# design 1

Figure 1. Clock network drawn from the DEF (design 1).
Bar = 50 µm.
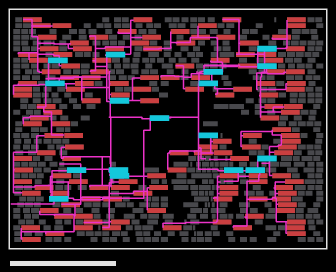
Figure 2. Clock nets (design 1).
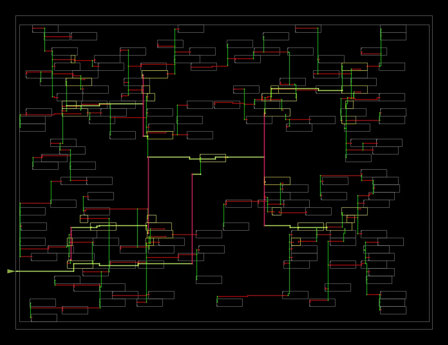
File: src/rtl/hilo_div_ctrl.sv
// HI/LO issue and writeback controller that sits in front of the 32-bit signed sequential divider.
// When `DIV_ZERO_TRAP_EN is defined, zero divisors are trapped instead of being launched.
module hilo_div_ctrl #(
  parameter int TIMEOUT_CYCLES = 40,
  parameter int COUNT_W        = 6
) (
  input  logic        clock,
  input  logic        reset_n,
  input  logic        req_valid,
  output logic        req_ready,
  input  logic [1:0]  req_op,
  input  logic [31:0] req_a,
  input  logic [31:0] req_b,
  output logic        busy,
  output logic [31:0] hi,
  output logic [31:0] lo,
  output logic        done,
  output logic        timeout,
  output logic        div_by_zero,
  output logic        div_start,
  output logic [31:0] div_operand1,
  output logic [31:0] div_operand2,
  input  logic [63:0] div_result,
  input  logic        div_finish,
  input  logic        div_illegal
);

  typedef enum logic [1:0] {
    S_IDLE   = 2'd0,
    S_LAUNCH = 2'd1,
    S_WAIT   = 2'd2
  } state_t;

  localparam logic [1:0]         OP_DIV      = 2'b00;
  localparam logic [1:0]         OP_MTHI     = 2'b01;
  localparam logic [1:0]         OP_MTLO     = 2'b10;
  localparam logic [COUNT_W-1:0] LP_CNT_LAST = COUNT_W'(TIMEOUT_CYCLES - 1);
  localparam logic [COUNT_W-1:0] LP_CNT_ONE  = COUNT_W'(1);

  state_t             r_state, w_state_nxt;
  logic [COUNT_W-1:0] r_count, w_count_nxt;
  logic [31:0]        r_hi, w_hi_nxt;
  logic [31:0]        r_lo, w_lo_nxt;
  logic [31:0]        r_op1, w_op1_nxt;
  logic [31:0]        r_op2, w_op2_nxt;
  logic               r_start, w_start_nxt;
  logic               r_done, w_done_nxt;
  logic               r_timeout, w_timeout_nxt;
  logic               r_dbz, w_dbz_nxt;
  logic               w_accept;
  logic               w_trap;

`ifdef DIV_ZERO_TRAP_EN
  assign w_trap = (req_b == 32'd0);
`else
  logic w_unused_illegal;
  assign w_trap           = 1'b0;
  assign w_unused_illegal = div_illegal;
`endif

  assign w_accept     = req_valid & (r_state == S_IDLE);
  assign req_ready    = (r_state == S_IDLE);
  assign busy         = (r_state != S_IDLE);
  assign hi           = r_hi;
  assign lo           = r_lo;
  assign done         = r_done;
  assign timeout      = r_timeout;
  assign div_by_zero  = r_dbz;
  assign div_start    = r_start;
  assign div_operand1 = r_op1;
  assign div_operand2 = r_op2;

  // State register and all registered outputs
  always_ff @(posedge clock or negedge reset_n) begin
    if (!reset_n) begin
      r_state   <= S_IDLE;
      r_count   <= '0;
      r_hi      <= 32'd0;
      r_lo      <= 32'd0;
      r_op1     <= 32'd0;
      r_op2     <= 32'd0;
      r_start   <= 1'b0;
      r_done    <= 1'b0;
      r_timeout <= 1'b0;
      r_dbz     <= 1'b0;
    end else begin
      r_state   <= w_state_nxt;
      r_count   <= w_count_nxt;
      r_hi      <= w_hi_nxt;
      r_lo      <= w_lo_nxt;
      r_op1     <= w_op1_nxt;
      r_op2     <= w_op2_nxt;
      r_start   <= w_start_nxt;
      r_done    <= w_done_nxt;
      r_timeout <= w_timeout_nxt;
      r_dbz     <= w_dbz_nxt;
    end
  end

  // Next-state and next-output logic; the pulse outputs default low
  always_comb begin
    w_state_nxt   = r_state;
    w_count_nxt   = r_count;
    w_hi_nxt      = r_hi;
    w_lo_nxt      = r_lo;
    w_op1_nxt     = r_op1;
    w_op2_nxt     = r_op2;
    w_start_nxt   = 1'b0;
    w_done_nxt    = 1'b0;
    w_timeout_nxt = 1'b0;
    w_dbz_nxt     = 1'b0;
    case (r_state)
      S_IDLE: begin
        if (w_accept) begin
          case (req_op)
            OP_DIV: begin
              if (w_trap) begin
                w_dbz_nxt = 1'b1;
              end else begin
                w_op1_nxt   = req_a;
                w_op2_nxt   = req_b;
                w_start_nxt = 1'b1;
                w_count_nxt = '0;
                w_state_nxt = S_LAUNCH;
              end
            end
            OP_MTHI: w_hi_nxt = req_a;
            OP_MTLO: w_lo_nxt = req_a;
            default: w_state_nxt = S_IDLE;
          endcase
        end else begin
          w_state_nxt = S_IDLE;
        end
      end
      // div_finish may still be high from the previous operation, so it is ignored here.
      S_LAUNCH: w_state_nxt = S_WAIT;
      S_WAIT: begin
        w_count_nxt = r_count + LP_CNT_ONE;
        // If finish and the timeout limit occur on the same cycle, finish takes priority.
        if (div_finish) begin
          w_hi_nxt    = div_result[63:32];
          w_lo_nxt    = div_result[31:0];
          w_done_nxt  = 1'b1;
          w_state_nxt = S_IDLE;
        end
`ifdef DIV_ZERO_TRAP_EN
        else if (div_illegal) begin
          w_dbz_nxt   = 1'b1;
          w_state_nxt = S_IDLE;
        end
`endif
        else if (r_count == LP_CNT_LAST) begin
          w_timeout_nxt = 1'b1;
          w_state_nxt   = S_IDLE;
        end else begin
          w_state_nxt = S_WAIT;
        end
      end
      default: w_state_nxt = S_IDLE;
    endcase
  end

endmodule

File: config.mk
export PLATFORM = sky130hd
export DESIGN_NAME = hilo_div_ctrl
export DESIGN_NICKNAME = d
export VERILOG_FILES = /design/src/rtl/hilo_div_ctrl.sv
export SDC_FILE = /design/constraint.sdc
export NUM_CORES = 1
export LEC_CHECK = 0
export CAP_MARGIN = 20
export CORE_ASPECT_RATIO = 0.75
export CORE_UTILIZATION = 38
export DETAILED_ROUTE_END_ITERATION = 12
export PLACE_DENSITY = 0.79
export SLEW_MARGIN = 20
export SYNTH_ARGS = -nofsm -noshare
export SYNTH_HDL_FRONTEND = slang
export SYNTH_SLANG_ARGS = --single-unit
File: constraint.sdc
create_clock -name clock -period 1.7 [get_ports clock]
set_input_delay 0.34 -clock clock [delete_from_list [all_inputs] [get_ports clock]]
set_output_delay 0.34 -clock clock [all_outputs]
set_load 0.005 [all_outputs]
==> impl_metrics.yaml <==
# physical design summary
worst_setup_path:
  r2r_slack_ns: -0.02
  path_cells: "buf_6 > nor2b_4 > buf_12 > mux2_2 > mux2_2"
  rr_startpoint: "r_state[1]$_DFFE_PN0P_"
  path_common_cell: "mux2_2"
  startpoint: "r_state[1]$_DFFE_PN0P_"
  endpoint: "hi[16]$_DFFE_PN0P_"
  endpoint_kind: "flop"
power:
  p_comb_share_pct: 31.4
  leakage_uw: 0.00424
  powerComb_uw: 3700
  internal_power_uw: 8740
  power_uw: 11800
  vdd_ir_drop_max_mv: 0.749
  seqPwrFrac_pct: 39.7
synth:
  edf_count: 0
  ys_sh_mux_pct: 36.5
  synth-async-reset-ratio_pct: 100
  fa_ha_area_share_pct: 0.815
  yosys.area.top_type: "dfrtp_1"
  top_cell: "mux2_2"
  netlist_instances: 400
  synth-seq-cells: 139
  ys_top_cells_by_area: "dfrtp_1 (57%), mux2_2 (33%), mux2_4 (2.4%)"
status:
  status: "finished with violations"
  violations: "setup timing"
hold_path:
  hold-path-endpoint: "r_state[0]$_DFFE_PN0P_"
  hold_path_class: "in2reg"
  hold_depth: 4
  worstHoldStart: "req_op[0]"
placement:
  hpwl_mm: 12.3
  dp.cells: 866
  post_dp_cell_area_mm2: 0.00922
  port_buffers: 266
  gp_congestion: 0.824
global_route:
  grt_pass1_vias: 4863
  antenna_found_initial: 0
clock_tree:
  cts_tree: "done"
  clock_path_buffers: 2
  post_cts_buffers: 2
  clock-sinks: 139
final_timing:
  fmax_mhz: 583
  final_hold_viol_count: 0
  drv_slew: 0
  setup_viol: 4
  min_period_ns: 1.72
  fin_ws_ns: -0.0160
die:
  die_w_um: 149
  initCoreUtil_pct: 39.6
run:
  warning_count: 31
detailed_routing:
  drc: 0
  wirelength_mm: 16.7
cells_and_area:
  antenna_cells: 0
  fin_util_pct: 63.9
About Figure 1:
[magenta] clock wires | length: 1730 µm
[cyan] cells driving clock nets | count: 17
[red] flip-flops | count: 139
flops lie: all over the die
routed clock nets: 18
clock latency (worst-skew pair): 0.41 ns
Clk pwr share: 28.8%

About Figure 2:
clk pwr: 3390 µW
Clock Skew: 0.00664 ns
flip-flops: 139

[area by class of cell]
cell class,instances,area (µm²)
clock buffers,20,457
inverters,5,18.8
flip-flops and latches,139,3480
well taps,205,256
clock inverters,12,92.6
repair buffers,291,3040
multi-input cells,231,2580
fillers,1124,5600
[routing by layer]
layer  vias up  share of wire [%]  global-route usage (%)
met1      2221                 41                    23.8
li1       1999                  -                       -
met5         -                  0                       0
met2       189                 49                    35.4
met4         0                1.3                    6.19
met3        21                9.0                    7.76
[worst max-delay path, delay by kind of cell (launching register included)]
family        cells  cell delay [ns]
buf+inv           2             0.34
flops             1             0.38
mux               2             0.64
simple gates      1             0.23

# design 2

Figure 3. Placed cells, one color a class (design 2).
Fill, decap, tap and diode cells in gray.
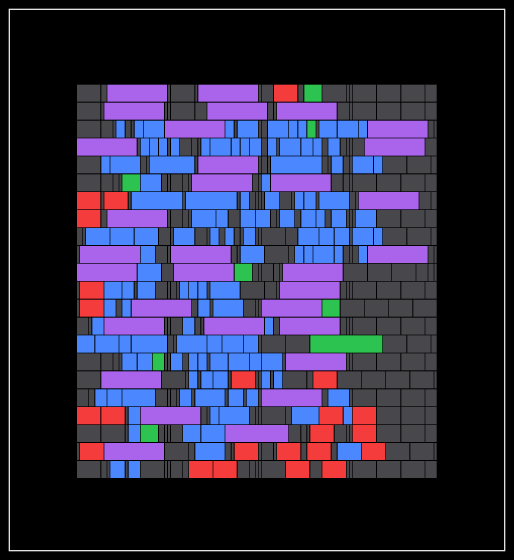
Figure 4. Signal wires by layer (design 2).
Bar = 20 µm. Two of the layers only.
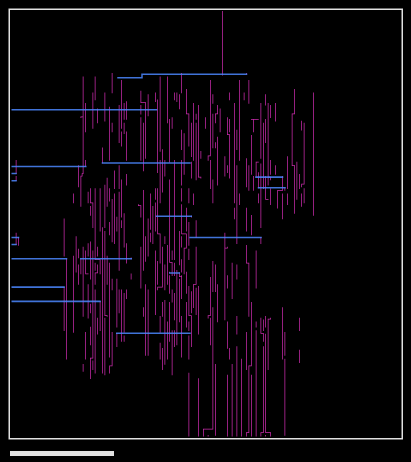
## config.mk

```make
export PLATFORM = sky130hd
export DESIGN_NAME = uart_tx_flow
export DESIGN_NICKNAME = d
export VERILOG_FILES = /design/src/rtl/uart_pkg.sv /design/src/rtl/uart_baud_tick.sv /design/src/rtl/uart_tx_flow.sv
export SDC_FILE = /design/constraint.sdc
export NUM_CORES = 1
export LEC_CHECK = 0
export CORE_AREA = 10 10 65 72
export DETAILED_ROUTE_END_ITERATION = 8
export DIE_AREA = 0 0 75 82
export PLACE_DENSITY = 0.75
export SYNTH_ARGS = -nofsm -noshare
export SYNTH_HDL_FRONTEND = slang
export SYNTH_HIERARCHICAL = 1
export SYNTH_SLANG_ARGS = --single-unit
```

## constraint.sdc

```tcl
create_clock -name clock -period 7 [get_ports clock]
set_input_delay 1.05 -clock clock [delete_from_list [all_inputs] [get_ports clock]]
set_output_delay 1.05 -clock clock [all_outputs]
set_load 0.005 [all_outputs]
```

## src/rtl/uart_pkg.sv

```systemverilog
// uart_pkg: shared definitions for the UART transmit/receive blocks.
//   - state_e        : transmitter frame state (PARITY only with UART_TX_PARITY_EN)
//   - XON / XOFF     : software flow-control characters
//   - UART_DATA_BITS : data bits per frame
// Build macro: UART_TX_PARITY_EN adds the even-parity state.
package uart_pkg;

  localparam int         UART_DATA_BITS = 8;
  localparam logic [7:0] XON            = 8'h11;
  localparam logic [7:0] XOFF           = 8'h13;

`ifdef UART_TX_PARITY_EN
  typedef enum logic [2:0] {
    ST_IDLE   = 3'd0,
    ST_START  = 3'd1,
    ST_DATA   = 3'd2,
    ST_PARITY = 3'd3,
    ST_STOP   = 3'd4
  } state_e;
`else
  typedef enum logic [2:0] {
    ST_IDLE  = 3'd0,
    ST_START = 3'd1,
    ST_DATA  = 3'd2,
    ST_STOP  = 3'd4
  } state_e;
`endif

endpackage

```

## src/rtl/uart_baud_tick.sv

```systemverilog
// uart_baud_tick: bit-time generator shared by the UART transmitter/receiver.
// Down-counter reloaded with CLOCKS_PER_BAUD-1; tick is high for the one
// cycle the count is zero, so ticks are CLOCKS_PER_BAUD cycles apart.
// Ports:
//   clock, reset : clock, async active-high reset (count resets to 0)
//   clear        : restart the bit time; the next tick lands CLOCKS_PER_BAUD
//                  cycles after the clearing edge
//   tick         : one-cycle pulse at the end of each bit time
module uart_baud_tick #(
  parameter int CLOCKS_PER_BAUD = 104,
  parameter int COUNTER_BITS    = 16
) (
  input  logic clock,
  input  logic reset,
  input  logic clear,
  output logic tick
);

  localparam logic [COUNTER_BITS-1:0] LOAD = COUNTER_BITS'(CLOCKS_PER_BAUD - 1);

  logic [COUNTER_BITS-1:0] cnt_q, cnt_d;

  always_comb begin
    cnt_d = cnt_q - 1'b1;
    if (clear || cnt_q == '0) cnt_d = LOAD;
  end

  always_ff @(posedge clock or posedge reset) begin
    if (reset) cnt_q <= '0;
    else       cnt_q <= cnt_d;
  end

  // A clearing cycle never counts as the end of a bit.
  assign tick = (cnt_q == '0) && !clear;

endmodule

```

## src/rtl/uart_tx_flow.sv

```systemverilog
// uart_tx_flow: 8N1 UART transmitter (LSB first) with XON/XOFF flow control.
// Build macro: UART_TX_PARITY_EN inserts an even-parity bit after bit 7 (8E1).
// Ports:
//   clock, reset          : clock, async active-high reset
//   data_i/valid_i/ready_o: byte input handshake, transfer on valid&&ready
//   rx_data_i/rx_valid_i  : decoded bytes from the companion receiver;
//                           XOFF pauses, XON resumes
//   tx_o                  : registered serial line, idles high
//   busy_o                : frame in progress
//   paused_o              : XOFF in effect (frames in flight still finish)
module uart_tx_flow
  import uart_pkg::*;
#(
  parameter int CLOCKS_PER_BAUD = 104,
  parameter int COUNTER_BITS    = 16
) (
  input  logic                      clock,
  input  logic                      reset,
  input  logic [UART_DATA_BITS-1:0] data_i,
  input  logic                      valid_i,
  output logic                      ready_o,
  input  logic [7:0]                rx_data_i,
  input  logic                      rx_valid_i,
  output logic                      tx_o,
  output logic                      busy_o,
  output logic                      paused_o
);

  localparam logic [2:0] LAST_BIT = 3'(UART_DATA_BITS - 1);

  state_e                    state_q, state_d;
  logic [UART_DATA_BITS-1:0] shift_q, shift_d;
  logic [2:0]                bit_idx_q, bit_idx_d;
  logic                      paused_q, paused_d;
  logic                      tx_q, tx_d;
  logic                      accept, tick;
`ifdef UART_TX_PARITY_EN
  logic                      parity_q, parity_d;
`endif

  assign ready_o  = (state_q == ST_IDLE) && !paused_q;
  assign accept   = valid_i && ready_o;
  assign busy_o   = (state_q != ST_IDLE);
  assign paused_o = paused_q;
  assign tx_o     = tx_q;

  uart_baud_tick #(
    .CLOCKS_PER_BAUD(CLOCKS_PER_BAUD),
    .COUNTER_BITS   (COUNTER_BITS)
  ) u_baud (
    .clock(clock),
    .reset(reset),
    .clear(accept),
    .tick (tick)
  );

  always_comb begin
    state_d   = state_q;
    shift_d   = shift_q;
    bit_idx_d = bit_idx_q;
`ifdef UART_TX_PARITY_EN
    parity_d  = parity_q;
`endif
    if (accept) begin
      state_d   = ST_START;
      shift_d   = data_i;
      bit_idx_d = '0;
`ifdef UART_TX_PARITY_EN
      parity_d  = ^data_i;
`endif
    end else if (tick) begin
      case (state_q)
        ST_START: state_d = ST_DATA;
        ST_DATA: begin
          // Index wraps back to 0 after the last bit, ready for the next frame.
          bit_idx_d = bit_idx_q + 3'd1;
          if (bit_idx_q == LAST_BIT) begin
`ifdef UART_TX_PARITY_EN
            state_d = ST_PARITY;
`else
            state_d = ST_STOP;
`endif
          end else begin
            shift_d = shift_q >> 1;
          end
        end
`ifdef UART_TX_PARITY_EN
        ST_PARITY: state_d = ST_STOP;
`endif
        ST_STOP:  state_d = ST_IDLE;
        default:  state_d = state_q;
      endcase
    end
  end

  // Line level is decoded from the next state so tx_o changes on the same
  // edge as the state, straight from a flop.
  always_comb begin
    case (state_d)
      ST_START:  tx_d = 1'b0;
      ST_DATA:   tx_d = shift_d[0];
`ifdef UART_TX_PARITY_EN
      ST_PARITY: tx_d = parity_d;
`endif
      default:   tx_d = 1'b1;
    endcase
  end

  always_comb begin
    paused_d = paused_q;
    if (rx_valid_i) begin
      if (rx_data_i == XOFF)     paused_d = 1'b1;
      else if (rx_data_i == XON) paused_d = 1'b0;
    end
  end

  always_ff @(posedge clock or posedge reset) begin
    if (reset) begin
      state_q   <= ST_IDLE;
      shift_q   <= '0;
      bit_idx_q <= '0;
      paused_q  <= 1'b0;
      tx_q      <= 1'b1;
    end else begin
      state_q   <= state_d;
      shift_q   <= shift_d;
      bit_idx_q <= bit_idx_d;
      paused_q  <= paused_d;
      tx_q      <= tx_d;
    end
  end

`ifdef UART_TX_PARITY_EN
  always_ff @(posedge clock or posedge reset) begin
    if (reset) parity_q <= 1'b0;
    else       parity_q <= parity_d;
  end
`endif

endmodule

```

==> impl_metrics.yaml <==
# physical design summary
clock_tree:
  cts_tree: "done"
  worstSkewPairLatency_ns: 0.36
  clock_path_buffers: 2
  h-tree-depth: 2
cells_and_area:
  fin_nets: 211
  area_growth_pct: 18.2
  logic_gate_count: 118
  mi_logic_area_um2: 841
  flops: 32
  fillers: 279
  clkbuf_count: 6
  top_register: "u_baud/cnt_q"
  fin_util_pct: 61.9
  n_all_inverters: 8
  comb-cell-share_pct: 41.5
  buf_share_pct: 11.4
  largest_class: "multi-input combinational cells"
  stdcell_count: 225
final_timing:
  finalCritPeriodShare_pct: 51.3
  setup_viol: 0
  clock_skew_ns: 0.0192
  drv_slew: 0
  fin_ws_ns: 3.41
  fin_tns_setup_ns: 0
  hold_ws_ns: 0.508
  worst_pin_slew_ns: 1.07
  final_hold_viol_count: 0
synth:
  top_cell: "dfrtp_1"
  yosys.area.top_type: "dfrtp_1"
  netlist_instances: 163
  syn_area_mm2: 0.00172
  ys_types: 47
  syn_avg_cell_area_um2: 10.5
  top_area_share_pct: 45.2
  synth.comb.largest_family: "simple AND/OR/NAND/NOR gates"
  synth.cellmix.compoundShare_pct: 11.7
  synth-async-reset-ratio_pct: 100
  edf_count: 0
  simple_gate_share_pct: 27.8
die:
  dieArea_mm2: 0.00615
  well_tap_count: 36
  core_mm2: 0.00328
  die_w_um: 75
global_route:
  grt_pass1_vias: 1300
  antenna_found_initial: 0
  grt_overflow_total: 0
power:
  vdd_ir_drop_max_mv: 0.106
  leakage_uw: 0.000891
  power_uw: 346
  p_per_area_mw_per_mm2: 171
worst_setup_path:
  endpoint_kind: "flop"
  reg2reg_to: "shift_q[4]$_DFFE_PP0P_"
  cpLargestDelayFamily: "simple AND/OR/NAND/NOR gates"
  cp.buffers_inverters: 2
  path_depth: 8
  slowest_stage: "nor4_1"
  reg2regPathDepth: 6
detailed_routing:
  wire_per_inst_um: 16.3
  via_per_inst: 5.76
hold_path:
  worstHoldStart: "shift_q[7]$_DFFE_PP0P_"
placement:
  hpwl_mm: 2.68
  pre_cts_ws_ns: 3.06
status:
  status: "finished, final reports clean"
About Figure 3:
| color | class | cells | share of their area |
|---|---|---|---|
| blue | all other logic | 126 | 44% |
| red | other buffers and delay cells | 23 | 12% |
| purple | flops | 32 | 40% |
| green | clock drivers and dummy loads | 8 | 3.9% |
design area: 0.00203 mm²
# rows: 22

About Figure 4:
| color | layer | wire length |
|---|---|---|
| magenta | met2 | 1850 µm |
| blue | met3 | 180 µm |
Vias: 1296
Global Route Usage Sum: 13.2%
total wire length: 3.67 mm

==> where the power goes <==
group | switching [µW] | internal, µW | leakage, µW
clock | 67.5 | 74.8 | 0.0000422
sequential | 0.457 | 185 | 0.000413
combinational | 6.50 | 11.7 | 0.000435
==> per-layer routing <==
metal / track usage [%] / part of all wire (%) / wire length, µm
met5: 0 / 0 / 0
met4: 6.44 / 1.9 / 69
met3: 5.67 / 4.9 / 179
met1: 14.8 / 43 / 1580
met2: 21.1 / 50 / 1850

# design 3

File: src/rtl/nim_dac_scan_ctrl_if.sv
`default_nettype none
// ============================================================================
// Module      : nim_dac_scan_ctrl_if
// Description : DAC programming strobes and result-word stream shared by the
//               threshold-scan sequencer, DAC_Control and the burst FIFO.
// Revision    : 1.0 - initial release
// ============================================================================
interface nim_dac_scan_ctrl_if;
  logic [15:0] dac_data;
  logic        dac_wr_blk;
  logic        dac_wr_dac;
  logic [63:0] res_data;
  logic        res_we;
  logic        res_ready;

  modport master (
    output dac_data, dac_wr_blk, dac_wr_dac, res_data, res_we,
    input  res_ready
  );

  modport slave (
    input  dac_data, dac_wr_blk, dac_wr_dac, res_data, res_we,
    output res_ready
  );
endinterface
`default_nettype wire

File: src/rtl/nim_dac_scan_ctrl.sv
`default_nettype none
// ============================================================================
// Module      : nim_dac_scan_ctrl
// Description : Threshold-scan sequencer for the NIM+ discriminators. Steps a
//               threshold over [thr_start..thr_stop], programs every enabled
//               channel's DAC, settles, clears and dwells on the input
//               counters, then streams one result word per channel plus a
//               trailer into the burst-write path.
// Revision    : 1.0 - initial release
// ============================================================================
module nim_dac_scan_ctrl #(
  parameter int CNT_W         = 32,
  parameter int SETTLE_CYCLES = 4096,
  parameter int CLR_CYCLES    = 2
) (
  input  logic                 clk,
  input  logic                 reset_n,
  input  logic                 start,
  input  logic                 abort,
  input  logic [7:0]           chan_mask,
  input  logic [11:0]          thr_start,
  input  logic [11:0]          thr_stop,
  input  logic [11:0]          thr_step,
  input  logic [31:0]          dwell,
  input  logic [8*CNT_W-1:0]   counts_in,
  output logic                 reset_cnt,
  output logic                 busy,
  output logic                 done,
  output logic                 error,
  nim_dac_scan_ctrl_if.master  scan
);

  typedef enum logic [3:0] {
    S_IDLE   = 4'd0,
    S_CHECK  = 4'd1,
    S_WR_BLK = 4'd2,
    S_WR_DAC = 4'd3,
    S_SETTLE = 4'd4,
    S_CLR    = 4'd5,
    S_DWELL  = 4'd6,
    S_LATCH  = 4'd7,
    S_EMIT   = 4'd8,
    S_NEXT   = 4'd9,
    S_END    = 4'd10
  } state_t;

  localparam logic [31:0] c_settle_ld = 32'(SETTLE_CYCLES - 1);
  localparam logic [31:0] c_clr_ld    = 32'(CLR_CYCLES - 1);

  state_t             r_state;
  state_t             w_state_next;

  // Shadowed configuration: the scan never looks at the live config inputs.
  logic [7:0]         r_mask;
  logic [11:0]        r_thr_start;
  logic [11:0]        r_thr_stop;
  logic [11:0]        r_thr_step;
  logic [31:0]        r_dwell;

  logic [11:0]        r_thr;
  logic [2:0]         r_ch;
  logic [31:0]        r_tmr;
  logic [11:0]        r_npts;
  logic [CNT_W-1:0]   r_cnt [8];
  logic [15:0]        r_dac_last;
  logic               r_error;
  logic               r_done;

  logic [2:0]         w_first_ch;
  logic [2:0]         w_next_ch;
  logic               w_has_next;
  logic [12:0]        w_nxt;
  logic               w_past_stop;
  logic               w_cfg_bad;
  logic               w_tmr_zero;
  logic [15:0]        w_dac_live;
  logic [CNT_W-1:0]   w_cnt_sel;
  logic [31:0]        w_cnt32;

  assign w_nxt       = {1'b0, r_thr} + {1'b0, r_thr_step};
  assign w_past_stop = (w_nxt > {1'b0, r_thr_stop});
  assign w_cfg_bad   = (r_mask == 8'h00) || (r_thr_step == 12'h000) ||
                       (r_thr_start > r_thr_stop);
  assign w_tmr_zero  = (r_tmr == 32'h0);
  assign w_dac_live  = {1'b0, r_ch, r_thr};
  assign w_cnt_sel   = r_cnt[r_ch];
  assign error       = r_error;
  assign done        = r_done;

  // Result words carry exactly 32 count bits: truncate wide counters,
  // zero-extend narrow ones.
  generate
    if (CNT_W >= 32) begin : g_cnt_trunc
      assign w_cnt32 = w_cnt_sel[31:0];
    end else begin : g_cnt_ext
      assign w_cnt32 = {{(32 - CNT_W){1'b0}}, w_cnt_sel};
    end
  endgenerate

  // Lowest enabled channel, and the next enabled channel above r_ch.
  always_comb begin
    w_first_ch = 3'd0;
    w_next_ch  = 3'd0;
    w_has_next = 1'b0;
    for (int i = 7; i >= 0; i--) begin
      if (r_mask[i]) begin
        w_first_ch = 3'(i);
        if (i > int'(r_ch)) begin
          w_next_ch  = 3'(i);
          w_has_next = 1'b1;
        end
      end
    end
  end

  // State register.
  always_ff @(posedge clk or negedge reset_n) begin
    if (!reset_n) r_state <= S_IDLE;
    else          r_state <= w_state_next;
  end

  // Next-state decode and Moore outputs; abort overrides every state.
  always_comb begin
    w_state_next    = r_state;
    busy            = (r_state != S_IDLE);
    reset_cnt       = (r_state == S_CLR);
    scan.dac_wr_blk = (r_state == S_WR_BLK);
    scan.dac_wr_dac = (r_state == S_WR_DAC);
    scan.dac_data   = r_dac_last;
    scan.res_we     = (r_state == S_EMIT) || (r_state == S_END);
    scan.res_data   = 64'h0;
    if ((r_state == S_WR_BLK) || (r_state == S_WR_DAC)) scan.dac_data = w_dac_live;
    if (r_state == S_EMIT) scan.res_data = {4'hD, r_ch, 1'b0, r_thr, 12'h000, w_cnt32};
    if (r_state == S_END)  scan.res_data = {4'hE, 28'h0, 20'h0, r_npts};
    if (abort) begin
      w_state_next = S_IDLE;
    end else begin
      case (r_state)
        S_IDLE:   if (start) w_state_next = S_CHECK;
        S_CHECK:  w_state_next = w_cfg_bad ? S_IDLE : S_WR_BLK;
        S_WR_BLK: w_state_next = S_WR_DAC;
        S_WR_DAC: w_state_next = w_has_next ? S_WR_BLK : S_SETTLE;
        S_SETTLE: if (w_tmr_zero) w_state_next = S_CLR;
        S_CLR:    if (w_tmr_zero) w_state_next = S_DWELL;
        S_DWELL:  if (w_tmr_zero) w_state_next = S_LATCH;
        S_LATCH:  w_state_next = S_EMIT;
        S_EMIT:   if (scan.res_ready) w_state_next = w_has_next ? S_EMIT : S_NEXT;
        S_NEXT:   w_state_next = w_past_stop ? S_END : S_WR_BLK;
        S_END:    if (scan.res_ready) w_state_next = S_IDLE;
        default:  w_state_next = S_IDLE;
      endcase
    end
  end

  // Datapath: shadow config, threshold/channel walk, phase timer, samples.
  always_ff @(posedge clk or negedge reset_n) begin
    if (!reset_n) begin
      r_mask      <= 8'h00;
      r_thr_start <= 12'h000;
      r_thr_stop  <= 12'h000;
      r_thr_step  <= 12'h000;
      r_dwell     <= 32'h0;
      r_thr       <= 12'h000;
      r_ch        <= 3'd0;
      r_tmr       <= 32'h0;
      r_npts      <= 12'h000;
      r_dac_last  <= 16'h0000;
      r_error     <= 1'b0;
      r_done      <= 1'b0;
      for (int i = 0; i < 8; i++) r_cnt[i] <= '0;
    end else begin
      r_done <= (r_state == S_END) && scan.res_ready && !abort;
      case (r_state)
        S_IDLE: begin
          if (start && !abort) begin
            r_mask      <= chan_mask;
            r_thr_start <= thr_start;
            r_thr_stop  <= thr_stop;
            r_thr_step  <= thr_step;
            r_dwell     <= dwell;
            r_error     <= 1'b0;
          end
        end
        S_CHECK: begin
          if (w_cfg_bad) begin
            if (!abort) r_error <= 1'b1;
          end else begin
            r_thr  <= r_thr_start;
            r_ch   <= w_first_ch;
            r_npts <= 12'h000;
          end
        end
        S_WR_BLK: r_dac_last <= w_dac_live;
        S_WR_DAC: begin
          if (w_has_next) r_ch  <= w_next_ch;
          else            r_tmr <= c_settle_ld;
        end
        S_SETTLE: r_tmr <= w_tmr_zero ? c_clr_ld : r_tmr - 32'd1;
        S_CLR: begin
          if (w_tmr_zero) r_tmr <= (r_dwell == 32'h0) ? 32'h0 : r_dwell - 32'd1;
          else            r_tmr <= r_tmr - 32'd1;
        end
        S_DWELL: if (!w_tmr_zero) r_tmr <= r_tmr - 32'd1;
        S_LATCH: begin
          for (int i = 0; i < 8; i++) r_cnt[i] <= counts_in[i*CNT_W +: CNT_W];
          r_ch <= w_first_ch;
        end
        S_EMIT: if (scan.res_ready && w_has_next) r_ch <= w_next_ch;
        S_NEXT: begin
          r_npts <= r_npts + 12'd1;
          if (!w_past_stop) begin
            r_thr <= w_nxt[11:0];
            r_ch  <= w_first_ch;
          end
        end
        default: ;
      endcase
    end
  end

endmodule
`default_nettype wire
File: src/flat_wrapper.sv
// flat-port wrapper written by rule: the top's interface ports become plain ports
module nim_dac_scan_ctrl_flat 
#(
  parameter int CNT_W         = 32,
  parameter int SETTLE_CYCLES = 4096,
  parameter int CLR_CYCLES    = 2
)
  (clk, reset_n, start, abort, chan_mask, thr_start, thr_stop, thr_step, dwell, counts_in, reset_cnt, busy, done, error, scan_dac_data, scan_dac_wr_blk, scan_dac_wr_dac, scan_res_data, scan_res_we, scan_res_ready);
  nim_dac_scan_ctrl_if scan_i ();
  input  logic clk;
  input  logic reset_n;
  input  logic start;
  input  logic abort;
  input  logic [7:0] chan_mask;
  input  logic [11:0] thr_start;
  input  logic [11:0] thr_stop;
  input  logic [11:0] thr_step;
  input  logic [31:0] dwell;
  input  logic [8*CNT_W-1:0] counts_in;
  output logic reset_cnt;
  output logic busy;
  output logic done;
  output logic error;
  output wire logic [$bits(scan_i.dac_data)-1:0] scan_dac_data;
  output wire logic [$bits(scan_i.dac_wr_blk)-1:0] scan_dac_wr_blk;
  output wire logic [$bits(scan_i.dac_wr_dac)-1:0] scan_dac_wr_dac;
  output wire logic [$bits(scan_i.res_data)-1:0] scan_res_data;
  output wire logic [$bits(scan_i.res_we)-1:0] scan_res_we;
  input wire logic [$bits(scan_i.res_ready)-1:0] scan_res_ready;
  assign scan_dac_data = scan_i.dac_data;
  assign scan_dac_wr_blk = scan_i.dac_wr_blk;
  assign scan_dac_wr_dac = scan_i.dac_wr_dac;
  assign scan_res_data = scan_i.res_data;
  assign scan_res_we = scan_i.res_we;
  assign scan_i.res_ready = scan_res_ready;
  nim_dac_scan_ctrl #(.CNT_W(CNT_W), .SETTLE_CYCLES(SETTLE_CYCLES), .CLR_CYCLES(CLR_CYCLES)) u_core (.clk(clk), .reset_n(reset_n), .start(start), .abort(abort), .chan_mask(chan_mask), .thr_start(thr_start), .thr_stop(thr_stop), .thr_step(thr_step), .dwell(dwell), .counts_in(counts_in), .reset_cnt(reset_cnt), .busy(busy), .done(done), .error(error), .scan(scan_i));
endmodule
File: config.mk
export PLATFORM = sky130hd
export DESIGN_NAME = nim_dac_scan_ctrl_flat
export DESIGN_NICKNAME = d
export VERILOG_FILES = /design/src/rtl/nim_dac_scan_ctrl_if.sv /design/src/rtl/nim_dac_scan_ctrl.sv /design/src/flat_wrapper.sv
export SDC_FILE = /design/constraint.sdc
export NUM_CORES = 1
export LEC_CHECK = 0
export CAP_MARGIN = 10
export CORE_ASPECT_RATIO = 1.5
export CORE_UTILIZATION = 40
export DETAILED_ROUTE_END_ITERATION = 10
export PLACE_DENSITY_LB_ADDON = 0.1
export SLEW_MARGIN = 40
export SYNTH_ARGS = -nofsm -noshare
export SYNTH_HDL_FRONTEND = slang
export SYNTH_SLANG_ARGS = --single-unit
File: constraint.sdc
create_clock -name clk -period 6.18 [get_ports clk]
set_input_delay 1.236 -clock clk [delete_from_list [all_inputs] [get_ports clk]]
set_output_delay 1.236 -clock clk [all_outputs]
set_load 0.05 [all_outputs]
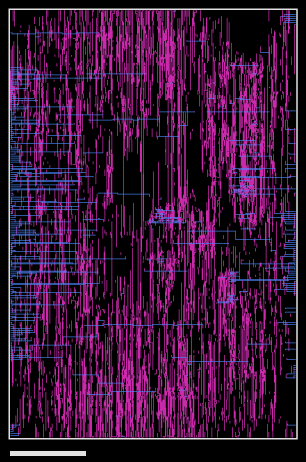
Figure 5: design 3, signal wires by layer.
Bar = 50 µm. Two of the layers only.
| color | layer | wire length |
|---|---|---|
| blue | met3 | 4220 µm |
| magenta | met2 | 32.9 mm |
Vias: 15400
routed length per instance: 21.8 µm
Global Route Usage Sum: 23.0%
total wire length: 61.4 mm

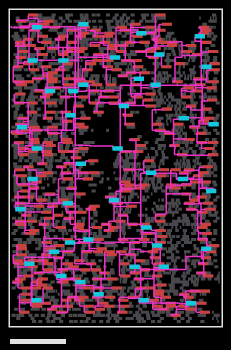
Figure 6: design 3, clock network drawn from the DEF.
Bar = 50 µm.
[red] flip-flops | count: 412
[cyan] cells driving clock nets | count: 44
[magenta] clock wires | length: 5890 µm
flops lie: all over the die
routed clock nets: 45
Clock Skew: 0.0286 ns
clock latency (worst-skew pair): 0.58 ns
clk pwr: 2840 µW
Clk pwr share: 28.1%

==> impl_metrics.yaml <==
# physical design summary
die:
  io_pins: 424
status:
  status: "finished, final reports clean"
synth:
  ys.flop_type: "dfrtp_1"
  fa_ha_area_share_pct: 2.52
  top_area_share_pct: 48.8
  simple_gate_share_pct: 8.26
final_timing:
  fmax_mhz: 207
  rsz0062_at_grt: "false"
  slew-limit-headroom_pct: 45.7
  worst_pin_slew_ns: 0.815
hold_path:
  hold_path_class: "reg2reg"
placement:
  dp.cells: 2732
global_route:
  use_met2_pct: 42.2
  grt_max_degree: 160
  globalRouteMet1Util_pct: 25.7
cells_and_area:
  final_cell_mix: "dfrtp_1 (409), clkdlybuf4s50_1 (408), mux2_2 (377)"
  comb-cell-share_pct: 37.3
  fin_nets: 2483
  regArea_mm2: 0.0103
  design_area_mm2: 0.0275
worst_setup_path:
  startpoint_type: "flop"
  rr_startpoint: "u_core.r_thr[0]$_DFFE_PN0P_"
  cp_slowest_stage_delay_ns: 0.89
  startpoint: "u_core.r_state[3]$_DFFE_PN0P_"
detailed_routing:
  top_layer: "met5"
  drt_iter0_drc: 771
  first_pass_iters: 7
  drc: 0
power:
  power_uw: 10100
  vdd_ir_drop_max_mv: 0.277
clock_tree:
  clock-sinks: 412
[registers in the layout, summed over array words and instances, names as in the netlist]
signal and cells:
u_core.done 1, u_core.error 1, u_core.r_ch 3, u_core.r_cnt 256
u_core.r_dac_last 15, u_core.r_dwell 32, u_core.r_mask 8, u_core.r_npts 12
u_core.r_state 4, u_core.r_thr 12, u_core.r_thr_start 12, u_core.r_thr_step 12
u_core.r_thr_stop 12, u_core.r_tmr 32

# design 4

Figure 7. Placed cells, one color a class (design 4).
Fill, decap, tap and diode cells in gray.
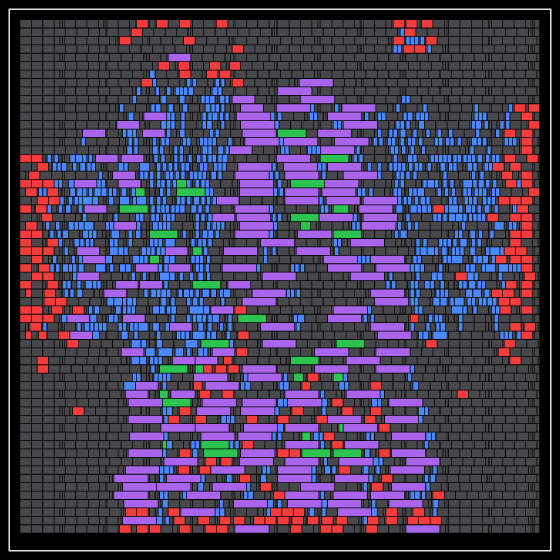
Figure 8. Signal wires by layer (design 4).
Bar = 50 µm. Two of the layers only.
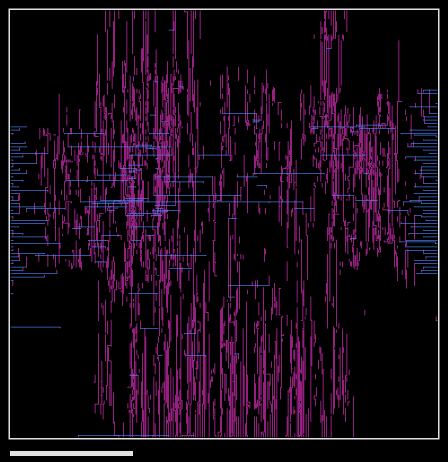
Figure 9. Clock nets (design 4).
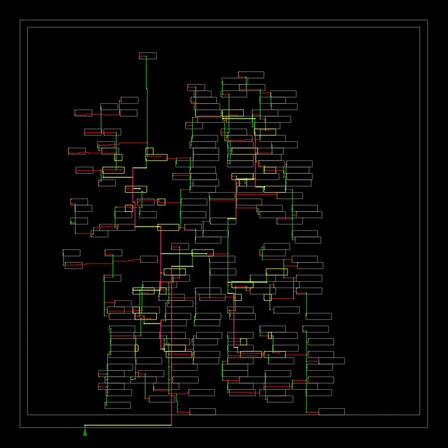
<file path="src/rtl/ifetch_if.sv">
// Handshake bundle between ifetch_ctrl, instruction memory and decode.
// The master modport is the fetch controller's view; the slave modport is the environment's.
interface ifetch_if #(
  parameter int XLEN      = 32,
  parameter int WORD_SIZE = 32
);
  logic                 redirect_valid;
  logic [XLEN-1:0]      redirect_pc;
  logic                 mem_req_valid;
  logic                 mem_req_ready;
  logic [XLEN-1:0]      mem_req_addr;
  logic                 mem_rsp_valid;
  logic [WORD_SIZE-1:0] mem_rsp_data;
  logic                 instr_valid;
  logic                 instr_ready;
  logic [WORD_SIZE-1:0] instr;
  logic [XLEN-1:0]      instr_pc;
  logic [XLEN-1:0]      instr_pcp4;

  modport master (
    input  redirect_valid, redirect_pc, mem_req_ready, mem_rsp_valid, mem_rsp_data, instr_ready,
    output mem_req_valid, mem_req_addr, instr_valid, instr, instr_pc, instr_pcp4
  );

  modport slave (
    output redirect_valid, redirect_pc, mem_req_ready, mem_rsp_valid, mem_rsp_data, instr_ready,
    input  mem_req_valid, mem_req_addr, instr_valid, instr, instr_pc, instr_pcp4
  );
endinterface

</file>
<file path="src/rtl/ifetch_ctrl.sv">
// Instruction fetch sequencer: one outstanding memory request, small PC-tagged buffer to decode.
// Define IFETCH_PERF_CNT_EN to add the perf_fetched / perf_flushed counters.
module ifetch_ctrl #(
  parameter int              XLEN       = 32,
  parameter int              WORD_SIZE  = 32,
  parameter int              FIFO_DEPTH = 2,
  parameter logic [XLEN-1:0] ENTRY_ADDR = '0
) (
  input  logic        clk,
  input  logic        reset,
  ifetch_if.master    bus
`ifdef IFETCH_PERF_CNT_EN
  ,
  output logic [31:0] perf_fetched,
  output logic [31:0] perf_flushed
`endif
);
  localparam int              PTR_W   = (FIFO_DEPTH > 1) ? $clog2(FIFO_DEPTH) : 1;
  localparam logic [PTR_W:0]  DEPTH_C = (PTR_W+1)'(FIFO_DEPTH);
  localparam logic [PTR_W:0]  PTR_ONE = (PTR_W+1)'(1);

  typedef enum logic [1:0] {ISSUE, WAIT, DRAIN} state_t;

  state_t               state;
  logic [XLEN-1:0]      fetch_pc;
  logic [PTR_W:0]       wr_ptr;
  logic [PTR_W:0]       rd_ptr;
  logic [PTR_W:0]       count;
  logic [WORD_SIZE-1:0] buf_word [FIFO_DEPTH];
  logic [XLEN-1:0]      buf_pc   [FIFO_DEPTH];
  logic                 req_fire;
  logic                 push;
  logic                 pop;
  logic                 has_entry;
  logic                 has_slot;
  logic [XLEN-1:0]      head_pc;

  assign count     = wr_ptr - rd_ptr;
  assign has_entry = (count != '0);
  // A request is only issued when a slot is free, so the eventual push cannot overflow.
  assign has_slot  = (count < DEPTH_C);

  assign bus.mem_req_valid = !reset && (state == ISSUE) && has_slot && !bus.redirect_valid;
  assign bus.mem_req_addr  = reset ? '0 : fetch_pc;
  assign req_fire          = bus.mem_req_valid && bus.mem_req_ready;
  assign push              = (state == WAIT) && bus.mem_rsp_valid && !bus.redirect_valid;

  assign bus.instr_valid = !reset && has_entry;
  assign pop             = bus.instr_valid && bus.instr_ready && !bus.redirect_valid;
  assign head_pc         = buf_pc[rd_ptr[PTR_W-1:0]];
  assign bus.instr       = bus.instr_valid ? buf_word[rd_ptr[PTR_W-1:0]] : '0;
  assign bus.instr_pc    = bus.instr_valid ? head_pc : '0;
  assign bus.instr_pcp4  = bus.instr_valid ? head_pc + XLEN'(4) : '0;

  // Buffer storage: data only, never reset.
  always_ff @(posedge clk) begin
    if (push) begin
      buf_word[wr_ptr[PTR_W-1:0]] <= bus.mem_rsp_data;
      buf_pc[wr_ptr[PTR_W-1:0]]   <= fetch_pc;
    end
  end

  // Sequencer and buffer pointers.
  always_ff @(posedge clk) begin
    if (reset) begin
      state    <= ISSUE;
      fetch_pc <= ENTRY_ADDR;
      wr_ptr   <= '0;
      rd_ptr   <= '0;
    end else begin
      if (bus.redirect_valid) begin
        wr_ptr   <= '0;
        rd_ptr   <= '0;
        fetch_pc <= bus.redirect_pc;
      end else begin
        if (push) begin
          wr_ptr   <= wr_ptr + PTR_ONE;
          fetch_pc <= fetch_pc + XLEN'(4);
        end
        if (pop) rd_ptr <= rd_ptr + PTR_ONE;
      end
      // A redirect never coincides with an ISSUE handshake (the request is masked), and a
      // redirect landing on the drained response itself still retires that response.
      unique case (state)
        ISSUE:   if (req_fire) state <= WAIT;
        WAIT:    if (bus.mem_rsp_valid) state <= ISSUE;
                 else if (bus.redirect_valid) state <= DRAIN;
        DRAIN:   if (bus.mem_rsp_valid) state <= ISSUE;
        default: state <= ISSUE;
      endcase
    end
  end

`ifdef IFETCH_PERF_CNT_EN
  logic discard;

  assign discard = bus.mem_rsp_valid &&
                   ((state == DRAIN) || ((state == WAIT) && bus.redirect_valid));

  always_ff @(posedge clk) begin
    if (reset) begin
      perf_fetched <= '0;
      perf_flushed <= '0;
    end else begin
      if (push) perf_fetched <= perf_fetched + 32'd1;
      perf_flushed <= perf_flushed
                    + (bus.redirect_valid ? 32'(count) : 32'd0)
                    + (discard ? 32'd1 : 32'd0);
    end
  end
`endif
endmodule

</file>
<file path="src/flat_wrapper.sv">
// flat-port wrapper written by rule: the top's interface ports become plain ports
module ifetch_ctrl_flat 
#(
  parameter int              XLEN       = 32,
  parameter int              WORD_SIZE  = 32,
  parameter int              FIFO_DEPTH = 2,
  parameter logic [XLEN-1:0] ENTRY_ADDR = '0
)
  (clk, reset, bus_redirect_valid, bus_redirect_pc, bus_mem_req_ready, bus_mem_rsp_valid, bus_mem_rsp_data, bus_instr_ready, bus_mem_req_valid, bus_mem_req_addr, bus_instr_valid, bus_instr, bus_instr_pc, bus_instr_pcp4);
  ifetch_if #(.XLEN(XLEN), .WORD_SIZE(WORD_SIZE)) bus_i ();
  input  logic clk;
  input  logic reset;
  input wire logic [$bits(bus_i.redirect_valid)-1:0] bus_redirect_valid;
  input wire logic [$bits(bus_i.redirect_pc)-1:0] bus_redirect_pc;
  input wire logic [$bits(bus_i.mem_req_ready)-1:0] bus_mem_req_ready;
  input wire logic [$bits(bus_i.mem_rsp_valid)-1:0] bus_mem_rsp_valid;
  input wire logic [$bits(bus_i.mem_rsp_data)-1:0] bus_mem_rsp_data;
  input wire logic [$bits(bus_i.instr_ready)-1:0] bus_instr_ready;
  output wire logic [$bits(bus_i.mem_req_valid)-1:0] bus_mem_req_valid;
  output wire logic [$bits(bus_i.mem_req_addr)-1:0] bus_mem_req_addr;
  output wire logic [$bits(bus_i.instr_valid)-1:0] bus_instr_valid;
  output wire logic [$bits(bus_i.instr)-1:0] bus_instr;
  output wire logic [$bits(bus_i.instr_pc)-1:0] bus_instr_pc;
  output wire logic [$bits(bus_i.instr_pcp4)-1:0] bus_instr_pcp4;
  assign bus_i.redirect_valid = bus_redirect_valid;
  assign bus_i.redirect_pc = bus_redirect_pc;
  assign bus_i.mem_req_ready = bus_mem_req_ready;
  assign bus_i.mem_rsp_valid = bus_mem_rsp_valid;
  assign bus_i.mem_rsp_data = bus_mem_rsp_data;
  assign bus_i.instr_ready = bus_instr_ready;
  assign bus_mem_req_valid = bus_i.mem_req_valid;
  assign bus_mem_req_addr = bus_i.mem_req_addr;
  assign bus_instr_valid = bus_i.instr_valid;
  assign bus_instr = bus_i.instr;
  assign bus_instr_pc = bus_i.instr_pc;
  assign bus_instr_pcp4 = bus_i.instr_pcp4;
  ifetch_ctrl #(.XLEN(XLEN), .WORD_SIZE(WORD_SIZE), .FIFO_DEPTH(FIFO_DEPTH), .ENTRY_ADDR(ENTRY_ADDR)) u_core (.clk(clk), .reset(reset), .bus(bus_i));
endmodule
</file>
<file path="config.mk">
export PLATFORM = sky130hd
export DESIGN_NAME = ifetch_ctrl_flat
export DESIGN_NICKNAME = d
export VERILOG_FILES = /design/src/rtl/ifetch_if.sv /design/src/rtl/ifetch_ctrl.sv /design/src/flat_wrapper.sv
export SDC_FILE = /design/constraint.sdc
export NUM_CORES = 1
export LEC_CHECK = 0
export ABC_AREA = 1
export CORE_MARGIN = 3
export CORE_UTILIZATION = 30
export DETAILED_ROUTE_END_ITERATION = 10
export GPL_ROUTABILITY_DRIVEN = 0
export PLACE_DENSITY = 0.64
export SLEW_MARGIN = 20
export SYNTH_ARGS = -nofsm -noshare
export SYNTH_HDL_FRONTEND = slang
export SYNTH_SLANG_ARGS = --single-unit
</file>
<file path="constraint.sdc">
create_clock -name clk -period 9.6 [get_ports clk]
set_clock_uncertainty 0.2 [all_clocks]
set_input_delay 1.92 -clock clk [delete_from_list [all_inputs] [get_ports clk]]
set_output_delay 1.92 -clock clk [all_outputs]
set_load 0.1 [all_outputs]
</file>
==> impl_metrics.yaml <==
# physical design summary
detailed_routing:
  via_per_inst: 4.57
  met2_length_mm: 11.5
  route.met3.wl_mm: 1.55
clock_tree:
  clk_pin_slew_ns: 0.06
power:
  p_comb_share_pct: 8.7
  pwr-share-clk_pct: 41.7
  swShare_pct: 24.1
global_route:
  grt_overflow_total: 0
  globalRouteMet1Util_pct: 21.7
  grt_max_degree: 68
final_timing:
  final_hold_viol_count: 0
  min_period_ns: 7.24
cells_and_area:
  regArea_mm2: 0.00463
  layout-drive-gt1-share_pct: 5.14
  fin_util_pct: 41.1
  fin_nets: 1345
  mi_logic_area_mm2: 0.00338
synth:
  synth.cellmix.compoundShare_pct: 6.88
  fa_ha_area_share_pct: 0.441
worst_setup_path:
  startpoint_type: "input pin"
  cp_max_fo: 60
  endpoint: "bus_instr_pcp4[12]"
  rr_startpoint: "u_core.state[1]$_SDFFE_PP0P_"
placement:
  dp.cells: 1631
run:
  warning_count: 26
status:
  status: "finished, final reports clean"
die:
  die_h_um: 174
Notes on Figure 7 above:
| color | class | cells | share of their area |
|---|---|---|---|
| purple | flops | 167 | 42% |
| red | other buffers and delay cells | 205 | 18% |
| blue | all other logic | 881 | 34% |
| green | clock drivers and dummy loads | 32 | 5.4% |
design area: 0.0115 mm²
# rows: 61

Notes on Figure 8 above:
| color | layer | wire length |
|---|---|---|
| magenta | met2 | 11500 µm |
| blue | met3 | 1550 µm |
Global Route Usage Sum: 16.1%
routed length per instance: 15.0 µm
Vias: 7610
total wire length: 24.9 mm

Notes on Figure 9 above:
clk pwr: 677 µW
number of clock buffers in the layout: 20

[power by group through the flow]
stage               Combinational (µW)  Sequential [µW]  Clock (µW)
finish                             141              805         677
global route                       151              806         722
CTS                                142              804         691
detailed placement                 141              820           0
global placement                   140              819           0
floorplan                         86.5              812           0
[worst max-delay path, cell delays in order]
cell and delay, ns:
buf_2 0.07, buf_4 0.48, inv_1 0.26, nand2_2 0.65
buf_4 0.54, nor3_1 0.13, clkdlybuf4s50_1 0.99

# design 5

File: src/rtl/uart_param.sv
// uart_param: parametrised full-duplex UART with a TX FIFO,
// glitch-filtered RX and per-word parity/framing flags.
module uart_param #(
   parameter int CLKS_PER_BIT  = 434,
   parameter int DATA_BITS     = 8,
   parameter int PARITY        = 0,
   parameter int STOP_BITS     = 1,
   parameter int TX_FIFO_DEPTH = 4
) (
   input  logic                 clk,
   input  logic                 reset,
   input  logic                 rx,
   output logic                 tx,
   input  logic [DATA_BITS-1:0] tx_data,
   input  logic                 tx_valid,
   output logic                 tx_ready,
   output logic                 tx_busy,
   output logic [DATA_BITS-1:0] rx_data,
   output logic                 rx_valid,
   output logic                 rx_parity_err,
   output logic                 rx_frame_err
);

   localparam int CW = $clog2(CLKS_PER_BIT);
   localparam int BW = $clog2(DATA_BITS);
   localparam int AW = $clog2(TX_FIFO_DEPTH);

   localparam logic [CW-1:0] BAUD_LAST = CW'(CLKS_PER_BIT - 1);
   localparam logic [CW-1:0] HALF_LAST = CW'(CLKS_PER_BIT / 2 - 1);
   localparam logic [BW-1:0] DATA_LAST = BW'(DATA_BITS - 1);
   localparam logic [BW-1:0] STOP_LAST = BW'(STOP_BITS - 1);
   localparam logic [AW:0]   FIFO_FULL = (AW+1)'(TX_FIFO_DEPTH);

   localparam bit HAS_PAR = (PARITY != 0);
   localparam bit ODD_PAR = (PARITY == 2);

   // ---------------- TX FIFO ----------------
   logic [DATA_BITS-1:0] fifo_mem [TX_FIFO_DEPTH];
   logic [AW-1:0]        wr_ptr;
   logic [AW-1:0]        rd_ptr;
   logic [AW:0]          fifo_cnt;
   logic                 push;
   logic                 pop;
   logic                 fifo_nempty;
   logic [DATA_BITS-1:0] fifo_head;

   assign tx_ready    = (fifo_cnt != FIFO_FULL);
   assign push        = tx_valid & tx_ready;
   assign fifo_nempty = (fifo_cnt != '0);
   assign fifo_head   = fifo_mem[rd_ptr];

   always_ff @(posedge clk) begin
      if (push) begin
         fifo_mem[wr_ptr] <= tx_data;
      end
   end

   always_ff @(posedge clk) begin
      if (!reset) begin
         wr_ptr   <= '0;
         rd_ptr   <= '0;
         fifo_cnt <= '0;
      end else begin
         if (push) begin
            wr_ptr <= wr_ptr + AW'(1);
         end
         if (pop) begin
            rd_ptr <= rd_ptr + AW'(1);
         end
         case ({push, pop})
            2'b10:   fifo_cnt <= fifo_cnt + (AW+1)'(1);
            2'b01:   fifo_cnt <= fifo_cnt - (AW+1)'(1);
            default: fifo_cnt <= fifo_cnt;
         endcase
      end
   end

   // ---------------- TX FSM ----------------
   typedef enum logic [2:0] {
      TX_IDLE,
      TX_START,
      TX_DATA,
      TX_PAR,
      TX_STOP
   } tx_state_t;

   tx_state_t            tx_state;
   tx_state_t            tx_state_n;
   logic [CW-1:0]        tx_baud;
   logic [CW-1:0]        tx_baud_n;
   logic [BW-1:0]        tx_bit;
   logic [BW-1:0]        tx_bit_n;
   logic [DATA_BITS-1:0] tx_shift;
   logic [DATA_BITS-1:0] tx_shift_n;
   logic                 tx_par;
   logic                 tx_par_n;
   logic                 tx_line;
   logic                 tx_tick;
   logic                 tx_load;

   assign tx_tick = (tx_baud == BAUD_LAST);

   always_ff @(posedge clk) begin
      if (!reset) begin
         tx_state <= TX_IDLE;
         tx_baud  <= '0;
         tx_bit   <= '0;
         tx_shift <= '0;
         tx_par   <= 1'b0;
         tx       <= 1'b1;
         tx_busy  <= 1'b0;
      end else begin
         tx_state <= tx_state_n;
         tx_baud  <= tx_baud_n;
         tx_bit   <= tx_bit_n;
         tx_shift <= tx_shift_n;
         tx_par   <= tx_par_n;
         tx       <= tx_line;
         tx_busy  <= (tx_state != TX_IDLE) | fifo_nempty;
      end
   end

   // tx is registered from the current state, so it trails the FSM by one cycle
   always_comb begin
      tx_state_n = tx_state;
      tx_baud_n  = tx_baud;
      tx_bit_n   = tx_bit;
      tx_shift_n = tx_shift;
      tx_par_n   = tx_par;
      tx_line    = 1'b1;
      tx_load    = 1'b0;
      pop        = 1'b0;
      unique case (tx_state)
         TX_IDLE: begin
            tx_baud_n = '0;
            tx_bit_n  = '0;
            tx_load   = fifo_nempty;
         end
         TX_START: begin
            tx_line   = 1'b0;
            tx_baud_n = tx_baud + CW'(1);
            if (tx_tick) begin
               tx_baud_n  = '0;
               tx_state_n = TX_DATA;
            end
         end
         TX_DATA: begin
            tx_line   = tx_shift[0];
            tx_baud_n = tx_baud + CW'(1);
            if (tx_tick) begin
               tx_baud_n  = '0;
               tx_shift_n = tx_shift >> 1;
               tx_bit_n   = tx_bit + BW'(1);
               if (tx_bit == DATA_LAST) begin
                  tx_bit_n   = '0;
                  tx_state_n = HAS_PAR ? TX_PAR : TX_STOP;
               end
            end
         end
         TX_PAR: begin
            tx_line   = tx_par;
            tx_baud_n = tx_baud + CW'(1);
            if (tx_tick) begin
               tx_baud_n  = '0;
               tx_state_n = TX_STOP;
            end
         end
         TX_STOP: begin
            tx_baud_n = tx_baud + CW'(1);
            if (tx_tick) begin
               tx_baud_n = '0;
               tx_bit_n  = tx_bit + BW'(1);
               if (tx_bit == STOP_LAST) begin
                  tx_bit_n   = '0;
                  tx_state_n = TX_IDLE;
                  tx_load    = fifo_nempty;
               end
            end
         end
         default: begin
            tx_state_n = TX_IDLE;
         end
      endcase
      if (tx_load) begin
         pop        = 1'b1;
         tx_shift_n = fifo_head;
         tx_par_n   = ^fifo_head ^ ODD_PAR;
         tx_state_n = TX_START;
      end
   end

   // ---------------- RX path ----------------
   typedef enum logic [2:0] {
      RX_IDLE,
      RX_START,
      RX_DATA,
      RX_PAR,
      RX_STOP
   } rx_state_t;

   logic                 rx_s1;
   logic                 rx_s2;
   logic                 rx_s3;
   rx_state_t            rx_state;
   rx_state_t            rx_state_n;
   logic [CW-1:0]        rx_baud;
   logic [CW-1:0]        rx_baud_n;
   logic [BW-1:0]        rx_bit;
   logic [BW-1:0]        rx_bit_n;
   logic [DATA_BITS-1:0] rx_shift;
   logic [DATA_BITS-1:0] rx_shift_n;
   logic                 rx_par;
   logic                 rx_par_n;
   logic                 rx_tick;
   logic                 rx_done;

   assign rx_tick = (rx_baud == BAUD_LAST);

   always_ff @(posedge clk) begin
      if (!reset) begin
         rx_s1         <= 1'b1;
         rx_s2         <= 1'b1;
         rx_s3         <= 1'b1;
         rx_state      <= RX_IDLE;
         rx_baud       <= '0;
         rx_bit        <= '0;
         rx_shift      <= '0;
         rx_par        <= 1'b0;
         rx_data       <= '0;
         rx_valid      <= 1'b0;
         rx_parity_err <= 1'b0;
         rx_frame_err  <= 1'b0;
      end else begin
         rx_s1    <= rx;
         rx_s2    <= rx_s1;
         rx_s3    <= rx_s2;
         rx_state <= rx_state_n;
         rx_baud  <= rx_baud_n;
         rx_bit   <= rx_bit_n;
         rx_shift <= rx_shift_n;
         rx_par   <= rx_par_n;
         rx_valid <= rx_done;
         if (rx_done) begin
            rx_data       <= rx_shift;
            rx_parity_err <= HAS_PAR & (rx_par ^ (^rx_shift) ^ ODD_PAR);
            rx_frame_err  <= ~rx_s2;
         end
      end
   end

   // a low stop bit leaves the line low, so the edge detector stays quiet until it rises
   always_comb begin
      rx_state_n = rx_state;
      rx_baud_n  = rx_baud;
      rx_bit_n   = rx_bit;
      rx_shift_n = rx_shift;
      rx_par_n   = rx_par;
      rx_done    = 1'b0;
      unique case (rx_state)
         RX_IDLE: begin
            rx_baud_n = '0;
            rx_bit_n  = '0;
            if (rx_s3 & ~rx_s2) begin
               rx_state_n = RX_START;
            end
         end
         RX_START: begin
            rx_baud_n = rx_baud + CW'(1);
            if (rx_baud == HALF_LAST) begin
               rx_baud_n  = '0;
               rx_state_n = rx_s2 ? RX_IDLE : RX_DATA;
            end
         end
         RX_DATA: begin
            rx_baud_n = rx_baud + CW'(1);
            if (rx_tick) begin
               rx_baud_n  = '0;
               rx_shift_n = {rx_s2, rx_shift[DATA_BITS-1:1]};
               rx_bit_n   = rx_bit + BW'(1);
               if (rx_bit == DATA_LAST) begin
                  rx_bit_n   = '0;
                  rx_state_n = HAS_PAR ? RX_PAR : RX_STOP;
               end
            end
         end
         RX_PAR: begin
            rx_baud_n = rx_baud + CW'(1);
            if (rx_tick) begin
               rx_baud_n  = '0;
               rx_par_n   = rx_s2;
               rx_state_n = RX_STOP;
            end
         end
         RX_STOP: begin
            rx_baud_n = rx_baud + CW'(1);
            if (rx_tick) begin
               rx_baud_n  = '0;
               rx_done    = 1'b1;
               rx_state_n = RX_IDLE;
            end
         end
         default: begin
            rx_state_n = RX_IDLE;
         end
      endcase
   end

endmodule

File: config.mk
export PLATFORM = sky130hd
export DESIGN_NAME = uart_param
export DESIGN_NICKNAME = d
export VERILOG_FILES = /design/src/rtl/uart_param.sv
export SDC_FILE = /design/constraint.sdc
export NUM_CORES = 1
export LEC_CHECK = 0
export CAP_MARGIN = 20
export CORE_MARGIN = 3
export CORE_UTILIZATION = 40
export CTS_CLUSTER_SIZE = 40
export DETAILED_ROUTE_END_ITERATION = 6
export PLACE_DENSITY = 0.6
export SETUP_SLACK_MARGIN = 0.15
export SLEW_MARGIN = 15
export SYNTH_ARGS = -nofsm -noshare
export SYNTH_HDL_FRONTEND = slang
export SYNTH_SLANG_ARGS = --single-unit
File: constraint.sdc
create_clock -name clk -period 3 [get_ports clk]
set_input_delay 0.3 -clock clk [delete_from_list [all_inputs] [get_ports clk]]
set_output_delay 0.3 -clock clk [all_outputs]
set_load 0.01 [all_outputs]
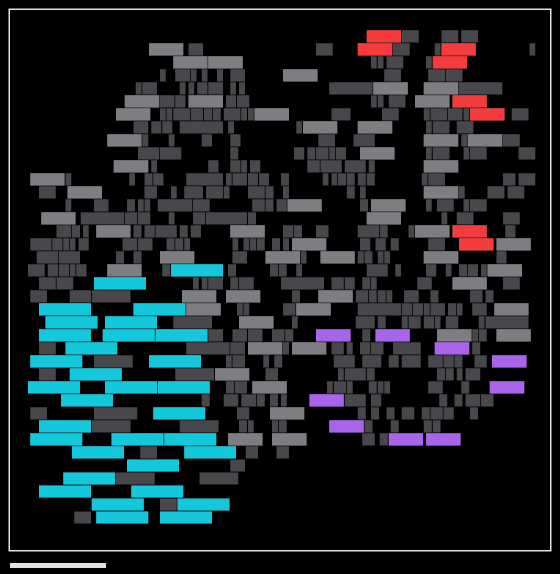
Figure 10: design 5, sequential cells grouped by signal name.
Bar = 20 µm. Other sequential cells in the stronger gray, the rest of the logic in the fainter gray.
| color | name in the netlist | flops |
|---|---|---|
| red | rx_data | 8 |
| purple | rx_baud | 9 |
| cyan | fifo_mem | 32 |
not colored: 54
fin util: 47.4%
Flop area: 0.00238 mm²
reported sequential group power: 1730 µW
Seq area share: 45.6%

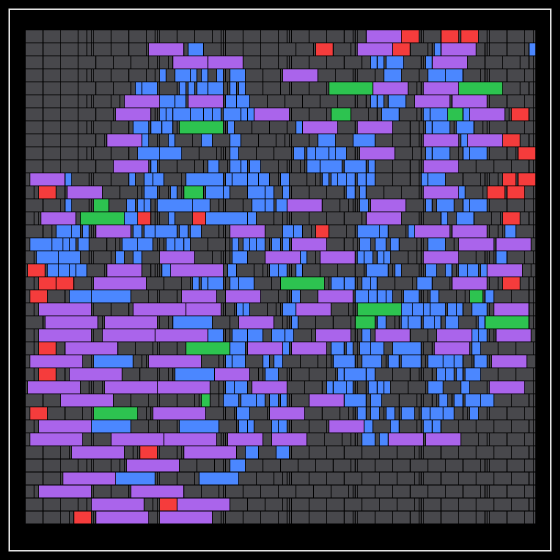
Figure 11: design 5, placed cells, one color a class.
Fill, decap, tap and diode cells in gray.
| color | class | cells | share of their area |
|---|---|---|---|
| blue | all other logic | 313 | 42% |
| green | clock drivers and dummy loads | 16 | 5.7% |
| red | other buffers and delay cells | 28 | 5.4% |
| purple | flops | 103 | 47% |
area of the core: 0.0110 mm²
design area: 0.00523 mm²
# rows: 38

## sequential cells by signal, summed over array words and instances (netlist names), 3 cells and up, named ones only
| signal | flops |
|---|---|
| rx_data | 8 |
| rx_bit | 3 |
| fifo_cnt | 3 |
| tx_shift | 8 |
| fifo_mem | 32 |
| tx_bit | 3 |
| rx_baud | 9 |
| rx_shift | 8 |
| rx_state | 3 |
| tx_state | 3 |
| tx_baud | 9 |
==> impl_metrics.yaml <==
# physical design summary
final_timing:
  min_period_ns: 2.70
  fin_ws_ns: 0.298
  clock_skew_ns: 0.00610
  rsz0062_at_grt: "false"
worst_setup_path:
  cp_max_fo: 5
  r2r_slack_ns: 0.30
  path_cells: "or4b_1 > o31ai_4 > and3_1 > inv_1 > fa_1 > a211o_1 > a21o_1 > a21oi_1"
  endpoint: "fifo_cnt[2]$_SDFFE_PN0P_"
  cp_slowest_stage_delay_ns: 0.69
detailed_routing:
  via_per_inst: 5.29
  top_layer: "met4"
  wirelength_mm: 8.36
  drt_iter0_drc: 199
  drc: 0
status:
  status: "finished, final reports clean"
synth:
  ys.flop_type: "dfxtp_1"
  edf_count: 32
  synth-async-reset-ratio_pct: 0
  syn_area_mm2: 0.00458
  xor_share_pct: 3.06
  yosys_area_mm2: 0.00458
  top_cell: "dfxtp_1"
  netlist_instances: 434
hold_path:
  hold_depth: 1
power:
  p_per_area_mw_per_mm2: 735
  internal_power_uw: 2650
  swShare_pct: 31.0
  p_sw_uw: 1190
  seqPwrFrac_pct: 45.0
  power_uw: 3840
cells_and_area:
  antenna_cells: 0
  flops: 103
  signal_buffers: 28
  clk_share_pct: 5.53
placement:
  dp.cells: 584
global_route:
  use_met2_pct: 22.2
clock_tree:
  clk_pin_slew_ns: 0.07
  cts_resized: 0
  post_cts_buffers: 0
  worstSkewPairLatency_ns: 0.35

# design 6

Figure 12. Sequential cells grouped by signal name (design 6).
Bar = 20 µm. Other sequential cells in the stronger gray, the rest of the logic in the fainter gray.
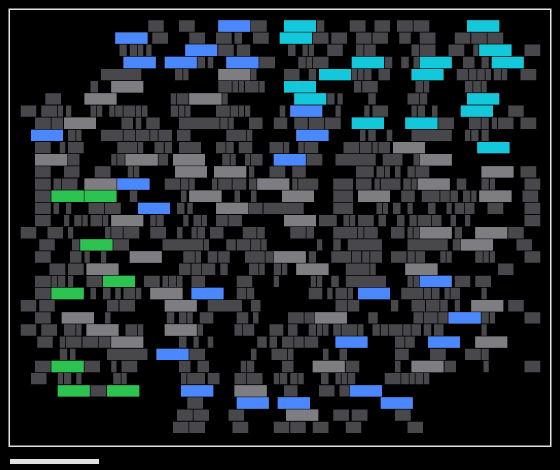
Figure 13. Clock nets (design 6).
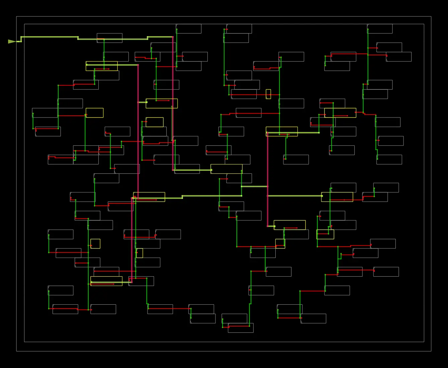
Figure 14. Signal wires by layer (design 6).
Bar = 20 µm. Two of the layers only.
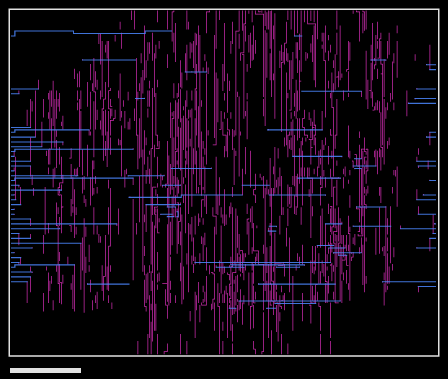
### src/rtl/cpu_bus_master.sv
// CPU-side bus initiator: splits one 8/16-bit core access into little-endian byte
// transfers on the req_rdwr/data_ready handshake, with per-byte timeout.
module cpu_bus_master #(
    parameter int unsigned ADDR_WIDTH     = 24,
    parameter int unsigned DATA_WIDTH     = 8,
    parameter int unsigned TIMEOUT_CYCLES = 15,
    parameter int unsigned BANK_WRAP      = 0
) (
    input  logic                      clk,
    input  logic                      rst,
    input  logic                      enable,
    input  logic                      start,
    input  logic                      is_write,
    input  logic                      is_word,
    input  logic [ADDR_WIDTH-1:0]     req_addr,
    input  logic [2*DATA_WIDTH-1:0]   wdata,
    output logic                      busy,
    output logic                      done,
    output logic                      error,
    output logic [2*DATA_WIDTH-1:0]   rdata,
    output logic                      req_rdwr,
    output logic                      which_rdwr,
    output logic [ADDR_WIDTH-1:0]     addr,
    output logic [DATA_WIDTH-1:0]     data_out,
    input  logic [DATA_WIDTH-1:0]     data_in,
    input  logic                      data_ready
);

    localparam int unsigned AW = ADDR_WIDTH;
    localparam int unsigned DW = DATA_WIDTH;
    localparam int unsigned CW = (TIMEOUT_CYCLES > 1) ? $clog2(TIMEOUT_CYCLES) : 1;
    localparam logic [CW-1:0] CNT_LAST = CW'((TIMEOUT_CYCLES > 0) ? (TIMEOUT_CYCLES - 1) : 0);
    // Bits of the address that take part in the +1 for the high byte.
    localparam logic [AW-1:0] INC_MASK = (BANK_WRAP != 0) ? AW'(17'h0FFFF) : '1;
    localparam logic WH_READ  = 1'b0;
    localparam logic WH_WRITE = 1'b1;

    typedef enum logic [1:0] {S_IDLE, S_LO, S_HI, S_FIN} state_t;

    state_t          r_state, w_state_nxt;
    logic            r_busy, w_busy_nxt;
    logic            r_done, w_done_nxt;
    logic            r_error, w_error_nxt;
    logic [2*DW-1:0] r_rdata, w_rdata_nxt;
    logic            r_req, w_req_nxt;
    logic            r_which, w_which_nxt;
    logic [AW-1:0]   r_addr, w_addr_nxt;
    logic [DW-1:0]   r_dout, w_dout_nxt;
    logic [CW-1:0]   r_cnt, w_cnt_nxt;
    logic            r_word, w_word_nxt;
    logic [AW-1:0]   r_base, w_base_nxt;
    logic [DW-1:0]   r_wdata_hi, w_wdata_hi_nxt;

    logic            w_byte_ok;
    logic            w_tmo;
    logic [AW-1:0]   w_addr_inc;

    assign busy       = r_busy;
    assign done       = r_done;
    assign error      = r_error;
    assign rdata      = r_rdata;
    assign req_rdwr   = r_req;
    assign which_rdwr = r_which;
    assign addr       = r_addr;
    assign data_out   = r_dout;

    always_comb begin
        w_byte_ok  = r_req && data_ready;
        w_tmo      = (TIMEOUT_CYCLES > 0) && r_req && !data_ready && (r_cnt == CNT_LAST);
        w_addr_inc = (r_base & ~INC_MASK) | ((r_base + AW'(1)) & INC_MASK);
    end

    // Next-state and registered-output logic; everything holds while enable is low.
    always_comb begin
        w_state_nxt    = r_state;
        w_busy_nxt     = r_busy;
        w_done_nxt     = r_done;
        w_error_nxt    = r_error;
        w_rdata_nxt    = r_rdata;
        w_req_nxt      = r_req;
        w_which_nxt    = r_which;
        w_addr_nxt     = r_addr;
        w_dout_nxt     = r_dout;
        w_cnt_nxt      = r_cnt;
        w_word_nxt     = r_word;
        w_base_nxt     = r_base;
        w_wdata_hi_nxt = r_wdata_hi;

        if (enable) begin
            w_done_nxt  = 1'b0;
            w_error_nxt = 1'b0;
            case (r_state)
                S_IDLE: begin
                    if (start) begin
                        w_state_nxt    = S_LO;
                        w_busy_nxt     = 1'b1;
                        w_req_nxt      = 1'b1;
                        w_which_nxt    = is_write ? WH_WRITE : WH_READ;
                        w_addr_nxt     = req_addr;
                        w_dout_nxt     = wdata[DW-1:0];
                        w_cnt_nxt      = '0;
                        w_word_nxt     = is_word;
                        w_base_nxt     = req_addr;
                        w_wdata_hi_nxt = wdata[2*DW-1:DW];
                    end
                end
                S_LO, S_HI: begin
                    if (r_state == S_HI && !r_req) begin
                        // Mandatory idle cycle between bytes.
                        w_req_nxt = 1'b1;
                    end else if (w_byte_ok) begin
                        w_req_nxt = 1'b0;
                        w_cnt_nxt = '0;
                        if (r_which == WH_READ) begin
                            if (r_state == S_LO)
                                w_rdata_nxt = {DW'(0), data_in};
                            else
                                w_rdata_nxt[2*DW-1:DW] = data_in;
                        end
                        if (r_state == S_LO && r_word) begin
                            w_state_nxt = S_HI;
                            w_addr_nxt  = w_addr_inc;
                            w_dout_nxt  = r_wdata_hi;
                        end else begin
                            w_state_nxt = S_FIN;
                            w_done_nxt  = 1'b1;
                            w_busy_nxt  = 1'b0;
                        end
                    end else if (w_tmo) begin
                        w_state_nxt = S_FIN;
                        w_done_nxt  = 1'b1;
                        w_error_nxt = 1'b1;
                        w_busy_nxt  = 1'b0;
                        w_req_nxt   = 1'b0;
                        w_cnt_nxt   = '0;
                    end else begin
                        w_cnt_nxt = r_cnt + CW'(1);
                    end
                end
                S_FIN: begin
                    w_state_nxt = S_IDLE;
                end
                default: begin
                    w_state_nxt = S_IDLE;
                end
            endcase
        end
    end

    always_ff @(posedge clk) begin
        if (rst) begin
            r_state    <= S_IDLE;
            r_busy     <= 1'b0;
            r_done     <= 1'b0;
            r_error    <= 1'b0;
            r_rdata    <= '0;
            r_req      <= 1'b0;
            r_which    <= WH_READ;
            r_addr     <= '0;
            r_dout     <= '0;
            r_cnt      <= '0;
            r_word     <= 1'b0;
            r_base     <= '0;
            r_wdata_hi <= '0;
        end else begin
            r_state    <= w_state_nxt;
            r_busy     <= w_busy_nxt;
            r_done     <= w_done_nxt;
            r_error    <= w_error_nxt;
            r_rdata    <= w_rdata_nxt;
            r_req      <= w_req_nxt;
            r_which    <= w_which_nxt;
            r_addr     <= w_addr_nxt;
            r_dout     <= w_dout_nxt;
            r_cnt      <= w_cnt_nxt;
            r_word     <= w_word_nxt;
            r_base     <= w_base_nxt;
            r_wdata_hi <= w_wdata_hi_nxt;
        end
    end

endmodule

### config.mk
export PLATFORM = sky130hd
export DESIGN_NAME = cpu_bus_master
export DESIGN_NICKNAME = d
export VERILOG_FILES = /design/src/rtl/cpu_bus_master.sv
export SDC_FILE = /design/constraint.sdc
export NUM_CORES = 1
export LEC_CHECK = 0
export ABC_CLOCK_PERIOD_IN_PS = 4700
export CORE_ASPECT_RATIO = 0.8
export CORE_MARGIN = 2
export CORE_UTILIZATION = 40
export CTS_CLUSTER_SIZE = 14
export DETAILED_ROUTE_END_ITERATION = 10
export PLACE_DENSITY = 0.65
export SYNTH_ARGS = -nofsm -noshare
export SYNTH_HDL_FRONTEND = slang
export SYNTH_SLANG_ARGS = --single-unit
### constraint.sdc
create_clock -name clk -period 4.7 [get_ports clk]
set_clock_uncertainty 0.15 [all_clocks]
set_input_delay 0.94 -clock clk [delete_from_list [all_inputs] [get_ports clk]]
set_output_delay 0.94 -clock clk [all_outputs]
set_load 0.01 [all_outputs]
==> impl_metrics.yaml <==
# physical design summary
status:
  status: "finished, final reports clean"
final_timing:
  fmax_mhz: 320
  worst_pin_slew_ns: 1.11
  fin_ws_ns: 1.57
run:
  warning_count: 32
cells_and_area:
  fin_nets: 682
  antenna_cells: 0
  design_area_mm2: 0.00577
  logic_gate_count: 395
  final_cell_mix: "clkdlybuf4s50_1 (106), nand2_1 (104), dfxtp_1 (92)"
  clk_share_pct: 5.03
  fillers: 1045
power:
  powerComb_uw: 539
  leakage_uw: 0.00204
  power_leader: "registers"
  p_comb_share_pct: 25.1
  p_per_area_mw_per_mm2: 372
synth:
  yosys.area.top_type: "dfxtp_1"
  fa_ha_area_share_pct: 2.58
  synth-seq-cells: 92
  synth-async-reset-ratio_pct: 0
  synth.comb.largest_family: "simple AND/OR/NAND/NOR gates"
  edf_count: 0
  xor_share_pct: 3.01
  ys_cells: 531
placement:
  gp_congestion: 0.832
clock_tree:
  clk_pin_slew_ns: 0.06
  root_buffer: "clkbuf_16"
  worstSkewPairLatency_ns: 0.34
  cts_tree: "done"
global_route:
  grt_pass1_wl_mm: 19.5
  grt_max_degree: 58
  grt_pass1_vias: 3914
die:
  initCoreUtil_pct: 40.5
  core_mm2: 0.0108
  die_h_um: 97.4
  fp-row-count: 34
worst_setup_path:
  reg2regPathDepth: 7
  rr_startpoint: "r_state[0]$_SDFFE_PP0P_"
  startpoint: "r_state[0]$_SDFFE_PP0P_"
  reg2reg_to: "addr[8]$_SDFFE_PP0P_"
detailed_routing:
  drt_iter0_drc: 225
About Figure 12:
| color | name in the netlist | flops |
|---|---|---|
| blue | addr | 24 |
| cyan | rdata | 16 |
| green | r_wdata_hi | 8 |
not colored: 44
Seq area share: 31.9%
reported sequential group power: 905 µW
Flop area: 0.00184 mm²
fin util: 53.6%

About Figure 13:
flip-flops: 92
total CTS buffers: 9
CTS sink count: 92

About Figure 14:
| color | layer | wire length |
|---|---|---|
| blue | met3 | 844 µm |
| magenta | met2 | 5490 µm |
total wire length: 11.9 mm
routed length per instance: 15.5 µm
Vias: 4166

[metal layers]
layer | vias to the layer above | routed length (µm) | GRT usage [%]
li1 | 2050 | - | -
met1 | 1970 | 5410 | 27.4
met2 | 131 | 5490 | 32.8
met3 | 15 | 843 | 6.40
met4 | 0 | 166 | 5.99
met5 | - | 0 | 0
[flip-flops by register name, indices dropped and copies added, names as in the netlist]
register,flops
error,1
busy,1
r_state,2
rdata,16
r_wdata_hi,8
addr,24
done,1
which_rdwr,1
req_rdwr,1
r_base,24
data_out,8
r_cnt,4
r_word,1

# design 7

==> src/rtl/alu_seq_ctrl.sv <==
// alu_seq_ctrl: multi-cycle sequencer in front of the shared LC-3b ALU.
//   Accepts one command over a valid/ready handshake, steps the external
//   combinational ALU (ADD/AND/XOR/PASSA) for one or more passes while
//   accumulating into an internal register, and returns RES plus NZP codes.
//   Adds NOT, SUB (two's-complement via XOR + ADD) and LSHF (repeated doubling).
// Ports:
//   CLK, RESET           clock (rising edge), synchronous active-high reset
//   CMD_VALID/READY      command handshake; CMD_READY high only in IDLE
//   CMD_OP/A/B           command opcode (0..7) and operands
//   ALU_A/B/SEL          drive the external ALU; 0/0/PASSA outside RUN
//   ALU_OUT              combinational ALU result for the current pass
//   RES_VALID/READY      result handshake; RES/RES_NZP held until taken
//   RES, RES_NZP         result and its {N,Z,P} condition codes
//   PASS_CNT             (only with ALU_SEQ_STATS_EN) saturating RUN-cycle count
// Configuration macro: ALU_SEQ_STATS_EN adds the PASS_CNT port and counter.
module alu_seq_ctrl #(
  parameter int unsigned WIDTH   = 16,
  parameter int unsigned SHAMT_W = 4
) (
  input  logic             CLK,
  input  logic             RESET,
  input  logic             CMD_VALID,
  output logic             CMD_READY,
  input  logic [2:0]       CMD_OP,
  input  logic [WIDTH-1:0] CMD_A,
  input  logic [WIDTH-1:0] CMD_B,
  output logic [WIDTH-1:0] ALU_A,
  output logic [WIDTH-1:0] ALU_B,
  output logic [1:0]       ALU_SEL,
  input  logic [WIDTH-1:0] ALU_OUT,
  output logic             RES_VALID,
  input  logic             RES_READY,
  output logic [WIDTH-1:0] RES,
  output logic [2:0]       RES_NZP
`ifdef ALU_SEQ_STATS_EN
  ,
  output logic [15:0]      PASS_CNT
`endif
);

  // Pass counter must hold both the 3-pass SUB index and up to 2^SHAMT_W-1 shifts.
  localparam int unsigned PASS_W = (SHAMT_W > 2) ? SHAMT_W : 2;

  localparam logic [2:0] OP_ADD   = 3'd0;
  localparam logic [2:0] OP_AND   = 3'd1;
  localparam logic [2:0] OP_XOR   = 3'd2;
  localparam logic [2:0] OP_PASSA = 3'd3;
  localparam logic [2:0] OP_NOT   = 3'd4;
  localparam logic [2:0] OP_SUB   = 3'd5;
  localparam logic [2:0] OP_LSHF  = 3'd6;

  localparam logic [1:0] SEL_ADD   = 2'd0;
  localparam logic [1:0] SEL_XOR   = 2'd2;
  localparam logic [1:0] SEL_PASSA = 2'd3;

  typedef enum logic [1:0] {
    S_IDLE = 2'd0,
    S_RUN  = 2'd1,
    S_DONE = 2'd2
  } state_t;

  state_t             r_state;
  state_t             w_state_nxt;

  logic [2:0]         r_op;
  logic [WIDTH-1:0]   r_a;
  logic [WIDTH-1:0]   r_b;
  logic [WIDTH-1:0]   r_acc;
  logic [PASS_W-1:0]  r_pass;
  logic [WIDTH-1:0]   r_res;
  logic [2:0]         r_nzp;
  logic               r_res_valid;
  logic               r_cmd_ready;

  logic [SHAMT_W-1:0] w_shamt;
  logic [WIDTH-1:0]   w_alu_a;
  logic [WIDTH-1:0]   w_alu_b;
  logic [1:0]         w_alu_sel;
  logic               w_last;

  // {N,Z,P} of a result value.
  function automatic logic [2:0] nzp_of(input logic [WIDTH-1:0] v);
    if (v[WIDTH-1])            nzp_of = 3'b100;
    else if (v == '0)          nzp_of = 3'b010;
    else                       nzp_of = 3'b001;
  endfunction

  assign w_shamt = r_b[SHAMT_W-1:0];

  // Pass schedule: ALU operands/select for the current pass and last-pass flag.
  always_comb begin
    w_alu_a   = '0;
    w_alu_b   = '0;
    w_alu_sel = SEL_PASSA;
    w_last    = 1'b1;
    if (r_state == S_RUN) begin
      case (r_op)
        OP_ADD, OP_AND, OP_XOR, OP_PASSA: begin
          w_alu_a   = r_a;
          w_alu_b   = r_b;
          w_alu_sel = r_op[1:0];
        end
        OP_NOT: begin
          w_alu_a   = r_a;
          w_alu_b   = '1;
          w_alu_sel = SEL_XOR;
        end
        OP_SUB: begin
          // A - B = A + (~B + 1), built up in the accumulator.
          case (r_pass)
            PASS_W'(0): begin
              w_alu_a   = r_b;
              w_alu_b   = '1;
              w_alu_sel = SEL_XOR;
              w_last    = 1'b0;
            end
            PASS_W'(1): begin
              w_alu_a   = r_acc;
              w_alu_b   = WIDTH'(1);
              w_alu_sel = SEL_ADD;
              w_last    = 1'b0;
            end
            default: begin
              w_alu_a   = r_a;
              w_alu_b   = r_acc;
              w_alu_sel = SEL_ADD;
            end
          endcase
        end
        OP_LSHF: begin
          if (w_shamt == '0) begin
            w_alu_a   = r_a;
            w_alu_sel = SEL_PASSA;
          end else begin
            // Each acc+acc pass doubles the value: one bit of left shift.
            w_alu_a   = r_acc;
            w_alu_b   = r_acc;
            w_alu_sel = SEL_ADD;
            w_last    = (r_pass == (PASS_W'(w_shamt) - PASS_W'(1)));
          end
        end
        default: begin
          w_alu_a   = r_a;
          w_alu_b   = r_b;
          w_alu_sel = SEL_PASSA;
        end
      endcase
    end
  end

  assign ALU_A     = w_alu_a;
  assign ALU_B     = w_alu_b;
  assign ALU_SEL   = w_alu_sel;
  assign CMD_READY = r_cmd_ready;
  assign RES_VALID = r_res_valid;
  assign RES       = r_res;
  assign RES_NZP   = r_nzp;

  // State register.
  always_ff @(posedge CLK) begin
    if (RESET) r_state <= S_IDLE;
    else       r_state <= w_state_nxt;
  end

  // Next-state logic.
  always_comb begin
    w_state_nxt = r_state;
    case (r_state)
      S_IDLE:  if (CMD_VALID) w_state_nxt = S_RUN;
      S_RUN:   if (w_last)    w_state_nxt = S_DONE;
      S_DONE:  if (RES_READY) w_state_nxt = S_IDLE;
      default: w_state_nxt = S_IDLE;
    endcase
  end

  // Handshake flags registered from the next state so they track r_state exactly.
  always_ff @(posedge CLK) begin
    if (RESET) begin
      r_cmd_ready <= 1'b1;
      r_res_valid <= 1'b0;
    end else begin
      r_cmd_ready <= (w_state_nxt == S_IDLE);
      r_res_valid <= (w_state_nxt == S_DONE);
    end
  end

  // Command latch, accumulator, pass counter and result capture.
  always_ff @(posedge CLK) begin
    if (RESET) begin
      r_op   <= '0;
      r_a    <= '0;
      r_b    <= '0;
      r_acc  <= '0;
      r_pass <= '0;
      r_res  <= '0;
      r_nzp  <= 3'b000;
    end else begin
      case (r_state)
        S_IDLE: begin
          if (CMD_VALID) begin
            r_op   <= CMD_OP;
            r_a    <= CMD_A;
            r_b    <= CMD_B;
            r_acc  <= CMD_A;
            r_pass <= '0;
          end
        end
        S_RUN: begin
          r_acc  <= ALU_OUT;
          r_pass <= r_pass + PASS_W'(1);
          if (w_last) begin
            r_res <= ALU_OUT;
            r_nzp <= nzp_of(ALU_OUT);
          end
        end
        default: ;
      endcase
    end
  end

`ifdef ALU_SEQ_STATS_EN
  logic [15:0] r_pass_cnt;

  // Saturating count of RUN cycles; cleared only by reset.
  always_ff @(posedge CLK) begin
    if (RESET)                                       r_pass_cnt <= '0;
    else if (r_state == S_RUN && r_pass_cnt != '1)   r_pass_cnt <= r_pass_cnt + 16'd1;
  end

  assign PASS_CNT = r_pass_cnt;
`endif

endmodule
==> config.mk <==
export PLATFORM = sky130hd
export DESIGN_NAME = alu_seq_ctrl
export DESIGN_NICKNAME = d
export VERILOG_FILES = /design/src/rtl/alu_seq_ctrl.sv
export SDC_FILE = /design/constraint.sdc
export NUM_CORES = 1
export LEC_CHECK = 0
export CAP_MARGIN = 40
export CELL_PAD_IN_SITES_DETAIL_PLACEMENT = 1
export CELL_PAD_IN_SITES_GLOBAL_PLACEMENT = 1
export CORE_MARGIN = 5
export CORE_UTILIZATION = 35
export DETAILED_ROUTE_END_ITERATION = 16
export GPL_TIMING_DRIVEN = 0
export PLACE_DENSITY_LB_ADDON = 0.08
export SLEW_MARGIN = 15
export SYNTH_ARGS = -nofsm -noshare
export SYNTH_HDL_FRONTEND = slang
export SYNTH_SLANG_ARGS = --single-unit
==> constraint.sdc <==
create_clock -name CLK -period 2.55 [get_ports CLK]
set_input_delay 0.3825 -clock CLK [delete_from_list [all_inputs] [get_ports CLK]]
set_output_delay 0.3825 -clock CLK [all_outputs]
set_load 0.02 [all_outputs]
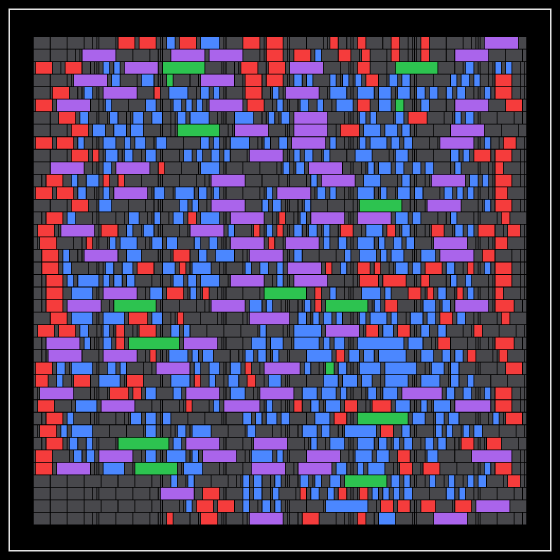
Figure 15: design 7, placed cells, one color a class.
Fill, decap, tap and diode cells in gray.
| color | class | cells | share of their area |
|---|---|---|---|
| purple | flops | 77 | 28% |
| green | clock drivers and dummy loads | 15 | 5.9% |
| blue | all other logic | 389 | 42% |
| red | other buffers and delay cells | 165 | 23% |
fin util: 50.3%
area of the core: 0.0114 mm²

==> impl_metrics.yaml <==
# physical design summary
worst_setup_path:
  reg2regPathDepth: 10
  endpoint_kind: "output port"
  startpoint: "r_b[1]$_SDFFE_PP0P_"
status:
  status: "finished with violations"
  violations: "setup timing"
cells_and_area:
  comb-cell-share_pct: 40.7
  sh_seq_area_pct: 27.2
  design_area_mm2: 0.00572
final_timing:
  fin_tns_setup_ns: -0.442
  fin_ws_ns: -0.114
  setup_viol: 10
  clock_skew_ns: 0.00965
synth:
  ys.flop_type: "dfxtp_1"
  synth-async-reset-ratio_pct: 0
power:
  p_per_area_mw_per_mm2: 604
die:
  initCoreUtil_pct: 35.4
hold_path:
  hold_path_class: "reg2reg"
-- stage by stage --
step	worst slack, ns	std cells	utilization (%)	hold slack [ns]
after floorplan	0.338	513	-	0.436
after global placement	-0.385	763	46.4	0.439
after CTS	-0.168	785	49.9	0.461
after global routing	-0.221	789	50.3	0.470
final	-0.114	789	50.3	0.455
after detailed placement	-0.474	763	46.4	0.449
-- per-layer routing --
metal,wire (µm),part of all wire [%]
met1,6830,45
met2,7140,47
met3,1010,6.7
met4,233,1.5
met5,0,0

# design 8

Figure 16. Placed cells, one color a class (design 8).
Fill, decap, tap and diode cells in gray.
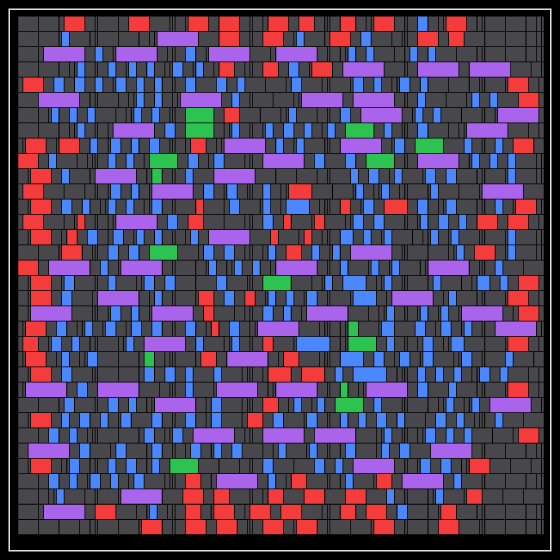
--- config.mk ---
export PLATFORM = sky130hd
export DESIGN_NAME = alu_wb_stage
export DESIGN_NICKNAME = d
export VERILOG_FILES = /design/src/rtl/alu_wb_stage_pkg.sv /design/src/rtl/alu_wb_entry_buf.sv /design/src/rtl/alu_wb_stage.sv
export SDC_FILE = /design/constraint.sdc
export NUM_CORES = 1
export LEC_CHECK = 0
export ABC_AREA = 1
export CELL_PAD_IN_SITES_DETAIL_PLACEMENT = 2
export CELL_PAD_IN_SITES_GLOBAL_PLACEMENT = 2
export CORE_UTILIZATION = 30
export DETAILED_ROUTE_END_ITERATION = 12
export GPL_TIMING_DRIVEN = 0
export PLACE_DENSITY_LB_ADDON = 0.1
export SYNTH_ARGS = -nofsm -noshare
export SYNTH_HDL_FRONTEND = slang
export SYNTH_SLANG_ARGS = --single-unit
--- constraint.sdc ---
create_clock -name clk -period 2.5 [get_ports clk]
set_input_delay 0.75 -clock clk [delete_from_list [all_inputs] [get_ports clk]]
set_output_delay 0.75 -clock clk [all_outputs]
set_load 0.02 [all_outputs]
--- src/rtl/alu_wb_stage_pkg.sv ---
// Shared constants and encodings for the ALU writeback stage.
// Default widths, ALU opcodes, flag bit positions and skid-buffer occupancy states.
package alu_wb_stage_pkg;

  localparam int unsigned WB_DATA_WIDTH     = 16;
  localparam int unsigned WB_FLAGS_WIDTH    = 4;
  localparam int unsigned WB_OPER_WIDTH     = 4;
  localparam int unsigned WB_REG_ADDR_WIDTH = 4;
  localparam int unsigned STAT_WIDTH        = 16;

  localparam int unsigned FLAG_Z = 0;
  localparam int unsigned FLAG_C = 1;

  typedef enum logic [3:0] {
    OP_ADD = 4'h0,
    OP_SUB = 4'h1,
    OP_AND = 4'h2,
    OP_OR  = 4'h3,
    OP_CMP = 4'h4,
    OP_XOR = 4'h5,
    OP_SHL = 4'h6,
    OP_SHR = 4'h7
  } alu_oper_e;

  typedef enum logic [1:0] {
    OCC_EMPTY = 2'd0,
    OCC_ONE   = 2'd1,
    OCC_TWO   = 2'd2
  } occ_state_e;

endpackage

--- src/rtl/alu_wb_entry_buf.sv ---
// Two-entry in-order skid buffer with a generic payload.
// in_ready depends only on registered occupancy, never on out_pop.
module alu_wb_entry_buf
  import alu_wb_stage_pkg::*;
#(
  parameter int unsigned PAYLOAD_WIDTH = 8
) (
  input  logic                     clk,
  input  logic                     rst_n,
  input  logic                     in_valid,
  output logic                     in_ready,
  input  logic [PAYLOAD_WIDTH-1:0] in_data,
  input  logic                     out_pop,
  output logic                     head_valid,
  output logic [PAYLOAD_WIDTH-1:0] head_data
);

  occ_state_e               state;
  logic [PAYLOAD_WIDTH-1:0] head_q;
  logic [PAYLOAD_WIDTH-1:0] skid_q;
  logic                     in_ready_q;
  logic                     head_valid_q;
  logic                     accept;
  logic                     retire;

  assign accept     = in_valid & in_ready_q;
  assign retire     = head_valid_q & out_pop;
  assign in_ready   = in_ready_q;
  assign head_valid = head_valid_q;
  assign head_data  = head_q;

  // Occupancy FSM; ready/valid flags are updated alongside the state they decode.
  always_ff @(posedge clk) begin
    if (!rst_n) begin
      state        <= OCC_EMPTY;
      head_q       <= '0;
      skid_q       <= '0;
      in_ready_q   <= 1'b1;
      head_valid_q <= 1'b0;
    end else begin
      case (state)
        OCC_EMPTY: begin
          if (accept) begin
            head_q       <= in_data;
            head_valid_q <= 1'b1;
            state        <= OCC_ONE;
          end
        end
        OCC_ONE: begin
          if (accept && retire) begin
            head_q <= in_data;
          end else if (accept) begin
            skid_q     <= in_data;
            in_ready_q <= 1'b0;
            state      <= OCC_TWO;
          end else if (retire) begin
            head_valid_q <= 1'b0;
            state        <= OCC_EMPTY;
          end
        end
        OCC_TWO: begin
          if (retire) begin
            head_q     <= skid_q;
            in_ready_q <= 1'b1;
            state      <= OCC_ONE;
          end
        end
        default: begin
          in_ready_q   <= 1'b1;
          head_valid_q <= 1'b0;
          state        <= OCC_EMPTY;
        end
      endcase
    end
  end

endmodule

--- src/rtl/alu_wb_stage.sv ---
// ALU writeback stage: skid-buffered capture, register-file write port, flags register.
// Optional retire/compare/stall counters are enabled with ALU_WB_STATS_EN.
module alu_wb_stage
  import alu_wb_stage_pkg::*;
#(
  parameter int unsigned DATA_WIDTH     = WB_DATA_WIDTH,
  parameter int unsigned FLAGS_WIDTH    = WB_FLAGS_WIDTH,
  parameter int unsigned OPER_WIDTH     = WB_OPER_WIDTH,
  parameter int unsigned REG_ADDR_WIDTH = WB_REG_ADDR_WIDTH,
  parameter logic [OPER_WIDTH-1:0] OPER_CMP = OPER_WIDTH'(OP_CMP)
) (
  input  logic                      clk,
  input  logic                      rst_n,
  input  logic                      in_valid,
  output logic                      in_ready,
  input  logic [OPER_WIDTH-1:0]     in_oper,
  input  logic [DATA_WIDTH-1:0]     in_result,
  input  logic [FLAGS_WIDTH-1:0]    in_flags,
  input  logic [REG_ADDR_WIDTH-1:0] in_dest,
  input  logic                      in_write_en,
  output logic                      rf_we,
  output logic [REG_ADDR_WIDTH-1:0] rf_waddr,
  output logic [DATA_WIDTH-1:0]     rf_wdata,
  input  logic                      rf_ready,
  output logic [FLAGS_WIDTH-1:0]    proc_flags,
  output logic                      busy
`ifdef ALU_WB_STATS_EN
  ,
  output logic [STAT_WIDTH-1:0]     retire_count,
  output logic [STAT_WIDTH-1:0]     cmp_count,
  output logic [STAT_WIDTH-1:0]     stall_count
`endif
);

  localparam int unsigned DEST_LSB   = 1;
  localparam int unsigned FLAGS_LSB  = DEST_LSB + REG_ADDR_WIDTH;
  localparam int unsigned RESULT_LSB = FLAGS_LSB + FLAGS_WIDTH;
  localparam int unsigned BASE_WIDTH = RESULT_LSB + DATA_WIDTH;
`ifdef ALU_WB_STATS_EN
  localparam int unsigned PAYLOAD_WIDTH = BASE_WIDTH + OPER_WIDTH;
`else
  localparam int unsigned PAYLOAD_WIDTH = BASE_WIDTH;
`endif

  logic                      in_wr;
  logic [BASE_WIDTH-1:0]     in_base;
  logic [PAYLOAD_WIDTH-1:0]  in_payload;
  logic [PAYLOAD_WIDTH-1:0]  head_data;
  logic                      head_valid;
  logic                      head_wr;
  logic [REG_ADDR_WIDTH-1:0] head_dest;
  logic [FLAGS_WIDTH-1:0]    head_flags;
  logic [DATA_WIDTH-1:0]     head_result;
  logic                      pop;
  logic                      retire;
  logic [FLAGS_WIDTH-1:0]    flags_q;

  // Compares never write the register file regardless of in_write_en.
  assign in_wr   = in_write_en & (in_oper != OPER_CMP);
  assign in_base = {in_result, in_flags, in_dest, in_wr};

`ifdef ALU_WB_STATS_EN
  logic [OPER_WIDTH-1:0] head_oper;
  assign in_payload = {in_oper, in_base};
  assign head_oper  = head_data[PAYLOAD_WIDTH-1 -: OPER_WIDTH];
`else
  assign in_payload = in_base;
`endif

  assign head_wr     = head_data[0];
  assign head_dest   = head_data[DEST_LSB +: REG_ADDR_WIDTH];
  assign head_flags  = head_data[FLAGS_LSB +: FLAGS_WIDTH];
  assign head_result = head_data[RESULT_LSB +: DATA_WIDTH];

  // Non-writing entries retire without waiting on the register file.
  assign pop    = rf_ready | ~head_wr;
  assign retire = head_valid & pop;

  alu_wb_entry_buf #(
    .PAYLOAD_WIDTH (PAYLOAD_WIDTH)
  ) u_entry_buf (
    .clk        (clk),
    .rst_n      (rst_n),
    .in_valid   (in_valid),
    .in_ready   (in_ready),
    .in_data    (in_payload),
    .out_pop    (pop),
    .head_valid (head_valid),
    .head_data  (head_data)
  );

  assign rf_we      = head_valid & head_wr;
  assign rf_waddr   = head_dest;
  assign rf_wdata   = head_result;
  assign busy       = head_valid;
  assign proc_flags = flags_q;

  // Architectural flags follow retirement order only.
  always_ff @(posedge clk) begin
    if (!rst_n) begin
      flags_q <= '0;
    end else if (retire) begin
      flags_q <= head_flags;
    end
  end

`ifdef ALU_WB_STATS_EN
  // Retire and compare counts wrap; stall count saturates.
  always_ff @(posedge clk) begin
    if (!rst_n) begin
      retire_count <= '0;
      cmp_count    <= '0;
      stall_count  <= '0;
    end else begin
      if (retire) begin
        retire_count <= retire_count + STAT_WIDTH'(1);
      end
      if (retire && (head_oper == OPER_CMP)) begin
        cmp_count <= cmp_count + STAT_WIDTH'(1);
      end
      if (rf_we && !rf_ready && (stall_count != '1)) begin
        stall_count <= stall_count + STAT_WIDTH'(1);
      end
    end
  end
`endif

endmodule
==> impl_metrics.yaml <==
# physical design summary
clock_tree:
  clock-sinks: 58
  cts_buffers: 9
  cts_resized: 0
  post_cts_buffers: 0
  root_buffer: "clkbuf_8"
  cts_tree: "done"
final_timing:
  final_hold_viol_count: 0
  setup_viol: 0
  fin_tns_setup_ns: 0
power:
  p_clk_uw: 788
  seqPwrFrac_pct: 35.6
  internal_power_uw: 2190
  p_sw_uw: 1390
  power_leader: "combinational cells"
  pwr-share-clk_pct: 22.0
detailed_routing:
  first_pass_iters: 4
  wirelength_mm: 8.30
  antenna_left: 0
  via_per_inst: 4.82
  wire_per_inst_um: 15.0
synth:
  ys_types: 19
  ys_top_cells_by_area: "dfxtp_1 (44%), nand2_1 (13%), o21ai_0 (7.9%)"
  yosys.area.top_type: "dfxtp_1"
  netlist_instances: 371
  top_area_share_pct: 43.5
  synth.comb.largest_family: "simple AND/OR/NAND/NOR gates"
  fa_ha_area_share_pct: 0
worst_setup_path:
  path_cells: "nand2_1 > inv_1 > clkdlybuf4s50_1"
  r2r_slack_ns: 0.94
  arrival_ns: 1.44
  cp.required_ns: 1.75
  reg2reg_to: "u_entry_buf.skid_q[13]$_SDFFE_PN0P_"
  cp_max_fo: 4
  cp.buffers_inverters: 2
  reg2regPathDepth: 6
  cp_slowest_stage_delay_ns: 0.59
  slowest_stage: "clkdlybuf4s50_1"
  path_class: "reg2out"
  startpoint: "u_entry_buf.head_valid$_SDFFE_PN0P_"
cells_and_area:
  buf_share_pct: 24.4
  stdcell_count: 553
  clk_share_pct: 4.78
  n_all_inverters: 22
  regArea_mm2: 0.00116
  layout-drive-gt1-share_pct: 13.7
  largest_class: "flip-flops and latches"
  area_growth_pct: 33.6
  antenna_cells: 0
placement:
  port_buffers: 59
  dp.cells: 538
  hpwl_mm: 6.01
run:
  drv_cap: 0
  warning_count: 26
global_route:
  grt_use_total_pct: 19.9
  grt_pass1_wl_mm: 13.6
  grt_max_degree: 11
  globalRouteMet1Util_pct: 26.3
  use_met3_pct: 4.27
  grt_busiest_layer: "met2"
hold_path:
  worstHoldStart: "u_entry_buf.skid_q[19]$_SDFFE_PN0P_"
  hold_depth: 2
die:
  well_tap_count: 108
  dieArea_mm2: 0.00927
  die_h_um: 96.3
status:
  status: "finished, final reports clean"
Notes on Figure 16 above:
| color | class | cells | share of their area |
|---|---|---|---|
| purple | flops | 58 | 34% |
| green | clock drivers and dummy loads | 15 | 5.0% |
| red | other buffers and delay cells | 99 | 25% |
| blue | all other logic | 273 | 36% |
# rows: 34
design area: 0.00356 mm²
fin util: 41.0%
area of the core: 0.00868 mm²
Seq area share: 32.6%

-- metal layers --
layer / vias to the layer above / routed length, µm
met5: - / 0
met3: 8 / 314
met4: 0 / 99
met1: 1299 / 4080
li1: 1308 / -
met2: 50 / 3800
-- Yosys cell counts --
cell type	number
nand2_4	3
dfxtp_1	58
nand3_1	30
inv_1	17
nand2_1	90
a21oi_1	38
buf_2	6
buf_6	4
buf_4	24
and2_1	1
nor2_1	41
clkbuf_1	5
o21ai_0	42
clkinv_1	1
inv_2	4
o21ai_4	2
buf_1	1
nand2_2	3
nor2_4	1

# design 9

Figure 17. Clock network drawn from the DEF (design 9).
Bar = 50 µm.
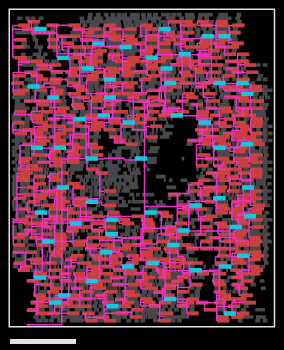
<file path="src/rtl/opti_sos_coef_bank_pkg.sv">
// Shared constants and state encoding for the biquad coefficient bank.
// Q2.14 reference values, words per stage, and FSM states.
package opti_sos_coef_bank_pkg;

    localparam logic [15:0] Q_ONE = 16'h4000;
    localparam logic [15:0] Q_MAX = 16'h7FFF;
    localparam logic [15:0] Q_MIN = 16'h8000;

    localparam int WORDS_PER_STAGE = 5;

    typedef enum logic [1:0] {
        ST_IDLE    = 2'd0,
        ST_LOAD    = 2'd1,
        ST_PENDING = 2'd2
    } state_e;

    function automatic int frame_words(input int nstages);
        return nstages * WORDS_PER_STAGE;
    endfunction

endpackage

</file>
<file path="src/rtl/opti_sos_coef_shadow.sv">
// Shadow/active coefficient register pair: word-addressed shadow writes,
// whole-bank copy into the active register on swap.
module opti_sos_coef_shadow
    import opti_sos_coef_bank_pkg::*;
#(
    parameter int NSTAGES = 4,
    parameter int COEF_W  = 16,
    localparam int NW     = frame_words(NSTAGES),
    localparam int IDX_W  = $clog2(NW),
    localparam int BANK_W = NW * COEF_W
) (
    input  logic              clk,
    input  logic              rst_n,
    input  logic              wr_en_i,
    input  logic [IDX_W-1:0]  wr_idx_i,
    input  logic [COEF_W-1:0] wr_data_i,
    input  logic              swap_i,
    output logic [BANK_W-1:0] active_o
);

    // Q2.14 unity scaled to the coefficient width (COEF_W >= 16).
    localparam logic [COEF_W-1:0] ONE_W = COEF_W'(32'(Q_ONE) << (COEF_W - 16));

    function automatic logic [BANK_W-1:0] pass_bank();
        logic [BANK_W-1:0] b;
        b = '0;
        for (int s = 0; s < NSTAGES; s++) begin
            b[s*WORDS_PER_STAGE*COEF_W +: COEF_W] = ONE_W;
        end
        return b;
    endfunction

    localparam logic [BANK_W-1:0] RST_BANK = pass_bank();

    logic [BANK_W-1:0] shadow_q;
    logic [BANK_W-1:0] active_q;

    always_ff @(posedge clk or negedge rst_n) begin
        if (!rst_n) begin
            shadow_q <= '0;
        end else if (wr_en_i) begin
            shadow_q[wr_idx_i*COEF_W +: COEF_W] <= wr_data_i;
        end
    end

    always_ff @(posedge clk or negedge rst_n) begin
        if (!rst_n) begin
            active_q <= RST_BANK;
        end else if (swap_i) begin
            active_q <= shadow_q;
        end
    end

    assign active_o = active_q;

endmodule

</file>
<file path="src/rtl/opti_sos_coef_bank.sv">
// Double-buffered biquad coefficient bank: frames load into a shadow copy
// and swap into the active bank only between filter samples.
//
//   state      | meaning
//   -----------+-----------------------------------------------------
//   ST_IDLE    | waiting for a word with cfg_sof to open a frame
//   ST_LOAD    | frame open, counter holds next shadow slot
//   ST_PENDING | full frame in shadow, waiting for data_valid_in low
module opti_sos_coef_bank
    import opti_sos_coef_bank_pkg::*;
#(
    parameter int NSTAGES = 4,
    parameter int COEF_W  = 16
) (
    input  logic                            clk,
    input  logic                            rst_n,
    input  logic                            cfg_valid,
    input  logic                            cfg_sof,
    input  logic [COEF_W-1:0]               cfg_data,
    output logic                            cfg_ready,
    input  logic                            data_valid_in,
    output logic [NSTAGES*5*COEF_W-1:0]     coef_out,
    output logic                            coef_update,
    output logic                            cfg_err
);

    localparam int NW    = frame_words(NSTAGES);
    localparam int IDX_W = $clog2(NW);

    state_e           state_q, state_d;
    logic [IDX_W-1:0] cnt_q, cnt_d;
    logic             ready_q;
    logic             err_q, err_d;
    logic             upd_q;

    logic             accept;
    logic             last_word;
    logic             wr_en;
    logic [IDX_W-1:0] wr_idx;
    logic             swap;

    assign accept    = cfg_valid && ready_q;
    assign last_word = (cnt_q == IDX_W'(NW - 1));

    // ready is registered from the next state so it is low throughout reset
    always_ff @(posedge clk or negedge rst_n) begin
        if (!rst_n) begin
            state_q <= ST_IDLE;
            cnt_q   <= '0;
            ready_q <= 1'b0;
            err_q   <= 1'b0;
            upd_q   <= 1'b0;
        end else begin
            state_q <= state_d;
            cnt_q   <= cnt_d;
            ready_q <= (state_d != ST_PENDING);
            err_q   <= err_d;
            upd_q   <= swap;
        end
    end

    always_comb begin
        state_d = state_q;
        cnt_d   = cnt_q;
        case (state_q)
            ST_IDLE: begin
                if (accept && cfg_sof) begin
                    state_d = ST_LOAD;
                    cnt_d   = IDX_W'(1);
                end
            end
            ST_LOAD: begin
                if (accept) begin
                    if (cfg_sof) begin
                        cnt_d = IDX_W'(1);
                    end else if (last_word) begin
                        state_d = ST_PENDING;
                        cnt_d   = '0;
                    end else begin
                        cnt_d = cnt_q + IDX_W'(1);
                    end
                end
            end
            ST_PENDING: begin
                if (!data_valid_in) begin
                    state_d = ST_IDLE;
                end
            end
            default: begin
                state_d = ST_IDLE;
                cnt_d   = '0;
            end
        endcase
    end

    always_comb begin
        wr_en  = 1'b0;
        wr_idx = cnt_q;
        swap   = 1'b0;
        err_d  = 1'b0;
        case (state_q)
            ST_IDLE: begin
                if (accept) begin
                    if (cfg_sof) begin
                        wr_en  = 1'b1;
                        wr_idx = '0;
                    end else begin
                        err_d = 1'b1;
                    end
                end
            end
            ST_LOAD: begin
                if (accept) begin
                    wr_en = 1'b1;
                    if (cfg_sof) begin
                        wr_idx = '0;
                        err_d  = 1'b1;
                    end
                end
            end
            ST_PENDING: begin
                swap = !data_valid_in;
            end
            default: begin
                swap = 1'b0;
            end
        endcase
    end

    opti_sos_coef_shadow #(
        .NSTAGES (NSTAGES),
        .COEF_W  (COEF_W)
    ) u_shadow (
        .clk       (clk),
        .rst_n     (rst_n),
        .wr_en_i   (wr_en),
        .wr_idx_i  (wr_idx),
        .wr_data_i (cfg_data),
        .swap_i    (swap),
        .active_o  (coef_out)
    );

    assign cfg_ready   = ready_q;
    assign coef_update = upd_q;
    assign cfg_err     = err_q;

endmodule

</file>
<file path="config.mk">
export PLATFORM = sky130hd
export DESIGN_NAME = opti_sos_coef_bank
export DESIGN_NICKNAME = d
export VERILOG_FILES = /design/src/rtl/opti_sos_coef_bank_pkg.sv /design/src/rtl/opti_sos_coef_shadow.sv /design/src/rtl/opti_sos_coef_bank.sv
export SDC_FILE = /design/constraint.sdc
export NUM_CORES = 1
export LEC_CHECK = 0
export CORE_ASPECT_RATIO = 1.2
export CORE_UTILIZATION = 55
export DETAILED_ROUTE_END_ITERATION = 8
export GPL_ROUTABILITY_DRIVEN = 0
export PLACE_DENSITY = 0.8
export SETUP_SLACK_MARGIN = 0.02
export SYNTH_ARGS = -nofsm -noshare
export SYNTH_HDL_FRONTEND = slang
export SYNTH_SLANG_ARGS = --single-unit
</file>
<file path="constraint.sdc">
create_clock -name clk -period 3.5 [get_ports clk]
set_input_delay 0.875 -clock clk [delete_from_list [all_inputs] [get_ports clk]]
set_output_delay 0.875 -clock clk [all_outputs]
set_load 0.02 [all_outputs]
</file>
==> impl_metrics.yaml <==
# physical design summary
status:
  status: "finished, final reports clean"
power:
  vdd_ir_drop_max_mv: 0.377
cells_and_area:
  design_area_mm2: 0.0326
  final_cell_mix: "dfrtp_1 (646), mux2_2 (395), clkdlybuf4s50_1 (342)"
  antenna_cells: 2
  buf_share_pct: 14.1
  fin_nets: 2373
  largest_class: "flip-flops and latches"
  n_all_inverters: 73
  sh_seq_area_pct: 49.9
run:
  drv_cap: 0
synth:
  synth-async-reset-ratio_pct: 100
  top_cell: "dfrtp_1"
  syn_avg_cell_area_um2: 12.9
  ys.flop_type: "dfrtp_1"
  edf_count: 0
  synth-seq-cells: 650
  ys_top_cells_by_area: "dfrtp_1 (63%), mux2_2 (17%), o21ai_0 (3.7%)"
  ys_seq_share_pct: 63.3
clock_tree:
  cts_tree: "done"
  clock_path_buffers: 3
  cts_resized: 0
  clk_pin_slew_ns: 0.07
  cts_buffers: 58
detailed_routing:
  met2_length_mm: 34.3
  wirelength_mm: 68.7
  via_per_inst: 5.76
  drc: 0
  route.met3.wl_mm: 3.93
  vias: 17400
placement:
  hpwl_mm: 45.9
  pre_cts_ws_ns: -0.215
worst_setup_path:
  startpoint: "cfg_sof"
  r2r_slack_ns: 0.62
  path_class: "in2reg"
  reg2regPathDepth: 9
  cp_max_fo: 16
die:
  die_w_um: 199
  io_pins: 344
  well_tap_count: 616
global_route:
  use_met3_pct: 4.54
  use_met2_pct: 48.7
  grt_use_total_pct: 29.5
final_timing:
  fin_tns_setup_ns: 0
  min_period_ns: 3.12
  hold_ws_ns: 0.179
  fin_ws_ns: 0.381
About Figure 17:
[magenta] clock wires | length: 6690 µm
[cyan] cells driving clock nets | count: 58
[red] flip-flops | count: 650
flops lie: all over the die
Clock Skew: 0.0135 ns
clock latency (worst-skew pair): 0.60 ns
Clk pwr share: 41.7%

-- critical path, cell delays in order --
cell	delay, ns
clkdlybuf4s50_1	0.43
buf_4	0.17
and4b_1	0.21
o21a_1	0.20
ha_2	0.35
and4b_1	0.25
buf_4	0.18
and2_4	0.18
nand4_4	0.33
mux2_2	0.41
-- report_power, final --
part           total (µW)  switching [µW]  leakage (µW)  internal, µW
Sequential           8110             238       0.00871          7870
Combinational        1550            1030       0.00605           512
Clock                6900            2760       0.00104          4140
Total               16600            4030        0.0158         12500

# design 10

Figure 18. Clock nets (design 10).
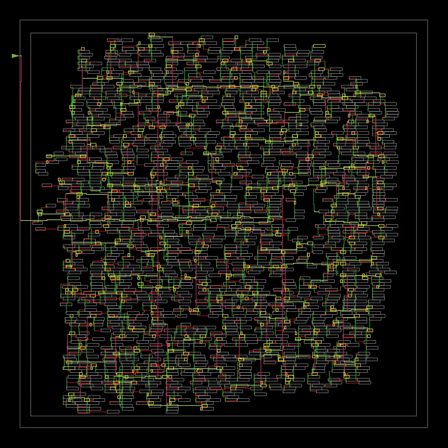
## src/rtl/ldmx_daq_pkg.sv

```systemverilog
// Shared LDMX DAQ definitions: event-tag field widths, bit offsets
// and overall tag width used by the tag generator and its FIFO.
package ldmx_daq_pkg;

    localparam int BXID_W  = 12;
    localparam int SPILL_W = 12;
    localparam int TIS_W   = 32;
    localparam int EVTID_W = 32;

    localparam int BXID_LSB  = 0;
    localparam int SPILL_LSB = BXID_LSB + BXID_W;
    localparam int TIS_LSB   = SPILL_LSB + SPILL_W;
    localparam int EVTID_LSB = TIS_LSB + TIS_W;

    localparam int TAG_W = EVTID_LSB + EVTID_W;

endpackage

```

## src/rtl/evttag_fifo.sv

```systemverilog
// Pending-tag FIFO: synchronous, first-word-fall-through, push+pop in
// one cycle. Ports: clk_i, rst_ni, clr_i, push_i, pop_i, din_i ->
// dout_o (head, valid when !empty_o), count_o, full_o, empty_o.
module evttag_fifo #(
    parameter int unsigned W    = 88,
    parameter int unsigned LOG2 = 4
) (
    input  logic          clk_i,
    input  logic          rst_ni,
    input  logic          clr_i,
    input  logic          push_i,
    input  logic          pop_i,
    input  logic [W-1:0]  din_i,
    output logic [W-1:0]  dout_o,
    output logic [LOG2:0] count_o,
    output logic          full_o,
    output logic          empty_o
);

    localparam int unsigned DEPTH = 1 << LOG2;
    localparam logic [LOG2:0] FULL_CNT = {1'b1, {LOG2{1'b0}}};

    logic [W-1:0]    mem_q [DEPTH];
    logic [LOG2-1:0] rd_q;
    logic [LOG2-1:0] wr_q;
    logic [LOG2:0]   cnt_q;
    logic            do_push;
    logic            do_pop;

    assign empty_o = (cnt_q == '0);
    assign full_o  = (cnt_q == FULL_CNT);
    assign count_o = cnt_q;
    assign dout_o  = mem_q[rd_q];

    // A push into a full FIFO is only legal when the head leaves
    // in the same cycle; pops on an empty FIFO are ignored.
    assign do_pop  = pop_i && !empty_o;
    assign do_push = push_i && (!full_o || do_pop);

    always_ff @(posedge clk_i) begin
        if (do_push && !clr_i) begin
            mem_q[wr_q] <= din_i;
        end
    end

    always_ff @(posedge clk_i or negedge rst_ni) begin
        if (!rst_ni) begin
            rd_q  <= '0;
            wr_q  <= '0;
            cnt_q <= '0;
        end else if (clr_i) begin
            rd_q  <= '0;
            wr_q  <= '0;
            cnt_q <= '0;
        end else begin
            if (do_push) begin
                wr_q <= wr_q + 1'b1;
            end
            if (do_pop) begin
                rd_q <= rd_q + 1'b1;
            end
            unique case ({do_push, do_pop})
                2'b10:   cnt_q <= cnt_q + 1'b1;
                2'b01:   cnt_q <= cnt_q - 1'b1;
                default: cnt_q <= cnt_q;
            endcase
        end
    end

endmodule

```

## src/rtl/evttag_gen.sv

```systemverilog
// Event-tag generator: bunch-crossing / spill / time / event counters,
// tag assembly on l1a, FIFO of pending tags and sticky overflow.
// Ports: bx_clk, reset_n, clear, l1a, spill_start, bx_zero, tagdone ->
// evttag (head tag, 0 when empty), tag_valid, fifo_count, overflow.
module evttag_gen
    import ldmx_daq_pkg::*;
#(
    parameter int unsigned TAG_FIFO_LOG2 = 4,
    parameter logic [11:0] BX_MAX        = 12'd3564
) (
    input  logic                     bx_clk,
    input  logic                     reset_n,
    input  logic                     clear,
    input  logic                     l1a,
    input  logic                     spill_start,
    input  logic                     bx_zero,
    input  logic                     tagdone,
    output logic [TAG_W-1:0]         evttag,
    output logic                     tag_valid,
    output logic [TAG_FIFO_LOG2:0]   fifo_count,
    output logic                     overflow
);

    logic [BXID_W-1:0]  bxid_q;
    logic [BXID_W-1:0]  bxid_d;
    logic [SPILL_W-1:0] spill_q;
    logic [TIS_W-1:0]   tis_q;
    logic [EVTID_W-1:0] evtid_q;
    logic               ovf_q;
    logic               armed_q;

    logic [TAG_W-1:0]   tag_d;
    logic [TAG_W-1:0]   head;
    logic               l1a_acc;
    logic               pop_ok;
    logic               drop;
    logic               fifo_full;
    logic               fifo_empty;

    // l1a on the very first edge after reset is not trusted.
    assign l1a_acc = l1a && armed_q;
    assign pop_ok  = tagdone && !fifo_empty;
    assign drop    = l1a_acc && fifo_full && !pop_ok;

    assign bxid_d = bx_zero                     ? '0 :
                    (bxid_q == BX_MAX - 12'd1) ? '0 :
                    bxid_q + 1'b1;

    // A coincident spill_start is reflected in the tag already;
    // bxid is always the pre-update value.
    always_comb begin
        tag_d = '0;
        tag_d[EVTID_LSB +: EVTID_W] = evtid_q;
        tag_d[TIS_LSB +: TIS_W]     = spill_start ? '0 : tis_q;
        tag_d[SPILL_LSB +: SPILL_W] = spill_start ? spill_q + 1'b1
                                                  : spill_q;
        tag_d[BXID_LSB +: BXID_W]   = bxid_q;
    end

    always_ff @(posedge bx_clk or negedge reset_n) begin
        if (!reset_n) begin
            bxid_q  <= '0;
            spill_q <= '0;
            tis_q   <= '0;
            evtid_q <= 32'd1;
            ovf_q   <= 1'b0;
            armed_q <= 1'b0;
        end else begin
            armed_q <= 1'b1;
            if (clear) begin
                bxid_q  <= '0;
                spill_q <= '0;
                tis_q   <= '0;
                evtid_q <= 32'd1;
                ovf_q   <= 1'b0;
            end else begin
                bxid_q <= bxid_d;
                if (spill_start) begin
                    spill_q <= spill_q + 1'b1;
                    tis_q   <= '0;
                end else if (tis_q != '1) begin
                    tis_q <= tis_q + 1'b1;
                end
                // Dropped events still consume an id.
                if (l1a_acc) begin
                    evtid_q <= evtid_q + 1'b1;
                end
                if (drop) begin
                    ovf_q <= 1'b1;
                end
            end
        end
    end

    evttag_fifo #(
        .W    (TAG_W),
        .LOG2 (TAG_FIFO_LOG2)
    ) u_fifo (
        .clk_i   (bx_clk),
        .rst_ni  (reset_n),
        .clr_i   (clear),
        .push_i  (l1a_acc),
        .pop_i   (tagdone),
        .din_i   (tag_d),
        .dout_o  (head),
        .count_o (fifo_count),
        .full_o  (fifo_full),
        .empty_o (fifo_empty)
    );

    assign tag_valid = !fifo_empty;
    assign evttag    = tag_valid ? head : '0;
    assign overflow  = ovf_q;

endmodule

```

## config.mk

```make
export PLATFORM = sky130hd
export DESIGN_NAME = evttag_gen
export DESIGN_NICKNAME = d
export VERILOG_FILES = /design/src/rtl/ldmx_daq_pkg.sv /design/src/rtl/evttag_fifo.sv /design/src/rtl/evttag_gen.sv
export SDC_FILE = /design/constraint.sdc
export NUM_CORES = 1
export LEC_CHECK = 0
export ABC_CLOCK_PERIOD_IN_PS = 10600
export CORE_MARGIN = 10
export CORE_UTILIZATION = 45
export CTS_BUF_LIST = sky130_fd_sc_hd__clkbuf_2 sky130_fd_sc_hd__clkbuf_4 sky130_fd_sc_hd__clkbuf_8
export CTS_CLUSTER_DIAMETER = 40
export DETAILED_ROUTE_END_ITERATION = 10
export SLEW_MARGIN = 0
export SYNTH_ARGS = -nofsm -noshare
export SYNTH_HDL_FRONTEND = slang
export SYNTH_SLANG_ARGS = --single-unit
```

## constraint.sdc

```tcl
create_clock -name bx_clk -period 10.6 [get_ports bx_clk]
set_input_delay 1.59 -clock bx_clk [delete_from_list [all_inputs] [get_ports bx_clk]]
set_output_delay 1.59 -clock bx_clk [all_outputs]
set_load 0.01 [all_outputs]
```

==> impl_metrics.yaml <==
# physical design summary
cells_and_area:
  largest_class: "flip-flops and latches"
  top_register: "u_fifo.mem_q"
  reg.largest.list: "u_fifo.mem_q x1408, evtid_q x32, tis_q x32"
  comb-cell-share_pct: 20.3
power:
  swShare_pct: 25.3
  pwr.group.sequential_uw: 6580
  power_leader: "registers"
worst_setup_path:
  startpoint_type: "flop"
  slowest_stage: "dfrtp_4"
  path_class: "reg2out"
  cpLargestDelayFamily: "buffers and inverters"
  path_depth: 6
final_timing:
  finalCritPeriodShare_pct: 62.1
  rsz0062_at_grt: "false"
  fmax_mhz: 152
detailed_routing:
  wire_per_inst_um: 27.7
  drc: 0
  drt-met1-wl_mm: 58.3
synth:
  synth-seq-cells: 1511
  ys_seq_share_pct: 76.0
  simple_gate_share_pct: 3.99
  netlist_instances: 2689
  yosys_area_mm2: 0.0590
clock_tree:
  clk_pin_slew_ns: 0.06
  cts_resized: 0
  cts_hold_buffers: 0
  worstSkewPairLatency_ns: 0.93
hold_path:
  hold_depth: 2
die:
  die_w_um: 382
global_route:
  grt_pass1_vias: 30000
  use_met2_pct: 30.0
placement:
  port_buffers: 101
  hpwl_mm: 69.3
status:
  status: "finished, final reports clean"
## Picture notes: Figure 18
total CTS buffers: 236
Clock Skew: 0.0535 ns
clk pwr: 4770 µW

[metrics by stage]
| stage | instances | hold WS (ns) | cell area, µm² |
|---|---|---|---|
| 6_report | 4895 | 0.571 | 66800 |
| 3_5_place_dp | 4447 | 0.558 | 62200 |
| 3_3_place_gp | 4447 | 0.539 | 62200 |
| 5_1_grt | 4892 | 0.589 | 66800 |
| 2_1_floorplan | 2689 | 0.501 | 59000 |
| 4_1_cts | 4889 | 0.566 | 66800 |

# design 11

`config.mk`:
```
export PLATFORM = sky130hd
export DESIGN_NAME = sdr_app_master
export DESIGN_NICKNAME = d
export VERILOG_FILES = /design/src/rtl/sdr_app_pkg.sv /design/src/rtl/sdr_app_pattern.sv /design/src/rtl/sdr_app_master.sv
export SDC_FILE = /design/constraint.sdc
export NUM_CORES = 1
export LEC_CHECK = 0
export CAP_MARGIN = 15
export CORE_MARGIN = 8
export CORE_UTILIZATION = 44
export CTS_BUF_LIST = sky130_fd_sc_hd__clkbuf_4 sky130_fd_sc_hd__clkbuf_8
export DETAILED_ROUTE_END_ITERATION = 16
export GPL_ROUTABILITY_DRIVEN = 0
export PLACE_DENSITY = 0.83
export SYNTH_ARGS = -nofsm -noshare
export SYNTH_HDL_FRONTEND = slang
export SYNTH_SLANG_ARGS = --single-unit
```
`constraint.sdc`:
```
create_clock -name sdram_clk -period 3.1 [get_ports sdram_clk]
set_input_delay 0.465 -clock sdram_clk [delete_from_list [all_inputs] [get_ports sdram_clk]]
set_output_delay 0.465 -clock sdram_clk [all_outputs]
set_load 0.05 [all_outputs]
```
`src/rtl/sdr_app_pkg.sv`:
```
// -----------------------------------------------------------------------------
// sdr_app_pkg
// Shared definitions for the SDRAM application-side traffic master.
//   - default application widths (overridable at compile time through the
//     APP_AW / APP_DW / APP_RW macros)
//   - FSM state enumeration used by sdr_app_master
//   - error-counter width and a saturating increment helper used by
//     sdr_app_pattern
// Compile this file before the other rtl/ files so the width macros exist.
// -----------------------------------------------------------------------------
`ifndef APP_AW
`define APP_AW 32
`endif
`ifndef APP_DW
`define APP_DW 32
`endif
`ifndef APP_RW
`define APP_RW 8
`endif

package sdr_app_pkg;

    // Burst-master state machine states
    typedef enum logic [2:0] {
        ST_IDLE  = 3'd0,
        ST_REQ   = 3'd1,
        ST_WDATA = 3'd2,
        ST_RDATA = 3'd3,
        ST_DONE  = 3'd4
    } state_t;

    // Width and ceiling of the read-mismatch counter
    localparam int              ERR_W   = 16;
    localparam logic [ERR_W-1:0] ERR_MAX = {ERR_W{1'b1}};

    // Increment that sticks at the all-ones ceiling instead of wrapping
    function automatic logic [ERR_W-1:0] sat_inc(input logic [ERR_W-1:0] value);
        return (value == ERR_MAX) ? value : value + ERR_W'(1);
    endfunction

endpackage

```
`src/rtl/sdr_app_pattern.sv`:
```
// -----------------------------------------------------------------------------
// sdr_app_pattern
// Data pattern generator and read checker for sdr_app_master.
// The pattern for beat i of a burst is seed + i (modulo 2^DW). The same
// value is driven as write data and used as the expected read data.
//
// Optional feature macro: SDR_APP_MASTER_CHECK_EN
//   defined   : every checked read beat is compared against the pattern and
//               mismatches are counted in a saturating 16-bit counter
//   undefined : no comparator is built and err_cnt is tied to zero
//
// Ports
//   clk      in   clock, rising edge
//   reset    in   synchronous active-high reset (clears err_cnt)
//   seed     in   DW  registered burst seed
//   beat     in   RW  current beat index within the burst
//   rd_data  in   DW  read beat from the controller
//   check    in   1   compare rd_data against the pattern this cycle
//   wr_data  out  DW  pattern value for the current beat
//   err_cnt  out  16  saturating mismatch count, held across bursts
// -----------------------------------------------------------------------------
module sdr_app_pattern
    import sdr_app_pkg::*;
#(
    parameter int DW = `APP_DW,
    parameter int RW = `APP_RW
) (
    input  logic             clk,
    input  logic             reset,
    input  logic [DW-1:0]    seed,
    input  logic [RW-1:0]    beat,
    input  logic [DW-1:0]    rd_data,
    input  logic             check,
    output logic [DW-1:0]    wr_data,
    output logic [ERR_W-1:0] err_cnt
);

    // Pattern value: the beat index is zero-extended and added to the seed,
    // wrapping naturally at the data width.
    assign wr_data = seed + DW'(beat);

`ifdef SDR_APP_MASTER_CHECK_EN

    logic mismatch;

    assign mismatch = check && (rd_data != wr_data);

    // Mismatch counter survives from burst to burst; only reset clears it.
    always_ff @(posedge clk) begin
        if (reset) begin
            err_cnt <= '0;
        end else if (mismatch) begin
            err_cnt <= sat_inc(err_cnt);
        end
    end

`else

    // Read beats are only counted by the master in this build, so the
    // comparator inputs have no load here.
    logic unused_check_inputs;

    assign unused_check_inputs = ^{clk, reset, rd_data, check};
    assign err_cnt             = '0;

`endif

endmodule

```
`src/rtl/sdr_app_master.sv`:
```
// -----------------------------------------------------------------------------
// sdr_app_master
// Application-side traffic master for an SDRAM controller. Accepts one user
// command at a time, issues a single request to the controller, then either
// streams a seed+index write pattern or checks returned read data against
// the same pattern.
//
// Optional feature macro: SDR_APP_MASTER_CHECK_EN (read data comparison and
// err_cnt; without it err_cnt stays 0 and read beats are only counted).
//
// Ports
//   sdram_clk        in   single clock, rising edge
//   reset            in   synchronous active-high reset
//   cmd_valid        in   user command offered
//   cmd_ready        out  idle; command taken when cmd_valid && cmd_ready
//   cmd_wr_n         in   0 = write, 1 = read
//   cmd_addr         in   AW start address
//   cmd_len          in   RW burst length in beats (0 = no transfer)
//   cmd_seed         in   DW data pattern seed
//   app_req          out  request to controller, held until app_req_ack
//   app_req_addr     out  AW registered address
//   app_req_len      out  RW registered length
//   app_req_wr_n     out  registered direction
//   app_req_wrap     out  always 0
//   app_wr_data      out  DW current write beat (seed + beat index)
//   app_wr_en_n      out  DW/8 byte enables, always all enabled (0)
//   app_req_ack      in   controller accepted the request
//   app_wr_next_req  in   controller consumes the current write beat
//   app_rd_data      in   DW read beat
//   app_rd_valid     in   app_rd_data valid
//   app_last_rd      in   final read beat marker
//   app_last_wr      in   final write beat marker
//   done             out  one-cycle pulse at burst completion
//   err_cnt          out  16 saturating read-mismatch count
//   proto_err        out  sticky controller protocol violation
// -----------------------------------------------------------------------------
module sdr_app_master
    import sdr_app_pkg::*;
#(
    parameter int AW = `APP_AW,
    parameter int DW = `APP_DW,
    parameter int RW = `APP_RW
) (
    input  logic             sdram_clk,
    input  logic             reset,
    input  logic             cmd_valid,
    output logic             cmd_ready,
    input  logic             cmd_wr_n,
    input  logic [AW-1:0]    cmd_addr,
    input  logic [RW-1:0]    cmd_len,
    input  logic [DW-1:0]    cmd_seed,
    output logic             app_req,
    output logic [AW-1:0]    app_req_addr,
    output logic [RW-1:0]    app_req_len,
    output logic             app_req_wr_n,
    output logic             app_req_wrap,
    output logic [DW-1:0]    app_wr_data,
    output logic [DW/8-1:0]  app_wr_en_n,
    input  logic             app_req_ack,
    input  logic             app_wr_next_req,
    input  logic [DW-1:0]    app_rd_data,
    input  logic             app_rd_valid,
    input  logic             app_last_rd,
    input  logic             app_last_wr,
    output logic             done,
    output logic [ERR_W-1:0] err_cnt,
    output logic             proto_err
);

    state_t          state;
    logic [DW-1:0]   seed_q;
    logic [RW-1:0]   beat;

    logic            last_beat;
    logic            wr_take;
    logic            rd_take;
    logic            rd_extra;
    logic            early_wr;
    logic            stray_beat;
    logic [RW-1:0]   rd_count_next;

    assign app_req_wrap = 1'b0;
    assign app_wr_en_n  = '0;

    // Beat bookkeeping. A write beat may be consumed in the same cycle the
    // request is acknowledged, so the REQ state counts as a data state when
    // app_req_ack is high. Read beats past the programmed length are not
    // counted; they only flag a protocol error.
    assign last_beat     = (beat == app_req_len - RW'(1));
    assign wr_take       = !app_req_wr_n && app_wr_next_req &&
                           ((state == ST_WDATA) || ((state == ST_REQ) && app_req_ack));
    assign rd_take       = (state == ST_RDATA) && app_rd_valid && (beat != app_req_len);
    assign rd_extra      = (state == ST_RDATA) && app_rd_valid && (beat == app_req_len);
    assign rd_count_next = beat + RW'(rd_take);

    // Write data consumed before the controller has acknowledged the request
    // is not attributed to any beat.
    assign early_wr   = (state == ST_REQ) && !app_req_wr_n && app_wr_next_req && !app_req_ack;
    assign stray_beat = ((state == ST_IDLE) || (state == ST_DONE)) &&
                        (app_rd_valid || app_wr_next_req);

    // Main control FSM. All handshake outputs are flops so the controller
    // sees glitch-free request/address/done signals. The write-beat handling
    // sits after the case statement because it applies both in WDATA and in
    // the acknowledging REQ cycle, and its exit to DONE must win over the
    // REQ->WDATA transition.
    always_ff @(posedge sdram_clk) begin
        if (reset) begin
            state        <= ST_IDLE;
            cmd_ready    <= 1'b1;
            app_req      <= 1'b0;
            done         <= 1'b0;
            proto_err    <= 1'b0;
            app_req_addr <= '0;
            app_req_len  <= '0;
            app_req_wr_n <= 1'b0;
            seed_q       <= '0;
            beat         <= '0;
        end else begin
            done <= 1'b0;

            if (stray_beat || rd_extra || early_wr) begin
                proto_err <= 1'b1;
            end

            case (state)
                ST_IDLE: begin
                    if (cmd_valid) begin
                        cmd_ready <= 1'b0;
                        if (cmd_len != '0) begin
                            app_req_addr <= cmd_addr;
                            app_req_len  <= cmd_len;
                            app_req_wr_n <= cmd_wr_n;
                            seed_q       <= cmd_seed;
                            beat         <= '0;
                            app_req      <= 1'b1;
                            state        <= ST_REQ;
                        end else begin
                            // Empty command: complete without touching the controller
                            done  <= 1'b1;
                            state <= ST_DONE;
                        end
                    end
                end

                ST_REQ: begin
                    if (app_req_ack) begin
                        app_req <= 1'b0;
                        state   <= app_req_wr_n ? ST_RDATA : ST_WDATA;
                    end
                end

                ST_WDATA: begin
                end

                ST_RDATA: begin
                    if (rd_take) begin
                        beat <= beat + RW'(1);
                    end
                    // The controller decides when the read ends; a short or
                    // long burst is still closed but flagged.
                    if (app_last_rd) begin
                        if (rd_count_next != app_req_len) begin
                            proto_err <= 1'b1;
                        end
                        done  <= 1'b1;
                        state <= ST_DONE;
                    end
                end

                ST_DONE: begin
                    cmd_ready <= 1'b1;
                    state     <= ST_IDLE;
                end

                default: begin
                    cmd_ready <= 1'b1;
                    app_req   <= 1'b0;
                    state     <= ST_IDLE;
                end
            endcase

            if (wr_take) begin
                beat <= beat + RW'(1);
                if (last_beat || app_last_wr) begin
                    // A last marker on an earlier beat aborts the burst
                    if (!last_beat) begin
                        proto_err <= 1'b1;
                    end
                    app_req <= 1'b0;
                    done    <= 1'b1;
                    state   <= ST_DONE;
                end
            end
        end
    end

    sdr_app_pattern #(
        .DW (DW),
        .RW (RW)
    ) u_pattern (
        .clk     (sdram_clk),
        .reset   (reset),
        .seed    (seed_q),
        .beat    (beat),
        .rd_data (app_rd_data),
        .check   (rd_take),
        .wr_data (app_wr_data),
        .err_cnt (err_cnt)
    );

endmodule

```
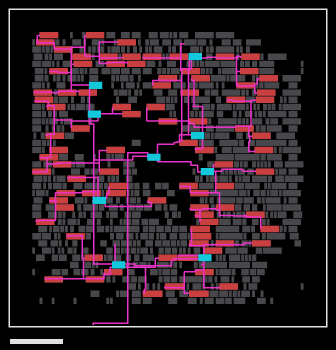
Figure 19: design 11, clock network drawn from the DEF.
Bar = 20 µm.
[red] flip-flops | count: 88
[magenta] clock wires | length: 1160 µm
[cyan] cells driving clock nets | count: 9
routed clock nets: 10
flops lie: all over the die
clk pwr: 921 µW
clock latency (worst-skew pair): 0.37 ns

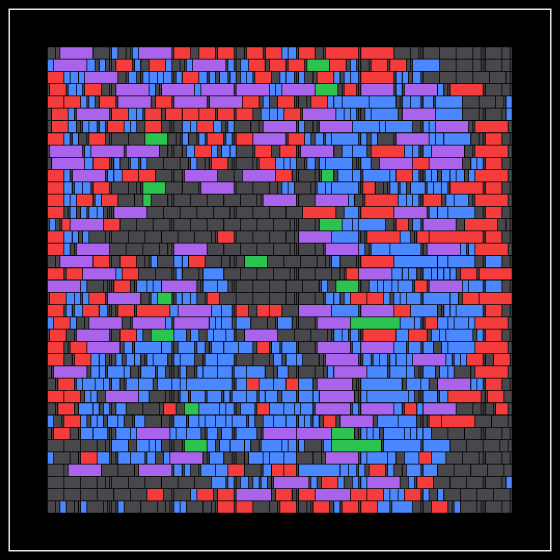
Figure 20: design 11, placed cells, one color a class.
Fill, decap, tap and diode cells in gray.
| color | class | cells | share of their area |
|---|---|---|---|
| blue | all other logic | 498 | 43% |
| red | other buffers and delay cells | 181 | 29% |
| purple | flops | 88 | 25% |
| green | clock drivers and dummy loads | 16 | 3.2% |
area of the core: 0.0107 mm²
Seq area share: 24.5%
fin util: 67.9%

==> impl_metrics.yaml <==
# physical design summary
status:
  status: "finished, final reports clean"
power:
  power_uw: 3280
  powerComb_uw: 1070
cells_and_area:
  final_cell_mix: "nand2_1 (176), clkdlybuf4s50_1 (128), a21oi_1 (79), dfxtp_1 (79), buf_12 (26)"
  regArea_mm2: 0.00177
  clkbuf_count: 10
die:
  initCoreUtil_pct: 44.4
  die_h_um: 120
  fp-row-count: 38
  dieArea_mm2: 0.0143
synth:
  xor_share_pct: 8.89
  ys_top_cells_by_area: "dfxtp_1 (37%), nand2_1 (14%), a21oi_1 (8.4%)"
  ys.flop_type: "dfxtp_1"
detailed_routing:
  top_layer: "met4"
  wirelength_mm: 15.6
  antenna_left: 0
worst_setup_path:
  slowest_stage: "fa_2"
clock_tree:
  root_buffer: "clkbuf_8"
global_route:
  globalRouteMet1Util_pct: 23.2
  antenna_found_initial: 0
final_timing:
  hold_ws_ns: 0.458
  worst_pin_slew_ns: 0.641
  final_hold_viol_count: 0
-- worst max-delay path by stage --
stage	startpoint	end	slack, ns	cells past startpoint
after global placement	beat[0]$_SDFFE_PP0P_	app_wr_data[26]	0.20	11
after floorplan	beat[0]$_SDFFE_PP0P_	app_wr_data[22]	-0.08	10
after global routing	beat[5]$_SDFFE_PP0P_	app_wr_data[31]	-0.06	9
after detailed placement	seed_q[0]$_SDFFE_PP0P_	app_wr_data[26]	0.13	11
final	seed_q[0]$_SDFFE_PP0P_	app_wr_data[18]	0.06	11
after CTS	seed_q[0]$_SDFFE_PP0P_	app_wr_data[18]	0.004	11

# design 12

Figure 21. Clock nets (design 12).
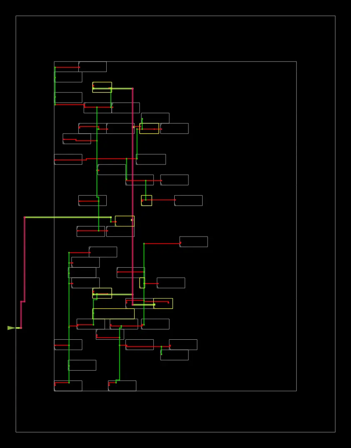
===== src/rtl/dmem_arbiter_pkg.sv =====
// Shared encodings for the data-memory arbiter: FSM states, requester IDs, IO addresses.
package dmem_arbiter_pkg;

    typedef enum logic [1:0] {
        ST_IDLE  = 2'd0,
        ST_SERVE = 2'd1,
        ST_DONE  = 2'd2
    } state_t;

    localparam logic REQ_CPU = 1'b0;
    localparam logic REQ_AUX = 1'b1;

    localparam logic [15:0] IO_SW   = 16'hfff0;
    localparam logic [15:0] IO_DISP = 16'hfffa;

endpackage


===== src/rtl/dmem_arbiter_rr_pick2.sv =====
// Two-way request picker: round-robin against last_grant, or fixed priority to requester 0.
module rr_pick2
    import dmem_arbiter_pkg::*;
#(
    parameter int ROUND_ROBIN = 1
) (
    input  logic req0,
    input  logic req1,
    input  logic last_grant,
    output logic valid,
    output logic gnt
);

    assign valid = req0 | req1;

    always_comb begin
        gnt = REQ_CPU;
        if (req0 && req1)
            gnt = (ROUND_ROBIN != 0) ? ~last_grant : REQ_CPU;
        else if (req1)
            gnt = REQ_AUX;
    end

endmodule


===== src/rtl/dmem_arbiter.sv =====
// Shares one data memory/IO port between the CPU (requester 0) and a loader (requester 1),
// one access per IDLE -> SERVE -> DONE pass with a single-cycle ack.
module dmem_arbiter
    import dmem_arbiter_pkg::*;
#(
    parameter int DATA_W      = 16,
    parameter int ADDR_W      = 16,
    parameter int ROUND_ROBIN = 1
) (
    input  logic              clock,
    input  logic              reset,
    input  logic              req0,
    input  logic              we0,
    input  logic [ADDR_W-1:0] addr0,
    input  logic [DATA_W-1:0] wdata0,
    output logic              ack0,
    output logic [DATA_W-1:0] rdata0,
    input  logic              req1,
    input  logic              we1,
    input  logic [ADDR_W-1:0] addr1,
    input  logic [DATA_W-1:0] wdata1,
    output logic              ack1,
    output logic [DATA_W-1:0] rdata1,
    output logic              busy,
    output logic [ADDR_W-1:0] mem_addr,
    output logic [DATA_W-1:0] mem_wdata,
    output logic              mem_read,
    output logic              mem_write,
    input  logic [DATA_W-1:0] mem_rdata
);

    state_t state;
    logic   gnt;
    logic   last_grant;
    logic   pick_valid;
    logic   pick_gnt;
    logic   we_g;

    rr_pick2 #(.ROUND_ROBIN(ROUND_ROBIN)) u_pick (
        .req0       (req0),
        .req1       (req1),
        .last_grant (last_grant),
        .valid      (pick_valid),
        .gnt        (pick_gnt)
    );

    assign we_g = (gnt == REQ_AUX) ? we1 : we0;
    assign busy = (state != ST_IDLE);

    // Memory port is only live during SERVE; reset in that cycle must not let a write through.
    always_comb begin
        mem_addr  = '0;
        mem_wdata = '0;
        mem_read  = 1'b0;
        mem_write = 1'b0;
        if (state == ST_SERVE) begin
            mem_addr  = (gnt == REQ_AUX) ? addr1  : addr0;
            mem_wdata = (gnt == REQ_AUX) ? wdata1 : wdata0;
            mem_read  = ~we_g;
            mem_write = we_g & ~reset;
        end
    end

    always_ff @(posedge clock) begin
        if (reset) begin
            state      <= ST_IDLE;
            gnt        <= REQ_CPU;
            last_grant <= REQ_AUX;
            ack0       <= 1'b0;
            ack1       <= 1'b0;
            rdata0     <= '0;
            rdata1     <= '0;
        end else begin
            case (state)
                ST_IDLE: begin
                    if (pick_valid) begin
                        gnt   <= pick_gnt;
                        state <= ST_SERVE;
                    end
                end
                ST_SERVE: begin
                    if (!we_g) begin
                        if (gnt == REQ_AUX) rdata1 <= mem_rdata;
                        else                rdata0 <= mem_rdata;
                    end
                    if (gnt == REQ_AUX) ack1 <= 1'b1;
                    else                ack0 <= 1'b1;
                    last_grant <= gnt;
                    state      <= ST_DONE;
                end
                ST_DONE: begin
                    ack0  <= 1'b0;
                    ack1  <= 1'b0;
                    state <= ST_IDLE;
                end
                default: state <= ST_IDLE;
            endcase
        end
    end

endmodule

===== config.mk =====
export PLATFORM = sky130hd
export DESIGN_NAME = dmem_arbiter
export DESIGN_NICKNAME = d
export VERILOG_FILES = /design/src/rtl/dmem_arbiter_pkg.sv /design/src/rtl/dmem_arbiter_rr_pick2.sv /design/src/rtl/dmem_arbiter.sv
export SDC_FILE = /design/constraint.sdc
export NUM_CORES = 1
export LEC_CHECK = 0
export CORE_ASPECT_RATIO = 1.4
export CORE_MARGIN = 10
export CORE_UTILIZATION = 37
export CTS_CLUSTER_DIAMETER = 150
export DETAILED_ROUTE_END_ITERATION = 16
export PLACE_DENSITY = 0.85
export SYNTH_ARGS = -nofsm -noshare
export SYNTH_HDL_FRONTEND = slang
export SYNTH_SLANG_ARGS = --single-unit

===== constraint.sdc =====
create_clock -name clock -period 3.6 [get_ports clock]
set_input_delay 0.72 -clock clock [delete_from_list [all_inputs] [get_ports clock]]
set_output_delay 0.72 -clock clock [all_outputs]
set_load 0.02 [all_outputs]

==> impl_metrics.yaml <==
# physical design summary
status:
  status: "finished, final reports clean"
global_route:
  grt_pass1_wl_mm: 12.3
  grt_overflow_total: 0
  grt_max_degree: 56
  antenna_found_initial: 0
  grt_use_total_pct: 16.5
worst_setup_path:
  path_class: "in2out"
  cp.buffers_inverters: 2
  reg2reg_to: "rdata1[12]$_SDFFE_PP0P_"
synth:
  yosys_area_mm2: 0.00214
  syn-num-nets: 313
  syn_avg_cell_area_um2: 9.43
  yosys.area.top_type: "dfxtp_1"
  ys_seq_share_pct: 35.5
  ys_top_cells_by_area: "dfxtp_1 (36%), mux2i_1 (30%), nand2b_1 (15%)"
  ys_types: 24
power:
  leakage_uw: 0.00144
final_timing:
  fmax_mhz: 333
  min_period_ns: 3.00
clock_tree:
  cts_resized: 0
  clock_path_buffers: 2
  clk_pin_slew_ns: 0.07
  root_buffer: "clkbuf_8"
  worstSkewPairLatency_ns: 0.29
  cts_hold_buffers: 0
cells_and_area:
  comb-cell-share_pct: 33.2
  sh_seq_area_pct: 19.9
  stdcell_count: 442
  largest_class: "non-clock buffers"
  final_cell_mix: "clkdlybuf4s50_1 (154), mux2i_1 (65), nand2b_1 (52)"
detailed_routing:
  drc: 0
  antenna_left: 0
die:
  io_pins: 155
  initCoreUtil_pct: 38.5
  die_w_um: 84.3
placement:
  dp.cells: 434
  hpwl_mm: 6.48
  port_buffers: 154
run:
  warning_count: 26
  drv_cap: 0
hold_path:
  hold_path_class: "reg2reg"
## Picture notes: Figure 21
CTS sink count: 38
number of clock buffers in the layout: 6

-- routing by layer --
metal / vias to the layer above / global-route usage (%) / wire length, µm
met5: - / 0 / 0
met4: 0 / 5.04 / 87
met3: 7 / 9.77 / 1230
met2: 123 / 26.3 / 3590
met1: 946 / 18.2 / 3090
li1: 1050 / - / -
-- power by group --
part | switching, µW | total [µW] | internal, µW
Sequential | 15.1 | 451 | 436
Combinational | 149 | 359 | 210
Clock | 152 | 359 | 207
Total | 316 | 1170 | 852
-- flip-flops by register name, indices dropped and copies added (netlist names) --
register	count
rdata0	16
ack1	1
state	2
rdata1	16
gnt	1
ack0	1
last_grant	1

# design 13

<file path="src/rtl/ma_pkg.sv">
// Shared definitions for the memory-access stage: FSM states, AMO flag indices,
// access-size encoding and the byte-lane shift helper.
package ma_pkg;

    typedef enum logic [2:0] {
        IDLE   = 3'd0,
        RD     = 3'd1,
        WR     = 3'd2,
        AMO_RD = 3'd3,
        AMO_WR = 3'd4,
        DONE   = 3'd5
    } state_t;

    // Bit positions of the one-hot AMO flags in io_ops.amo
    localparam int AMO_SWAP = 0;
    localparam int AMO_ADD  = 1;
    localparam int AMO_XOR  = 2;
    localparam int AMO_AND  = 3;
    localparam int AMO_OR   = 4;
    localparam int AMO_MIN  = 5;
    localparam int AMO_MAX  = 6;
    localparam int AMO_MINU = 7;
    localparam int AMO_MAXU = 8;
    localparam int AMO_NUM  = 9;

    localparam logic [1:0] SZ_B = 2'd0;
    localparam logic [1:0] SZ_H = 2'd1;
    localparam logic [1:0] SZ_W = 2'd2;
    localparam logic [1:0] SZ_D = 2'd3;
    localparam int SZ_UNSIGNED = 2;

    function automatic logic [5:0] laneShift(input logic [2:0] offset);
        return {offset, 3'b000};
    endfunction

endpackage

</file>
<file path="src/rtl/io_ops.sv">
// Operation flags carried by the EX/MA register into the memory-access stage.
interface io_ops;
    logic                load;
    logic                store;
    logic                lr;
    logic                sc;
    logic [8:0]          amo;
    logic [2:0]          size;
    logic [7:0]          mask;

    modport dst (input load, store, lr, sc, amo, size, mask);
    modport src (output load, store, lr, sc, amo, size, mask);
endinterface

</file>
<file path="src/rtl/ma_load_ext.sv">
// Picks the addressed bytes out of a full bus doubleword and sign/zero-extends
// them to 64 bits.
module ma_load_ext
    import ma_pkg::*;
(
    input  logic [63:0] i_rdata,
    input  logic [2:0]  i_offset,
    input  logic [2:0]  i_size,
    output logic [63:0] o_value
);

    logic [63:0] w_shifted;
    logic        w_signed;

    assign w_shifted = i_rdata >> laneShift(i_offset);
    assign w_signed  = ~i_size[SZ_UNSIGNED];

    always_comb begin
        case (i_size[1:0])
            SZ_B:    o_value = {{56{w_signed & w_shifted[7]}},  w_shifted[7:0]};
            SZ_H:    o_value = {{48{w_signed & w_shifted[15]}}, w_shifted[15:0]};
            SZ_W:    o_value = {{32{w_signed & w_shifted[31]}}, w_shifted[31:0]};
            default: o_value = w_shifted;
        endcase
    end

endmodule

</file>
<file path="src/rtl/stage_ma.sv">
// Memory-access pipeline stage: loads, stores, LR/SC and AMO read-modify-write
// on a simple req/ready data bus, stalling upstream while a transaction is open.
module stage_ma
    import ma_pkg::*;
#(
    parameter int XW      = 64,
    parameter int RSV_LSB = 3
) (
    input  logic          clk,
    input  logic          rst,
    input  logic [XW-1:0] pc_in,
    input  logic [4:0]    rd_in,
    input  logic [63:0]   result_in,
    input  logic [63:0]   data2_in,
    io_ops.dst            io_ops_in,
    output logic [XW-1:0] pc_out,
    output logic [4:0]    rd_out,
    output logic [63:0]   result_out,
    output logic          stall_out,
    output logic          bus_req,
    output logic          bus_we,
    output logic [63:0]   bus_addr,
    output logic [63:0]   bus_wdata,
    output logic [7:0]    bus_mask,
    input  logic          bus_ready,
    input  logic [63:0]   bus_rdata
);

    state_t              r_state;
    state_t              w_next;
    logic [63:0]         r_addr;
    logic [63:0]         r_data2;
    logic [63:0]         r_result;
    logic [4:0]          r_rd;
    logic [2:0]          r_size;
    logic [7:0]          r_mask;
    logic                r_isLr;
    logic [AMO_NUM-1:0]  r_amo;
    logic                r_rsvValid;
    logic [63:RSV_LSB]   r_rsvAddr;

    logic                w_isAmo;
    logic                w_memOp;
    logic                w_rsvHit;
    logic [2:0]          w_extSize;
    logic [63:0]         w_ext;
    logic                w_isWord;
    logic [63:0]         w_opA;
    logic [63:0]         w_opB;
    logic [63:0]         w_opAU;
    logic [63:0]         w_opBU;
    logic                w_lt;
    logic                w_ltu;
    logic [63:0]         w_amoNew;

    assign w_isAmo  = |io_ops_in.amo;
    assign w_memOp  = io_ops_in.load | io_ops_in.store | io_ops_in.lr | io_ops_in.sc | w_isAmo;
    assign w_rsvHit = r_rsvValid && (r_rsvAddr == result_in[63:RSV_LSB]);

    // AMO old values are always sign-extended, regardless of the unsigned flag
    assign w_extSize = (r_state == AMO_RD) ? {1'b0, r_size[1:0]} : r_size;

    ma_load_ext u_loadExt (
        .i_rdata  (bus_rdata),
        .i_offset (r_addr[2:0]),
        .i_size   (w_extSize),
        .o_value  (w_ext)
    );

    assign w_isWord = (r_size[1:0] == SZ_W);
    assign w_opA    = w_ext;
    assign w_opB    = w_isWord ? {{32{r_data2[31]}}, r_data2[31:0]} : r_data2;
    assign w_opAU   = w_isWord ? {32'b0, w_opA[31:0]} : w_opA;
    assign w_opBU   = w_isWord ? {32'b0, w_opB[31:0]} : w_opB;
    assign w_lt     = $signed(w_opA) < $signed(w_opB);
    assign w_ltu    = w_opAU < w_opBU;

    always_comb begin
        w_amoNew = w_opB;
        if      (r_amo[AMO_ADD])  w_amoNew = w_opA + w_opB;
        else if (r_amo[AMO_XOR])  w_amoNew = w_opA ^ w_opB;
        else if (r_amo[AMO_AND])  w_amoNew = w_opA & w_opB;
        else if (r_amo[AMO_OR])   w_amoNew = w_opA | w_opB;
        else if (r_amo[AMO_MIN])  w_amoNew = w_lt  ? w_opA : w_opB;
        else if (r_amo[AMO_MAX])  w_amoNew = w_lt  ? w_opB : w_opA;
        else if (r_amo[AMO_MINU]) w_amoNew = w_ltu ? w_opA : w_opB;
        else if (r_amo[AMO_MAXU]) w_amoNew = w_ltu ? w_opB : w_opA;
    end

    always_ff @(posedge clk) begin
        if (rst) r_state <= IDLE;
        else     r_state <= w_next;
    end

    always_comb begin
        w_next = r_state;
        case (r_state)
            IDLE: begin
                if (w_memOp) begin
                    if (io_ops_in.load || io_ops_in.lr) w_next = RD;
                    else if (io_ops_in.store)           w_next = WR;
                    else if (w_isAmo)                   w_next = AMO_RD;
                    else                                w_next = w_rsvHit ? WR : DONE;
                end
            end
            RD:      if (bus_ready) w_next = DONE;
            WR:      if (bus_ready) w_next = DONE;
            AMO_RD:  if (bus_ready) w_next = AMO_WR;
            AMO_WR:  if (bus_ready) w_next = DONE;
            DONE:    w_next = IDLE;
            default: w_next = IDLE;
        endcase
    end

    // Transaction context is latched on acceptance so the bus sees stable values
    always_ff @(posedge clk) begin
        if (rst) begin
            r_addr     <= '0;
            r_data2    <= '0;
            r_result   <= '0;
            r_rd       <= '0;
            r_size     <= '0;
            r_mask     <= '0;
            r_isLr     <= 1'b0;
            r_amo      <= '0;
            r_rsvValid <= 1'b0;
            r_rsvAddr  <= '0;
        end else begin
            case (r_state)
                IDLE: begin
                    if (w_memOp) begin
                        r_addr   <= result_in;
                        r_data2  <= data2_in;
                        r_rd     <= rd_in;
                        r_size   <= io_ops_in.size;
                        r_mask   <= io_ops_in.mask;
                        r_isLr   <= io_ops_in.lr;
                        r_amo    <= io_ops_in.amo;
                        r_result <= (io_ops_in.sc && !w_rsvHit) ? 64'd1 : 64'd0;
                        if (io_ops_in.sc || ((io_ops_in.store || w_isAmo) && w_rsvHit))
                            r_rsvValid <= 1'b0;
                    end
                end
                RD: begin
                    if (bus_ready) begin
                        r_result <= w_ext;
                        if (r_isLr) begin
                            r_rsvValid <= 1'b1;
                            r_rsvAddr  <= r_addr[63:RSV_LSB];
                        end
                    end
                end
                AMO_RD: begin
                    if (bus_ready) begin
                        r_result <= w_ext;
                        r_data2  <= w_amoNew;
                    end
                end
                default: ;
            endcase
        end
    end

    always_comb begin
        pc_out     = pc_in;
        rd_out     = '0;
        result_out = r_result;
        stall_out  = 1'b0;
        bus_req    = 1'b0;
        bus_we     = 1'b0;
        bus_addr   = {r_addr[63:3], 3'b000};
        bus_wdata  = r_data2 << laneShift(r_addr[2:0]);
        bus_mask   = r_mask;
        case (r_state)
            IDLE: begin
                stall_out  = w_memOp;
                rd_out     = w_memOp ? 5'd0 : rd_in;
                result_out = result_in;
            end
            RD, AMO_RD: begin
                stall_out = 1'b1;
                bus_req   = 1'b1;
            end
            WR, AMO_WR: begin
                stall_out = 1'b1;
                bus_req   = 1'b1;
                bus_we    = 1'b1;
            end
            DONE: begin
                rd_out = r_rd;
            end
            default: ;
        endcase
    end

endmodule

</file>
<file path="src/flat_wrapper.sv">
// flat-port wrapper written by rule: the top's interface ports become plain ports
module stage_ma_flat import ma_pkg::*;
#(
    parameter int XW      = 64,
    parameter int RSV_LSB = 3
)
  (clk, rst, pc_in, rd_in, result_in, data2_in, pc_out, rd_out, result_out, stall_out, bus_req, bus_we, bus_addr, bus_wdata, bus_mask, bus_ready, bus_rdata, io_ops_in_load, io_ops_in_store, io_ops_in_lr, io_ops_in_sc, io_ops_in_amo, io_ops_in_size, io_ops_in_mask);
  io_ops io_ops_in_i ();
  input  logic clk;
  input  logic rst;
  input  logic [XW-1:0] pc_in;
  input  logic [4:0] rd_in;
  input  logic [63:0] result_in;
  input  logic [63:0] data2_in;
  output logic [XW-1:0] pc_out;
  output logic [4:0] rd_out;
  output logic [63:0] result_out;
  output logic stall_out;
  output logic bus_req;
  output logic bus_we;
  output logic [63:0] bus_addr;
  output logic [63:0] bus_wdata;
  output logic [7:0] bus_mask;
  input  logic bus_ready;
  input  logic [63:0] bus_rdata;
  input wire logic [$bits(io_ops_in_i.load)-1:0] io_ops_in_load;
  input wire logic [$bits(io_ops_in_i.store)-1:0] io_ops_in_store;
  input wire logic [$bits(io_ops_in_i.lr)-1:0] io_ops_in_lr;
  input wire logic [$bits(io_ops_in_i.sc)-1:0] io_ops_in_sc;
  input wire logic [$bits(io_ops_in_i.amo)-1:0] io_ops_in_amo;
  input wire logic [$bits(io_ops_in_i.size)-1:0] io_ops_in_size;
  input wire logic [$bits(io_ops_in_i.mask)-1:0] io_ops_in_mask;
  assign io_ops_in_i.load = io_ops_in_load;
  assign io_ops_in_i.store = io_ops_in_store;
  assign io_ops_in_i.lr = io_ops_in_lr;
  assign io_ops_in_i.sc = io_ops_in_sc;
  assign io_ops_in_i.amo = io_ops_in_amo;
  assign io_ops_in_i.size = io_ops_in_size;
  assign io_ops_in_i.mask = io_ops_in_mask;
  stage_ma #(.XW(XW), .RSV_LSB(RSV_LSB)) u_core (.clk(clk), .rst(rst), .pc_in(pc_in), .rd_in(rd_in), .result_in(result_in), .data2_in(data2_in), .io_ops_in(io_ops_in_i), .pc_out(pc_out), .rd_out(rd_out), .result_out(result_out), .stall_out(stall_out), .bus_req(bus_req), .bus_we(bus_we), .bus_addr(bus_addr), .bus_wdata(bus_wdata), .bus_mask(bus_mask), .bus_ready(bus_ready), .bus_rdata(bus_rdata));
endmodule
</file>
<file path="config.mk">
export PLATFORM = sky130hd
export DESIGN_NAME = stage_ma_flat
export DESIGN_NICKNAME = d
export VERILOG_FILES = /design/src/rtl/ma_pkg.sv /design/src/rtl/io_ops.sv /design/src/rtl/ma_load_ext.sv /design/src/rtl/stage_ma.sv /design/src/flat_wrapper.sv
export SDC_FILE = /design/constraint.sdc
export NUM_CORES = 2
export LEC_CHECK = 0
export CORE_MARGIN = 2
export CORE_UTILIZATION = 41
export DETAILED_ROUTE_END_ITERATION = 8
export DONT_BUFFER_PORTS = 1
export PLACE_DENSITY = 0.58
export SETUP_SLACK_MARGIN = 0.4
export SYNTH_ARGS = -nofsm -noshare
export SYNTH_HDL_FRONTEND = slang
export SYNTH_SLANG_ARGS = --single-unit
</file>
<file path="constraint.sdc">
create_clock -name clk -period 16 [get_ports clk]
set_input_delay 4.8 -clock clk [delete_from_list [all_inputs] [get_ports clk]]
set_output_delay 4.8 -clock clk [all_outputs]
set_load 0.02 [all_outputs]
</file>
==> impl_metrics.yaml <==
# physical design summary
cells_and_area:
  largest_class: "multi-input combinational cells"
  final_cell_mix: "nand2_1 (712), nor2_1 (429), a21oi_1 (400)"
  clk_share_pct: 4.53
  buf_share_pct: 1.32
  antenna_cells: 10
clock_tree:
  cts_buffers: 36
detailed_routing:
  first_pass_iters: 7
worst_setup_path:
  arrival_ns: 12.75
  endpoint_kind: "flop"
  cp.buffers_inverters: 3
  r2r_slack_ns: 7.13
  reg2reg_to: "u_core.r_data2[15]$_SDFFE_PP0P_"
status:
  status: "finished, final reports clean"
die:
  initCoreUtil_pct: 41.4
placement:
  dp.cells: 4423
hold_path:
  hold-path-endpoint: "u_core.r_rsvAddr[22]$_SDFFE_PP0P_"
synth:
  edf_count: 0
  ys.flop_type: "dfxtp_1"
==> per-layer routing <==
metal	GRT usage [%]	up-vias	wire (µm)
met5	0	-	82
met4	18.1	12	7350
met3	10.5	350	15300
met2	54.5	1739	55200
met1	46.0	13500	50600
li1	-	12900	-
==> where the power goes <==
part | internal [µW] | leakage (µW) | total (µW) | switching, µW
sequential | 787 | 0.00231 | 995 | 209
clock | 518 | 0.000616 | 889 | 371
combinational | 869 | 0.00841 | 2720 | 1850
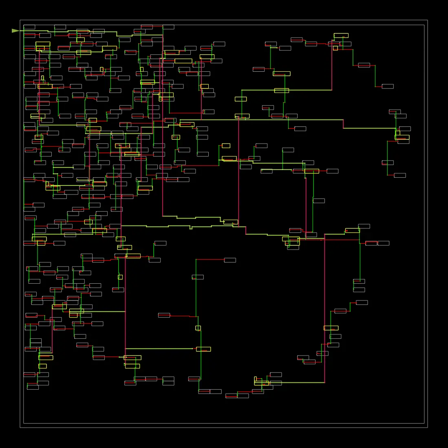
Figure 22: design 13, clock nets.
flip-flops: 282
number of clock buffers in the layout: 49
Clock Skew: 0.0442 ns

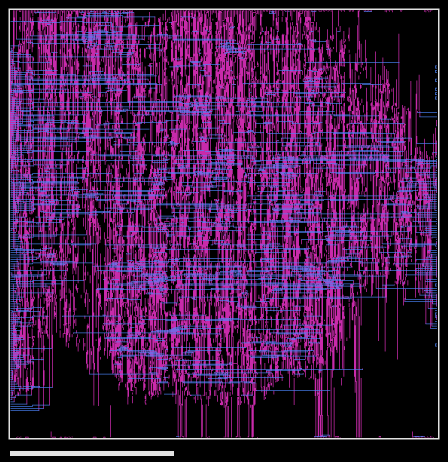
Figure 23: design 13, signal wires by layer.
Bar = 100 µm. Two of the layers only.
| color | layer | wire length |
|---|---|---|
| magenta | met2 | 55.2 mm |
| blue | met3 | 15300 µm |
routed length per instance: 28.6 µm
total wire length: 129 mm


# design 14

Figure 24. Clock network drawn from the DEF (design 14).
Bar = 20 µm.
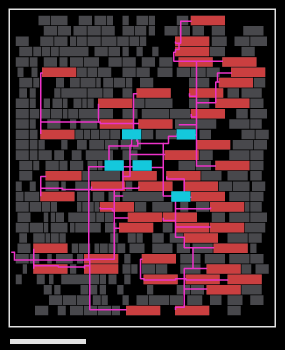
Figure 25. Signal wires by layer (design 14).
Bar = 20 µm. Two of the layers only.
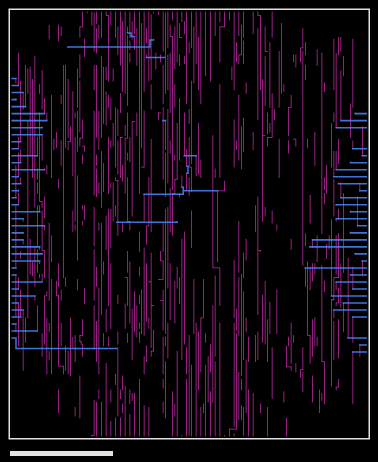
==> src/rtl/imem_pkg.sv <==
// Shared widths and type definitions for the instruction-memory controller.
package imem_pkg;

  localparam int unsigned IMEM_ADDR_W = 9;
  localparam int unsigned IMEM_DATA_W = 16;

  // Controller phase: boot-load, then run until the next reset.
  typedef enum logic {
    S_LOAD = 1'b0,
    S_RUN  = 1'b1
  } state_t;

  // Which requester owns the read issued on port 1 in the previous cycle.
  typedef enum logic [1:0] {
    OWN_NONE  = 2'd0,
    OWN_FETCH = 2'd1,
    OWN_DBG   = 2'd2
  } owner_t;

endpackage

==> src/rtl/imem_if.sv <==
// Bundles the boot-load stream, CPU fetch, debug readback and SRAM port signals.
interface imem_if import imem_pkg::*; #(
  parameter int unsigned ADDR_W = IMEM_ADDR_W,
  parameter int unsigned DATA_W = IMEM_DATA_W
) ();

  logic              ld_valid;
  logic [DATA_W-1:0] ld_data;
  logic              ld_last;
  logic              ld_ready;
  logic              boot_done;

  logic              fetch_req;
  logic [15:0]       fetch_addr;
  logic              fetch_gnt;
  logic              fetch_valid;
  logic [DATA_W-1:0] fetch_data;
  logic              addr_err;

  logic              dbg_req;
  logic [ADDR_W-1:0] dbg_addr;
  logic              dbg_gnt;
  logic              dbg_valid;
  logic [DATA_W-1:0] dbg_data;

  logic              sram_csb0;
  logic [ADDR_W-1:0] sram_addr0;
  logic [DATA_W-1:0] sram_din0;
  logic              sram_csb1;
  logic [ADDR_W-1:0] sram_addr1;
  logic [DATA_W-1:0] sram_dout1;

  // Controller side.
  modport slave (
    input  ld_valid, ld_data, ld_last, fetch_req, fetch_addr, dbg_req, dbg_addr,
           sram_dout1,
    output ld_ready, boot_done, fetch_gnt, fetch_valid, fetch_data, addr_err,
           dbg_gnt, dbg_valid, dbg_data, sram_csb0, sram_addr0, sram_din0,
           sram_csb1, sram_addr1
  );

  // Loader / CPU / debug / SRAM side.
  modport master (
    output ld_valid, ld_data, ld_last, fetch_req, fetch_addr, dbg_req, dbg_addr,
           sram_dout1,
    input  ld_ready, boot_done, fetch_gnt, fetch_valid, fetch_data, addr_err,
           dbg_gnt, dbg_valid, dbg_data, sram_csb0, sram_addr0, sram_din0,
           sram_csb1, sram_addr1
  );

endinterface

==> src/rtl/imem_rd_arb.sv <==
// Read-port arbiter: fetch has priority, debug is guaranteed a slot after
// STARVE_N consecutive fetch wins. Also registers who owns the read in flight.
module imem_rd_arb import imem_pkg::*; #(
  parameter int unsigned STARVE_N = 4
) (
  input  logic   clk,
  input  logic   rst_n,
  input  logic   en,
  input  logic   fetch_req,
  input  logic   dbg_req,
  output logic   fetch_gnt,
  output logic   dbg_gnt,
  output owner_t owner
);

  localparam int unsigned CNT_W = (STARVE_N < 1) ? 1 : $clog2(STARVE_N + 1);

  logic [CNT_W-1:0] starve_cnt;
  logic             starved;

  assign starved   = (starve_cnt == CNT_W'(STARVE_N));
  assign dbg_gnt   = en && dbg_req && (!fetch_req || starved);
  assign fetch_gnt = en && fetch_req && !dbg_gnt;

  // Count fetch wins while debug waits; register the owner of this cycle's read.
  always_ff @(posedge clk or negedge rst_n) begin
    if (!rst_n) begin
      starve_cnt <= '0;
      owner      <= OWN_NONE;
    end else begin
      if (!dbg_req || dbg_gnt) begin
        starve_cnt <= '0;
      end else if (fetch_gnt && !starved) begin
        starve_cnt <= starve_cnt + 1'b1;
      end
      if (fetch_gnt) begin
        owner <= OWN_FETCH;
      end else if (dbg_gnt) begin
        owner <= OWN_DBG;
      end else begin
        owner <= OWN_NONE;
      end
    end
  end

endmodule

==> src/rtl/imem_ctrl.sv <==
// Instruction SRAM controller: boot-loads the image through port 0, then
// serves CPU fetches and debug readback through port 1 with 1-cycle latency.
module imem_ctrl import imem_pkg::*; #(
  parameter int unsigned ADDR_W   = IMEM_ADDR_W,
  parameter int unsigned DATA_W   = IMEM_DATA_W,
  parameter int unsigned LOAD_LEN = 512,
  parameter int unsigned STARVE_N = 4
) (
  input logic   Clock,
  input logic   reset_n,
  imem_if.slave bus
);

  state_t            state;
  logic [ADDR_W-1:0] wr_ptr;
  logic              run;
  logic              wr_en;
  logic              wr_last;
  logic              fetch_gnt;
  logic              dbg_gnt;
  owner_t            owner;
  logic              err_q;
  logic [DATA_W-1:0] fetch_hold;
  logic [DATA_W-1:0] dbg_hold;

  assign run     = (state == S_RUN);
  // ld_ready is gated by reset so the loader sees no acceptance while held in reset.
  assign bus.ld_ready  = !run && reset_n;
  assign bus.boot_done = run;
  assign wr_en   = bus.ld_valid && bus.ld_ready;
  assign wr_last = bus.ld_last || (wr_ptr == ADDR_W'(LOAD_LEN - 1));

  // Boot-load write pointer and the one-way LOAD -> RUN transition.
  always_ff @(posedge Clock or negedge reset_n) begin
    if (!reset_n) begin
      state  <= S_LOAD;
      wr_ptr <= '0;
    end else if (wr_en) begin
      wr_ptr <= wr_ptr + 1'b1;
      if (wr_last) begin
        state <= S_RUN;
      end
    end
  end

  assign bus.sram_csb0  = !wr_en;
  assign bus.sram_addr0 = wr_en ? wr_ptr : '0;
  assign bus.sram_din0  = wr_en ? bus.ld_data : '0;

  imem_rd_arb #(
    .STARVE_N(STARVE_N)
  ) u_arb (
    .clk       (Clock),
    .rst_n     (reset_n),
    .en        (run),
    .fetch_req (bus.fetch_req),
    .dbg_req   (bus.dbg_req),
    .fetch_gnt (fetch_gnt),
    .dbg_gnt   (dbg_gnt),
    .owner     (owner)
  );

  assign bus.fetch_gnt  = fetch_gnt;
  assign bus.dbg_gnt    = dbg_gnt;
  assign bus.sram_csb1  = !(fetch_gnt || dbg_gnt);
  assign bus.sram_addr1 = dbg_gnt   ? bus.dbg_addr :
                          fetch_gnt ? bus.fetch_addr[ADDR_W-1:0] : '0;

  assign bus.fetch_valid = (owner == OWN_FETCH);
  assign bus.dbg_valid   = (owner == OWN_DBG);
  assign bus.addr_err    = bus.fetch_valid && err_q;

  // Read data is passed straight through in the valid cycle and held afterwards.
  assign bus.fetch_data = bus.fetch_valid ? bus.sram_dout1 : fetch_hold;
  assign bus.dbg_data   = bus.dbg_valid   ? bus.sram_dout1 : dbg_hold;

  // Remember out-of-range fetches and the last delivered word per requester.
  always_ff @(posedge Clock or negedge reset_n) begin
    if (!reset_n) begin
      err_q      <= 1'b0;
      fetch_hold <= '0;
      dbg_hold   <= '0;
    end else begin
      err_q <= fetch_gnt && (bus.fetch_addr[15:ADDR_W] != '0);
      if (bus.fetch_valid) begin
        fetch_hold <= bus.sram_dout1;
      end
      if (bus.dbg_valid) begin
        dbg_hold <= bus.sram_dout1;
      end
    end
  end

endmodule

==> src/flat_wrapper.sv <==
// flat-port wrapper written by rule: the top's interface ports become plain ports
module imem_ctrl_flat import imem_pkg::*;
#(
  parameter int unsigned ADDR_W   = IMEM_ADDR_W,
  parameter int unsigned DATA_W   = IMEM_DATA_W,
  parameter int unsigned LOAD_LEN = 512,
  parameter int unsigned STARVE_N = 4
)
  (Clock, reset_n, bus_ld_valid, bus_ld_data, bus_ld_last, bus_fetch_req, bus_fetch_addr, bus_dbg_req, bus_dbg_addr, bus_sram_dout1, bus_ld_ready, bus_boot_done, bus_fetch_gnt, bus_fetch_valid, bus_fetch_data, bus_addr_err, bus_dbg_gnt, bus_dbg_valid, bus_dbg_data, bus_sram_csb0, bus_sram_addr0, bus_sram_din0, bus_sram_csb1, bus_sram_addr1);
  imem_if #(.ADDR_W(ADDR_W), .DATA_W(DATA_W)) bus_i ();
  input logic Clock;
  input logic reset_n;
  input wire logic [$bits(bus_i.ld_valid)-1:0] bus_ld_valid;
  input wire logic [$bits(bus_i.ld_data)-1:0] bus_ld_data;
  input wire logic [$bits(bus_i.ld_last)-1:0] bus_ld_last;
  input wire logic [$bits(bus_i.fetch_req)-1:0] bus_fetch_req;
  input wire logic [$bits(bus_i.fetch_addr)-1:0] bus_fetch_addr;
  input wire logic [$bits(bus_i.dbg_req)-1:0] bus_dbg_req;
  input wire logic [$bits(bus_i.dbg_addr)-1:0] bus_dbg_addr;
  input wire logic [$bits(bus_i.sram_dout1)-1:0] bus_sram_dout1;
  output wire logic [$bits(bus_i.ld_ready)-1:0] bus_ld_ready;
  output wire logic [$bits(bus_i.boot_done)-1:0] bus_boot_done;
  output wire logic [$bits(bus_i.fetch_gnt)-1:0] bus_fetch_gnt;
  output wire logic [$bits(bus_i.fetch_valid)-1:0] bus_fetch_valid;
  output wire logic [$bits(bus_i.fetch_data)-1:0] bus_fetch_data;
  output wire logic [$bits(bus_i.addr_err)-1:0] bus_addr_err;
  output wire logic [$bits(bus_i.dbg_gnt)-1:0] bus_dbg_gnt;
  output wire logic [$bits(bus_i.dbg_valid)-1:0] bus_dbg_valid;
  output wire logic [$bits(bus_i.dbg_data)-1:0] bus_dbg_data;
  output wire logic [$bits(bus_i.sram_csb0)-1:0] bus_sram_csb0;
  output wire logic [$bits(bus_i.sram_addr0)-1:0] bus_sram_addr0;
  output wire logic [$bits(bus_i.sram_din0)-1:0] bus_sram_din0;
  output wire logic [$bits(bus_i.sram_csb1)-1:0] bus_sram_csb1;
  output wire logic [$bits(bus_i.sram_addr1)-1:0] bus_sram_addr1;
  assign bus_i.ld_valid = bus_ld_valid;
  assign bus_i.ld_data = bus_ld_data;
  assign bus_i.ld_last = bus_ld_last;
  assign bus_i.fetch_req = bus_fetch_req;
  assign bus_i.fetch_addr = bus_fetch_addr;
  assign bus_i.dbg_req = bus_dbg_req;
  assign bus_i.dbg_addr = bus_dbg_addr;
  assign bus_i.sram_dout1 = bus_sram_dout1;
  assign bus_ld_ready = bus_i.ld_ready;
  assign bus_boot_done = bus_i.boot_done;
  assign bus_fetch_gnt = bus_i.fetch_gnt;
  assign bus_fetch_valid = bus_i.fetch_valid;
  assign bus_fetch_data = bus_i.fetch_data;
  assign bus_addr_err = bus_i.addr_err;
  assign bus_dbg_gnt = bus_i.dbg_gnt;
  assign bus_dbg_valid = bus_i.dbg_valid;
  assign bus_dbg_data = bus_i.dbg_data;
  assign bus_sram_csb0 = bus_i.sram_csb0;
  assign bus_sram_addr0 = bus_i.sram_addr0;
  assign bus_sram_din0 = bus_i.sram_din0;
  assign bus_sram_csb1 = bus_i.sram_csb1;
  assign bus_sram_addr1 = bus_i.sram_addr1;
  imem_ctrl #(.ADDR_W(ADDR_W), .DATA_W(DATA_W), .LOAD_LEN(LOAD_LEN), .STARVE_N(STARVE_N)) u_core (.Clock(Clock), .reset_n(reset_n), .bus(bus_i));
endmodule
==> config.mk <==
export PLATFORM = sky130hd
export DESIGN_NAME = imem_ctrl_flat
export DESIGN_NICKNAME = d
export VERILOG_FILES = /design/src/rtl/imem_pkg.sv /design/src/rtl/imem_if.sv /design/src/rtl/imem_rd_arb.sv /design/src/rtl/imem_ctrl.sv /design/src/flat_wrapper.sv
export SDC_FILE = /design/constraint.sdc
export NUM_CORES = 1
export LEC_CHECK = 0
export CAP_MARGIN = 15
export CORE_ASPECT_RATIO = 1.2
export CORE_UTILIZATION = 42
export CTS_BUF_LIST = sky130_fd_sc_hd__clkbuf_4 sky130_fd_sc_hd__clkbuf_8
export CTS_CLUSTER_SIZE = 20
export DETAILED_ROUTE_END_ITERATION = 7
export PLACE_DENSITY = 0.89
export SLEW_MARGIN = 20
export SYNTH_ARGS = -nofsm -noshare
export SYNTH_HDL_FRONTEND = slang
export SYNTH_SLANG_ARGS = --single-unit
==> constraint.sdc <==
create_clock -name Clock -period 2.4 [get_ports Clock]
set_input_delay 0.72 -clock Clock [delete_from_list [all_inputs] [get_ports Clock]]
set_output_delay 0.72 -clock Clock [all_outputs]
set_load 0.005 [all_outputs]
==> impl_metrics.yaml <==
# physical design summary
synth:
  ys_top_cells_by_area: "dfrtp_1 (52%), mux2_2 (11%), and2_1 (7.1%)"
  ys_sh_mux_pct: 17.2
  synth.comb.largest_family: "multiplexers"
  syn_area_mm2: 0.00230
  yosys_area_mm2: 0.00230
  ys_types: 33
  top_area_share_pct: 52.3
  synth.cellmix.compoundShare_pct: 5.78
  top_cell: "dfrtp_1"
  synth-async-reset-ratio_pct: 100
  synth-seq-cells: 48
  ys.flop_type: "dfrtp_1"
  yosys.area.top_type: "dfrtp_1"
clock_tree:
  root_buffer: "clkbuf_8"
  clk_pin_slew_ns: 0.09
worst_setup_path:
  startpoint: "bus_sram_dout1[12]"
  path_cells: "clkdlybuf4s50_1 > mux2_2 > dlygate4sd2_1"
  cp.required_ns: 1.68
  slowest_stage: "clkdlybuf4s50_1"
  path_class: "in2out"
  cp_slowest_stage_delay_ns: 0.41
  reg2regPathDepth: 7
  reg2reg_to: "u_core.wr_ptr[7]$_DFFE_PN0N_"
  arrival_ns: 1.67
  cpLargestDelayFamily: "buffers and inverters"
placement:
  dp.cells: 387
  pre_cts_ws_ns: -0.731
global_route:
  grt_pass1_wl_mm: 10.3
  grt_pass1_vias: 2117
  grt_overflow_total: 0
  antenna_found_initial: 0
  grt_max_degree: 49
  globalRouteMet1Util_pct: 27.8
cells_and_area:
  n_all_inverters: 5
  fin_util_pct: 77.6
  largest_class: "non-clock buffers"
  clk_share_pct: 3.37
  clkbuf_count: 5
  flops: 48
  design_area_mm2: 0.00408
  area_growth_pct: 77.9
die:
  well_tap_count: 62
  core_mm2: 0.00526
  die_w_um: 69.5
  fp-row-count: 29
  die_h_um: 83.0
final_timing:
  fin_ws_ns: 0.00698
  drv_slew: 0
  fin_tns_setup_ns: 0
  hold_ws_ns: 0.500
  worst_pin_slew_ns: 0.602
  rsz0062_at_grt: "true"
power:
  vdd_ir_drop_max_mv: 0.401
  power_uw: 2980
  p_per_area_mw_per_mm2: 731
  leakage_uw: 0.00204
hold_path:
  worstHoldStart: "u_core.fetch_hold[5]$_DFF_PN0_"
  hold-path-endpoint: "u_core.fetch_hold[5]$_DFF_PN0_"
  hold_depth: 1
run:
  warning_count: 29
status:
  status: "finished, final reports clean"
detailed_routing:
  first_pass_iters: 4
## Picture notes: Figure 24
[red] flip-flops | count: 48
[cyan] cells driving clock nets | count: 5
[magenta] clock wires | length: 527 µm
routed clock nets: 6
Clock Skew: 0.0102 ns
clk pwr: 692 µW
clock latency (worst-skew pair): 0.29 ns
Clk pwr share: 23.2%

## Picture notes: Figure 25
| color | layer | wire length |
|---|---|---|
| blue | met3 | 325 µm |
| magenta | met2 | 3570 µm |
Global Route Usage Sum: 22.5%
Vias: 2054
total wire length: 6.61 mm
routed length per instance: 16.0 µm

power by group:
group	switching [µW]	internal, µW
clock network	272	419
logic	408	733
registers	117	1030
flip-flops by register name (all words and copies together) (netlist names):
signal                   flops
u_core.fetch_hold           16
u_core.wr_ptr                9
u_core.u_arb.starve_cnt      3
u_core.bus.boot_done         1
u_core.dbg_hold             16
u_core.u_arb.owner           2
u_core.err_q                 1
repair_timing:
item,in CTS,in global routing
gates resized,203,42
buffers inserted,13,4
gates cloned,4,0
endpoints found under the setup margin,70,36
pin swaps,5,11

# design 15

`src/rtl/stream_serializer.sv`:
```
// Parametrised valid/ready word-to-beat serializer with a one-word staging buffer.
// Emits each D*S-bit word as S D-bit beats, gapless back to back, with idle fill and an underrun flag.
module stream_serializer #(
    parameter int             D            = 8,
    parameter int             S            = 4,
    parameter int             MSB_FIRST    = 0,
    parameter logic [D-1:0]   IDLE_PATTERN = '0
) (
    input  logic             high_speed_clock,
    input  logic             reset,
    input  logic             in_valid,
    output logic             in_ready,
    input  logic [D*S-1:0]   data_in,
    input  logic             clear_underrun,
    output logic [D-1:0]     data_out,
    output logic             out_valid,
    output logic             frame_start,
    output logic             underrun
);

    localparam int              CW       = (S > 1) ? $clog2(S) : 1;
    localparam logic [CW-1:0]   LAST_IDX = CW'(S - 1);

    typedef enum logic [1:0] {
        ACT_IDLE,
        ACT_LOAD,
        ACT_SHIFT
    } action_e;

    action_e          action;
    logic             load_now;
    logic             accept;

    logic             stg_valid_q,   stg_valid_d;
    logic [D*S-1:0]   stg_word_q,    stg_word_d;
    logic [D*S-1:0]   act_word_q,    act_word_d;
    logic [CW-1:0]    beat_idx_q,    beat_idx_d;
    logic [CW-1:0]    beats_left_q,  beats_left_d;
    logic [D-1:0]     data_out_q,    data_out_d;
    logic             out_valid_q,   out_valid_d;
    logic             frame_start_q, frame_start_d;
    logic             underrun_q,    underrun_d;

    // Beat k of a word; the ordering is fixed at elaboration by MSB_FIRST.
    function automatic logic [D-1:0] pick_beat(input logic [D*S-1:0] word,
                                               input logic [CW-1:0]  k);
        int             pos;
        logic [D*S-1:0] shifted;
        pos     = (MSB_FIRST != 0) ? (S - 1 - int'(k)) : int'(k);
        shifted = word >> (pos * D);
        return shifted[D-1:0];
    endfunction

    function automatic logic [CW-1:0] next_idx(input logic [CW-1:0] k);
        return (k == LAST_IDX) ? '0 : k + CW'(1);
    endfunction

    assign load_now = (beats_left_q == '0) && stg_valid_q;
    assign in_ready = !stg_valid_q || load_now;
    assign accept   = in_valid && in_ready;

    always_comb begin
        if (load_now) begin
            action = ACT_LOAD;
        end else if (beats_left_q != '0) begin
            action = ACT_SHIFT;
        end else begin
            action = ACT_IDLE;
        end
    end

    // NOTE: every next-state signal takes its hold value first, so no path through this block can infer a latch.
    always_comb begin
        stg_valid_d   = stg_valid_q;
        stg_word_d    = stg_word_q;
        act_word_d    = act_word_q;
        beat_idx_d    = beat_idx_q;
        beats_left_d  = beats_left_q;
        data_out_d    = data_out_q;
        out_valid_d   = out_valid_q;
        frame_start_d = frame_start_q;
        underrun_d    = underrun_q;

        case (action)
            ACT_LOAD: begin
                act_word_d    = stg_word_q;
                data_out_d    = pick_beat(stg_word_q, '0);
                out_valid_d   = 1'b1;
                frame_start_d = 1'b1;
                beat_idx_d    = next_idx('0);
                beats_left_d  = LAST_IDX;
                stg_valid_d   = 1'b0;
            end
            ACT_SHIFT: begin
                data_out_d    = pick_beat(act_word_q, beat_idx_q);
                out_valid_d   = 1'b1;
                frame_start_d = 1'b0;
                beat_idx_d    = next_idx(beat_idx_q);
                beats_left_d  = beats_left_q - CW'(1);
            end
            default: begin
                data_out_d    = IDLE_PATTERN;
                out_valid_d   = 1'b0;
                frame_start_d = 1'b0;
            end
        endcase

        // A word accepted on the same edge as a load refills the staging slot.
        if (accept) begin
            stg_word_d  = data_in;
            stg_valid_d = 1'b1;
        end

        if (out_valid_q && !out_valid_d) begin
            underrun_d = 1'b1;
        end else if (clear_underrun) begin
            underrun_d = 1'b0;
        end
    end

    // NOTE: sequential state is written with non-blocking assignments so every register samples pre-edge values.
    always_ff @(posedge high_speed_clock or posedge reset) begin
        if (reset) begin
            stg_valid_q   <= 1'b0;
            beat_idx_q    <= '0;
            beats_left_q  <= '0;
            data_out_q    <= IDLE_PATTERN;
            out_valid_q   <= 1'b0;
            frame_start_q <= 1'b0;
            underrun_q    <= 1'b0;
        end else begin
            stg_valid_q   <= stg_valid_d;
            beat_idx_q    <= beat_idx_d;
            beats_left_q  <= beats_left_d;
            data_out_q    <= data_out_d;
            out_valid_q   <= out_valid_d;
            frame_start_q <= frame_start_d;
            underrun_q    <= underrun_d;
        end
    end

    // NOTE: word storage is not reset; the valid flag and beat counter alone decide whether it is ever used.
    always_ff @(posedge high_speed_clock) begin
        stg_word_q <= stg_word_d;
        act_word_q <= act_word_d;
    end

    assign data_out    = data_out_q;
    assign out_valid   = out_valid_q;
    assign frame_start = frame_start_q;
    assign underrun    = underrun_q;

endmodule

```
`config.mk`:
```
export PLATFORM = sky130hd
export DESIGN_NAME = stream_serializer
export DESIGN_NICKNAME = d
export VERILOG_FILES = /design/src/rtl/stream_serializer.sv
export SDC_FILE = /design/constraint.sdc
export NUM_CORES = 1
export LEC_CHECK = 0
export CAP_MARGIN = 20
export CORE_MARGIN = 4
export CORE_UTILIZATION = 28
export DETAILED_ROUTE_END_ITERATION = 10
export PLACE_DENSITY_LB_ADDON = 0.25
export SYNTH_ARGS = -nofsm -noshare
export SYNTH_HDL_FRONTEND = slang
export SYNTH_SLANG_ARGS = --single-unit
```
`constraint.sdc`:
```
create_clock -name high_speed_clock -period 5.2 [get_ports high_speed_clock]
set_input_delay 0.78 -clock high_speed_clock [delete_from_list [all_inputs] [get_ports high_speed_clock]]
set_output_delay 0.78 -clock high_speed_clock [all_outputs]
set_load 0.01 [all_outputs]
```
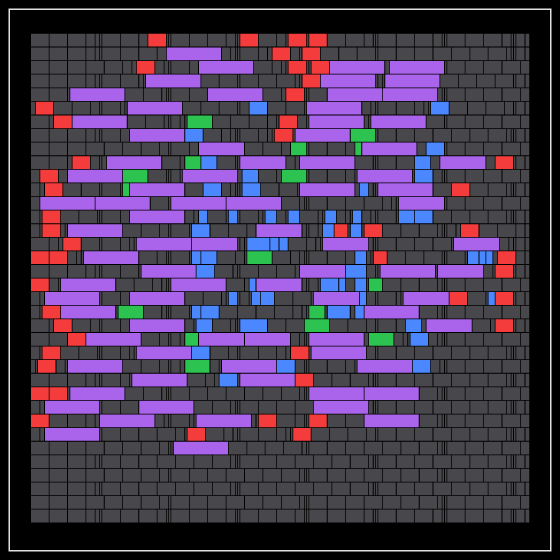
Figure 26: design 15, placed cells, one color a class.
Fill, decap, tap and diode cells in gray.
| color | class | cells | share of their area |
|---|---|---|---|
| red | other buffers and delay cells | 49 | 14% |
| green | clock drivers and dummy loads | 16 | 5.1% |
| blue | all other logic | 54 | 12% |
| purple | flops | 80 | 68% |
fin util: 36.5%
area of the core: 0.00977 mm²

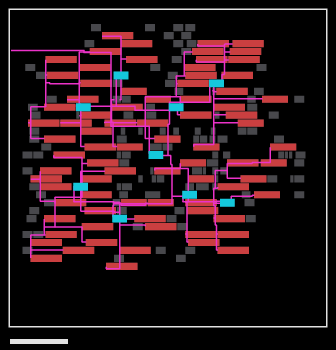
Figure 27: design 15, clock network drawn from the DEF.
Bar = 20 µm.
[cyan] cells driving clock nets | count: 9
[red] flip-flops | count: 80
[magenta] clock wires | length: 904 µm
routed clock nets: 10
clk pwr: 393 µW
Clock Skew: 0.0119 ns

==> impl_metrics.yaml <==
# physical design summary
status:
  status: "finished, final reports clean"
synth:
  xor_share_pct: 0
  yosys.area.top_type: "edfxtp_1"
  yosysWarningCount: 0
  yosys_area_mm2: 0.00280
detailed_routing:
  top_layer: "met4"
  wire_per_inst_um: 13.5
final_timing:
  slew-limit-headroom_pct: 36.1
  rsz0062_at_grt: "false"
run:
  warning_count: 26
cells_and_area:
  buf_share_pct: 13.6
  signal_buffers: 49
  antenna_cells: 0
placement:
  gp_congestion: 0.677
  post_dp_cell_area_mm2: 0.00339
worst_setup_path:
  cp.required_ns: 4.42
  startpoint_type: "flop"
  slowest_stage: "clkdlybuf4s50_1"
  reg2regPathDepth: 5
die:
  well_tap_count: 133
  dieArea_mm2: 0.0117
[power groups by stage]
stage | Combinational, µW | Sequential [µW] | Clock, µW
3_5_place_dp | 451 | 1060 | 0
2_1_floorplan | 309 | 1020 | 0
6_report | 434 | 1030 | 393
5_1_grt | 488 | 1060 | 435
3_3_place_gp | 441 | 1050 | 0
4_1_cts | 451 | 1040 | 412
[metrics by stage]
| stage | cells | setup WS (ns) |
|---|---|---|
| after detailed placement | 316 | 2.72 |
| after floorplan | 141 | 3.13 |
| final | 332 | 2.40 |
| after global placement | 316 | 2.77 |
| after global routing | 332 | 2.18 |
| after CTS | 332 | 2.33 |

# design 16

File: src/rtl/axi_inf_pkg.sv
// Shared types and constants for the AXI write slave core.
// Holds the FSM state encoding and the AXI burst/response codes.
package axi_inf_pkg;

    typedef enum logic [1:0] {
        ST_IDLE = 2'd0,
        ST_DATA = 2'd1,
        ST_RESP = 2'd2
    } state_e;

    localparam logic [1:0] BURST_INCR  = 2'b01;
    localparam logic [1:0] RESP_OKAY   = 2'b00;
    localparam logic [1:0] RESP_SLVERR = 2'b10;

endpackage

File: src/rtl/axi_inf_addr_gen.sv
// Beat address generator: loads the burst start address and
// advances by the transfer size after every accepted beat.
module axi_inf_addr_gen
    import axi_inf_pkg::*;
#(
    parameter int ASIZE = 32
) (
    input  logic             clk_i,
    input  logic             rst_i,
    input  logic             load_i,
    input  logic [ASIZE-1:0] addr_i,
    input  logic             inc_i,
    input  logic [2:0]       size_i,
    output logic [ASIZE-1:0] addr_o
);

    logic [ASIZE-1:0] addr_q;
    logic [ASIZE-1:0] addr_d;

    // Plain modular add: the address wraps at 2^ASIZE.
    always_comb begin
        addr_d = addr_q;
        if (load_i) begin
            addr_d = addr_i;
        end else if (inc_i) begin
            addr_d = addr_q + (ASIZE'(1) << size_i);
        end
    end

    always_ff @(posedge clk_i) begin
        if (rst_i) begin
            addr_q <= '0;
        end else begin
            addr_q <= addr_d;
        end
    end

    assign addr_o = addr_q;

endmodule

File: src/rtl/axi_inf_write_slave_core.sv
// AXI write slave: accepts one burst at a time, forwards beats to a
// local sink as registered writes, and returns a single B response.
module axi_inf_write_slave_core
    import axi_inf_pkg::*;
#(
    parameter int IDSIZE = 3,
    parameter int LSIZE  = 10,
    parameter int ASIZE  = 32,
    parameter int DSIZE  = 256
) (
    input  logic                 axi_aclk,
    input  logic                 axi_reset,
    input  logic [IDSIZE-1:0]    axi_awid,
    input  logic [ASIZE-1:0]     axi_awaddr,
    input  logic [LSIZE-1:0]     axi_awlen,
    input  logic [2:0]           axi_awsize,
    input  logic [1:0]           axi_awburst,
    input  logic                 axi_awvalid,
    output logic                 axi_awready,
    input  logic [DSIZE-1:0]     axi_wdata,
    input  logic [DSIZE/8-1:0]   axi_wstrb,
    input  logic                 axi_wlast,
    input  logic                 axi_wvalid,
    output logic                 axi_wready,
    output logic [IDSIZE-1:0]    axi_bid,
    output logic [1:0]           axi_bresp,
    output logic                 axi_bvalid,
    input  logic                 axi_bready,
    output logic                 sink_wr_en,
    output logic [ASIZE-1:0]     sink_addr,
    output logic [DSIZE-1:0]     sink_data,
    output logic [DSIZE/8-1:0]   sink_strb,
    input  logic                 sink_full,
    output logic                 busy,
    output logic                 burst_done,
    output logic [15:0]          err_cnt
);

    localparam int SSIZE = DSIZE / 8;

    state_e             state_q, state_d;
    logic [IDSIZE-1:0]  awid_q, awid_d;
    logic [LSIZE-1:0]   awlen_q, awlen_d;
    logic [2:0]         awsize_q, awsize_d;
    logic [1:0]         awburst_q, awburst_d;
    logic [LSIZE-1:0]   cnt_q, cnt_d;
    logic [1:0]         bresp_q, bresp_d;
    logic               wr_en_q, wr_en_d;
    logic [ASIZE-1:0]   saddr_q, saddr_d;
    logic [DSIZE-1:0]   sdata_q, sdata_d;
    logic [SSIZE-1:0]   sstrb_q, sstrb_d;
    logic               done_q, done_d;
    logic [15:0]        err_q, err_d;

    logic               aw_hs, w_hs, b_hs;
    logic               at_len, beat_last, beat_err;
    logic [ASIZE-1:0]   beat_addr;

    // Handshake readiness is masked during reset so nothing is accepted.
    assign axi_awready = (state_q == ST_IDLE) && !axi_reset;
    assign axi_wready  = (state_q == ST_DATA) && !sink_full && !axi_reset;
    assign axi_bvalid  = (state_q == ST_RESP) && !axi_reset;
    assign busy        = (state_q != ST_IDLE) && !axi_reset;

    assign aw_hs = axi_awvalid && axi_awready;
    assign w_hs  = axi_wvalid && axi_wready;
    assign b_hs  = axi_bvalid && axi_bready;

    // A burst ends on the length match or on wlast; any mismatch is an error.
    assign at_len    = (cnt_q == awlen_q);
    assign beat_last = at_len || axi_wlast;
    assign beat_err  = (axi_wlast != at_len) || (awburst_q != BURST_INCR);

    axi_inf_addr_gen #(
        .ASIZE (ASIZE)
    ) u_addr_gen (
        .clk_i  (axi_aclk),
        .rst_i  (axi_reset),
        .load_i (aw_hs),
        .addr_i (axi_awaddr),
        .inc_i  (w_hs),
        .size_i (awsize_q),
        .addr_o (beat_addr)
    );

    always_comb begin
        state_d   = state_q;
        awid_d    = awid_q;
        awlen_d   = awlen_q;
        awsize_d  = awsize_q;
        awburst_d = awburst_q;
        cnt_d     = cnt_q;
        bresp_d   = bresp_q;
        wr_en_d   = 1'b0;
        saddr_d   = saddr_q;
        sdata_d   = sdata_q;
        sstrb_d   = sstrb_q;
        done_d    = 1'b0;
        err_d     = err_q;
        unique case (state_q)
            ST_IDLE: begin
                if (aw_hs) begin
                    awid_d    = axi_awid;
                    awlen_d   = axi_awlen;
                    awsize_d  = axi_awsize;
                    awburst_d = axi_awburst;
                    cnt_d     = '0;
                    state_d   = ST_DATA;
                end
            end
            ST_DATA: begin
                if (w_hs) begin
                    cnt_d   = cnt_q + LSIZE'(1);
                    wr_en_d = (awburst_q == BURST_INCR);
                    saddr_d = beat_addr;
                    sdata_d = axi_wdata;
                    sstrb_d = axi_wstrb;
                    if (beat_last) begin
                        bresp_d = beat_err ? RESP_SLVERR : RESP_OKAY;
                        state_d = ST_RESP;
                    end
                end
            end
            ST_RESP: begin
                if (b_hs) begin
                    done_d  = 1'b1;
                    state_d = ST_IDLE;
                    if (bresp_q == RESP_SLVERR && err_q != 16'hFFFF) begin
                        err_d = err_q + 16'd1;
                    end
                end
            end
            default: begin
                state_d = ST_IDLE;
            end
        endcase
    end

    always_ff @(posedge axi_aclk) begin
        if (axi_reset) begin
            state_q   <= ST_IDLE;
            awid_q    <= '0;
            awlen_q   <= '0;
            awsize_q  <= '0;
            awburst_q <= '0;
            cnt_q     <= '0;
            bresp_q   <= RESP_OKAY;
            wr_en_q   <= 1'b0;
            saddr_q   <= '0;
            sdata_q   <= '0;
            sstrb_q   <= '0;
            done_q    <= 1'b0;
            err_q     <= '0;
        end else begin
            state_q   <= state_d;
            awid_q    <= awid_d;
            awlen_q   <= awlen_d;
            awsize_q  <= awsize_d;
            awburst_q <= awburst_d;
            cnt_q     <= cnt_d;
            bresp_q   <= bresp_d;
            wr_en_q   <= wr_en_d;
            saddr_q   <= saddr_d;
            sdata_q   <= sdata_d;
            sstrb_q   <= sstrb_d;
            done_q    <= done_d;
            err_q     <= err_d;
        end
    end

    assign axi_bid    = awid_q;
    assign axi_bresp  = bresp_q;
    assign sink_wr_en = wr_en_q;
    assign sink_addr  = saddr_q;
    assign sink_data  = sdata_q;
    assign sink_strb  = sstrb_q;
    assign burst_done = done_q;
    assign err_cnt    = err_q;

endmodule
File: config.mk
export PLATFORM = sky130hd
export DESIGN_NAME = axi_inf_write_slave_core
export DESIGN_NICKNAME = d
export VERILOG_FILES = /design/src/rtl/axi_inf_pkg.sv /design/src/rtl/axi_inf_addr_gen.sv /design/src/rtl/axi_inf_write_slave_core.sv
export SDC_FILE = /design/constraint.sdc
export NUM_CORES = 1
export LEC_CHECK = 0
export CORE_AREA = 2 2 272 274
export CTS_CLUSTER_SIZE = 24
export DETAILED_ROUTE_END_ITERATION = 8
export DIE_AREA = 0 0 274 276
export PLACE_DENSITY = 0.55
export SLEW_MARGIN = 0
export SYNTH_ARGS = -nofsm -noshare
export SYNTH_HDL_FRONTEND = slang
export SYNTH_SLANG_ARGS = --single-unit
File: constraint.sdc
create_clock -name axi_aclk -period 2.65 [get_ports axi_aclk]
set_input_delay 0.795 -clock axi_aclk [delete_from_list [all_inputs] [get_ports axi_aclk]]
set_output_delay 0.795 -clock axi_aclk [all_outputs]
set_load 0.005 [all_outputs]
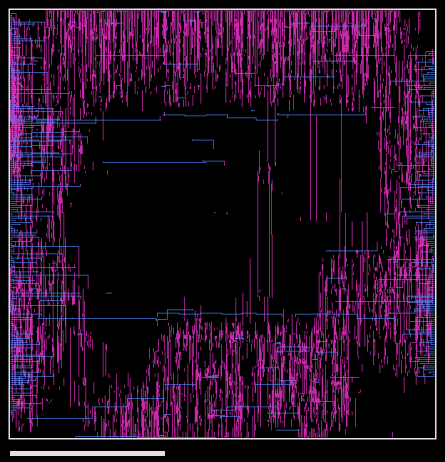
Figure 28: design 16, signal wires by layer.
Bar = 100 µm. Two of the layers only.
| color | layer | wire length |
|---|---|---|
| magenta | met2 | 29.6 mm |
| blue | met3 | 5050 µm |
Vias: 15600
routed length per instance: 17.0 µm
total wire length: 62.0 mm
Global Route Usage Sum: 15.6%

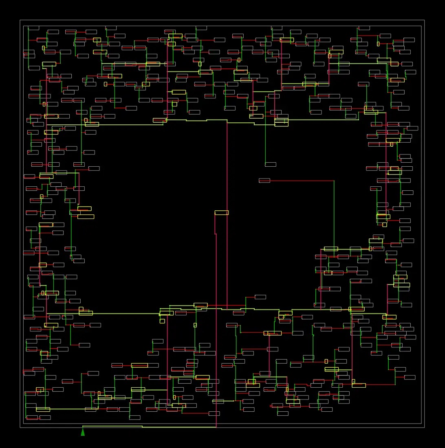
Figure 29: design 16, clock nets.
number of clock buffers in the layout: 71
clock latency (worst-skew pair): 0.58 ns

==> cell type report <==
cell class                 instances  area, µm²
sequential                       401       8040
clock buffer                      71       1420
multi-input combinational       1366       6720
inverter                           7       31.3
tap                              959       1200
timing repair buffer             812       8110
clock inverter                    18        184
antenna                            5       12.5
fill                            7614      46900
==> power by group through the flow <==
stage	registers (µW)	clock network, µW	logic (µW)
after floorplan	6370	0	405
after global placement	6390	0	1350
after detailed placement	6390	0	1340
after CTS	6260	6980	1350
after global routing	6270	7220	1450
final	6260	6700	1340
==> worst max-delay path: cells and delay by family <==
family	cells	cell delay, ns
buf+inv	3	0.79
simple gates	1	0.17
==> impl_metrics.yaml <==
# physical design summary
final_timing:
  fmax_mhz: 390
  slew-limit-headroom_pct: 14.2
  fin_ws_ns: 0.0842
placement:
  gp_congestion: 0.863
  pre_cts_ws_ns: -0.651
  post_dp_cell_area_mm2: 0.0240
status:
  status: "finished, final reports clean"
worst_setup_path:
  path_class: "in2out"
  endpoint_kind: "output port"
  startpoint_type: "input pin"
  rr_startpoint: "awsize_q[1]$_SDFFE_PP0P_"
  slowest_stage: "clkdlybuf4s50_1"
  path_cells: "buf_8 > buf_6 > nor3b_2 > clkdlybuf4s50_1"
  startpoint: "axi_reset"
  r2r_slack_ns: 0.12
detailed_routing:
  via_per_inst: 4.27
  met2_length_mm: 29.6
  drt_iter0_drc: 786
  antenna_left: 0
cells_and_area:
  area_growth_pct: 68.9
  fin_nets: 2993
  stdcell_count: 3639
  final_cell_mix: "nand2_1 (698), clkdlybuf4s50_1 (687), dfxtp_1 (398)"
  fin_util_pct: 35.4
  layout-drive-gt1-share_pct: 8.93
power:
  leakage_uw: 0.00893
  p_per_area_mw_per_mm2: 556
  p_sw_uw: 3330
global_route:
  use_met3_pct: 4.72
  grt_pass1_wl_mm: 91.6
  grt_max_degree: 187
hold_path:
  hold_path_class: "reg2reg"
  worstHoldStart: "sink_data[173]$_SDFFE_PP0P_"
run:
  drv_cap: 0
synth:
  synth.cellmix.compoundShare_pct: 14.6
  fa_ha_area_share_pct: 1.04
  ys_sh_mux_pct: 0.214
  syn-num-nets: 2271
  yosys_area_mm2: 0.0152
  ys_types: 60
  netlist_instances: 1914
  xor_share_pct: 2.47
  syn_area_mm2: 0.0152
die:
  die_h_um: 276
  io_pins: 692
  die_w_um: 274
  core_mm2: 0.0726
  fp-row-count: 99
  initCoreUtil_pct: 21.0
clock_tree:
  cts_resized: 15
  cts_tree: "done"
  root_buffer: "clkbuf_16"
  cts_hold_buffers: 0
  h-tree-depth: 2

# design 17

## src/rtl/ising_observables.sv

```systemverilog
// ising_observables
//   Row-serial observable unit for the Ising lattice peripheral. Streams one
//   lattice row per beat and, with periodic boundaries, accumulates the count
//   of unlike nearest-neighbour bonds (D) and of up spins (ones). When a frame
//   closes it forms
//     energy = 4*D - 4*N*N   (each bond seen from both ends)
//     magnet = 2*ones - N*N
//   and reports every DECIM-th frame over a valid/ready interface.
//
// Ports
//   clk        rising-edge clock
//   reset      asynchronous, active-low; clears all state
//   clear      synchronous flush: drops partial frame, frame counter -> 0
//   row_valid  row_data valid
//   row_ready  a row is accepted this cycle (registered, ACCUM only)
//   row_data   lattice row, bit j = column j, rows in order 0..N-1
//   obs_valid  result valid (held until obs_ready)
//   obs_ready  consumer takes the result
//   energy     signed frame energy
//   magnet     signed frame magnetisation
//   frame_idx  index of the reported frame, wraps at 16 bits
module ising_observables #(
    parameter int N     = 32,
    parameter int DECIM = 4,
    parameter int E_W   = $clog2(4*N*N) + 2,
    parameter int M_W   = $clog2(N*N) + 2
) (
    input  logic           clk,
    input  logic           reset,
    input  logic           clear,
    input  logic           row_valid,
    output logic           row_ready,
    input  logic [N-1:0]   row_data,
    output logic           obs_valid,
    input  logic           obs_ready,
    output logic [E_W-1:0] energy,
    output logic [M_W-1:0] magnet,
    output logic [15:0]    frame_idx
);

    localparam int D_W = $clog2(2*N*N + 1);  // unlike-bond count, max 2*N*N
    localparam int O_W = $clog2(N*N + 1);    // up-spin count, max N*N
    localparam int C_W = $clog2(N);
    localparam int P_W = $clog2(N + 1);

    typedef enum logic [1:0] {ACCUM, FINAL, HOLD} state_t;

    state_t         state;
    logic [C_W-1:0] row_cnt;
    logic [D_W-1:0] d_acc;
    logic [O_W-1:0] ones;
    logic [N-1:0]   first;
    logic [N-1:0]   prev;
    logic [15:0]    frame_cnt;

    function automatic logic [P_W-1:0] popcnt(input logic [N-1:0] v);
        logic [P_W-1:0] c;
        c = '0;
        for (int i = 0; i < N; i++) c = c + P_W'(v[i]);
        return c;
    endfunction

    logic           beat;
    logic [N-1:0]   row_rot;
    logic [P_W-1:0] pc_h, pc_v, pc_w, pc_o;
    logic [D_W-1:0] d_fin;
    logic [E_W-1:0] e_fin;
    logic [M_W-1:0] m_fin;
    logic           emit;

    assign beat    = row_valid && row_ready;
    // column wrap: bit j is compared with bit j-1, bit 0 with bit N-1
    assign row_rot = {row_data[N-2:0], row_data[N-1]};
    assign pc_h    = popcnt(row_data ^ row_rot);
    assign pc_v    = popcnt(row_data ^ prev);
    assign pc_o    = popcnt(row_data);
    // row wrap bond between last row (prev) and row 0 (first)
    assign pc_w    = popcnt(prev ^ first);
    assign d_fin   = d_acc + D_W'(pc_w);
    // two's-complement wrap of the subtraction yields the signed result
    assign e_fin   = E_W'({d_fin, 2'b00}) - E_W'(4*N*N);
    assign m_fin   = M_W'({ones, 1'b0}) - M_W'(N*N);
    assign emit    = (32'(frame_cnt) % DECIM) == 0;

    always_ff @(posedge clk or negedge reset) begin
        if (!reset) begin
            state     <= ACCUM;
            row_cnt   <= '0;
            d_acc     <= '0;
            ones      <= '0;
            first     <= '0;
            prev      <= '0;
            frame_cnt <= '0;
            frame_idx <= '0;
            row_ready <= 1'b0;
            obs_valid <= 1'b0;
            energy    <= '0;
            magnet    <= '0;
        end else if (clear) begin
            // wins over a simultaneous beat; energy/magnet keep last value
            state     <= ACCUM;
            row_cnt   <= '0;
            d_acc     <= '0;
            ones      <= '0;
            frame_cnt <= '0;
            frame_idx <= '0;
            row_ready <= 1'b1;
            obs_valid <= 1'b0;
        end else begin
            case (state)
                ACCUM: begin
                    row_ready <= 1'b1;
                    if (beat) begin
                        ones  <= ones + O_W'(pc_o);
                        d_acc <= d_acc + D_W'(pc_h)
                                 + ((row_cnt != '0) ? D_W'(pc_v) : '0);
                        prev  <= row_data;
                        if (row_cnt == '0) first <= row_data;
                        if (row_cnt == C_W'(N-1)) begin
                            row_cnt   <= '0;
                            row_ready <= 1'b0;
                            state     <= FINAL;
                        end else begin
                            row_cnt <= row_cnt + 1'b1;
                        end
                    end
                end
                FINAL: begin
                    if (emit) begin
                        energy    <= e_fin;
                        magnet    <= m_fin;
                        frame_idx <= frame_cnt;
                        obs_valid <= 1'b1;
                        state     <= HOLD;
                    end else begin
                        row_ready <= 1'b1;
                        state     <= ACCUM;
                    end
                    d_acc     <= '0;
                    ones      <= '0;
                    frame_cnt <= frame_cnt + 1'b1;
                end
                HOLD: begin
                    if (obs_ready) begin
                        obs_valid <= 1'b0;
                        row_ready <= 1'b1;
                        state     <= ACCUM;
                    end
                end
                default: state <= ACCUM;
            endcase
        end
    end

endmodule

```

## config.mk

```make
export PLATFORM = sky130hd
export DESIGN_NAME = ising_observables
export DESIGN_NICKNAME = d
export VERILOG_FILES = /design/src/rtl/ising_observables.sv
export SDC_FILE = /design/constraint.sdc
export NUM_CORES = 1
export LEC_CHECK = 0
export ABC_CLOCK_PERIOD_IN_PS = 9500
export CORE_ASPECT_RATIO = 0.5
export CORE_UTILIZATION = 50
export CTS_CLUSTER_DIAMETER = 200
export DETAILED_ROUTE_END_ITERATION = 8
export PLACE_DENSITY = 0.76
export SLEW_MARGIN = 20
export SYNTH_ARGS = -nofsm -noshare
export SYNTH_HDL_FRONTEND = slang
export SYNTH_SLANG_ARGS = --single-unit
```

## constraint.sdc

```tcl
create_clock -name clk -period 9.5 [get_ports clk]
set_clock_uncertainty 0.15 [all_clocks]
set_input_delay 2.375 -clock clk [delete_from_list [all_inputs] [get_ports clk]]
set_output_delay 2.375 -clock clk [all_outputs]
set_load 0.02 [all_outputs]
```

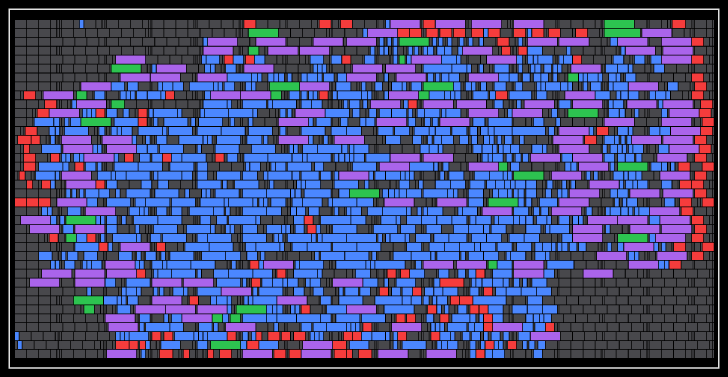
Figure 30: design 17, placed cells, one color a class.
Fill, decap, tap and diode cells in gray.
| color | class | cells | share of their area |
|---|---|---|---|
| purple | flops | 151 | 28% |
| red | other buffers and delay cells | 140 | 9.2% |
| blue | all other logic | 925 | 58% |
| green | clock drivers and dummy loads | 31 | 4.2% |
Seq area share: 27.4%
design area: 0.0138 mm²
area of the core: 0.0221 mm²
# rows: 38

==> impl_metrics.yaml <==
# physical design summary
detailed_routing:
  vias: 8209
  drc: 0
  route.met3.wl_mm: 1.54
  met2_length_mm: 12.8
  wire_per_inst_um: 17.7
  via_per_inst: 5.31
global_route:
  grt_use_total_pct: 25.5
  grt_max_degree: 83
  grt_pass1_wl_mm: 45.3
  grt_busiest_layer: "met2"
  globalRouteMet1Util_pct: 34.2
  use_met2_pct: 41.8
clock_tree:
  cts_hold_buffers: 0
  worstSkewPairLatency_ns: 0.46
  h-tree-depth: 4
  root_buffer: "clkbuf_16"
  post_cts_buffers: 3
  clk_pin_slew_ns: 0.07
synth:
  ys_cells: 1108
  synth.comb.largest_family: "adder cells"
  fa_ha_area_share_pct: 28.6
  netlist_instances: 1108
  synth-seq-cells: 151
  yosys.area.top_type: "dfrtp_1"
  ys.flop_type: "dfrtp_1"
final_timing:
  slew-limit-headroom_pct: 34.7
  min_period_ns: 10.38
  fin_tns_setup_ns: -7.38
  fin_ws_ns: -0.877
  rsz0062_at_grt: "true"
  hold_ws_ns: 0.327
  setup_viol: 11
status:
  status: "finished with violations"
  violations: "setup timing"
placement:
  gp_congestion: 0.927
  post_dp_cell_area_mm2: 0.0129
  dp.cells: 1511
  hpwl_mm: 21.4
cells_and_area:
  clkbuf_count: 17
  regArea_mm2: 0.00378
  buf_share_pct: 8.91
  clk_share_pct: 4.10
  flops: 151
  mi_logic_area_mm2: 0.00735
  layout_top_cell: "nand2_1"
  n_all_inverters: 128
  final_cell_mix: "nand2_1 (164), dfrtp_1 (151), inv_1 (123)"
worst_setup_path:
  cpLargestDelayFamily: "adder cells"
  path_class: "in2reg"
  startpoint_type: "input pin"
  endpoint_kind: "flop"
die:
  die_w_um: 216
  well_tap_count: 300
hold_path:
  hold_path_class: "reg2reg"
[worst paths after layout]
kind                                                 end  slack, ns  cells past startpoint
worst max register to register      d_acc[7]$_DFFE_PN0P_       0.69                     29
max in group asynchronous          first[28]$_DFFE_PN0P_       5.99                      2
worst min register to register     magnet[9]$_DFFE_PN0P_       0.33                      2
worst min-delay path               magnet[9]$_DFFE_PN0P_       0.33                      2
worst max-delay path                d_acc[7]$_DFFE_PN0P_      -0.88                     30
min in group asynchronous       frame_idx[2]$_DFFE_PN0P_       1.80                      1

# design 18

<file path="config.mk">
export PLATFORM = sky130hd
export DESIGN_NAME = top_multi_digit_display
export DESIGN_NICKNAME = d
export VERILOG_FILES = /design/src/rtl/seg7_pkg.sv /design/src/rtl/bcd_double_dabble.sv /design/src/rtl/top_multi_digit_display.sv
export SDC_FILE = /design/constraint.sdc
export NUM_CORES = 1
export LEC_CHECK = 0
export CAP_MARGIN = 25
export CORE_MARGIN = 1
export CORE_UTILIZATION = 64
export CTS_BUF_LIST = sky130_fd_sc_hd__clkbuf_16
export DETAILED_ROUTE_END_ITERATION = 8
export DONT_BUFFER_PORTS = 1
export PLACE_DENSITY = 0.8
export SETUP_SLACK_MARGIN = 0.05
export SLEW_MARGIN = 20
export SYNTH_ARGS = -nofsm -noshare
export SYNTH_HDL_FRONTEND = slang
export SYNTH_SLANG_ARGS = --single-unit
</file>
<file path="constraint.sdc">
create_clock -name clk -period 3.15 [get_ports clk]
set_clock_uncertainty 0.2 [all_clocks]
set_input_delay 0.315 -clock clk [delete_from_list [all_inputs] [get_ports clk]]
set_output_delay 0.315 -clock clk [all_outputs]
set_load 0.03 [all_outputs]
</file>
<file path="src/rtl/seg7_pkg.sv">
// rtl/seg7_pkg.sv - shared constants for the 7-segment display lab
// Cathode/anode patterns are active-low, cathode bit order {g,f,e,d,c,b,a}.
package seg7_pkg;

  localparam int BIN_W = 12;
  localparam int BCD_W = 16;

  localparam logic [6:0] SEG_BLANK = 7'b1111111;

  localparam logic [6:0] SEG_DIGIT [0:9] = '{
    7'b1000000, 7'b1111001, 7'b0100100, 7'b0110000, 7'b0011001,
    7'b0010010, 7'b0000010, 7'b1111000, 7'b0000000, 7'b0010000
  };

  localparam logic [3:0] ANODE_SEL [0:3] = '{4'b1110, 4'b1101, 4'b1011, 4'b0111};

  typedef enum logic {CONV_IDLE, CONV_RUN} conv_state_e;

  function automatic logic [6:0] seg_decode(input logic [3:0] nib);
    logic [6:0] seg;
    seg = SEG_BLANK;
    for (int i = 0; i < 10; i++) begin
      if (nib == 4'(i)) seg = SEG_DIGIT[i];
    end
    return seg;
  endfunction

endpackage

</file>
<file path="src/rtl/bcd_double_dabble.sv">
// rtl/bcd_double_dabble.sv - sequential 12-bit binary to 4-digit BCD converter
// One add-3/shift step per cycle; result register holds until the next conversion.
module bcd_double_dabble
  import seg7_pkg::*;
(
  input  logic             clk,
  input  logic             reset,
  input  logic             start,
  input  logic [BIN_W-1:0] bin,
  output logic [BCD_W-1:0] bcd,
  output logic             done
);

  conv_state_e      state_q, state_d;
  logic [BIN_W-1:0] bin_q, bin_d;
  logic [BCD_W-1:0] scr_q, scr_d;
  logic [BCD_W-1:0] bcd_q, bcd_d;
  logic [3:0]       cnt_q, cnt_d;
  logic             done_q, done_d;
  logic [BCD_W-1:0] adj;

  always_ff @(posedge clk) begin
    if (reset) begin
      state_q <= CONV_IDLE;
      bin_q   <= '0;
      scr_q   <= '0;
      bcd_q   <= '0;
      cnt_q   <= '0;
      done_q  <= 1'b0;
    end else begin
      state_q <= state_d;
      bin_q   <= bin_d;
      scr_q   <= scr_d;
      bcd_q   <= bcd_d;
      cnt_q   <= cnt_d;
      done_q  <= done_d;
    end
  end

  always_comb begin
    adj = scr_q;
    for (int i = 0; i < BCD_W / 4; i++) begin
      if (scr_q[4*i +: 4] >= 4'd5) adj[4*i +: 4] = scr_q[4*i +: 4] + 4'd3;
    end
  end

  always_comb begin
    state_d = state_q;
    bin_d   = bin_q;
    scr_d   = scr_q;
    bcd_d   = bcd_q;
    cnt_d   = cnt_q;
    done_d  = 1'b0;
    case (state_q)
      CONV_IDLE: begin
        if (start) begin
          bin_d   = bin;
          scr_d   = '0;
          cnt_d   = '0;
          state_d = CONV_RUN;
        end
      end
      CONV_RUN: begin
        {scr_d, bin_d} = {adj[BCD_W-2:0], bin_q, 1'b0};
        cnt_d = cnt_q + 4'd1;
        // Last shift lands straight in the output register, saving a cycle.
        if (cnt_q == 4'(BIN_W - 1)) begin
          bcd_d   = scr_d;
          done_d  = 1'b1;
          state_d = CONV_IDLE;
        end
      end
      default: state_d = CONV_IDLE;
    endcase
  end

  assign bcd  = bcd_q;
  assign done = done_q;

endmodule

</file>
<file path="src/rtl/top_multi_digit_display.sv">
// rtl/top_multi_digit_display.sv - free-running decimal counter on a 4-digit 7-segment display
// Prescaler -> 12-bit counter -> double-dabble -> digit multiplexer/decoder.
module top_multi_digit_display
  import seg7_pkg::*;
#(
  parameter int COUNT_DIV   = 10_000_000,
  parameter int REFRESH_DIV = 100_000
) (
  input  logic       clk,
  input  logic       reset,
  output logic [6:0] seg_cathode,
  output logic [3:0] seg_anode_o
);

  localparam int PW = (COUNT_DIV > 1) ? $clog2(COUNT_DIV) : 1;
  localparam int RW = (REFRESH_DIV > 1) ? $clog2(REFRESH_DIV) : 1;

  logic [PW-1:0]    presc_q, presc_d;
  logic [RW-1:0]    ref_q, ref_d;
  logic [BIN_W-1:0] count_q, count_d;
  logic [1:0]       sel_q, sel_d;
  logic             start_q, start_d;
  logic             pend_q, pend_d;
  logic             tick, ref_wrap, conv_done;
  logic [BCD_W-1:0] bcd_w;
  logic [3:0]       nib;

  always_ff @(posedge clk) begin
    if (reset) begin
      presc_q <= '0;
      ref_q   <= '0;
      count_q <= '0;
      sel_q   <= '0;
      start_q <= 1'b0;
      pend_q  <= 1'b0;
    end else begin
      presc_q <= presc_d;
      ref_q   <= ref_d;
      count_q <= count_d;
      sel_q   <= sel_d;
      start_q <= start_d;
      pend_q  <= pend_d;
    end
  end

  assign tick     = (presc_q == PW'(COUNT_DIV - 1));
  assign ref_wrap = (ref_q == RW'(REFRESH_DIV - 1));

  always_comb begin
    presc_d = tick ? '0 : presc_q + 1'b1;
    count_d = tick ? count_q + 1'b1 : count_q;
    ref_d   = ref_wrap ? '0 : ref_q + 1'b1;
    sel_d   = ref_wrap ? sel_q + 2'd1 : sel_q;
    // pend tracks an outstanding conversion so a start never hits a busy converter.
    start_d = tick & ~pend_q;
    pend_d  = (pend_q | start_q) & ~conv_done;
  end

  bcd_double_dabble u_bcd (
    .clk   (clk),
    .reset (reset),
    .start (start_q),
    .bin   (count_q),
    .bcd   (bcd_w),
    .done  (conv_done)
  );

  assign nib         = 4'(bcd_w >> {sel_q, 2'b00});
  assign seg_cathode = seg_decode(nib);
  assign seg_anode_o = ANODE_SEL[sel_q];

endmodule

</file>
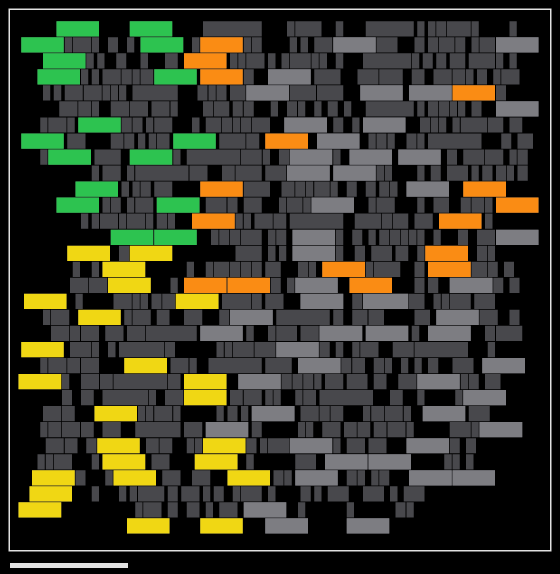
Figure 31: design 18, sequential cells grouped by signal name.
Bar = 20 µm. Other sequential cells in the stronger gray, the rest of the logic in the fainter gray.
| color | name in the netlist | flops |
|---|---|---|
| green | ref_q | 17 |
| yellow | presc_q | 24 |
| orange | u_bcd.scr_q | 16 |
not colored: 50
Flop area: 0.00214 mm²
reported sequential group power: 1360 µW
Seq area share: 39.6%
fin util: 70.1%

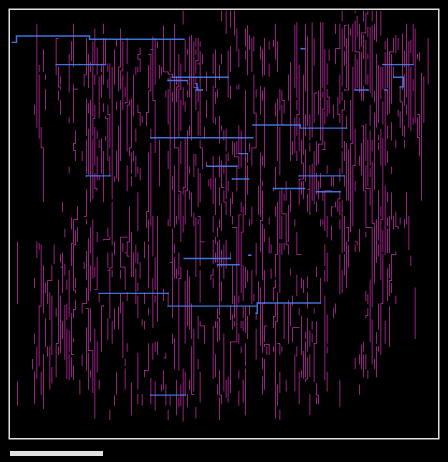
Figure 32: design 18, signal wires by layer.
Bar = 20 µm. Two of the layers only.
| color | layer | wire length |
|---|---|---|
| magenta | met2 | 4710 µm |
| blue | met3 | 236 µm |
Vias: 3899
Global Route Usage Sum: 24.5%
total wire length: 9.57 mm
routed length per instance: 13.9 µm

==> impl_metrics.yaml <==
# physical design summary
final_timing:
  rsz0062_at_grt: "false"
  final_hold_viol_count: 0
  slew-limit-headroom_pct: 43.3
  finalCritPeriodShare_pct: 89.2
  fmax_mhz: 356
  fin_ws_ns: 0.340
  hold_ws_ns: 0.0279
  worst_pin_slew_ns: 0.850
synth:
  yosys_area_mm2: 0.00514
  yosys.area.top_type: "dfxtp_1"
  top_cell: "nor2_1"
  ys_seq_share_pct: 41.7
  ys_top_cells_by_area: "dfxtp_1 (42%), nor2_1 (8.2%), xor2_1 (4.6%)"
  syn_avg_cell_area_um2: 8.57
run:
  warning_count: 33
power:
  leakage_uw: 0.00196
  p_per_area_mw_per_mm2: 440
  p_comb_share_pct: 1.6
  internal_power_uw: 1890
  power_uw: 2390
  p_sw_uw: 494
  pwr-share-clk_pct: 41.1
cells_and_area:
  clk_share_pct: 4.69
  final_cell_mix: "nor2_1 (112), dfxtp_1 (106), nand2_1 (47)"
  flops: 107
  clkbuf_count: 9
  antenna_cells: 0
  logic_gate_count: 440
  stdcell_count: 690
  signal_buffers: 4
worst_setup_path:
  cp.buffers_inverters: 0
  rr_startpoint: "u_bcd.cnt_q[0]$_SDFFE_PP0P_"
  r2r_slack_ns: 1.02
  slowest_stage: "mux4_2"
  arrival_ns: 2.29
  reg2regPathDepth: 4
  endpoint: "seg_cathode[6]"
  startpoint: "sel_q[0]$_SDFFE_PP0P_"
  startpoint_type: "flop"
die:
  die_h_um: 91.6
  io_pins: 13
  die_w_um: 91.6
  initCoreUtil_pct: 66.5
hold_path:
  hold-path-endpoint: "count_q[11]$_SDFFE_PP0N_"
clock_tree:
  clk_pin_slew_ns: 0.06
  cts_tree: "done"
  root_buffer: "clkbuf_16"
  cts_hold_buffers: 1
  worstSkewPairLatency_ns: 0.34
detailed_routing:
  top_layer: "met4"
  route.met3.wl_um: 236
  antenna_left: 0
global_route:
  grt_pass1_vias: 3754
status:
  status: "finished, final reports clean"
==> sequential cells by signal, indices dropped and copies added, names as in the netlist <==
name and cells:
pend_q 1, u_bcd.bcd 16, u_bcd.state_q 1, presc_q 24, u_bcd.scr_q 16, u_bcd.done 1
u_bcd.bin_q 12, ref_q 17, start_q 1, sel_q 2, u_bcd.cnt_q 4, count_q 12
==> kinds of logic (layout without fill, tap and decap cells) <==
logic type	Yosys count	after routing	share of synthesized area [%]
compound gates	75	75	8.40
xor+xnor	52	52	8.87
fa+ha+maj	16	16	3.90
buf+inv	52	41	4.48
flops	107	107	41.7
mux	25	25	5.63
simple gates	272	272	27.0

# design 19

Figure 33. Met1 routing (design 19).
Bar = 20 µm. Cells faint in the background.
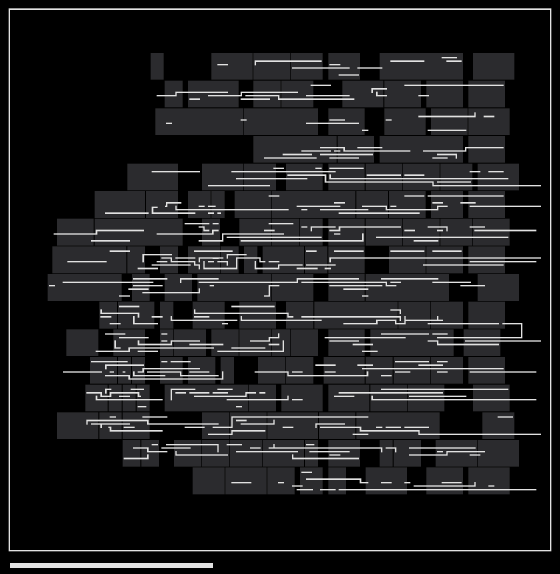
Figure 34. Clock network drawn from the DEF (design 19).
Bar = 20 µm.
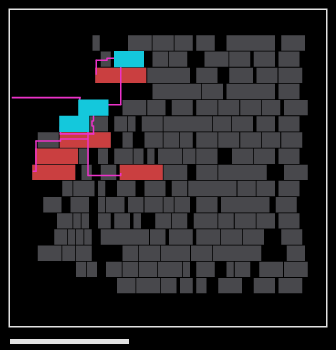
<file path="src/rtl/fifo_wr_rr_arbiter.sv">
// fifo_wr_rr_arbiter: round-robin, packet-atomic sharing of one FIFO write port among N requesters.
// Define FIFO_ARB_MAX_BEATS_EN to force-release a grant after MAX_BEATS beats without last.
module fifo_wr_rr_arbiter #(
    parameter int N = 4,
    parameter int W = 8,
    parameter int MAX_BEATS = 16
) (
    input  logic                 clk,
    input  logic                 reset,
    input  logic [N-1:0]         req_valid,
    input  logic [N*W-1:0]       req_data,
    input  logic [N-1:0]         req_last,
    output logic [N-1:0]         req_ready,
    output logic [W-1:0]         wr_data,
    output logic                 wr_en,
    input  logic                 wr_full,
    output logic [$clog2(N)-1:0] grant_id,
    output logic                 busy,
    output logic                 overrun
);
    localparam int GW = $clog2(N);
    typedef enum logic {ARB, XFER} state_t;
    state_t state;
    logic [GW-1:0] last_r, nxt, idx;
    logic [N-1:0][W-1:0] data_v;
    logic xfer, done, force_rel, found;

    if (N < 2 || N > 16 || MAX_BEATS < 1) begin : g_bad_cfg
        $error("fifo_wr_rr_arbiter: N must be 2..16 and MAX_BEATS >= 1");
    end

    assign data_v    = req_data;
    assign xfer      = state == XFER;
    assign busy      = xfer;
    assign req_ready = (xfer && !wr_full) ? N'(1) << grant_id : '0;
    assign wr_en     = xfer && req_valid[grant_id] && !wr_full;
    assign wr_data   = xfer ? data_v[grant_id] : '0;
    assign done      = wr_en && req_last[grant_id];

    // Search starts one past the previous owner so every requester gets a turn.
    always_comb begin
        nxt = '0;
        idx = '0;
        found = 1'b0;
        for (int k = 1; k <= N; k++) begin
            idx = GW'((int'(last_r) + k) % N);
            if (!found && req_valid[idx]) begin
                nxt = idx;
                found = 1'b1;
            end
        end
    end

`ifdef FIFO_ARB_MAX_BEATS_EN
    localparam int CW = $clog2(MAX_BEATS + 1);
    logic [CW-1:0] beats;
    assign force_rel = wr_en && !req_last[grant_id] && beats == CW'(MAX_BEATS - 1);
    always_ff @(posedge clk) begin
        if (reset) begin
            beats   <= '0;
            overrun <= 1'b0;
        end else begin
            beats   <= xfer ? beats + CW'(wr_en) : '0;
            overrun <= force_rel;
        end
    end
`else
    assign force_rel = 1'b0;
    assign overrun   = 1'b0;
`endif

    always_ff @(posedge clk) begin
        if (reset) begin
            state    <= ARB;
            grant_id <= '0;
            last_r   <= GW'(N - 1);
        end else if (!xfer) begin
            if (found) begin
                grant_id <= nxt;
                state    <= XFER;
            end
        end else if (done || force_rel) begin
            last_r <= grant_id;
            state  <= ARB;
        end
    end
endmodule

</file>
<file path="config.mk">
export PLATFORM = sky130hd
export DESIGN_NAME = fifo_wr_rr_arbiter
export DESIGN_NICKNAME = d
export VERILOG_FILES = /design/src/rtl/fifo_wr_rr_arbiter.sv
export SDC_FILE = /design/constraint.sdc
export NUM_CORES = 1
export LEC_CHECK = 0
export CORE_MARGIN = 3
export CORE_UTILIZATION = 30
export CTS_BUF_LIST = sky130_fd_sc_hd__clkbuf_8
export CTS_CLUSTER_DIAMETER = 150
export DETAILED_ROUTE_END_ITERATION = 10
export PLACE_DENSITY = 0.82
export SETUP_SLACK_MARGIN = 0.3
export SYNTH_ARGS = -nofsm -noshare
export SYNTH_HDL_FRONTEND = slang
export SYNTH_SLANG_ARGS = --single-unit
</file>
<file path="constraint.sdc">
create_clock -name clk -period 2 [get_ports clk]
set_clock_uncertainty 0.1 [all_clocks]
set_input_delay 0.3 -clock clk [delete_from_list [all_inputs] [get_ports clk]]
set_output_delay 0.3 -clock clk [all_outputs]
set_load 0.02 [all_outputs]
</file>
==> impl_metrics.yaml <==
# physical design summary
synth:
  synth-seq-cells: 5
  yosys_area_um2: 667
  ys_types: 29
  ys_sh_mux_pct: 36.8
  synth-async-reset-ratio_pct: 0
  ys_cells: 74
  edf_count: 0
  yosys.area.top_type: "mux4_2"
  synth.cellmix.compoundShare_pct: 13.7
  syn-num-nets: 117
die:
  initCoreUtil_pct: 32.7
  dieArea_mm2: 0.00282
  fp-row-count: 16
  well_tap_count: 27
  die_w_um: 53.2
detailed_routing:
  first_pass_iters: 4
  wire_per_inst_um: 17.1
  antenna_left: 0
global_route:
  grt_pass1_wl_mm: 4.22
cells_and_area:
  area_growth_pct: 126
  mi_logic_area_um2: 558
  comb-cell-share_pct: 37.0
  fin_nets: 193
  n_all_inverters: 5
  layout_top_cell: "clkdlybuf4s50_1"
  sh_seq_area_pct: 7.13
  signal_buffers: 77
placement:
  port_buffers: 58
run:
  drv_cap: 0
  warning_count: 29
clock_tree:
  h-tree-depth: 1
  clk_pin_slew_ns: 0.04
  cts_resized: 92
  clock-sinks: 5
  root_buffer: "clkbuf_8"
  clock_path_buffers: 2
worst_setup_path:
  startpoint: "grant_id[0]$_SDFFE_PP0P_"
  slowest_stage: "mux4_2"
  rr_startpoint: "grant_id[1]$_SDFFE_PP0P_"
  path_cells: "buf_12 > mux4_2 > and2_4 > buf_6"
  cp.buffers_inverters: 2
hold_path:
  hold_path_class: "reg2reg"
  worstHoldStart: "last_r[0]$_SDFFE_PP1P_"
  hold_depth: 1
final_timing:
  final_hold_viol_count: 0
  fin_tns_setup_ns: 0
  min_period_ns: 1.86
power:
  power_uw: 658
status:
  status: "finished, final reports clean"
## Picture notes: Figure 33
longest straight run: 20.7 µm
nets with wire on the layer: 166
share of all routed wire: 37%
wire length on this layer: 1100 µm
main direction: horizontal
GR Util met1: 21.3%
Vias: 892
total wire length: 3.01 mm

## Picture notes: Figure 34
[red] flip-flops | count: 5
[cyan] cells driving clock nets | count: 3
[magenta] clock wires | length: 76.0 µm
flops lie: west
routed clock nets: 4
clock latency (worst-skew pair): 0.22 ns
Clk pwr share: 28.0%

[metal layers]
metal / GRT usage [%] / vias up / part of all wire, % / wire length, µm
li1: - / 421 / - / -
met1: 21.3 / 418 / 37 / 1100
met2: 40.3 / 51 / 50 / 1500
met3: 7.32 / 2 / 13 / 387
met4: 2.55 / 0 / 0.53 / 16
met5: 0 / - / 0 / 0
[report_power, final]
| group | internal (µW) | switching [µW] | total (µW) |
|---|---|---|---|
| registers | 107 | 7.14 | 114 |
| clock network | 134 | 50.6 | 184 |
| logic | 226 | 133 | 359 |
| total | 466 | 191 | 658 |

# design 20

===== src/rtl/nibble_pingpong_pkg.sv =====
// Shared definitions for the nibble ping-pong buffer and the downstream 2:1 nibble mux.
package nibble_pingpong_pkg;

  localparam int NIBBLE_W = 4;

  typedef enum logic [1:0] {
    CNT_EMPTY = 2'd0,
    CNT_HALF  = 2'd1,
    CNT_FULL  = 2'd2
  } cnt_e;

  // Occupancy after one edge; push and pop together leave it unchanged.
  function automatic cnt_e cnt_next(cnt_e cur, logic push, logic pop);
    cnt_e nxt;
    nxt = cur;
    unique case ({push, pop})
      2'b10:   nxt = (cur == CNT_EMPTY) ? CNT_HALF : CNT_FULL;
      2'b01:   nxt = (cur == CNT_FULL) ? CNT_HALF : CNT_EMPTY;
      default: nxt = cur;
    endcase
    return nxt;
  endfunction

endpackage


===== src/rtl/nibble_bank_reg.sv =====
// WIDTH-bit storage register with write enable; one instance per ping-pong bank.
module nibble_bank_reg #(
  parameter int WIDTH = 4
) (
  input  logic             clk,
  input  logic             rst,
  input  logic             we,
  input  logic [WIDTH-1:0] d,
  output logic [WIDTH-1:0] q
);

  always_ff @(posedge clk or posedge rst) begin
    if (rst)
      q <= '0;
    else if (we)
      q <= d;
  end

endmodule


===== src/rtl/nibble_pingpong_buffer.sv =====
// Two-entry ping-pong buffer feeding the 2:1 nibble mux; sel always points at the oldest unread bank.
// Optional synchronous flush port enabled by NIBBLE_PINGPONG_FLUSH_EN.
//
// count     | meaning
// ----------+------------------------------------------
// CNT_EMPTY | no unread word, out_valid low
// CNT_HALF  | one unread word at bank[sel]
// CNT_FULL  | both banks unread, in_ready low
module nibble_pingpong_buffer
  import nibble_pingpong_pkg::*;
#(
  parameter int WIDTH = NIBBLE_W
) (
  input  logic             clk,
  input  logic             rst,
`ifdef NIBBLE_PINGPONG_FLUSH_EN
  input  logic             flush,
`endif
  input  logic [WIDTH-1:0] in_data,
  input  logic             in_valid,
  output logic             in_ready,
  output logic [WIDTH-1:0] bank_a,
  output logic [WIDTH-1:0] bank_b,
  output logic             sel,
  output logic             out_valid,
  input  logic             out_ready
);

  cnt_e count;
  logic wr_ptr;
  logic flush_now;
  logic push;
  logic pop;

`ifdef NIBBLE_PINGPONG_FLUSH_EN
  assign flush_now = flush;
`else
  assign flush_now = 1'b0;
`endif

  assign in_ready  = (count != CNT_FULL) && !rst && !flush_now;
  assign out_valid = (count != CNT_EMPTY);

  // in_ready already excludes flush, so a push during flush is never stored.
  assign push = in_valid && in_ready;
  assign pop  = out_valid && out_ready && !flush_now;

  always_ff @(posedge clk or posedge rst) begin
    if (rst) begin
      count  <= CNT_EMPTY;
      wr_ptr <= 1'b0;
      sel    <= 1'b0;
    end else if (flush_now) begin
      count  <= CNT_EMPTY;
      wr_ptr <= 1'b0;
      sel    <= 1'b0;
    end else begin
      count <= cnt_next(count, push, pop);
      if (push)
        wr_ptr <= ~wr_ptr;
      if (pop)
        sel <= ~sel;
    end
  end

  nibble_bank_reg #(.WIDTH(WIDTH)) u_bank_a (
    .clk (clk),
    .rst (rst),
    .we  (push && !wr_ptr),
    .d   (in_data),
    .q   (bank_a)
  );

  nibble_bank_reg #(.WIDTH(WIDTH)) u_bank_b (
    .clk (clk),
    .rst (rst),
    .we  (push && wr_ptr),
    .d   (in_data),
    .q   (bank_b)
  );

  // Write pointer runs ahead of the read pointer by exactly the occupancy.
  a_ptr_inv: assert property (@(posedge clk) disable iff (rst)
    (count == CNT_FULL) ? (wr_ptr == sel) : (wr_ptr == (sel ^ count[0])));

  a_cnt_legal: assert property (@(posedge clk) disable iff (rst)
    count inside {CNT_EMPTY, CNT_HALF, CNT_FULL});

endmodule

===== config.mk =====
export PLATFORM = sky130hd
export DESIGN_NAME = nibble_pingpong_buffer
export DESIGN_NICKNAME = d
export VERILOG_FILES = /design/src/rtl/nibble_pingpong_pkg.sv /design/src/rtl/nibble_bank_reg.sv /design/src/rtl/nibble_pingpong_buffer.sv
export SDC_FILE = /design/constraint.sdc
export NUM_CORES = 1
export LEC_CHECK = 0
export CORE_AREA = 2 2 39 41
export CTS_CLUSTER_DIAMETER = 100
export DETAILED_ROUTE_END_ITERATION = 16
export DIE_AREA = 0 0 41 43
export DONT_BUFFER_PORTS = 1
export PLACE_DENSITY = 0.62
export SLEW_MARGIN = 5
export SYNTH_ARGS = -nofsm -noshare
export SYNTH_HDL_FRONTEND = slang
export SYNTH_SLANG_ARGS = --single-unit

===== constraint.sdc =====
create_clock -name clk -period 1.4 [get_ports clk]
set_input_delay 0.21 -clock clk [delete_from_list [all_inputs] [get_ports clk]]
set_output_delay 0.21 -clock clk [all_outputs]
set_load 0.01 [all_outputs]

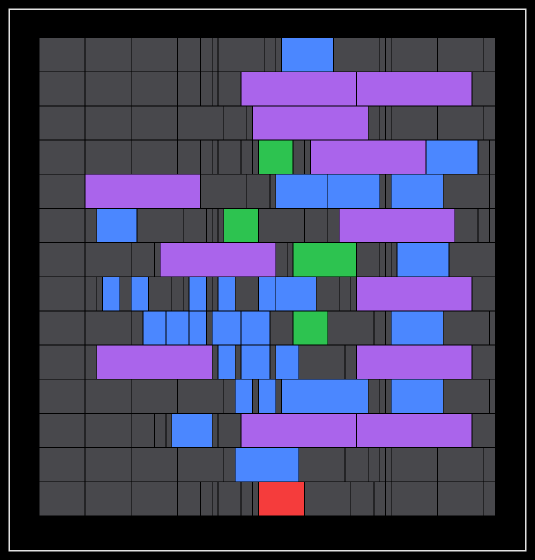
Figure 35: design 20, placed cells, one color a class.
Fill, decap, tap and diode cells in gray.
| color | class | cells | share of their area |
|---|---|---|---|
| green | clock drivers and dummy loads | 4 | 6.4% |
| purple | flops | 12 | 53% |
| blue | all other logic | 28 | 38% |
| red | other buffers and delay cells | 1 | 1.8% |
design area: 583 µm²
# rows: 14

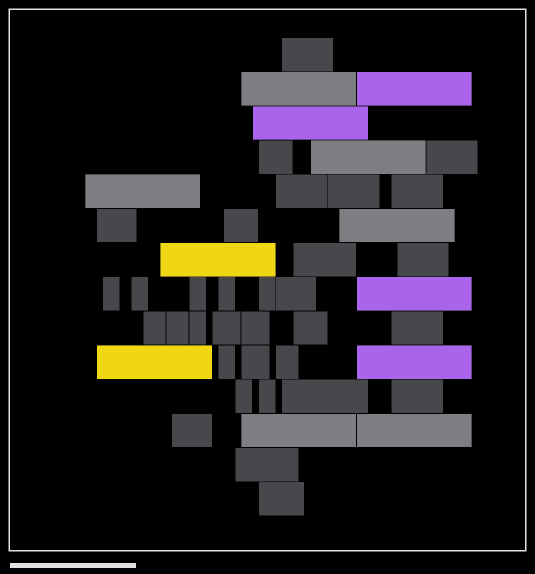
Figure 36: design 20, sequential cells grouped by signal name.
Bar = 10 µm. Other sequential cells in the stronger gray, the rest of the logic in the fainter gray.
| color | name in the netlist | flops |
|---|---|---|
| purple | u_bank_b.q | 4 |
| yellow | count | 2 |
not colored: 6
fin util: 42.1%
reported sequential group power: 674 µW
Flop area: 300 µm²

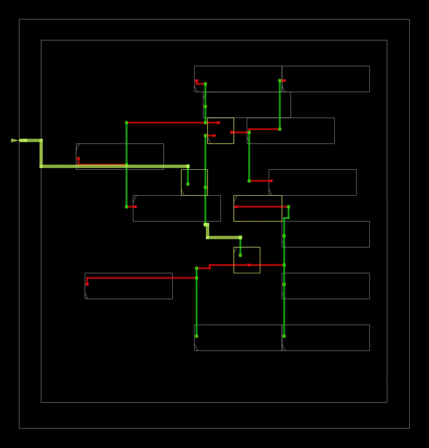
Figure 37: design 20, clock nets.
clock latency (worst-skew pair): 0.26 ns
clk pwr: 268 µW

==> impl_metrics.yaml <==
# physical design summary
status:
  status: "finished, final reports clean"
power:
  leakage_uw: 0.000255
  p_sw_uw: 360
  seqPwrFrac_pct: 58.6
  internal_power_uw: 791
  swShare_pct: 31.3
  power_uw: 1150
  vdd_ir_drop_max_mv: 0.563
clock_tree:
  clock-sinks: 12
  post_cts_buffers: 0
  clock_path_buffers: 2
  root_buffer: "clkbuf_4"
worst_setup_path:
  reg2reg_to: "u_bank_a.q[1]$_DFFE_PP0P_"
  path_class: "reg2reg"
  rr_startpoint: "count[1]$_DFFE_PP0P_"
  arrival_ns: 1.49
  endpoint: "u_bank_a.q[1]$_DFFE_PP0P_"
  cp.buffers_inverters: 0
  startpoint_type: "flop"
  cp.required_ns: 1.55
  r2r_slack_ns: 0.06
  cp_slowest_stage_delay_ns: 0.40
global_route:
  use_met3_pct: 5.24
  grt_max_degree: 13
  use_met2_pct: 18.1
  grt_pass1_wl_mm: 1.32
final_timing:
  clock_skew_ns: 0.00215
  min_period_ns: 1.34
  setup_viol: 0
  worst_pin_slew_ns: 0.447
  final_hold_viol_count: 0
  rsz0062_at_grt: "false"
detailed_routing:
  drt_iter0_drc: 3
  via_per_inst: 5.02
  route.met3.wl_um: 88
  top_layer: "met3"
  first_pass_iters: 2
  drt-met1-wl_um: 314
  drc: 0
cells_and_area:
  fillers: 145
  final_cell_mix: "dfrtp_1 (12), mux2_2 (7), nand2_1 (4)"
  clk_share_pct: 6.22
  layout-drive-gt1-share_pct: 28.9
  sh_seq_area_pct: 51.5
  logic_gate_count: 25
  comb-cell-share_pct: 35.2
  largest_class: "flip-flops and latches"
  layout_top_cell: "dfrtp_1"
  clkbuf_count: 4
die:
  io_pins: 19
  well_tap_count: 16
  core_mm2: 0.00138
  dieArea_mm2: 0.00176
synth:
  yosys_area_um2: 517
  synth.cellmix.compoundShare_pct: 4.84
  synth-async-reset-ratio_pct: 100
  xor_share_pct: 3.39
  ys_sh_mux_pct: 17.4
  top_area_share_pct: 58.1
  ys.flop_type: "dfrtp_1"
  ys_top_cells_by_count: "dfrtp_1 (12), mux2_2 (7), nand2_1 (4)"
  simple_gate_share_pct: 14.0
placement:
  gp_congestion: 0.717
run:
  drv_cap: 0
[power by group through the flow]
stage / clock, µW / combinational [µW] / sequential, µW
6_report: 268 / 208 / 674
5_1_grt: 304 / 231 / 704
4_1_cts: 277 / 214 / 680
3_5_place_dp: 0 / 211 / 688
3_3_place_gp: 0 / 197 / 683
2_1_floorplan: 0 / 184 / 657
[timing repair]
action | in CTS | in global routing
hold endpoints to repair | 12 | 0
hold buffers | 1 | 0
resized | 0 | 0
[state kept, by name, indices dropped and copies added (netlist names)]
signal / count
sel: 1
count: 2
wr_ptr: 1
u_bank_a.q: 4
u_bank_b.q: 4

# design 21

==> src/rtl/uart_pkg.sv <==
// Shared UART framing definitions, used by both the receiver and the transmitter.
package uart_pkg;

  localparam int DATA_BITS_DEF = 8;
  localparam int DIV_W_DEF     = 16;

  typedef enum logic [1:0] {
    RX_IDLE  = 2'd0,
    RX_START = 2'd1,
    RX_DATA  = 2'd2,
    RX_STOP  = 2'd3
  } rx_state_e;

endpackage

==> src/rtl/uart_sync.sv <==
// Two-flop synchroniser for asynchronous single-bit inputs, with a selectable reset value.
module uart_sync #(
  parameter logic RST_VAL = 1'b1
) (
  input  logic clk_i,
  input  logic rstn_i,
  input  logic d_i,
  output logic q_o
);

  logic meta_q, sync_q;

  always_ff @(posedge clk_i or negedge rstn_i) begin
    if (!rstn_i) begin
      meta_q <= RST_VAL;
      sync_q <= RST_VAL;
    end else begin
      meta_q <= d_i;
      sync_q <= meta_q;
    end
  end

  assign q_o = sync_q;

endmodule

==> src/rtl/uart_rx.sv <==
// 8N1 UART receiver with a one-entry holding register behind a valid/ready handshake.
// state    | meaning
// RX_IDLE  | waiting for a falling edge on the synchronised line
// RX_START | timing to mid start bit to confirm it is not a glitch
// RX_DATA  | sampling data bits at bit-period intervals, LSB first
// RX_STOP  | sampling the stop bit, then back to idle at mid stop bit
module uart_rx
  import uart_pkg::*;
#(
  parameter int DATA_BITS = DATA_BITS_DEF,
  parameter int DIV_W     = DIV_W_DEF
) (
  input  logic                 clk_i,
  input  logic                 rstn_i,
  input  logic                 en_i,
  input  logic [DIV_W-1:0]     clks_per_bit_i,
  input  logic                 rx_i,
  output logic [DATA_BITS-1:0] data_o,
  output logic                 valid_o,
  input  logic                 ready_i,
  output logic                 busy_o,
  output logic                 frame_err_o,
  output logic                 overrun_o
);

  localparam int BC_W = (DATA_BITS > 1) ? $clog2(DATA_BITS) : 1;

  rx_state_e            state_q, state_d;
  logic                 rx_s, rx_prev_q;
  logic [DIV_W-1:0]     cnt_q, cnt_d, div_q, div_d;
  logic [BC_W-1:0]      bit_cnt_q, bit_cnt_d;
  logic [DATA_BITS-1:0] shift_q, shift_d, data_q, data_d;
  logic                 valid_q, valid_d;
  logic                 frame_err_q, frame_err_d, overrun_q, overrun_d;
  logic                 start_edge, mid_start, bit_end, last_bit;
  logic                 sample_bit, stop_ok, stop_bad;

  uart_sync #(.RST_VAL(1'b1)) u_sync (
    .clk_i  (clk_i),
    .rstn_i (rstn_i),
    .d_i    (rx_i),
    .q_o    (rx_s)
  );

  assign start_edge = rx_prev_q & ~rx_s;
  assign mid_start  = (cnt_q == ((div_q >> 1) - DIV_W'(1)));
  assign bit_end    = (cnt_q == (div_q - DIV_W'(1)));
  assign last_bit   = (bit_cnt_q == BC_W'(DATA_BITS - 1));

  always_ff @(posedge clk_i or negedge rstn_i) begin
    if (!rstn_i) state_q <= RX_IDLE;
    else         state_q <= state_d;
  end

  always_comb begin
    state_d = state_q;
    if (!en_i) begin
      state_d = RX_IDLE;
    end else begin
      case (state_q)
        RX_IDLE:  if (start_edge) state_d = RX_START;
        RX_START: if (mid_start)  state_d = rx_s ? RX_IDLE : RX_DATA;
        RX_DATA:  if (bit_end && last_bit) state_d = RX_STOP;
        RX_STOP:  if (bit_end)    state_d = RX_IDLE;
        default:  state_d = RX_IDLE;
      endcase
    end
  end

  always_comb begin
    busy_o     = (state_q != RX_IDLE);
    sample_bit = en_i && (state_q == RX_DATA) && bit_end;
    stop_ok    = en_i && (state_q == RX_STOP) && bit_end && rx_s;
    stop_bad   = en_i && (state_q == RX_STOP) && bit_end && !rx_s;
  end

  always_comb begin
    // Baud counter restarts on every state change and on every data-bit sample.
    if (state_q == RX_IDLE || state_d != state_q || sample_bit) cnt_d = '0;
    else                                                         cnt_d = cnt_q + DIV_W'(1);

    bit_cnt_d = bit_cnt_q;
    if (state_q == RX_START)          bit_cnt_d = '0;
    else if (sample_bit && !last_bit) bit_cnt_d = bit_cnt_q + BC_W'(1);

    shift_d = sample_bit ? {rx_s, shift_q[DATA_BITS-1:1]} : shift_q;
    div_d   = (state_q == RX_IDLE && en_i && start_edge) ? clks_per_bit_i : div_q;

    data_d  = data_q;
    valid_d = valid_q;
    if (stop_ok && (!valid_q || ready_i)) begin
      data_d  = shift_q;
      valid_d = 1'b1;
    end else if (valid_q && ready_i) begin
      valid_d = 1'b0;
    end

    frame_err_d = stop_bad;
    overrun_d   = stop_ok && valid_q && !ready_i;
  end

  always_ff @(posedge clk_i or negedge rstn_i) begin
    if (!rstn_i) begin
      rx_prev_q   <= 1'b1;
      cnt_q       <= '0;
      bit_cnt_q   <= '0;
      shift_q     <= '0;
      div_q       <= '0;
      data_q      <= '0;
      valid_q     <= 1'b0;
      frame_err_q <= 1'b0;
      overrun_q   <= 1'b0;
    end else begin
      rx_prev_q   <= rx_s;
      cnt_q       <= cnt_d;
      bit_cnt_q   <= bit_cnt_d;
      shift_q     <= shift_d;
      div_q       <= div_d;
      data_q      <= data_d;
      valid_q     <= valid_d;
      frame_err_q <= frame_err_d;
      overrun_q   <= overrun_d;
    end
  end

  assign data_o      = data_q;
  assign valid_o     = valid_q;
  assign frame_err_o = frame_err_q;
  assign overrun_o   = overrun_q;

endmodule

==> config.mk <==
export PLATFORM = sky130hd
export DESIGN_NAME = uart_rx
export DESIGN_NICKNAME = d
export VERILOG_FILES = /design/src/rtl/uart_pkg.sv /design/src/rtl/uart_sync.sv /design/src/rtl/uart_rx.sv
export SDC_FILE = /design/constraint.sdc
export NUM_CORES = 1
export LEC_CHECK = 0
export CAP_MARGIN = 20
export CORE_MARGIN = 5
export CORE_UTILIZATION = 55
export CTS_CLUSTER_SIZE = 25
export DETAILED_ROUTE_END_ITERATION = 6
export PLACE_DENSITY_LB_ADDON = 0.08
export SYNTH_ARGS = -nofsm -noshare
export SYNTH_HDL_FRONTEND = slang
export SYNTH_SLANG_ARGS = --single-unit
==> constraint.sdc <==
create_clock -name clk_i -period 11 [get_ports clk_i]
set_input_delay 1.1 -clock clk_i [delete_from_list [all_inputs] [get_ports clk_i]]
set_output_delay 1.1 -clock clk_i [all_outputs]
set_load 0.02 [all_outputs]
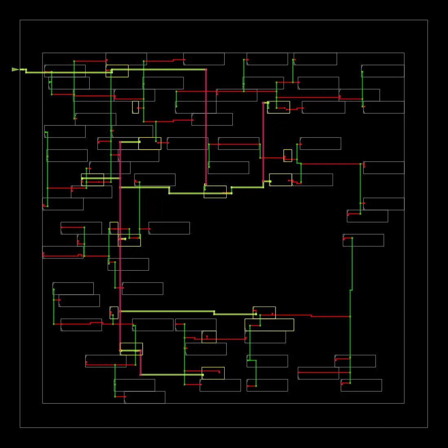
Figure 38: design 21, clock nets.
CTS sink count: 59
Clock Skew: 0.0110 ns

==> impl_metrics.yaml <==
# physical design summary
clock_tree:
  h-tree-depth: 3
  cts_hold_buffers: 0
  cts_resized: 0
status:
  status: "finished, final reports clean"
run:
  warning_count: 26
die:
  die_w_um: 91.7
worst_setup_path:
  r2r_slack_ns: 7.08
  path_depth: 7
  cp.buffers_inverters: 0
  path_cells: "nor4_1 > nand3_1 > xnor2_1 > or3_1 > or3_1 > nor3_2 > mux2_2"
global_route:
  use_met3_pct: 4.75
  grt_max_degree: 60
synth:
  ys_sh_mux_pct: 10.7
  synth.comb.largest_family: "simple AND/OR/NAND/NOR gates"
power:
  p_sw_uw: 244
final_timing:
  finalCritPeriodShare_pct: 35.6
  min_period_ns: 3.92
cells_and_area:
  mi_logic_area_mm2: 0.00203
  comb-cell-share_pct: 48.8
detailed_routing:
  wirelength_mm: 7.93
[cells by family after synthesis]
kind of cell    Yosys count
simple gates            147
flops                    59
xor+xnor                 56
compound gates           42
buf+inv                  35
mux                      35
fa+ha+maj                 5
[power groups by stage]
| stage | combinational [µW] | clock, µW | sequential [µW] |
|---|---|---|---|
| finish | 202 | 199 | 296 |
| global route | 227 | 212 | 302 |
| CTS | 202 | 202 | 296 |
| detailed placement | 201 | 0 | 300 |
| global placement | 197 | 0 | 298 |
| floorplan | 200 | 0 | 258 |

# design 22

Figure 39. Signal wires by layer (design 22).
Bar = 20 µm. Two of the layers only.
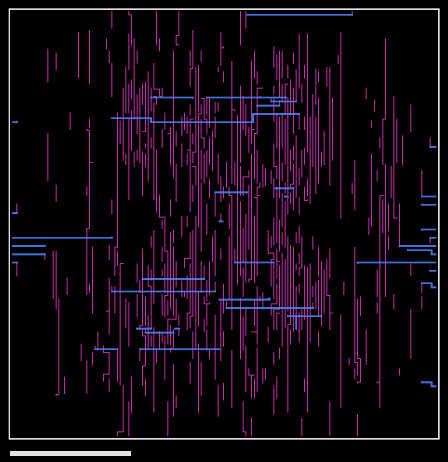
[src/rtl/video_timing_gen_pkg.sv]
// Shared types and constants for the video timing slice: coordinates, 640x480@60 timing, colour bars.
// Optional colour-bar output is enabled by TIMING_PATTERN_EN.
package nesoi_video_pkg;

    typedef logic [11:0] coord_t;
    typedef logic [23:0] rgb_t;

    localparam int unsigned VGA_H_ACTIVE = 640;
    localparam int unsigned VGA_H_FP     = 16;
    localparam int unsigned VGA_H_SYNC   = 96;
    localparam int unsigned VGA_H_BP     = 48;
    localparam int unsigned VGA_V_ACTIVE = 480;
    localparam int unsigned VGA_V_FP     = 10;
    localparam int unsigned VGA_V_SYNC   = 2;
    localparam int unsigned VGA_V_BP     = 33;

    localparam rgb_t RGB_WHITE   = 24'hFFFFFF;
    localparam rgb_t RGB_YELLOW  = 24'hFFFF00;
    localparam rgb_t RGB_CYAN    = 24'h00FFFF;
    localparam rgb_t RGB_GREEN   = 24'h00FF00;
    localparam rgb_t RGB_MAGENTA = 24'hFF00FF;
    localparam rgb_t RGB_RED     = 24'hFF0000;
    localparam rgb_t RGB_BLUE    = 24'h0000FF;
    localparam rgb_t RGB_BLACK   = 24'h000000;

    // Bar 0 is the leftmost bar.
    function automatic rgb_t bar_color(input logic [2:0] idx);
        case (idx)
            3'd0:    return RGB_WHITE;
            3'd1:    return RGB_YELLOW;
            3'd2:    return RGB_CYAN;
            3'd3:    return RGB_GREEN;
            3'd4:    return RGB_MAGENTA;
            3'd5:    return RGB_RED;
            3'd6:    return RGB_BLUE;
            default: return RGB_BLACK;
        endcase
    endfunction

endpackage

[src/rtl/video_timing_gen_if.sv]
// Raster output bundle from the timing generator to the TMDS encoder side.
// rgb is present only when TIMING_PATTERN_EN is defined.
interface video_timing_if;
    import nesoi_video_pkg::*;

    logic   hsync;
    logic   vsync;
    logic   de;
    coord_t x;
    coord_t y;
    logic   line_start;
    logic   frame_start;
`ifdef TIMING_PATTERN_EN
    rgb_t   rgb;

    modport master (output hsync, vsync, de, x, y, line_start, frame_start, rgb);
    modport slave  (input  hsync, vsync, de, x, y, line_start, frame_start, rgb);
`else
    modport master (output hsync, vsync, de, x, y, line_start, frame_start);
    modport slave  (input  hsync, vsync, de, x, y, line_start, frame_start);
`endif

endinterface

[src/rtl/video_timing_gen_color_bar_gen.sv]
// Combinational eight-bar colour pattern from the horizontal position; black outside the active region.
// Registered by the parent alongside de, so no latency of its own.
module color_bar_gen
    import nesoi_video_pkg::*;
#(
    parameter int unsigned H_ACTIVE = VGA_H_ACTIVE
) (
    input  coord_t x,
    input  logic   de,
    output rgb_t   rgb
);

    localparam int unsigned BAR_W = (H_ACTIVE >= 8) ? H_ACTIVE / 8 : 1;

    coord_t     bar_idx;
    logic [2:0] bar_sel;

    assign bar_idx = x / coord_t'(BAR_W);

    // A ragged last bar (H_ACTIVE not a multiple of 8) stays black rather than wrapping to white.
    always_comb begin
        bar_sel = (bar_idx > coord_t'(7)) ? 3'd7 : bar_idx[2:0];
        rgb     = de ? bar_color(bar_sel) : RGB_BLACK;
    end

endmodule

[src/rtl/video_timing_gen.sv]
// Raster timing generator: hsync/vsync/de/coordinates registered one clk after each pix_ce; holds when pix_ce=0.
// Optional colour-bar rgb output under TIMING_PATTERN_EN.
module video_timing_gen
    import nesoi_video_pkg::*;
#(
    parameter int unsigned H_ACTIVE  = VGA_H_ACTIVE,
    parameter int unsigned H_FP      = VGA_H_FP,
    parameter int unsigned H_SYNC    = VGA_H_SYNC,
    parameter int unsigned H_BP      = VGA_H_BP,
    parameter int unsigned V_ACTIVE  = VGA_V_ACTIVE,
    parameter int unsigned V_FP      = VGA_V_FP,
    parameter int unsigned V_SYNC    = VGA_V_SYNC,
    parameter int unsigned V_BP      = VGA_V_BP,
    parameter bit          HSYNC_POL = 1'b0,
    parameter bit          VSYNC_POL = 1'b0
) (
    input  logic clk,
    input  logic rst,
    input  logic pix_ce,
    video_timing_if.master vid
);

    localparam int unsigned H_TOTAL = H_ACTIVE + H_FP + H_SYNC + H_BP;
    localparam int unsigned V_TOTAL = V_ACTIVE + V_FP + V_SYNC + V_BP;

    if (H_TOTAL > 4095 || V_TOTAL > 4095) begin : g_cfg_check
        $error("video_timing_gen: H_TOTAL/V_TOTAL exceed the 12-bit counter range");
    end

    localparam coord_t H_LAST   = coord_t'(H_TOTAL - 1);
    localparam coord_t V_LAST   = coord_t'(V_TOTAL - 1);
    localparam coord_t H_ACT_C  = coord_t'(H_ACTIVE);
    localparam coord_t V_ACT_C  = coord_t'(V_ACTIVE);
    localparam coord_t HS_START = coord_t'(H_ACTIVE + H_FP);
    localparam coord_t HS_END   = coord_t'(H_ACTIVE + H_FP + H_SYNC);
    localparam coord_t VS_START = coord_t'(V_ACTIVE + V_FP);
    localparam coord_t VS_END   = coord_t'(V_ACTIVE + V_FP + V_SYNC);

    coord_t h_cnt_q, h_cnt_d;
    coord_t v_cnt_q, v_cnt_d;
    logic   hsync_q, hsync_d;
    logic   vsync_q, vsync_d;
    logic   de_q, de_d;
    coord_t x_q, x_d;
    coord_t y_q, y_d;
    logic   line_start_q, line_start_d;
    logic   frame_start_q, frame_start_d;

    logic de_now;
    logic in_hsync;
    logic in_vsync;

    // Decode of the pixel about to be presented (pre-increment counters).
    assign de_now   = (h_cnt_q < H_ACT_C) && (v_cnt_q < V_ACT_C);
    assign in_hsync = (h_cnt_q >= HS_START) && (h_cnt_q < HS_END);
    assign in_vsync = (v_cnt_q >= VS_START) && (v_cnt_q < VS_END);

    always_comb begin
        h_cnt_d       = h_cnt_q;
        v_cnt_d       = v_cnt_q;
        hsync_d       = hsync_q;
        vsync_d       = vsync_q;
        de_d          = de_q;
        x_d           = x_q;
        y_d           = y_q;
        line_start_d  = line_start_q;
        frame_start_d = frame_start_q;
        if (pix_ce) begin
            hsync_d       = in_hsync ? HSYNC_POL : ~HSYNC_POL;
            vsync_d       = in_vsync ? VSYNC_POL : ~VSYNC_POL;
            de_d          = de_now;
            x_d           = h_cnt_q;
            y_d           = v_cnt_q;
            line_start_d  = (h_cnt_q == '0);
            frame_start_d = (h_cnt_q == '0) && (v_cnt_q == '0);
            if (h_cnt_q == H_LAST) begin
                h_cnt_d = '0;
                v_cnt_d = (v_cnt_q == V_LAST) ? '0 : v_cnt_q + 12'd1;
            end else begin
                h_cnt_d = h_cnt_q + 12'd1;
            end
        end
    end

    always_ff @(posedge clk or posedge rst) begin
        if (rst) begin
            h_cnt_q       <= '0;
            v_cnt_q       <= '0;
            hsync_q       <= ~HSYNC_POL;
            vsync_q       <= ~VSYNC_POL;
            de_q          <= 1'b0;
            x_q           <= '0;
            y_q           <= '0;
            line_start_q  <= 1'b0;
            frame_start_q <= 1'b0;
        end else begin
            h_cnt_q       <= h_cnt_d;
            v_cnt_q       <= v_cnt_d;
            hsync_q       <= hsync_d;
            vsync_q       <= vsync_d;
            de_q          <= de_d;
            x_q           <= x_d;
            y_q           <= y_d;
            line_start_q  <= line_start_d;
            frame_start_q <= frame_start_d;
        end
    end

    assign vid.hsync       = hsync_q;
    assign vid.vsync       = vsync_q;
    assign vid.de          = de_q;
    assign vid.x           = x_q;
    assign vid.y           = y_q;
    assign vid.line_start  = line_start_q;
    assign vid.frame_start = frame_start_q;

`ifdef TIMING_PATTERN_EN
    rgb_t bar_rgb;
    rgb_t rgb_q, rgb_d;

    color_bar_gen #(.H_ACTIVE(H_ACTIVE)) u_color_bar_gen (
        .x   (h_cnt_q),
        .de  (de_now),
        .rgb (bar_rgb)
    );

    always_comb begin
        rgb_d = rgb_q;
        if (pix_ce) begin
            rgb_d = bar_rgb;
        end
    end

    always_ff @(posedge clk or posedge rst) begin
        if (rst) begin
            rgb_q <= '0;
        end else begin
            rgb_q <= rgb_d;
        end
    end

    assign vid.rgb = rgb_q;
`endif

endmodule
[src/flat_wrapper.sv]
// flat-port wrapper written by rule: the top's interface ports become plain ports
module video_timing_gen_flat import nesoi_video_pkg::*;
#(
    parameter int unsigned H_ACTIVE  = VGA_H_ACTIVE,
    parameter int unsigned H_FP      = VGA_H_FP,
    parameter int unsigned H_SYNC    = VGA_H_SYNC,
    parameter int unsigned H_BP      = VGA_H_BP,
    parameter int unsigned V_ACTIVE  = VGA_V_ACTIVE,
    parameter int unsigned V_FP      = VGA_V_FP,
    parameter int unsigned V_SYNC    = VGA_V_SYNC,
    parameter int unsigned V_BP      = VGA_V_BP,
    parameter bit          HSYNC_POL = 1'b0,
    parameter bit          VSYNC_POL = 1'b0
)
  (clk, rst, pix_ce, vid_hsync, vid_vsync, vid_de, vid_x, vid_y, vid_line_start, vid_frame_start);
  video_timing_if vid_i ();
  input  logic clk;
  input  logic rst;
  input  logic pix_ce;
  output wire logic [$bits(vid_i.hsync)-1:0] vid_hsync;
  output wire logic [$bits(vid_i.vsync)-1:0] vid_vsync;
  output wire logic [$bits(vid_i.de)-1:0] vid_de;
  output wire logic [$bits(vid_i.x)-1:0] vid_x;
  output wire logic [$bits(vid_i.y)-1:0] vid_y;
  output wire logic [$bits(vid_i.line_start)-1:0] vid_line_start;
  output wire logic [$bits(vid_i.frame_start)-1:0] vid_frame_start;
  assign vid_hsync = vid_i.hsync;
  assign vid_vsync = vid_i.vsync;
  assign vid_de = vid_i.de;
  assign vid_x = vid_i.x;
  assign vid_y = vid_i.y;
  assign vid_line_start = vid_i.line_start;
  assign vid_frame_start = vid_i.frame_start;
  video_timing_gen #(.H_ACTIVE(H_ACTIVE), .H_FP(H_FP), .H_SYNC(H_SYNC), .H_BP(H_BP), .V_ACTIVE(V_ACTIVE), .V_FP(V_FP), .V_SYNC(V_SYNC), .V_BP(V_BP), .HSYNC_POL(HSYNC_POL), .VSYNC_POL(VSYNC_POL)) u_core (.clk(clk), .rst(rst), .pix_ce(pix_ce), .vid(vid_i));
endmodule
[config.mk]
export PLATFORM = sky130hd
export DESIGN_NAME = video_timing_gen_flat
export DESIGN_NICKNAME = d
export VERILOG_FILES = /design/src/rtl/video_timing_gen_pkg.sv /design/src/rtl/video_timing_gen_if.sv /design/src/rtl/video_timing_gen_color_bar_gen.sv /design/src/rtl/video_timing_gen.sv /design/src/flat_wrapper.sv
export SDC_FILE = /design/constraint.sdc
export NUM_CORES = 1
export LEC_CHECK = 0
export ABC_CLOCK_PERIOD_IN_PS = 2550
export CORE_UTILIZATION = 55
export CTS_CLUSTER_SIZE = 14
export DETAILED_ROUTE_END_ITERATION = 8
export GPL_ROUTABILITY_DRIVEN = 0
export HOLD_SLACK_MARGIN = 0.15
export PLACE_DENSITY = 0.85
export SLEW_MARGIN = 10
export SYNTH_ARGS = -nofsm -noshare
export SYNTH_HDL_FRONTEND = slang
export SYNTH_SLANG_ARGS = --single-unit
[constraint.sdc]
create_clock -name clk -period 2.55 [get_ports clk]
set_clock_uncertainty 0.2 [all_clocks]
set_input_delay 0.3825 -clock clk [delete_from_list [all_inputs] [get_ports clk]]
set_output_delay 0.3825 -clock clk [all_outputs]
set_load 0.005 [all_outputs]
==> impl_metrics.yaml <==
# physical design summary
final_timing:
  fmax_mhz: 487
  drv_slew: 0
  final_hold_viol_count: 0
  fin_ws_ns: 0.496
power:
  p_sw_uw: 571
  leakage_uw: 0.00135
  pwr-share-clk_pct: 23.3
  pwr.group.sequential_uw: 1090
  power_uw: 1960
  p_per_area_mw_per_mm2: 651
  p_clk_uw: 457
synth:
  syn_area_mm2: 0.00258
  ys_seq_share_pct: 51.5
  ys_sh_mux_pct: 12.7
  yosysWarningCount: 0
  xor_share_pct: 3.73
cells_and_area:
  sh_seq_area_pct: 44.2
  largest_class: "flip-flops and latches"
  n_all_inverters: 12
  mi_logic_area_mm2: 0.00112
  clkbuf_count: 8
  antenna_cells: 0
  fillers: 325
  fin_util_pct: 67.6
  logic_gate_count: 150
  buf_share_pct: 12.3
  clk_share_pct: 2.66
  stdcell_count: 314
  regArea_mm2: 0.00133
clock_tree:
  worstSkewPairLatency_ns: 0.31
  post_cts_buffers: 0
  cts_resized: 0
  clock_path_buffers: 2
  h-tree-depth: 2
  cts_buffers: 5
detailed_routing:
  top_layer: "met4"
  drc: 6
die:
  core_mm2: 0.00444
  fp-row-count: 24
global_route:
  grt_busiest_layer: "met2"
  use_met3_pct: 5.77
  use_met2_pct: 35.1
  grt_pass1_vias: 1805
  grt_overflow_total: 0
placement:
  hpwl_mm: 3.58
  post_dp_cell_area_mm2: 0.00293
  port_buffers: 31
  dp.cells: 306
status:
  violations: "DRC"
  status: "finished with violations"
worst_setup_path:
  arrival_ns: 2.08
  cpLargestDelayFamily: "simple AND/OR/NAND/NOR gates"
  cp.buffers_inverters: 1
  startpoint: "u_core.h_cnt_q[5]$_DFFE_PP0P_"
  path_cells: "nor4_4 > and4b_1 > buf_4 > nand2_1 > o21ai_0"
run:
  drv_cap: 0
## Picture notes: Figure 39
| color | layer | wire length |
|---|---|---|
| magenta | met2 | 2390 µm |
| blue | met3 | 243 µm |
Vias: 1876
total wire length: 5.03 mm
routed length per instance: 16.0 µm
Global Route Usage Sum: 22.7%

-- cell usage after synthesis (all sizes together), types with 3 or more instances --
cell type  count  area share [%]
nand3         17             3.5
a21oi          8             1.6
nand2         13             1.9
o21ai         11             2.1
nor3           7             1.8
mux2i          7             2.7
inv           12             1.7
and3           6             1.5
clkbuf         3            0.44
xnor2          9             3.1
mux2          23              10
nor2          10             1.5
buf           12             3.1
nor4           5             1.8
nand4b         3             1.3
ha             5             2.4
nand4          8             2.2
dfrtp         51              49


==> gallery <==
Signal wires by layer.
image #1
Bar = 20 µm. Two of the layers only.
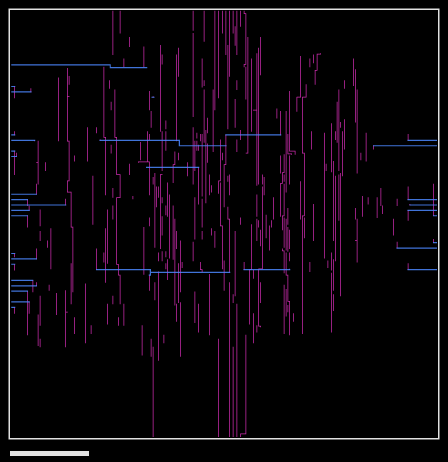
image #2
Bar = 20 µm. Two of the layers only.
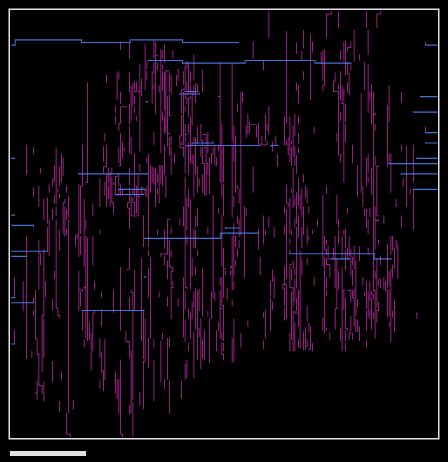
image #3
Bar = 20 µm. Two of the layers only.
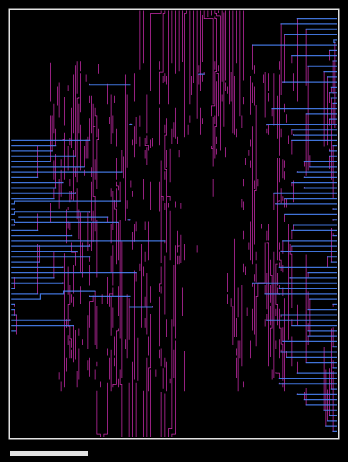
image #4
Bar = 20 µm. Two of the layers only.
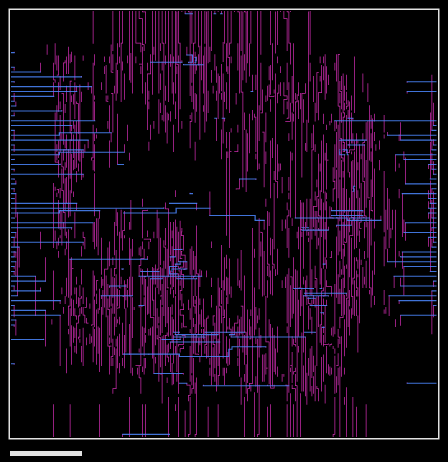
image #5
Bar = 20 µm. Two of the layers only.
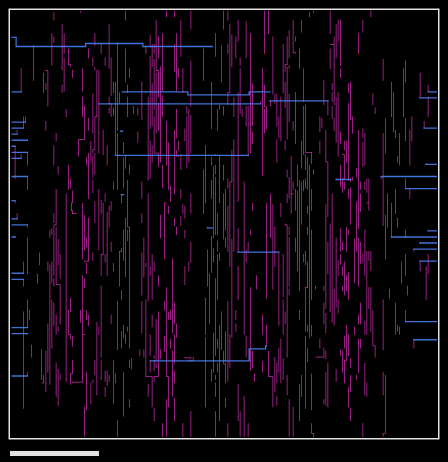
image #6
Bar = 50 µm. Two of the layers only.
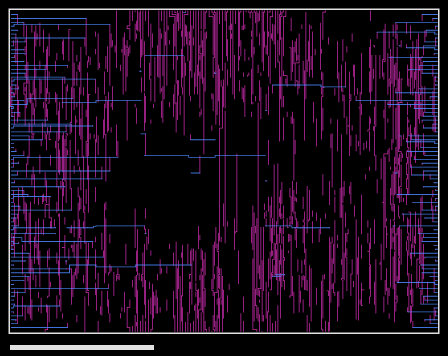
The one with the largest die is image #6.
Image #2 comes from design 5.
Image #3 comes from design 12.
Image #1 comes from design 15.
Image #5 comes from design 8.
Image #4 comes from design 11.
Image #6 comes from design 1.

Key to image #4:
| color | layer | wire length |
|---|---|---|
| magenta | met2 | 7740 µm |
| blue | met3 | 1220 µm |


==> notes/layouts.md <==
Pictures saved along the way, in no particular order.

Clock nets.
panel A
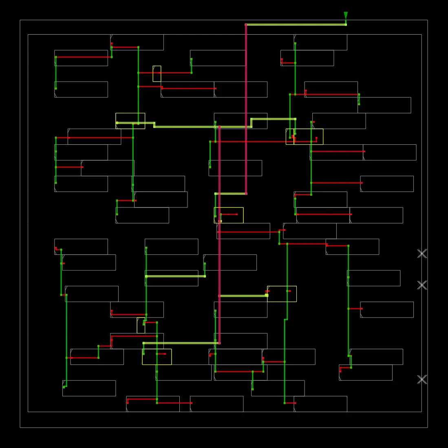
panel B
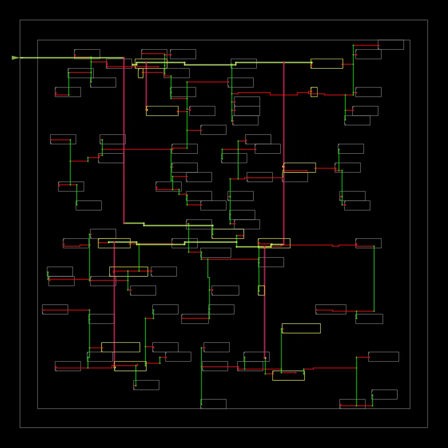
panel C
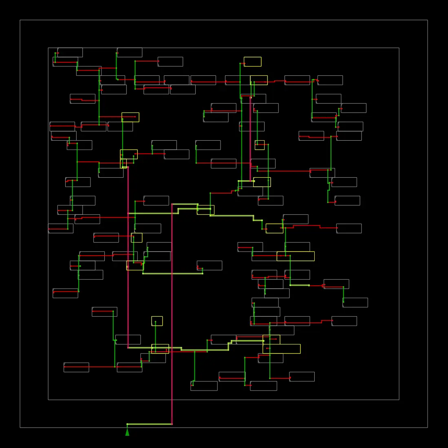
panel D
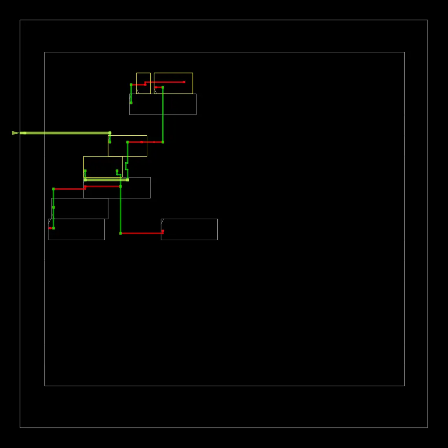
panel E
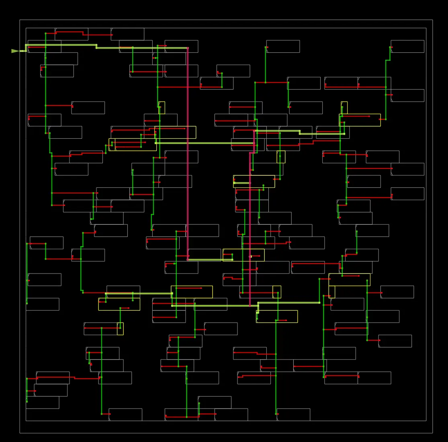
panel F
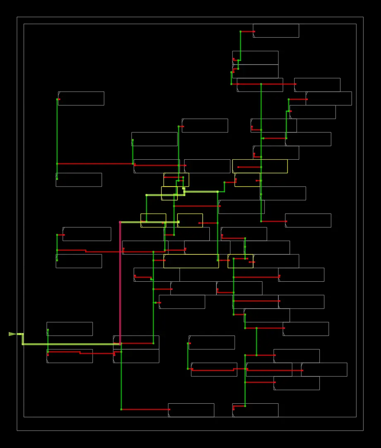
For design 22, see panel A.
For design 11, see panel C.
For design 14, see panel F.
For design 18, see panel E.
For design 19, see panel D.
For design 7, see panel B.
The one with the most sequential cells is panel E.
The one with the fewest sequential cells is panel D.

Power and IR drop assume default switching activity.
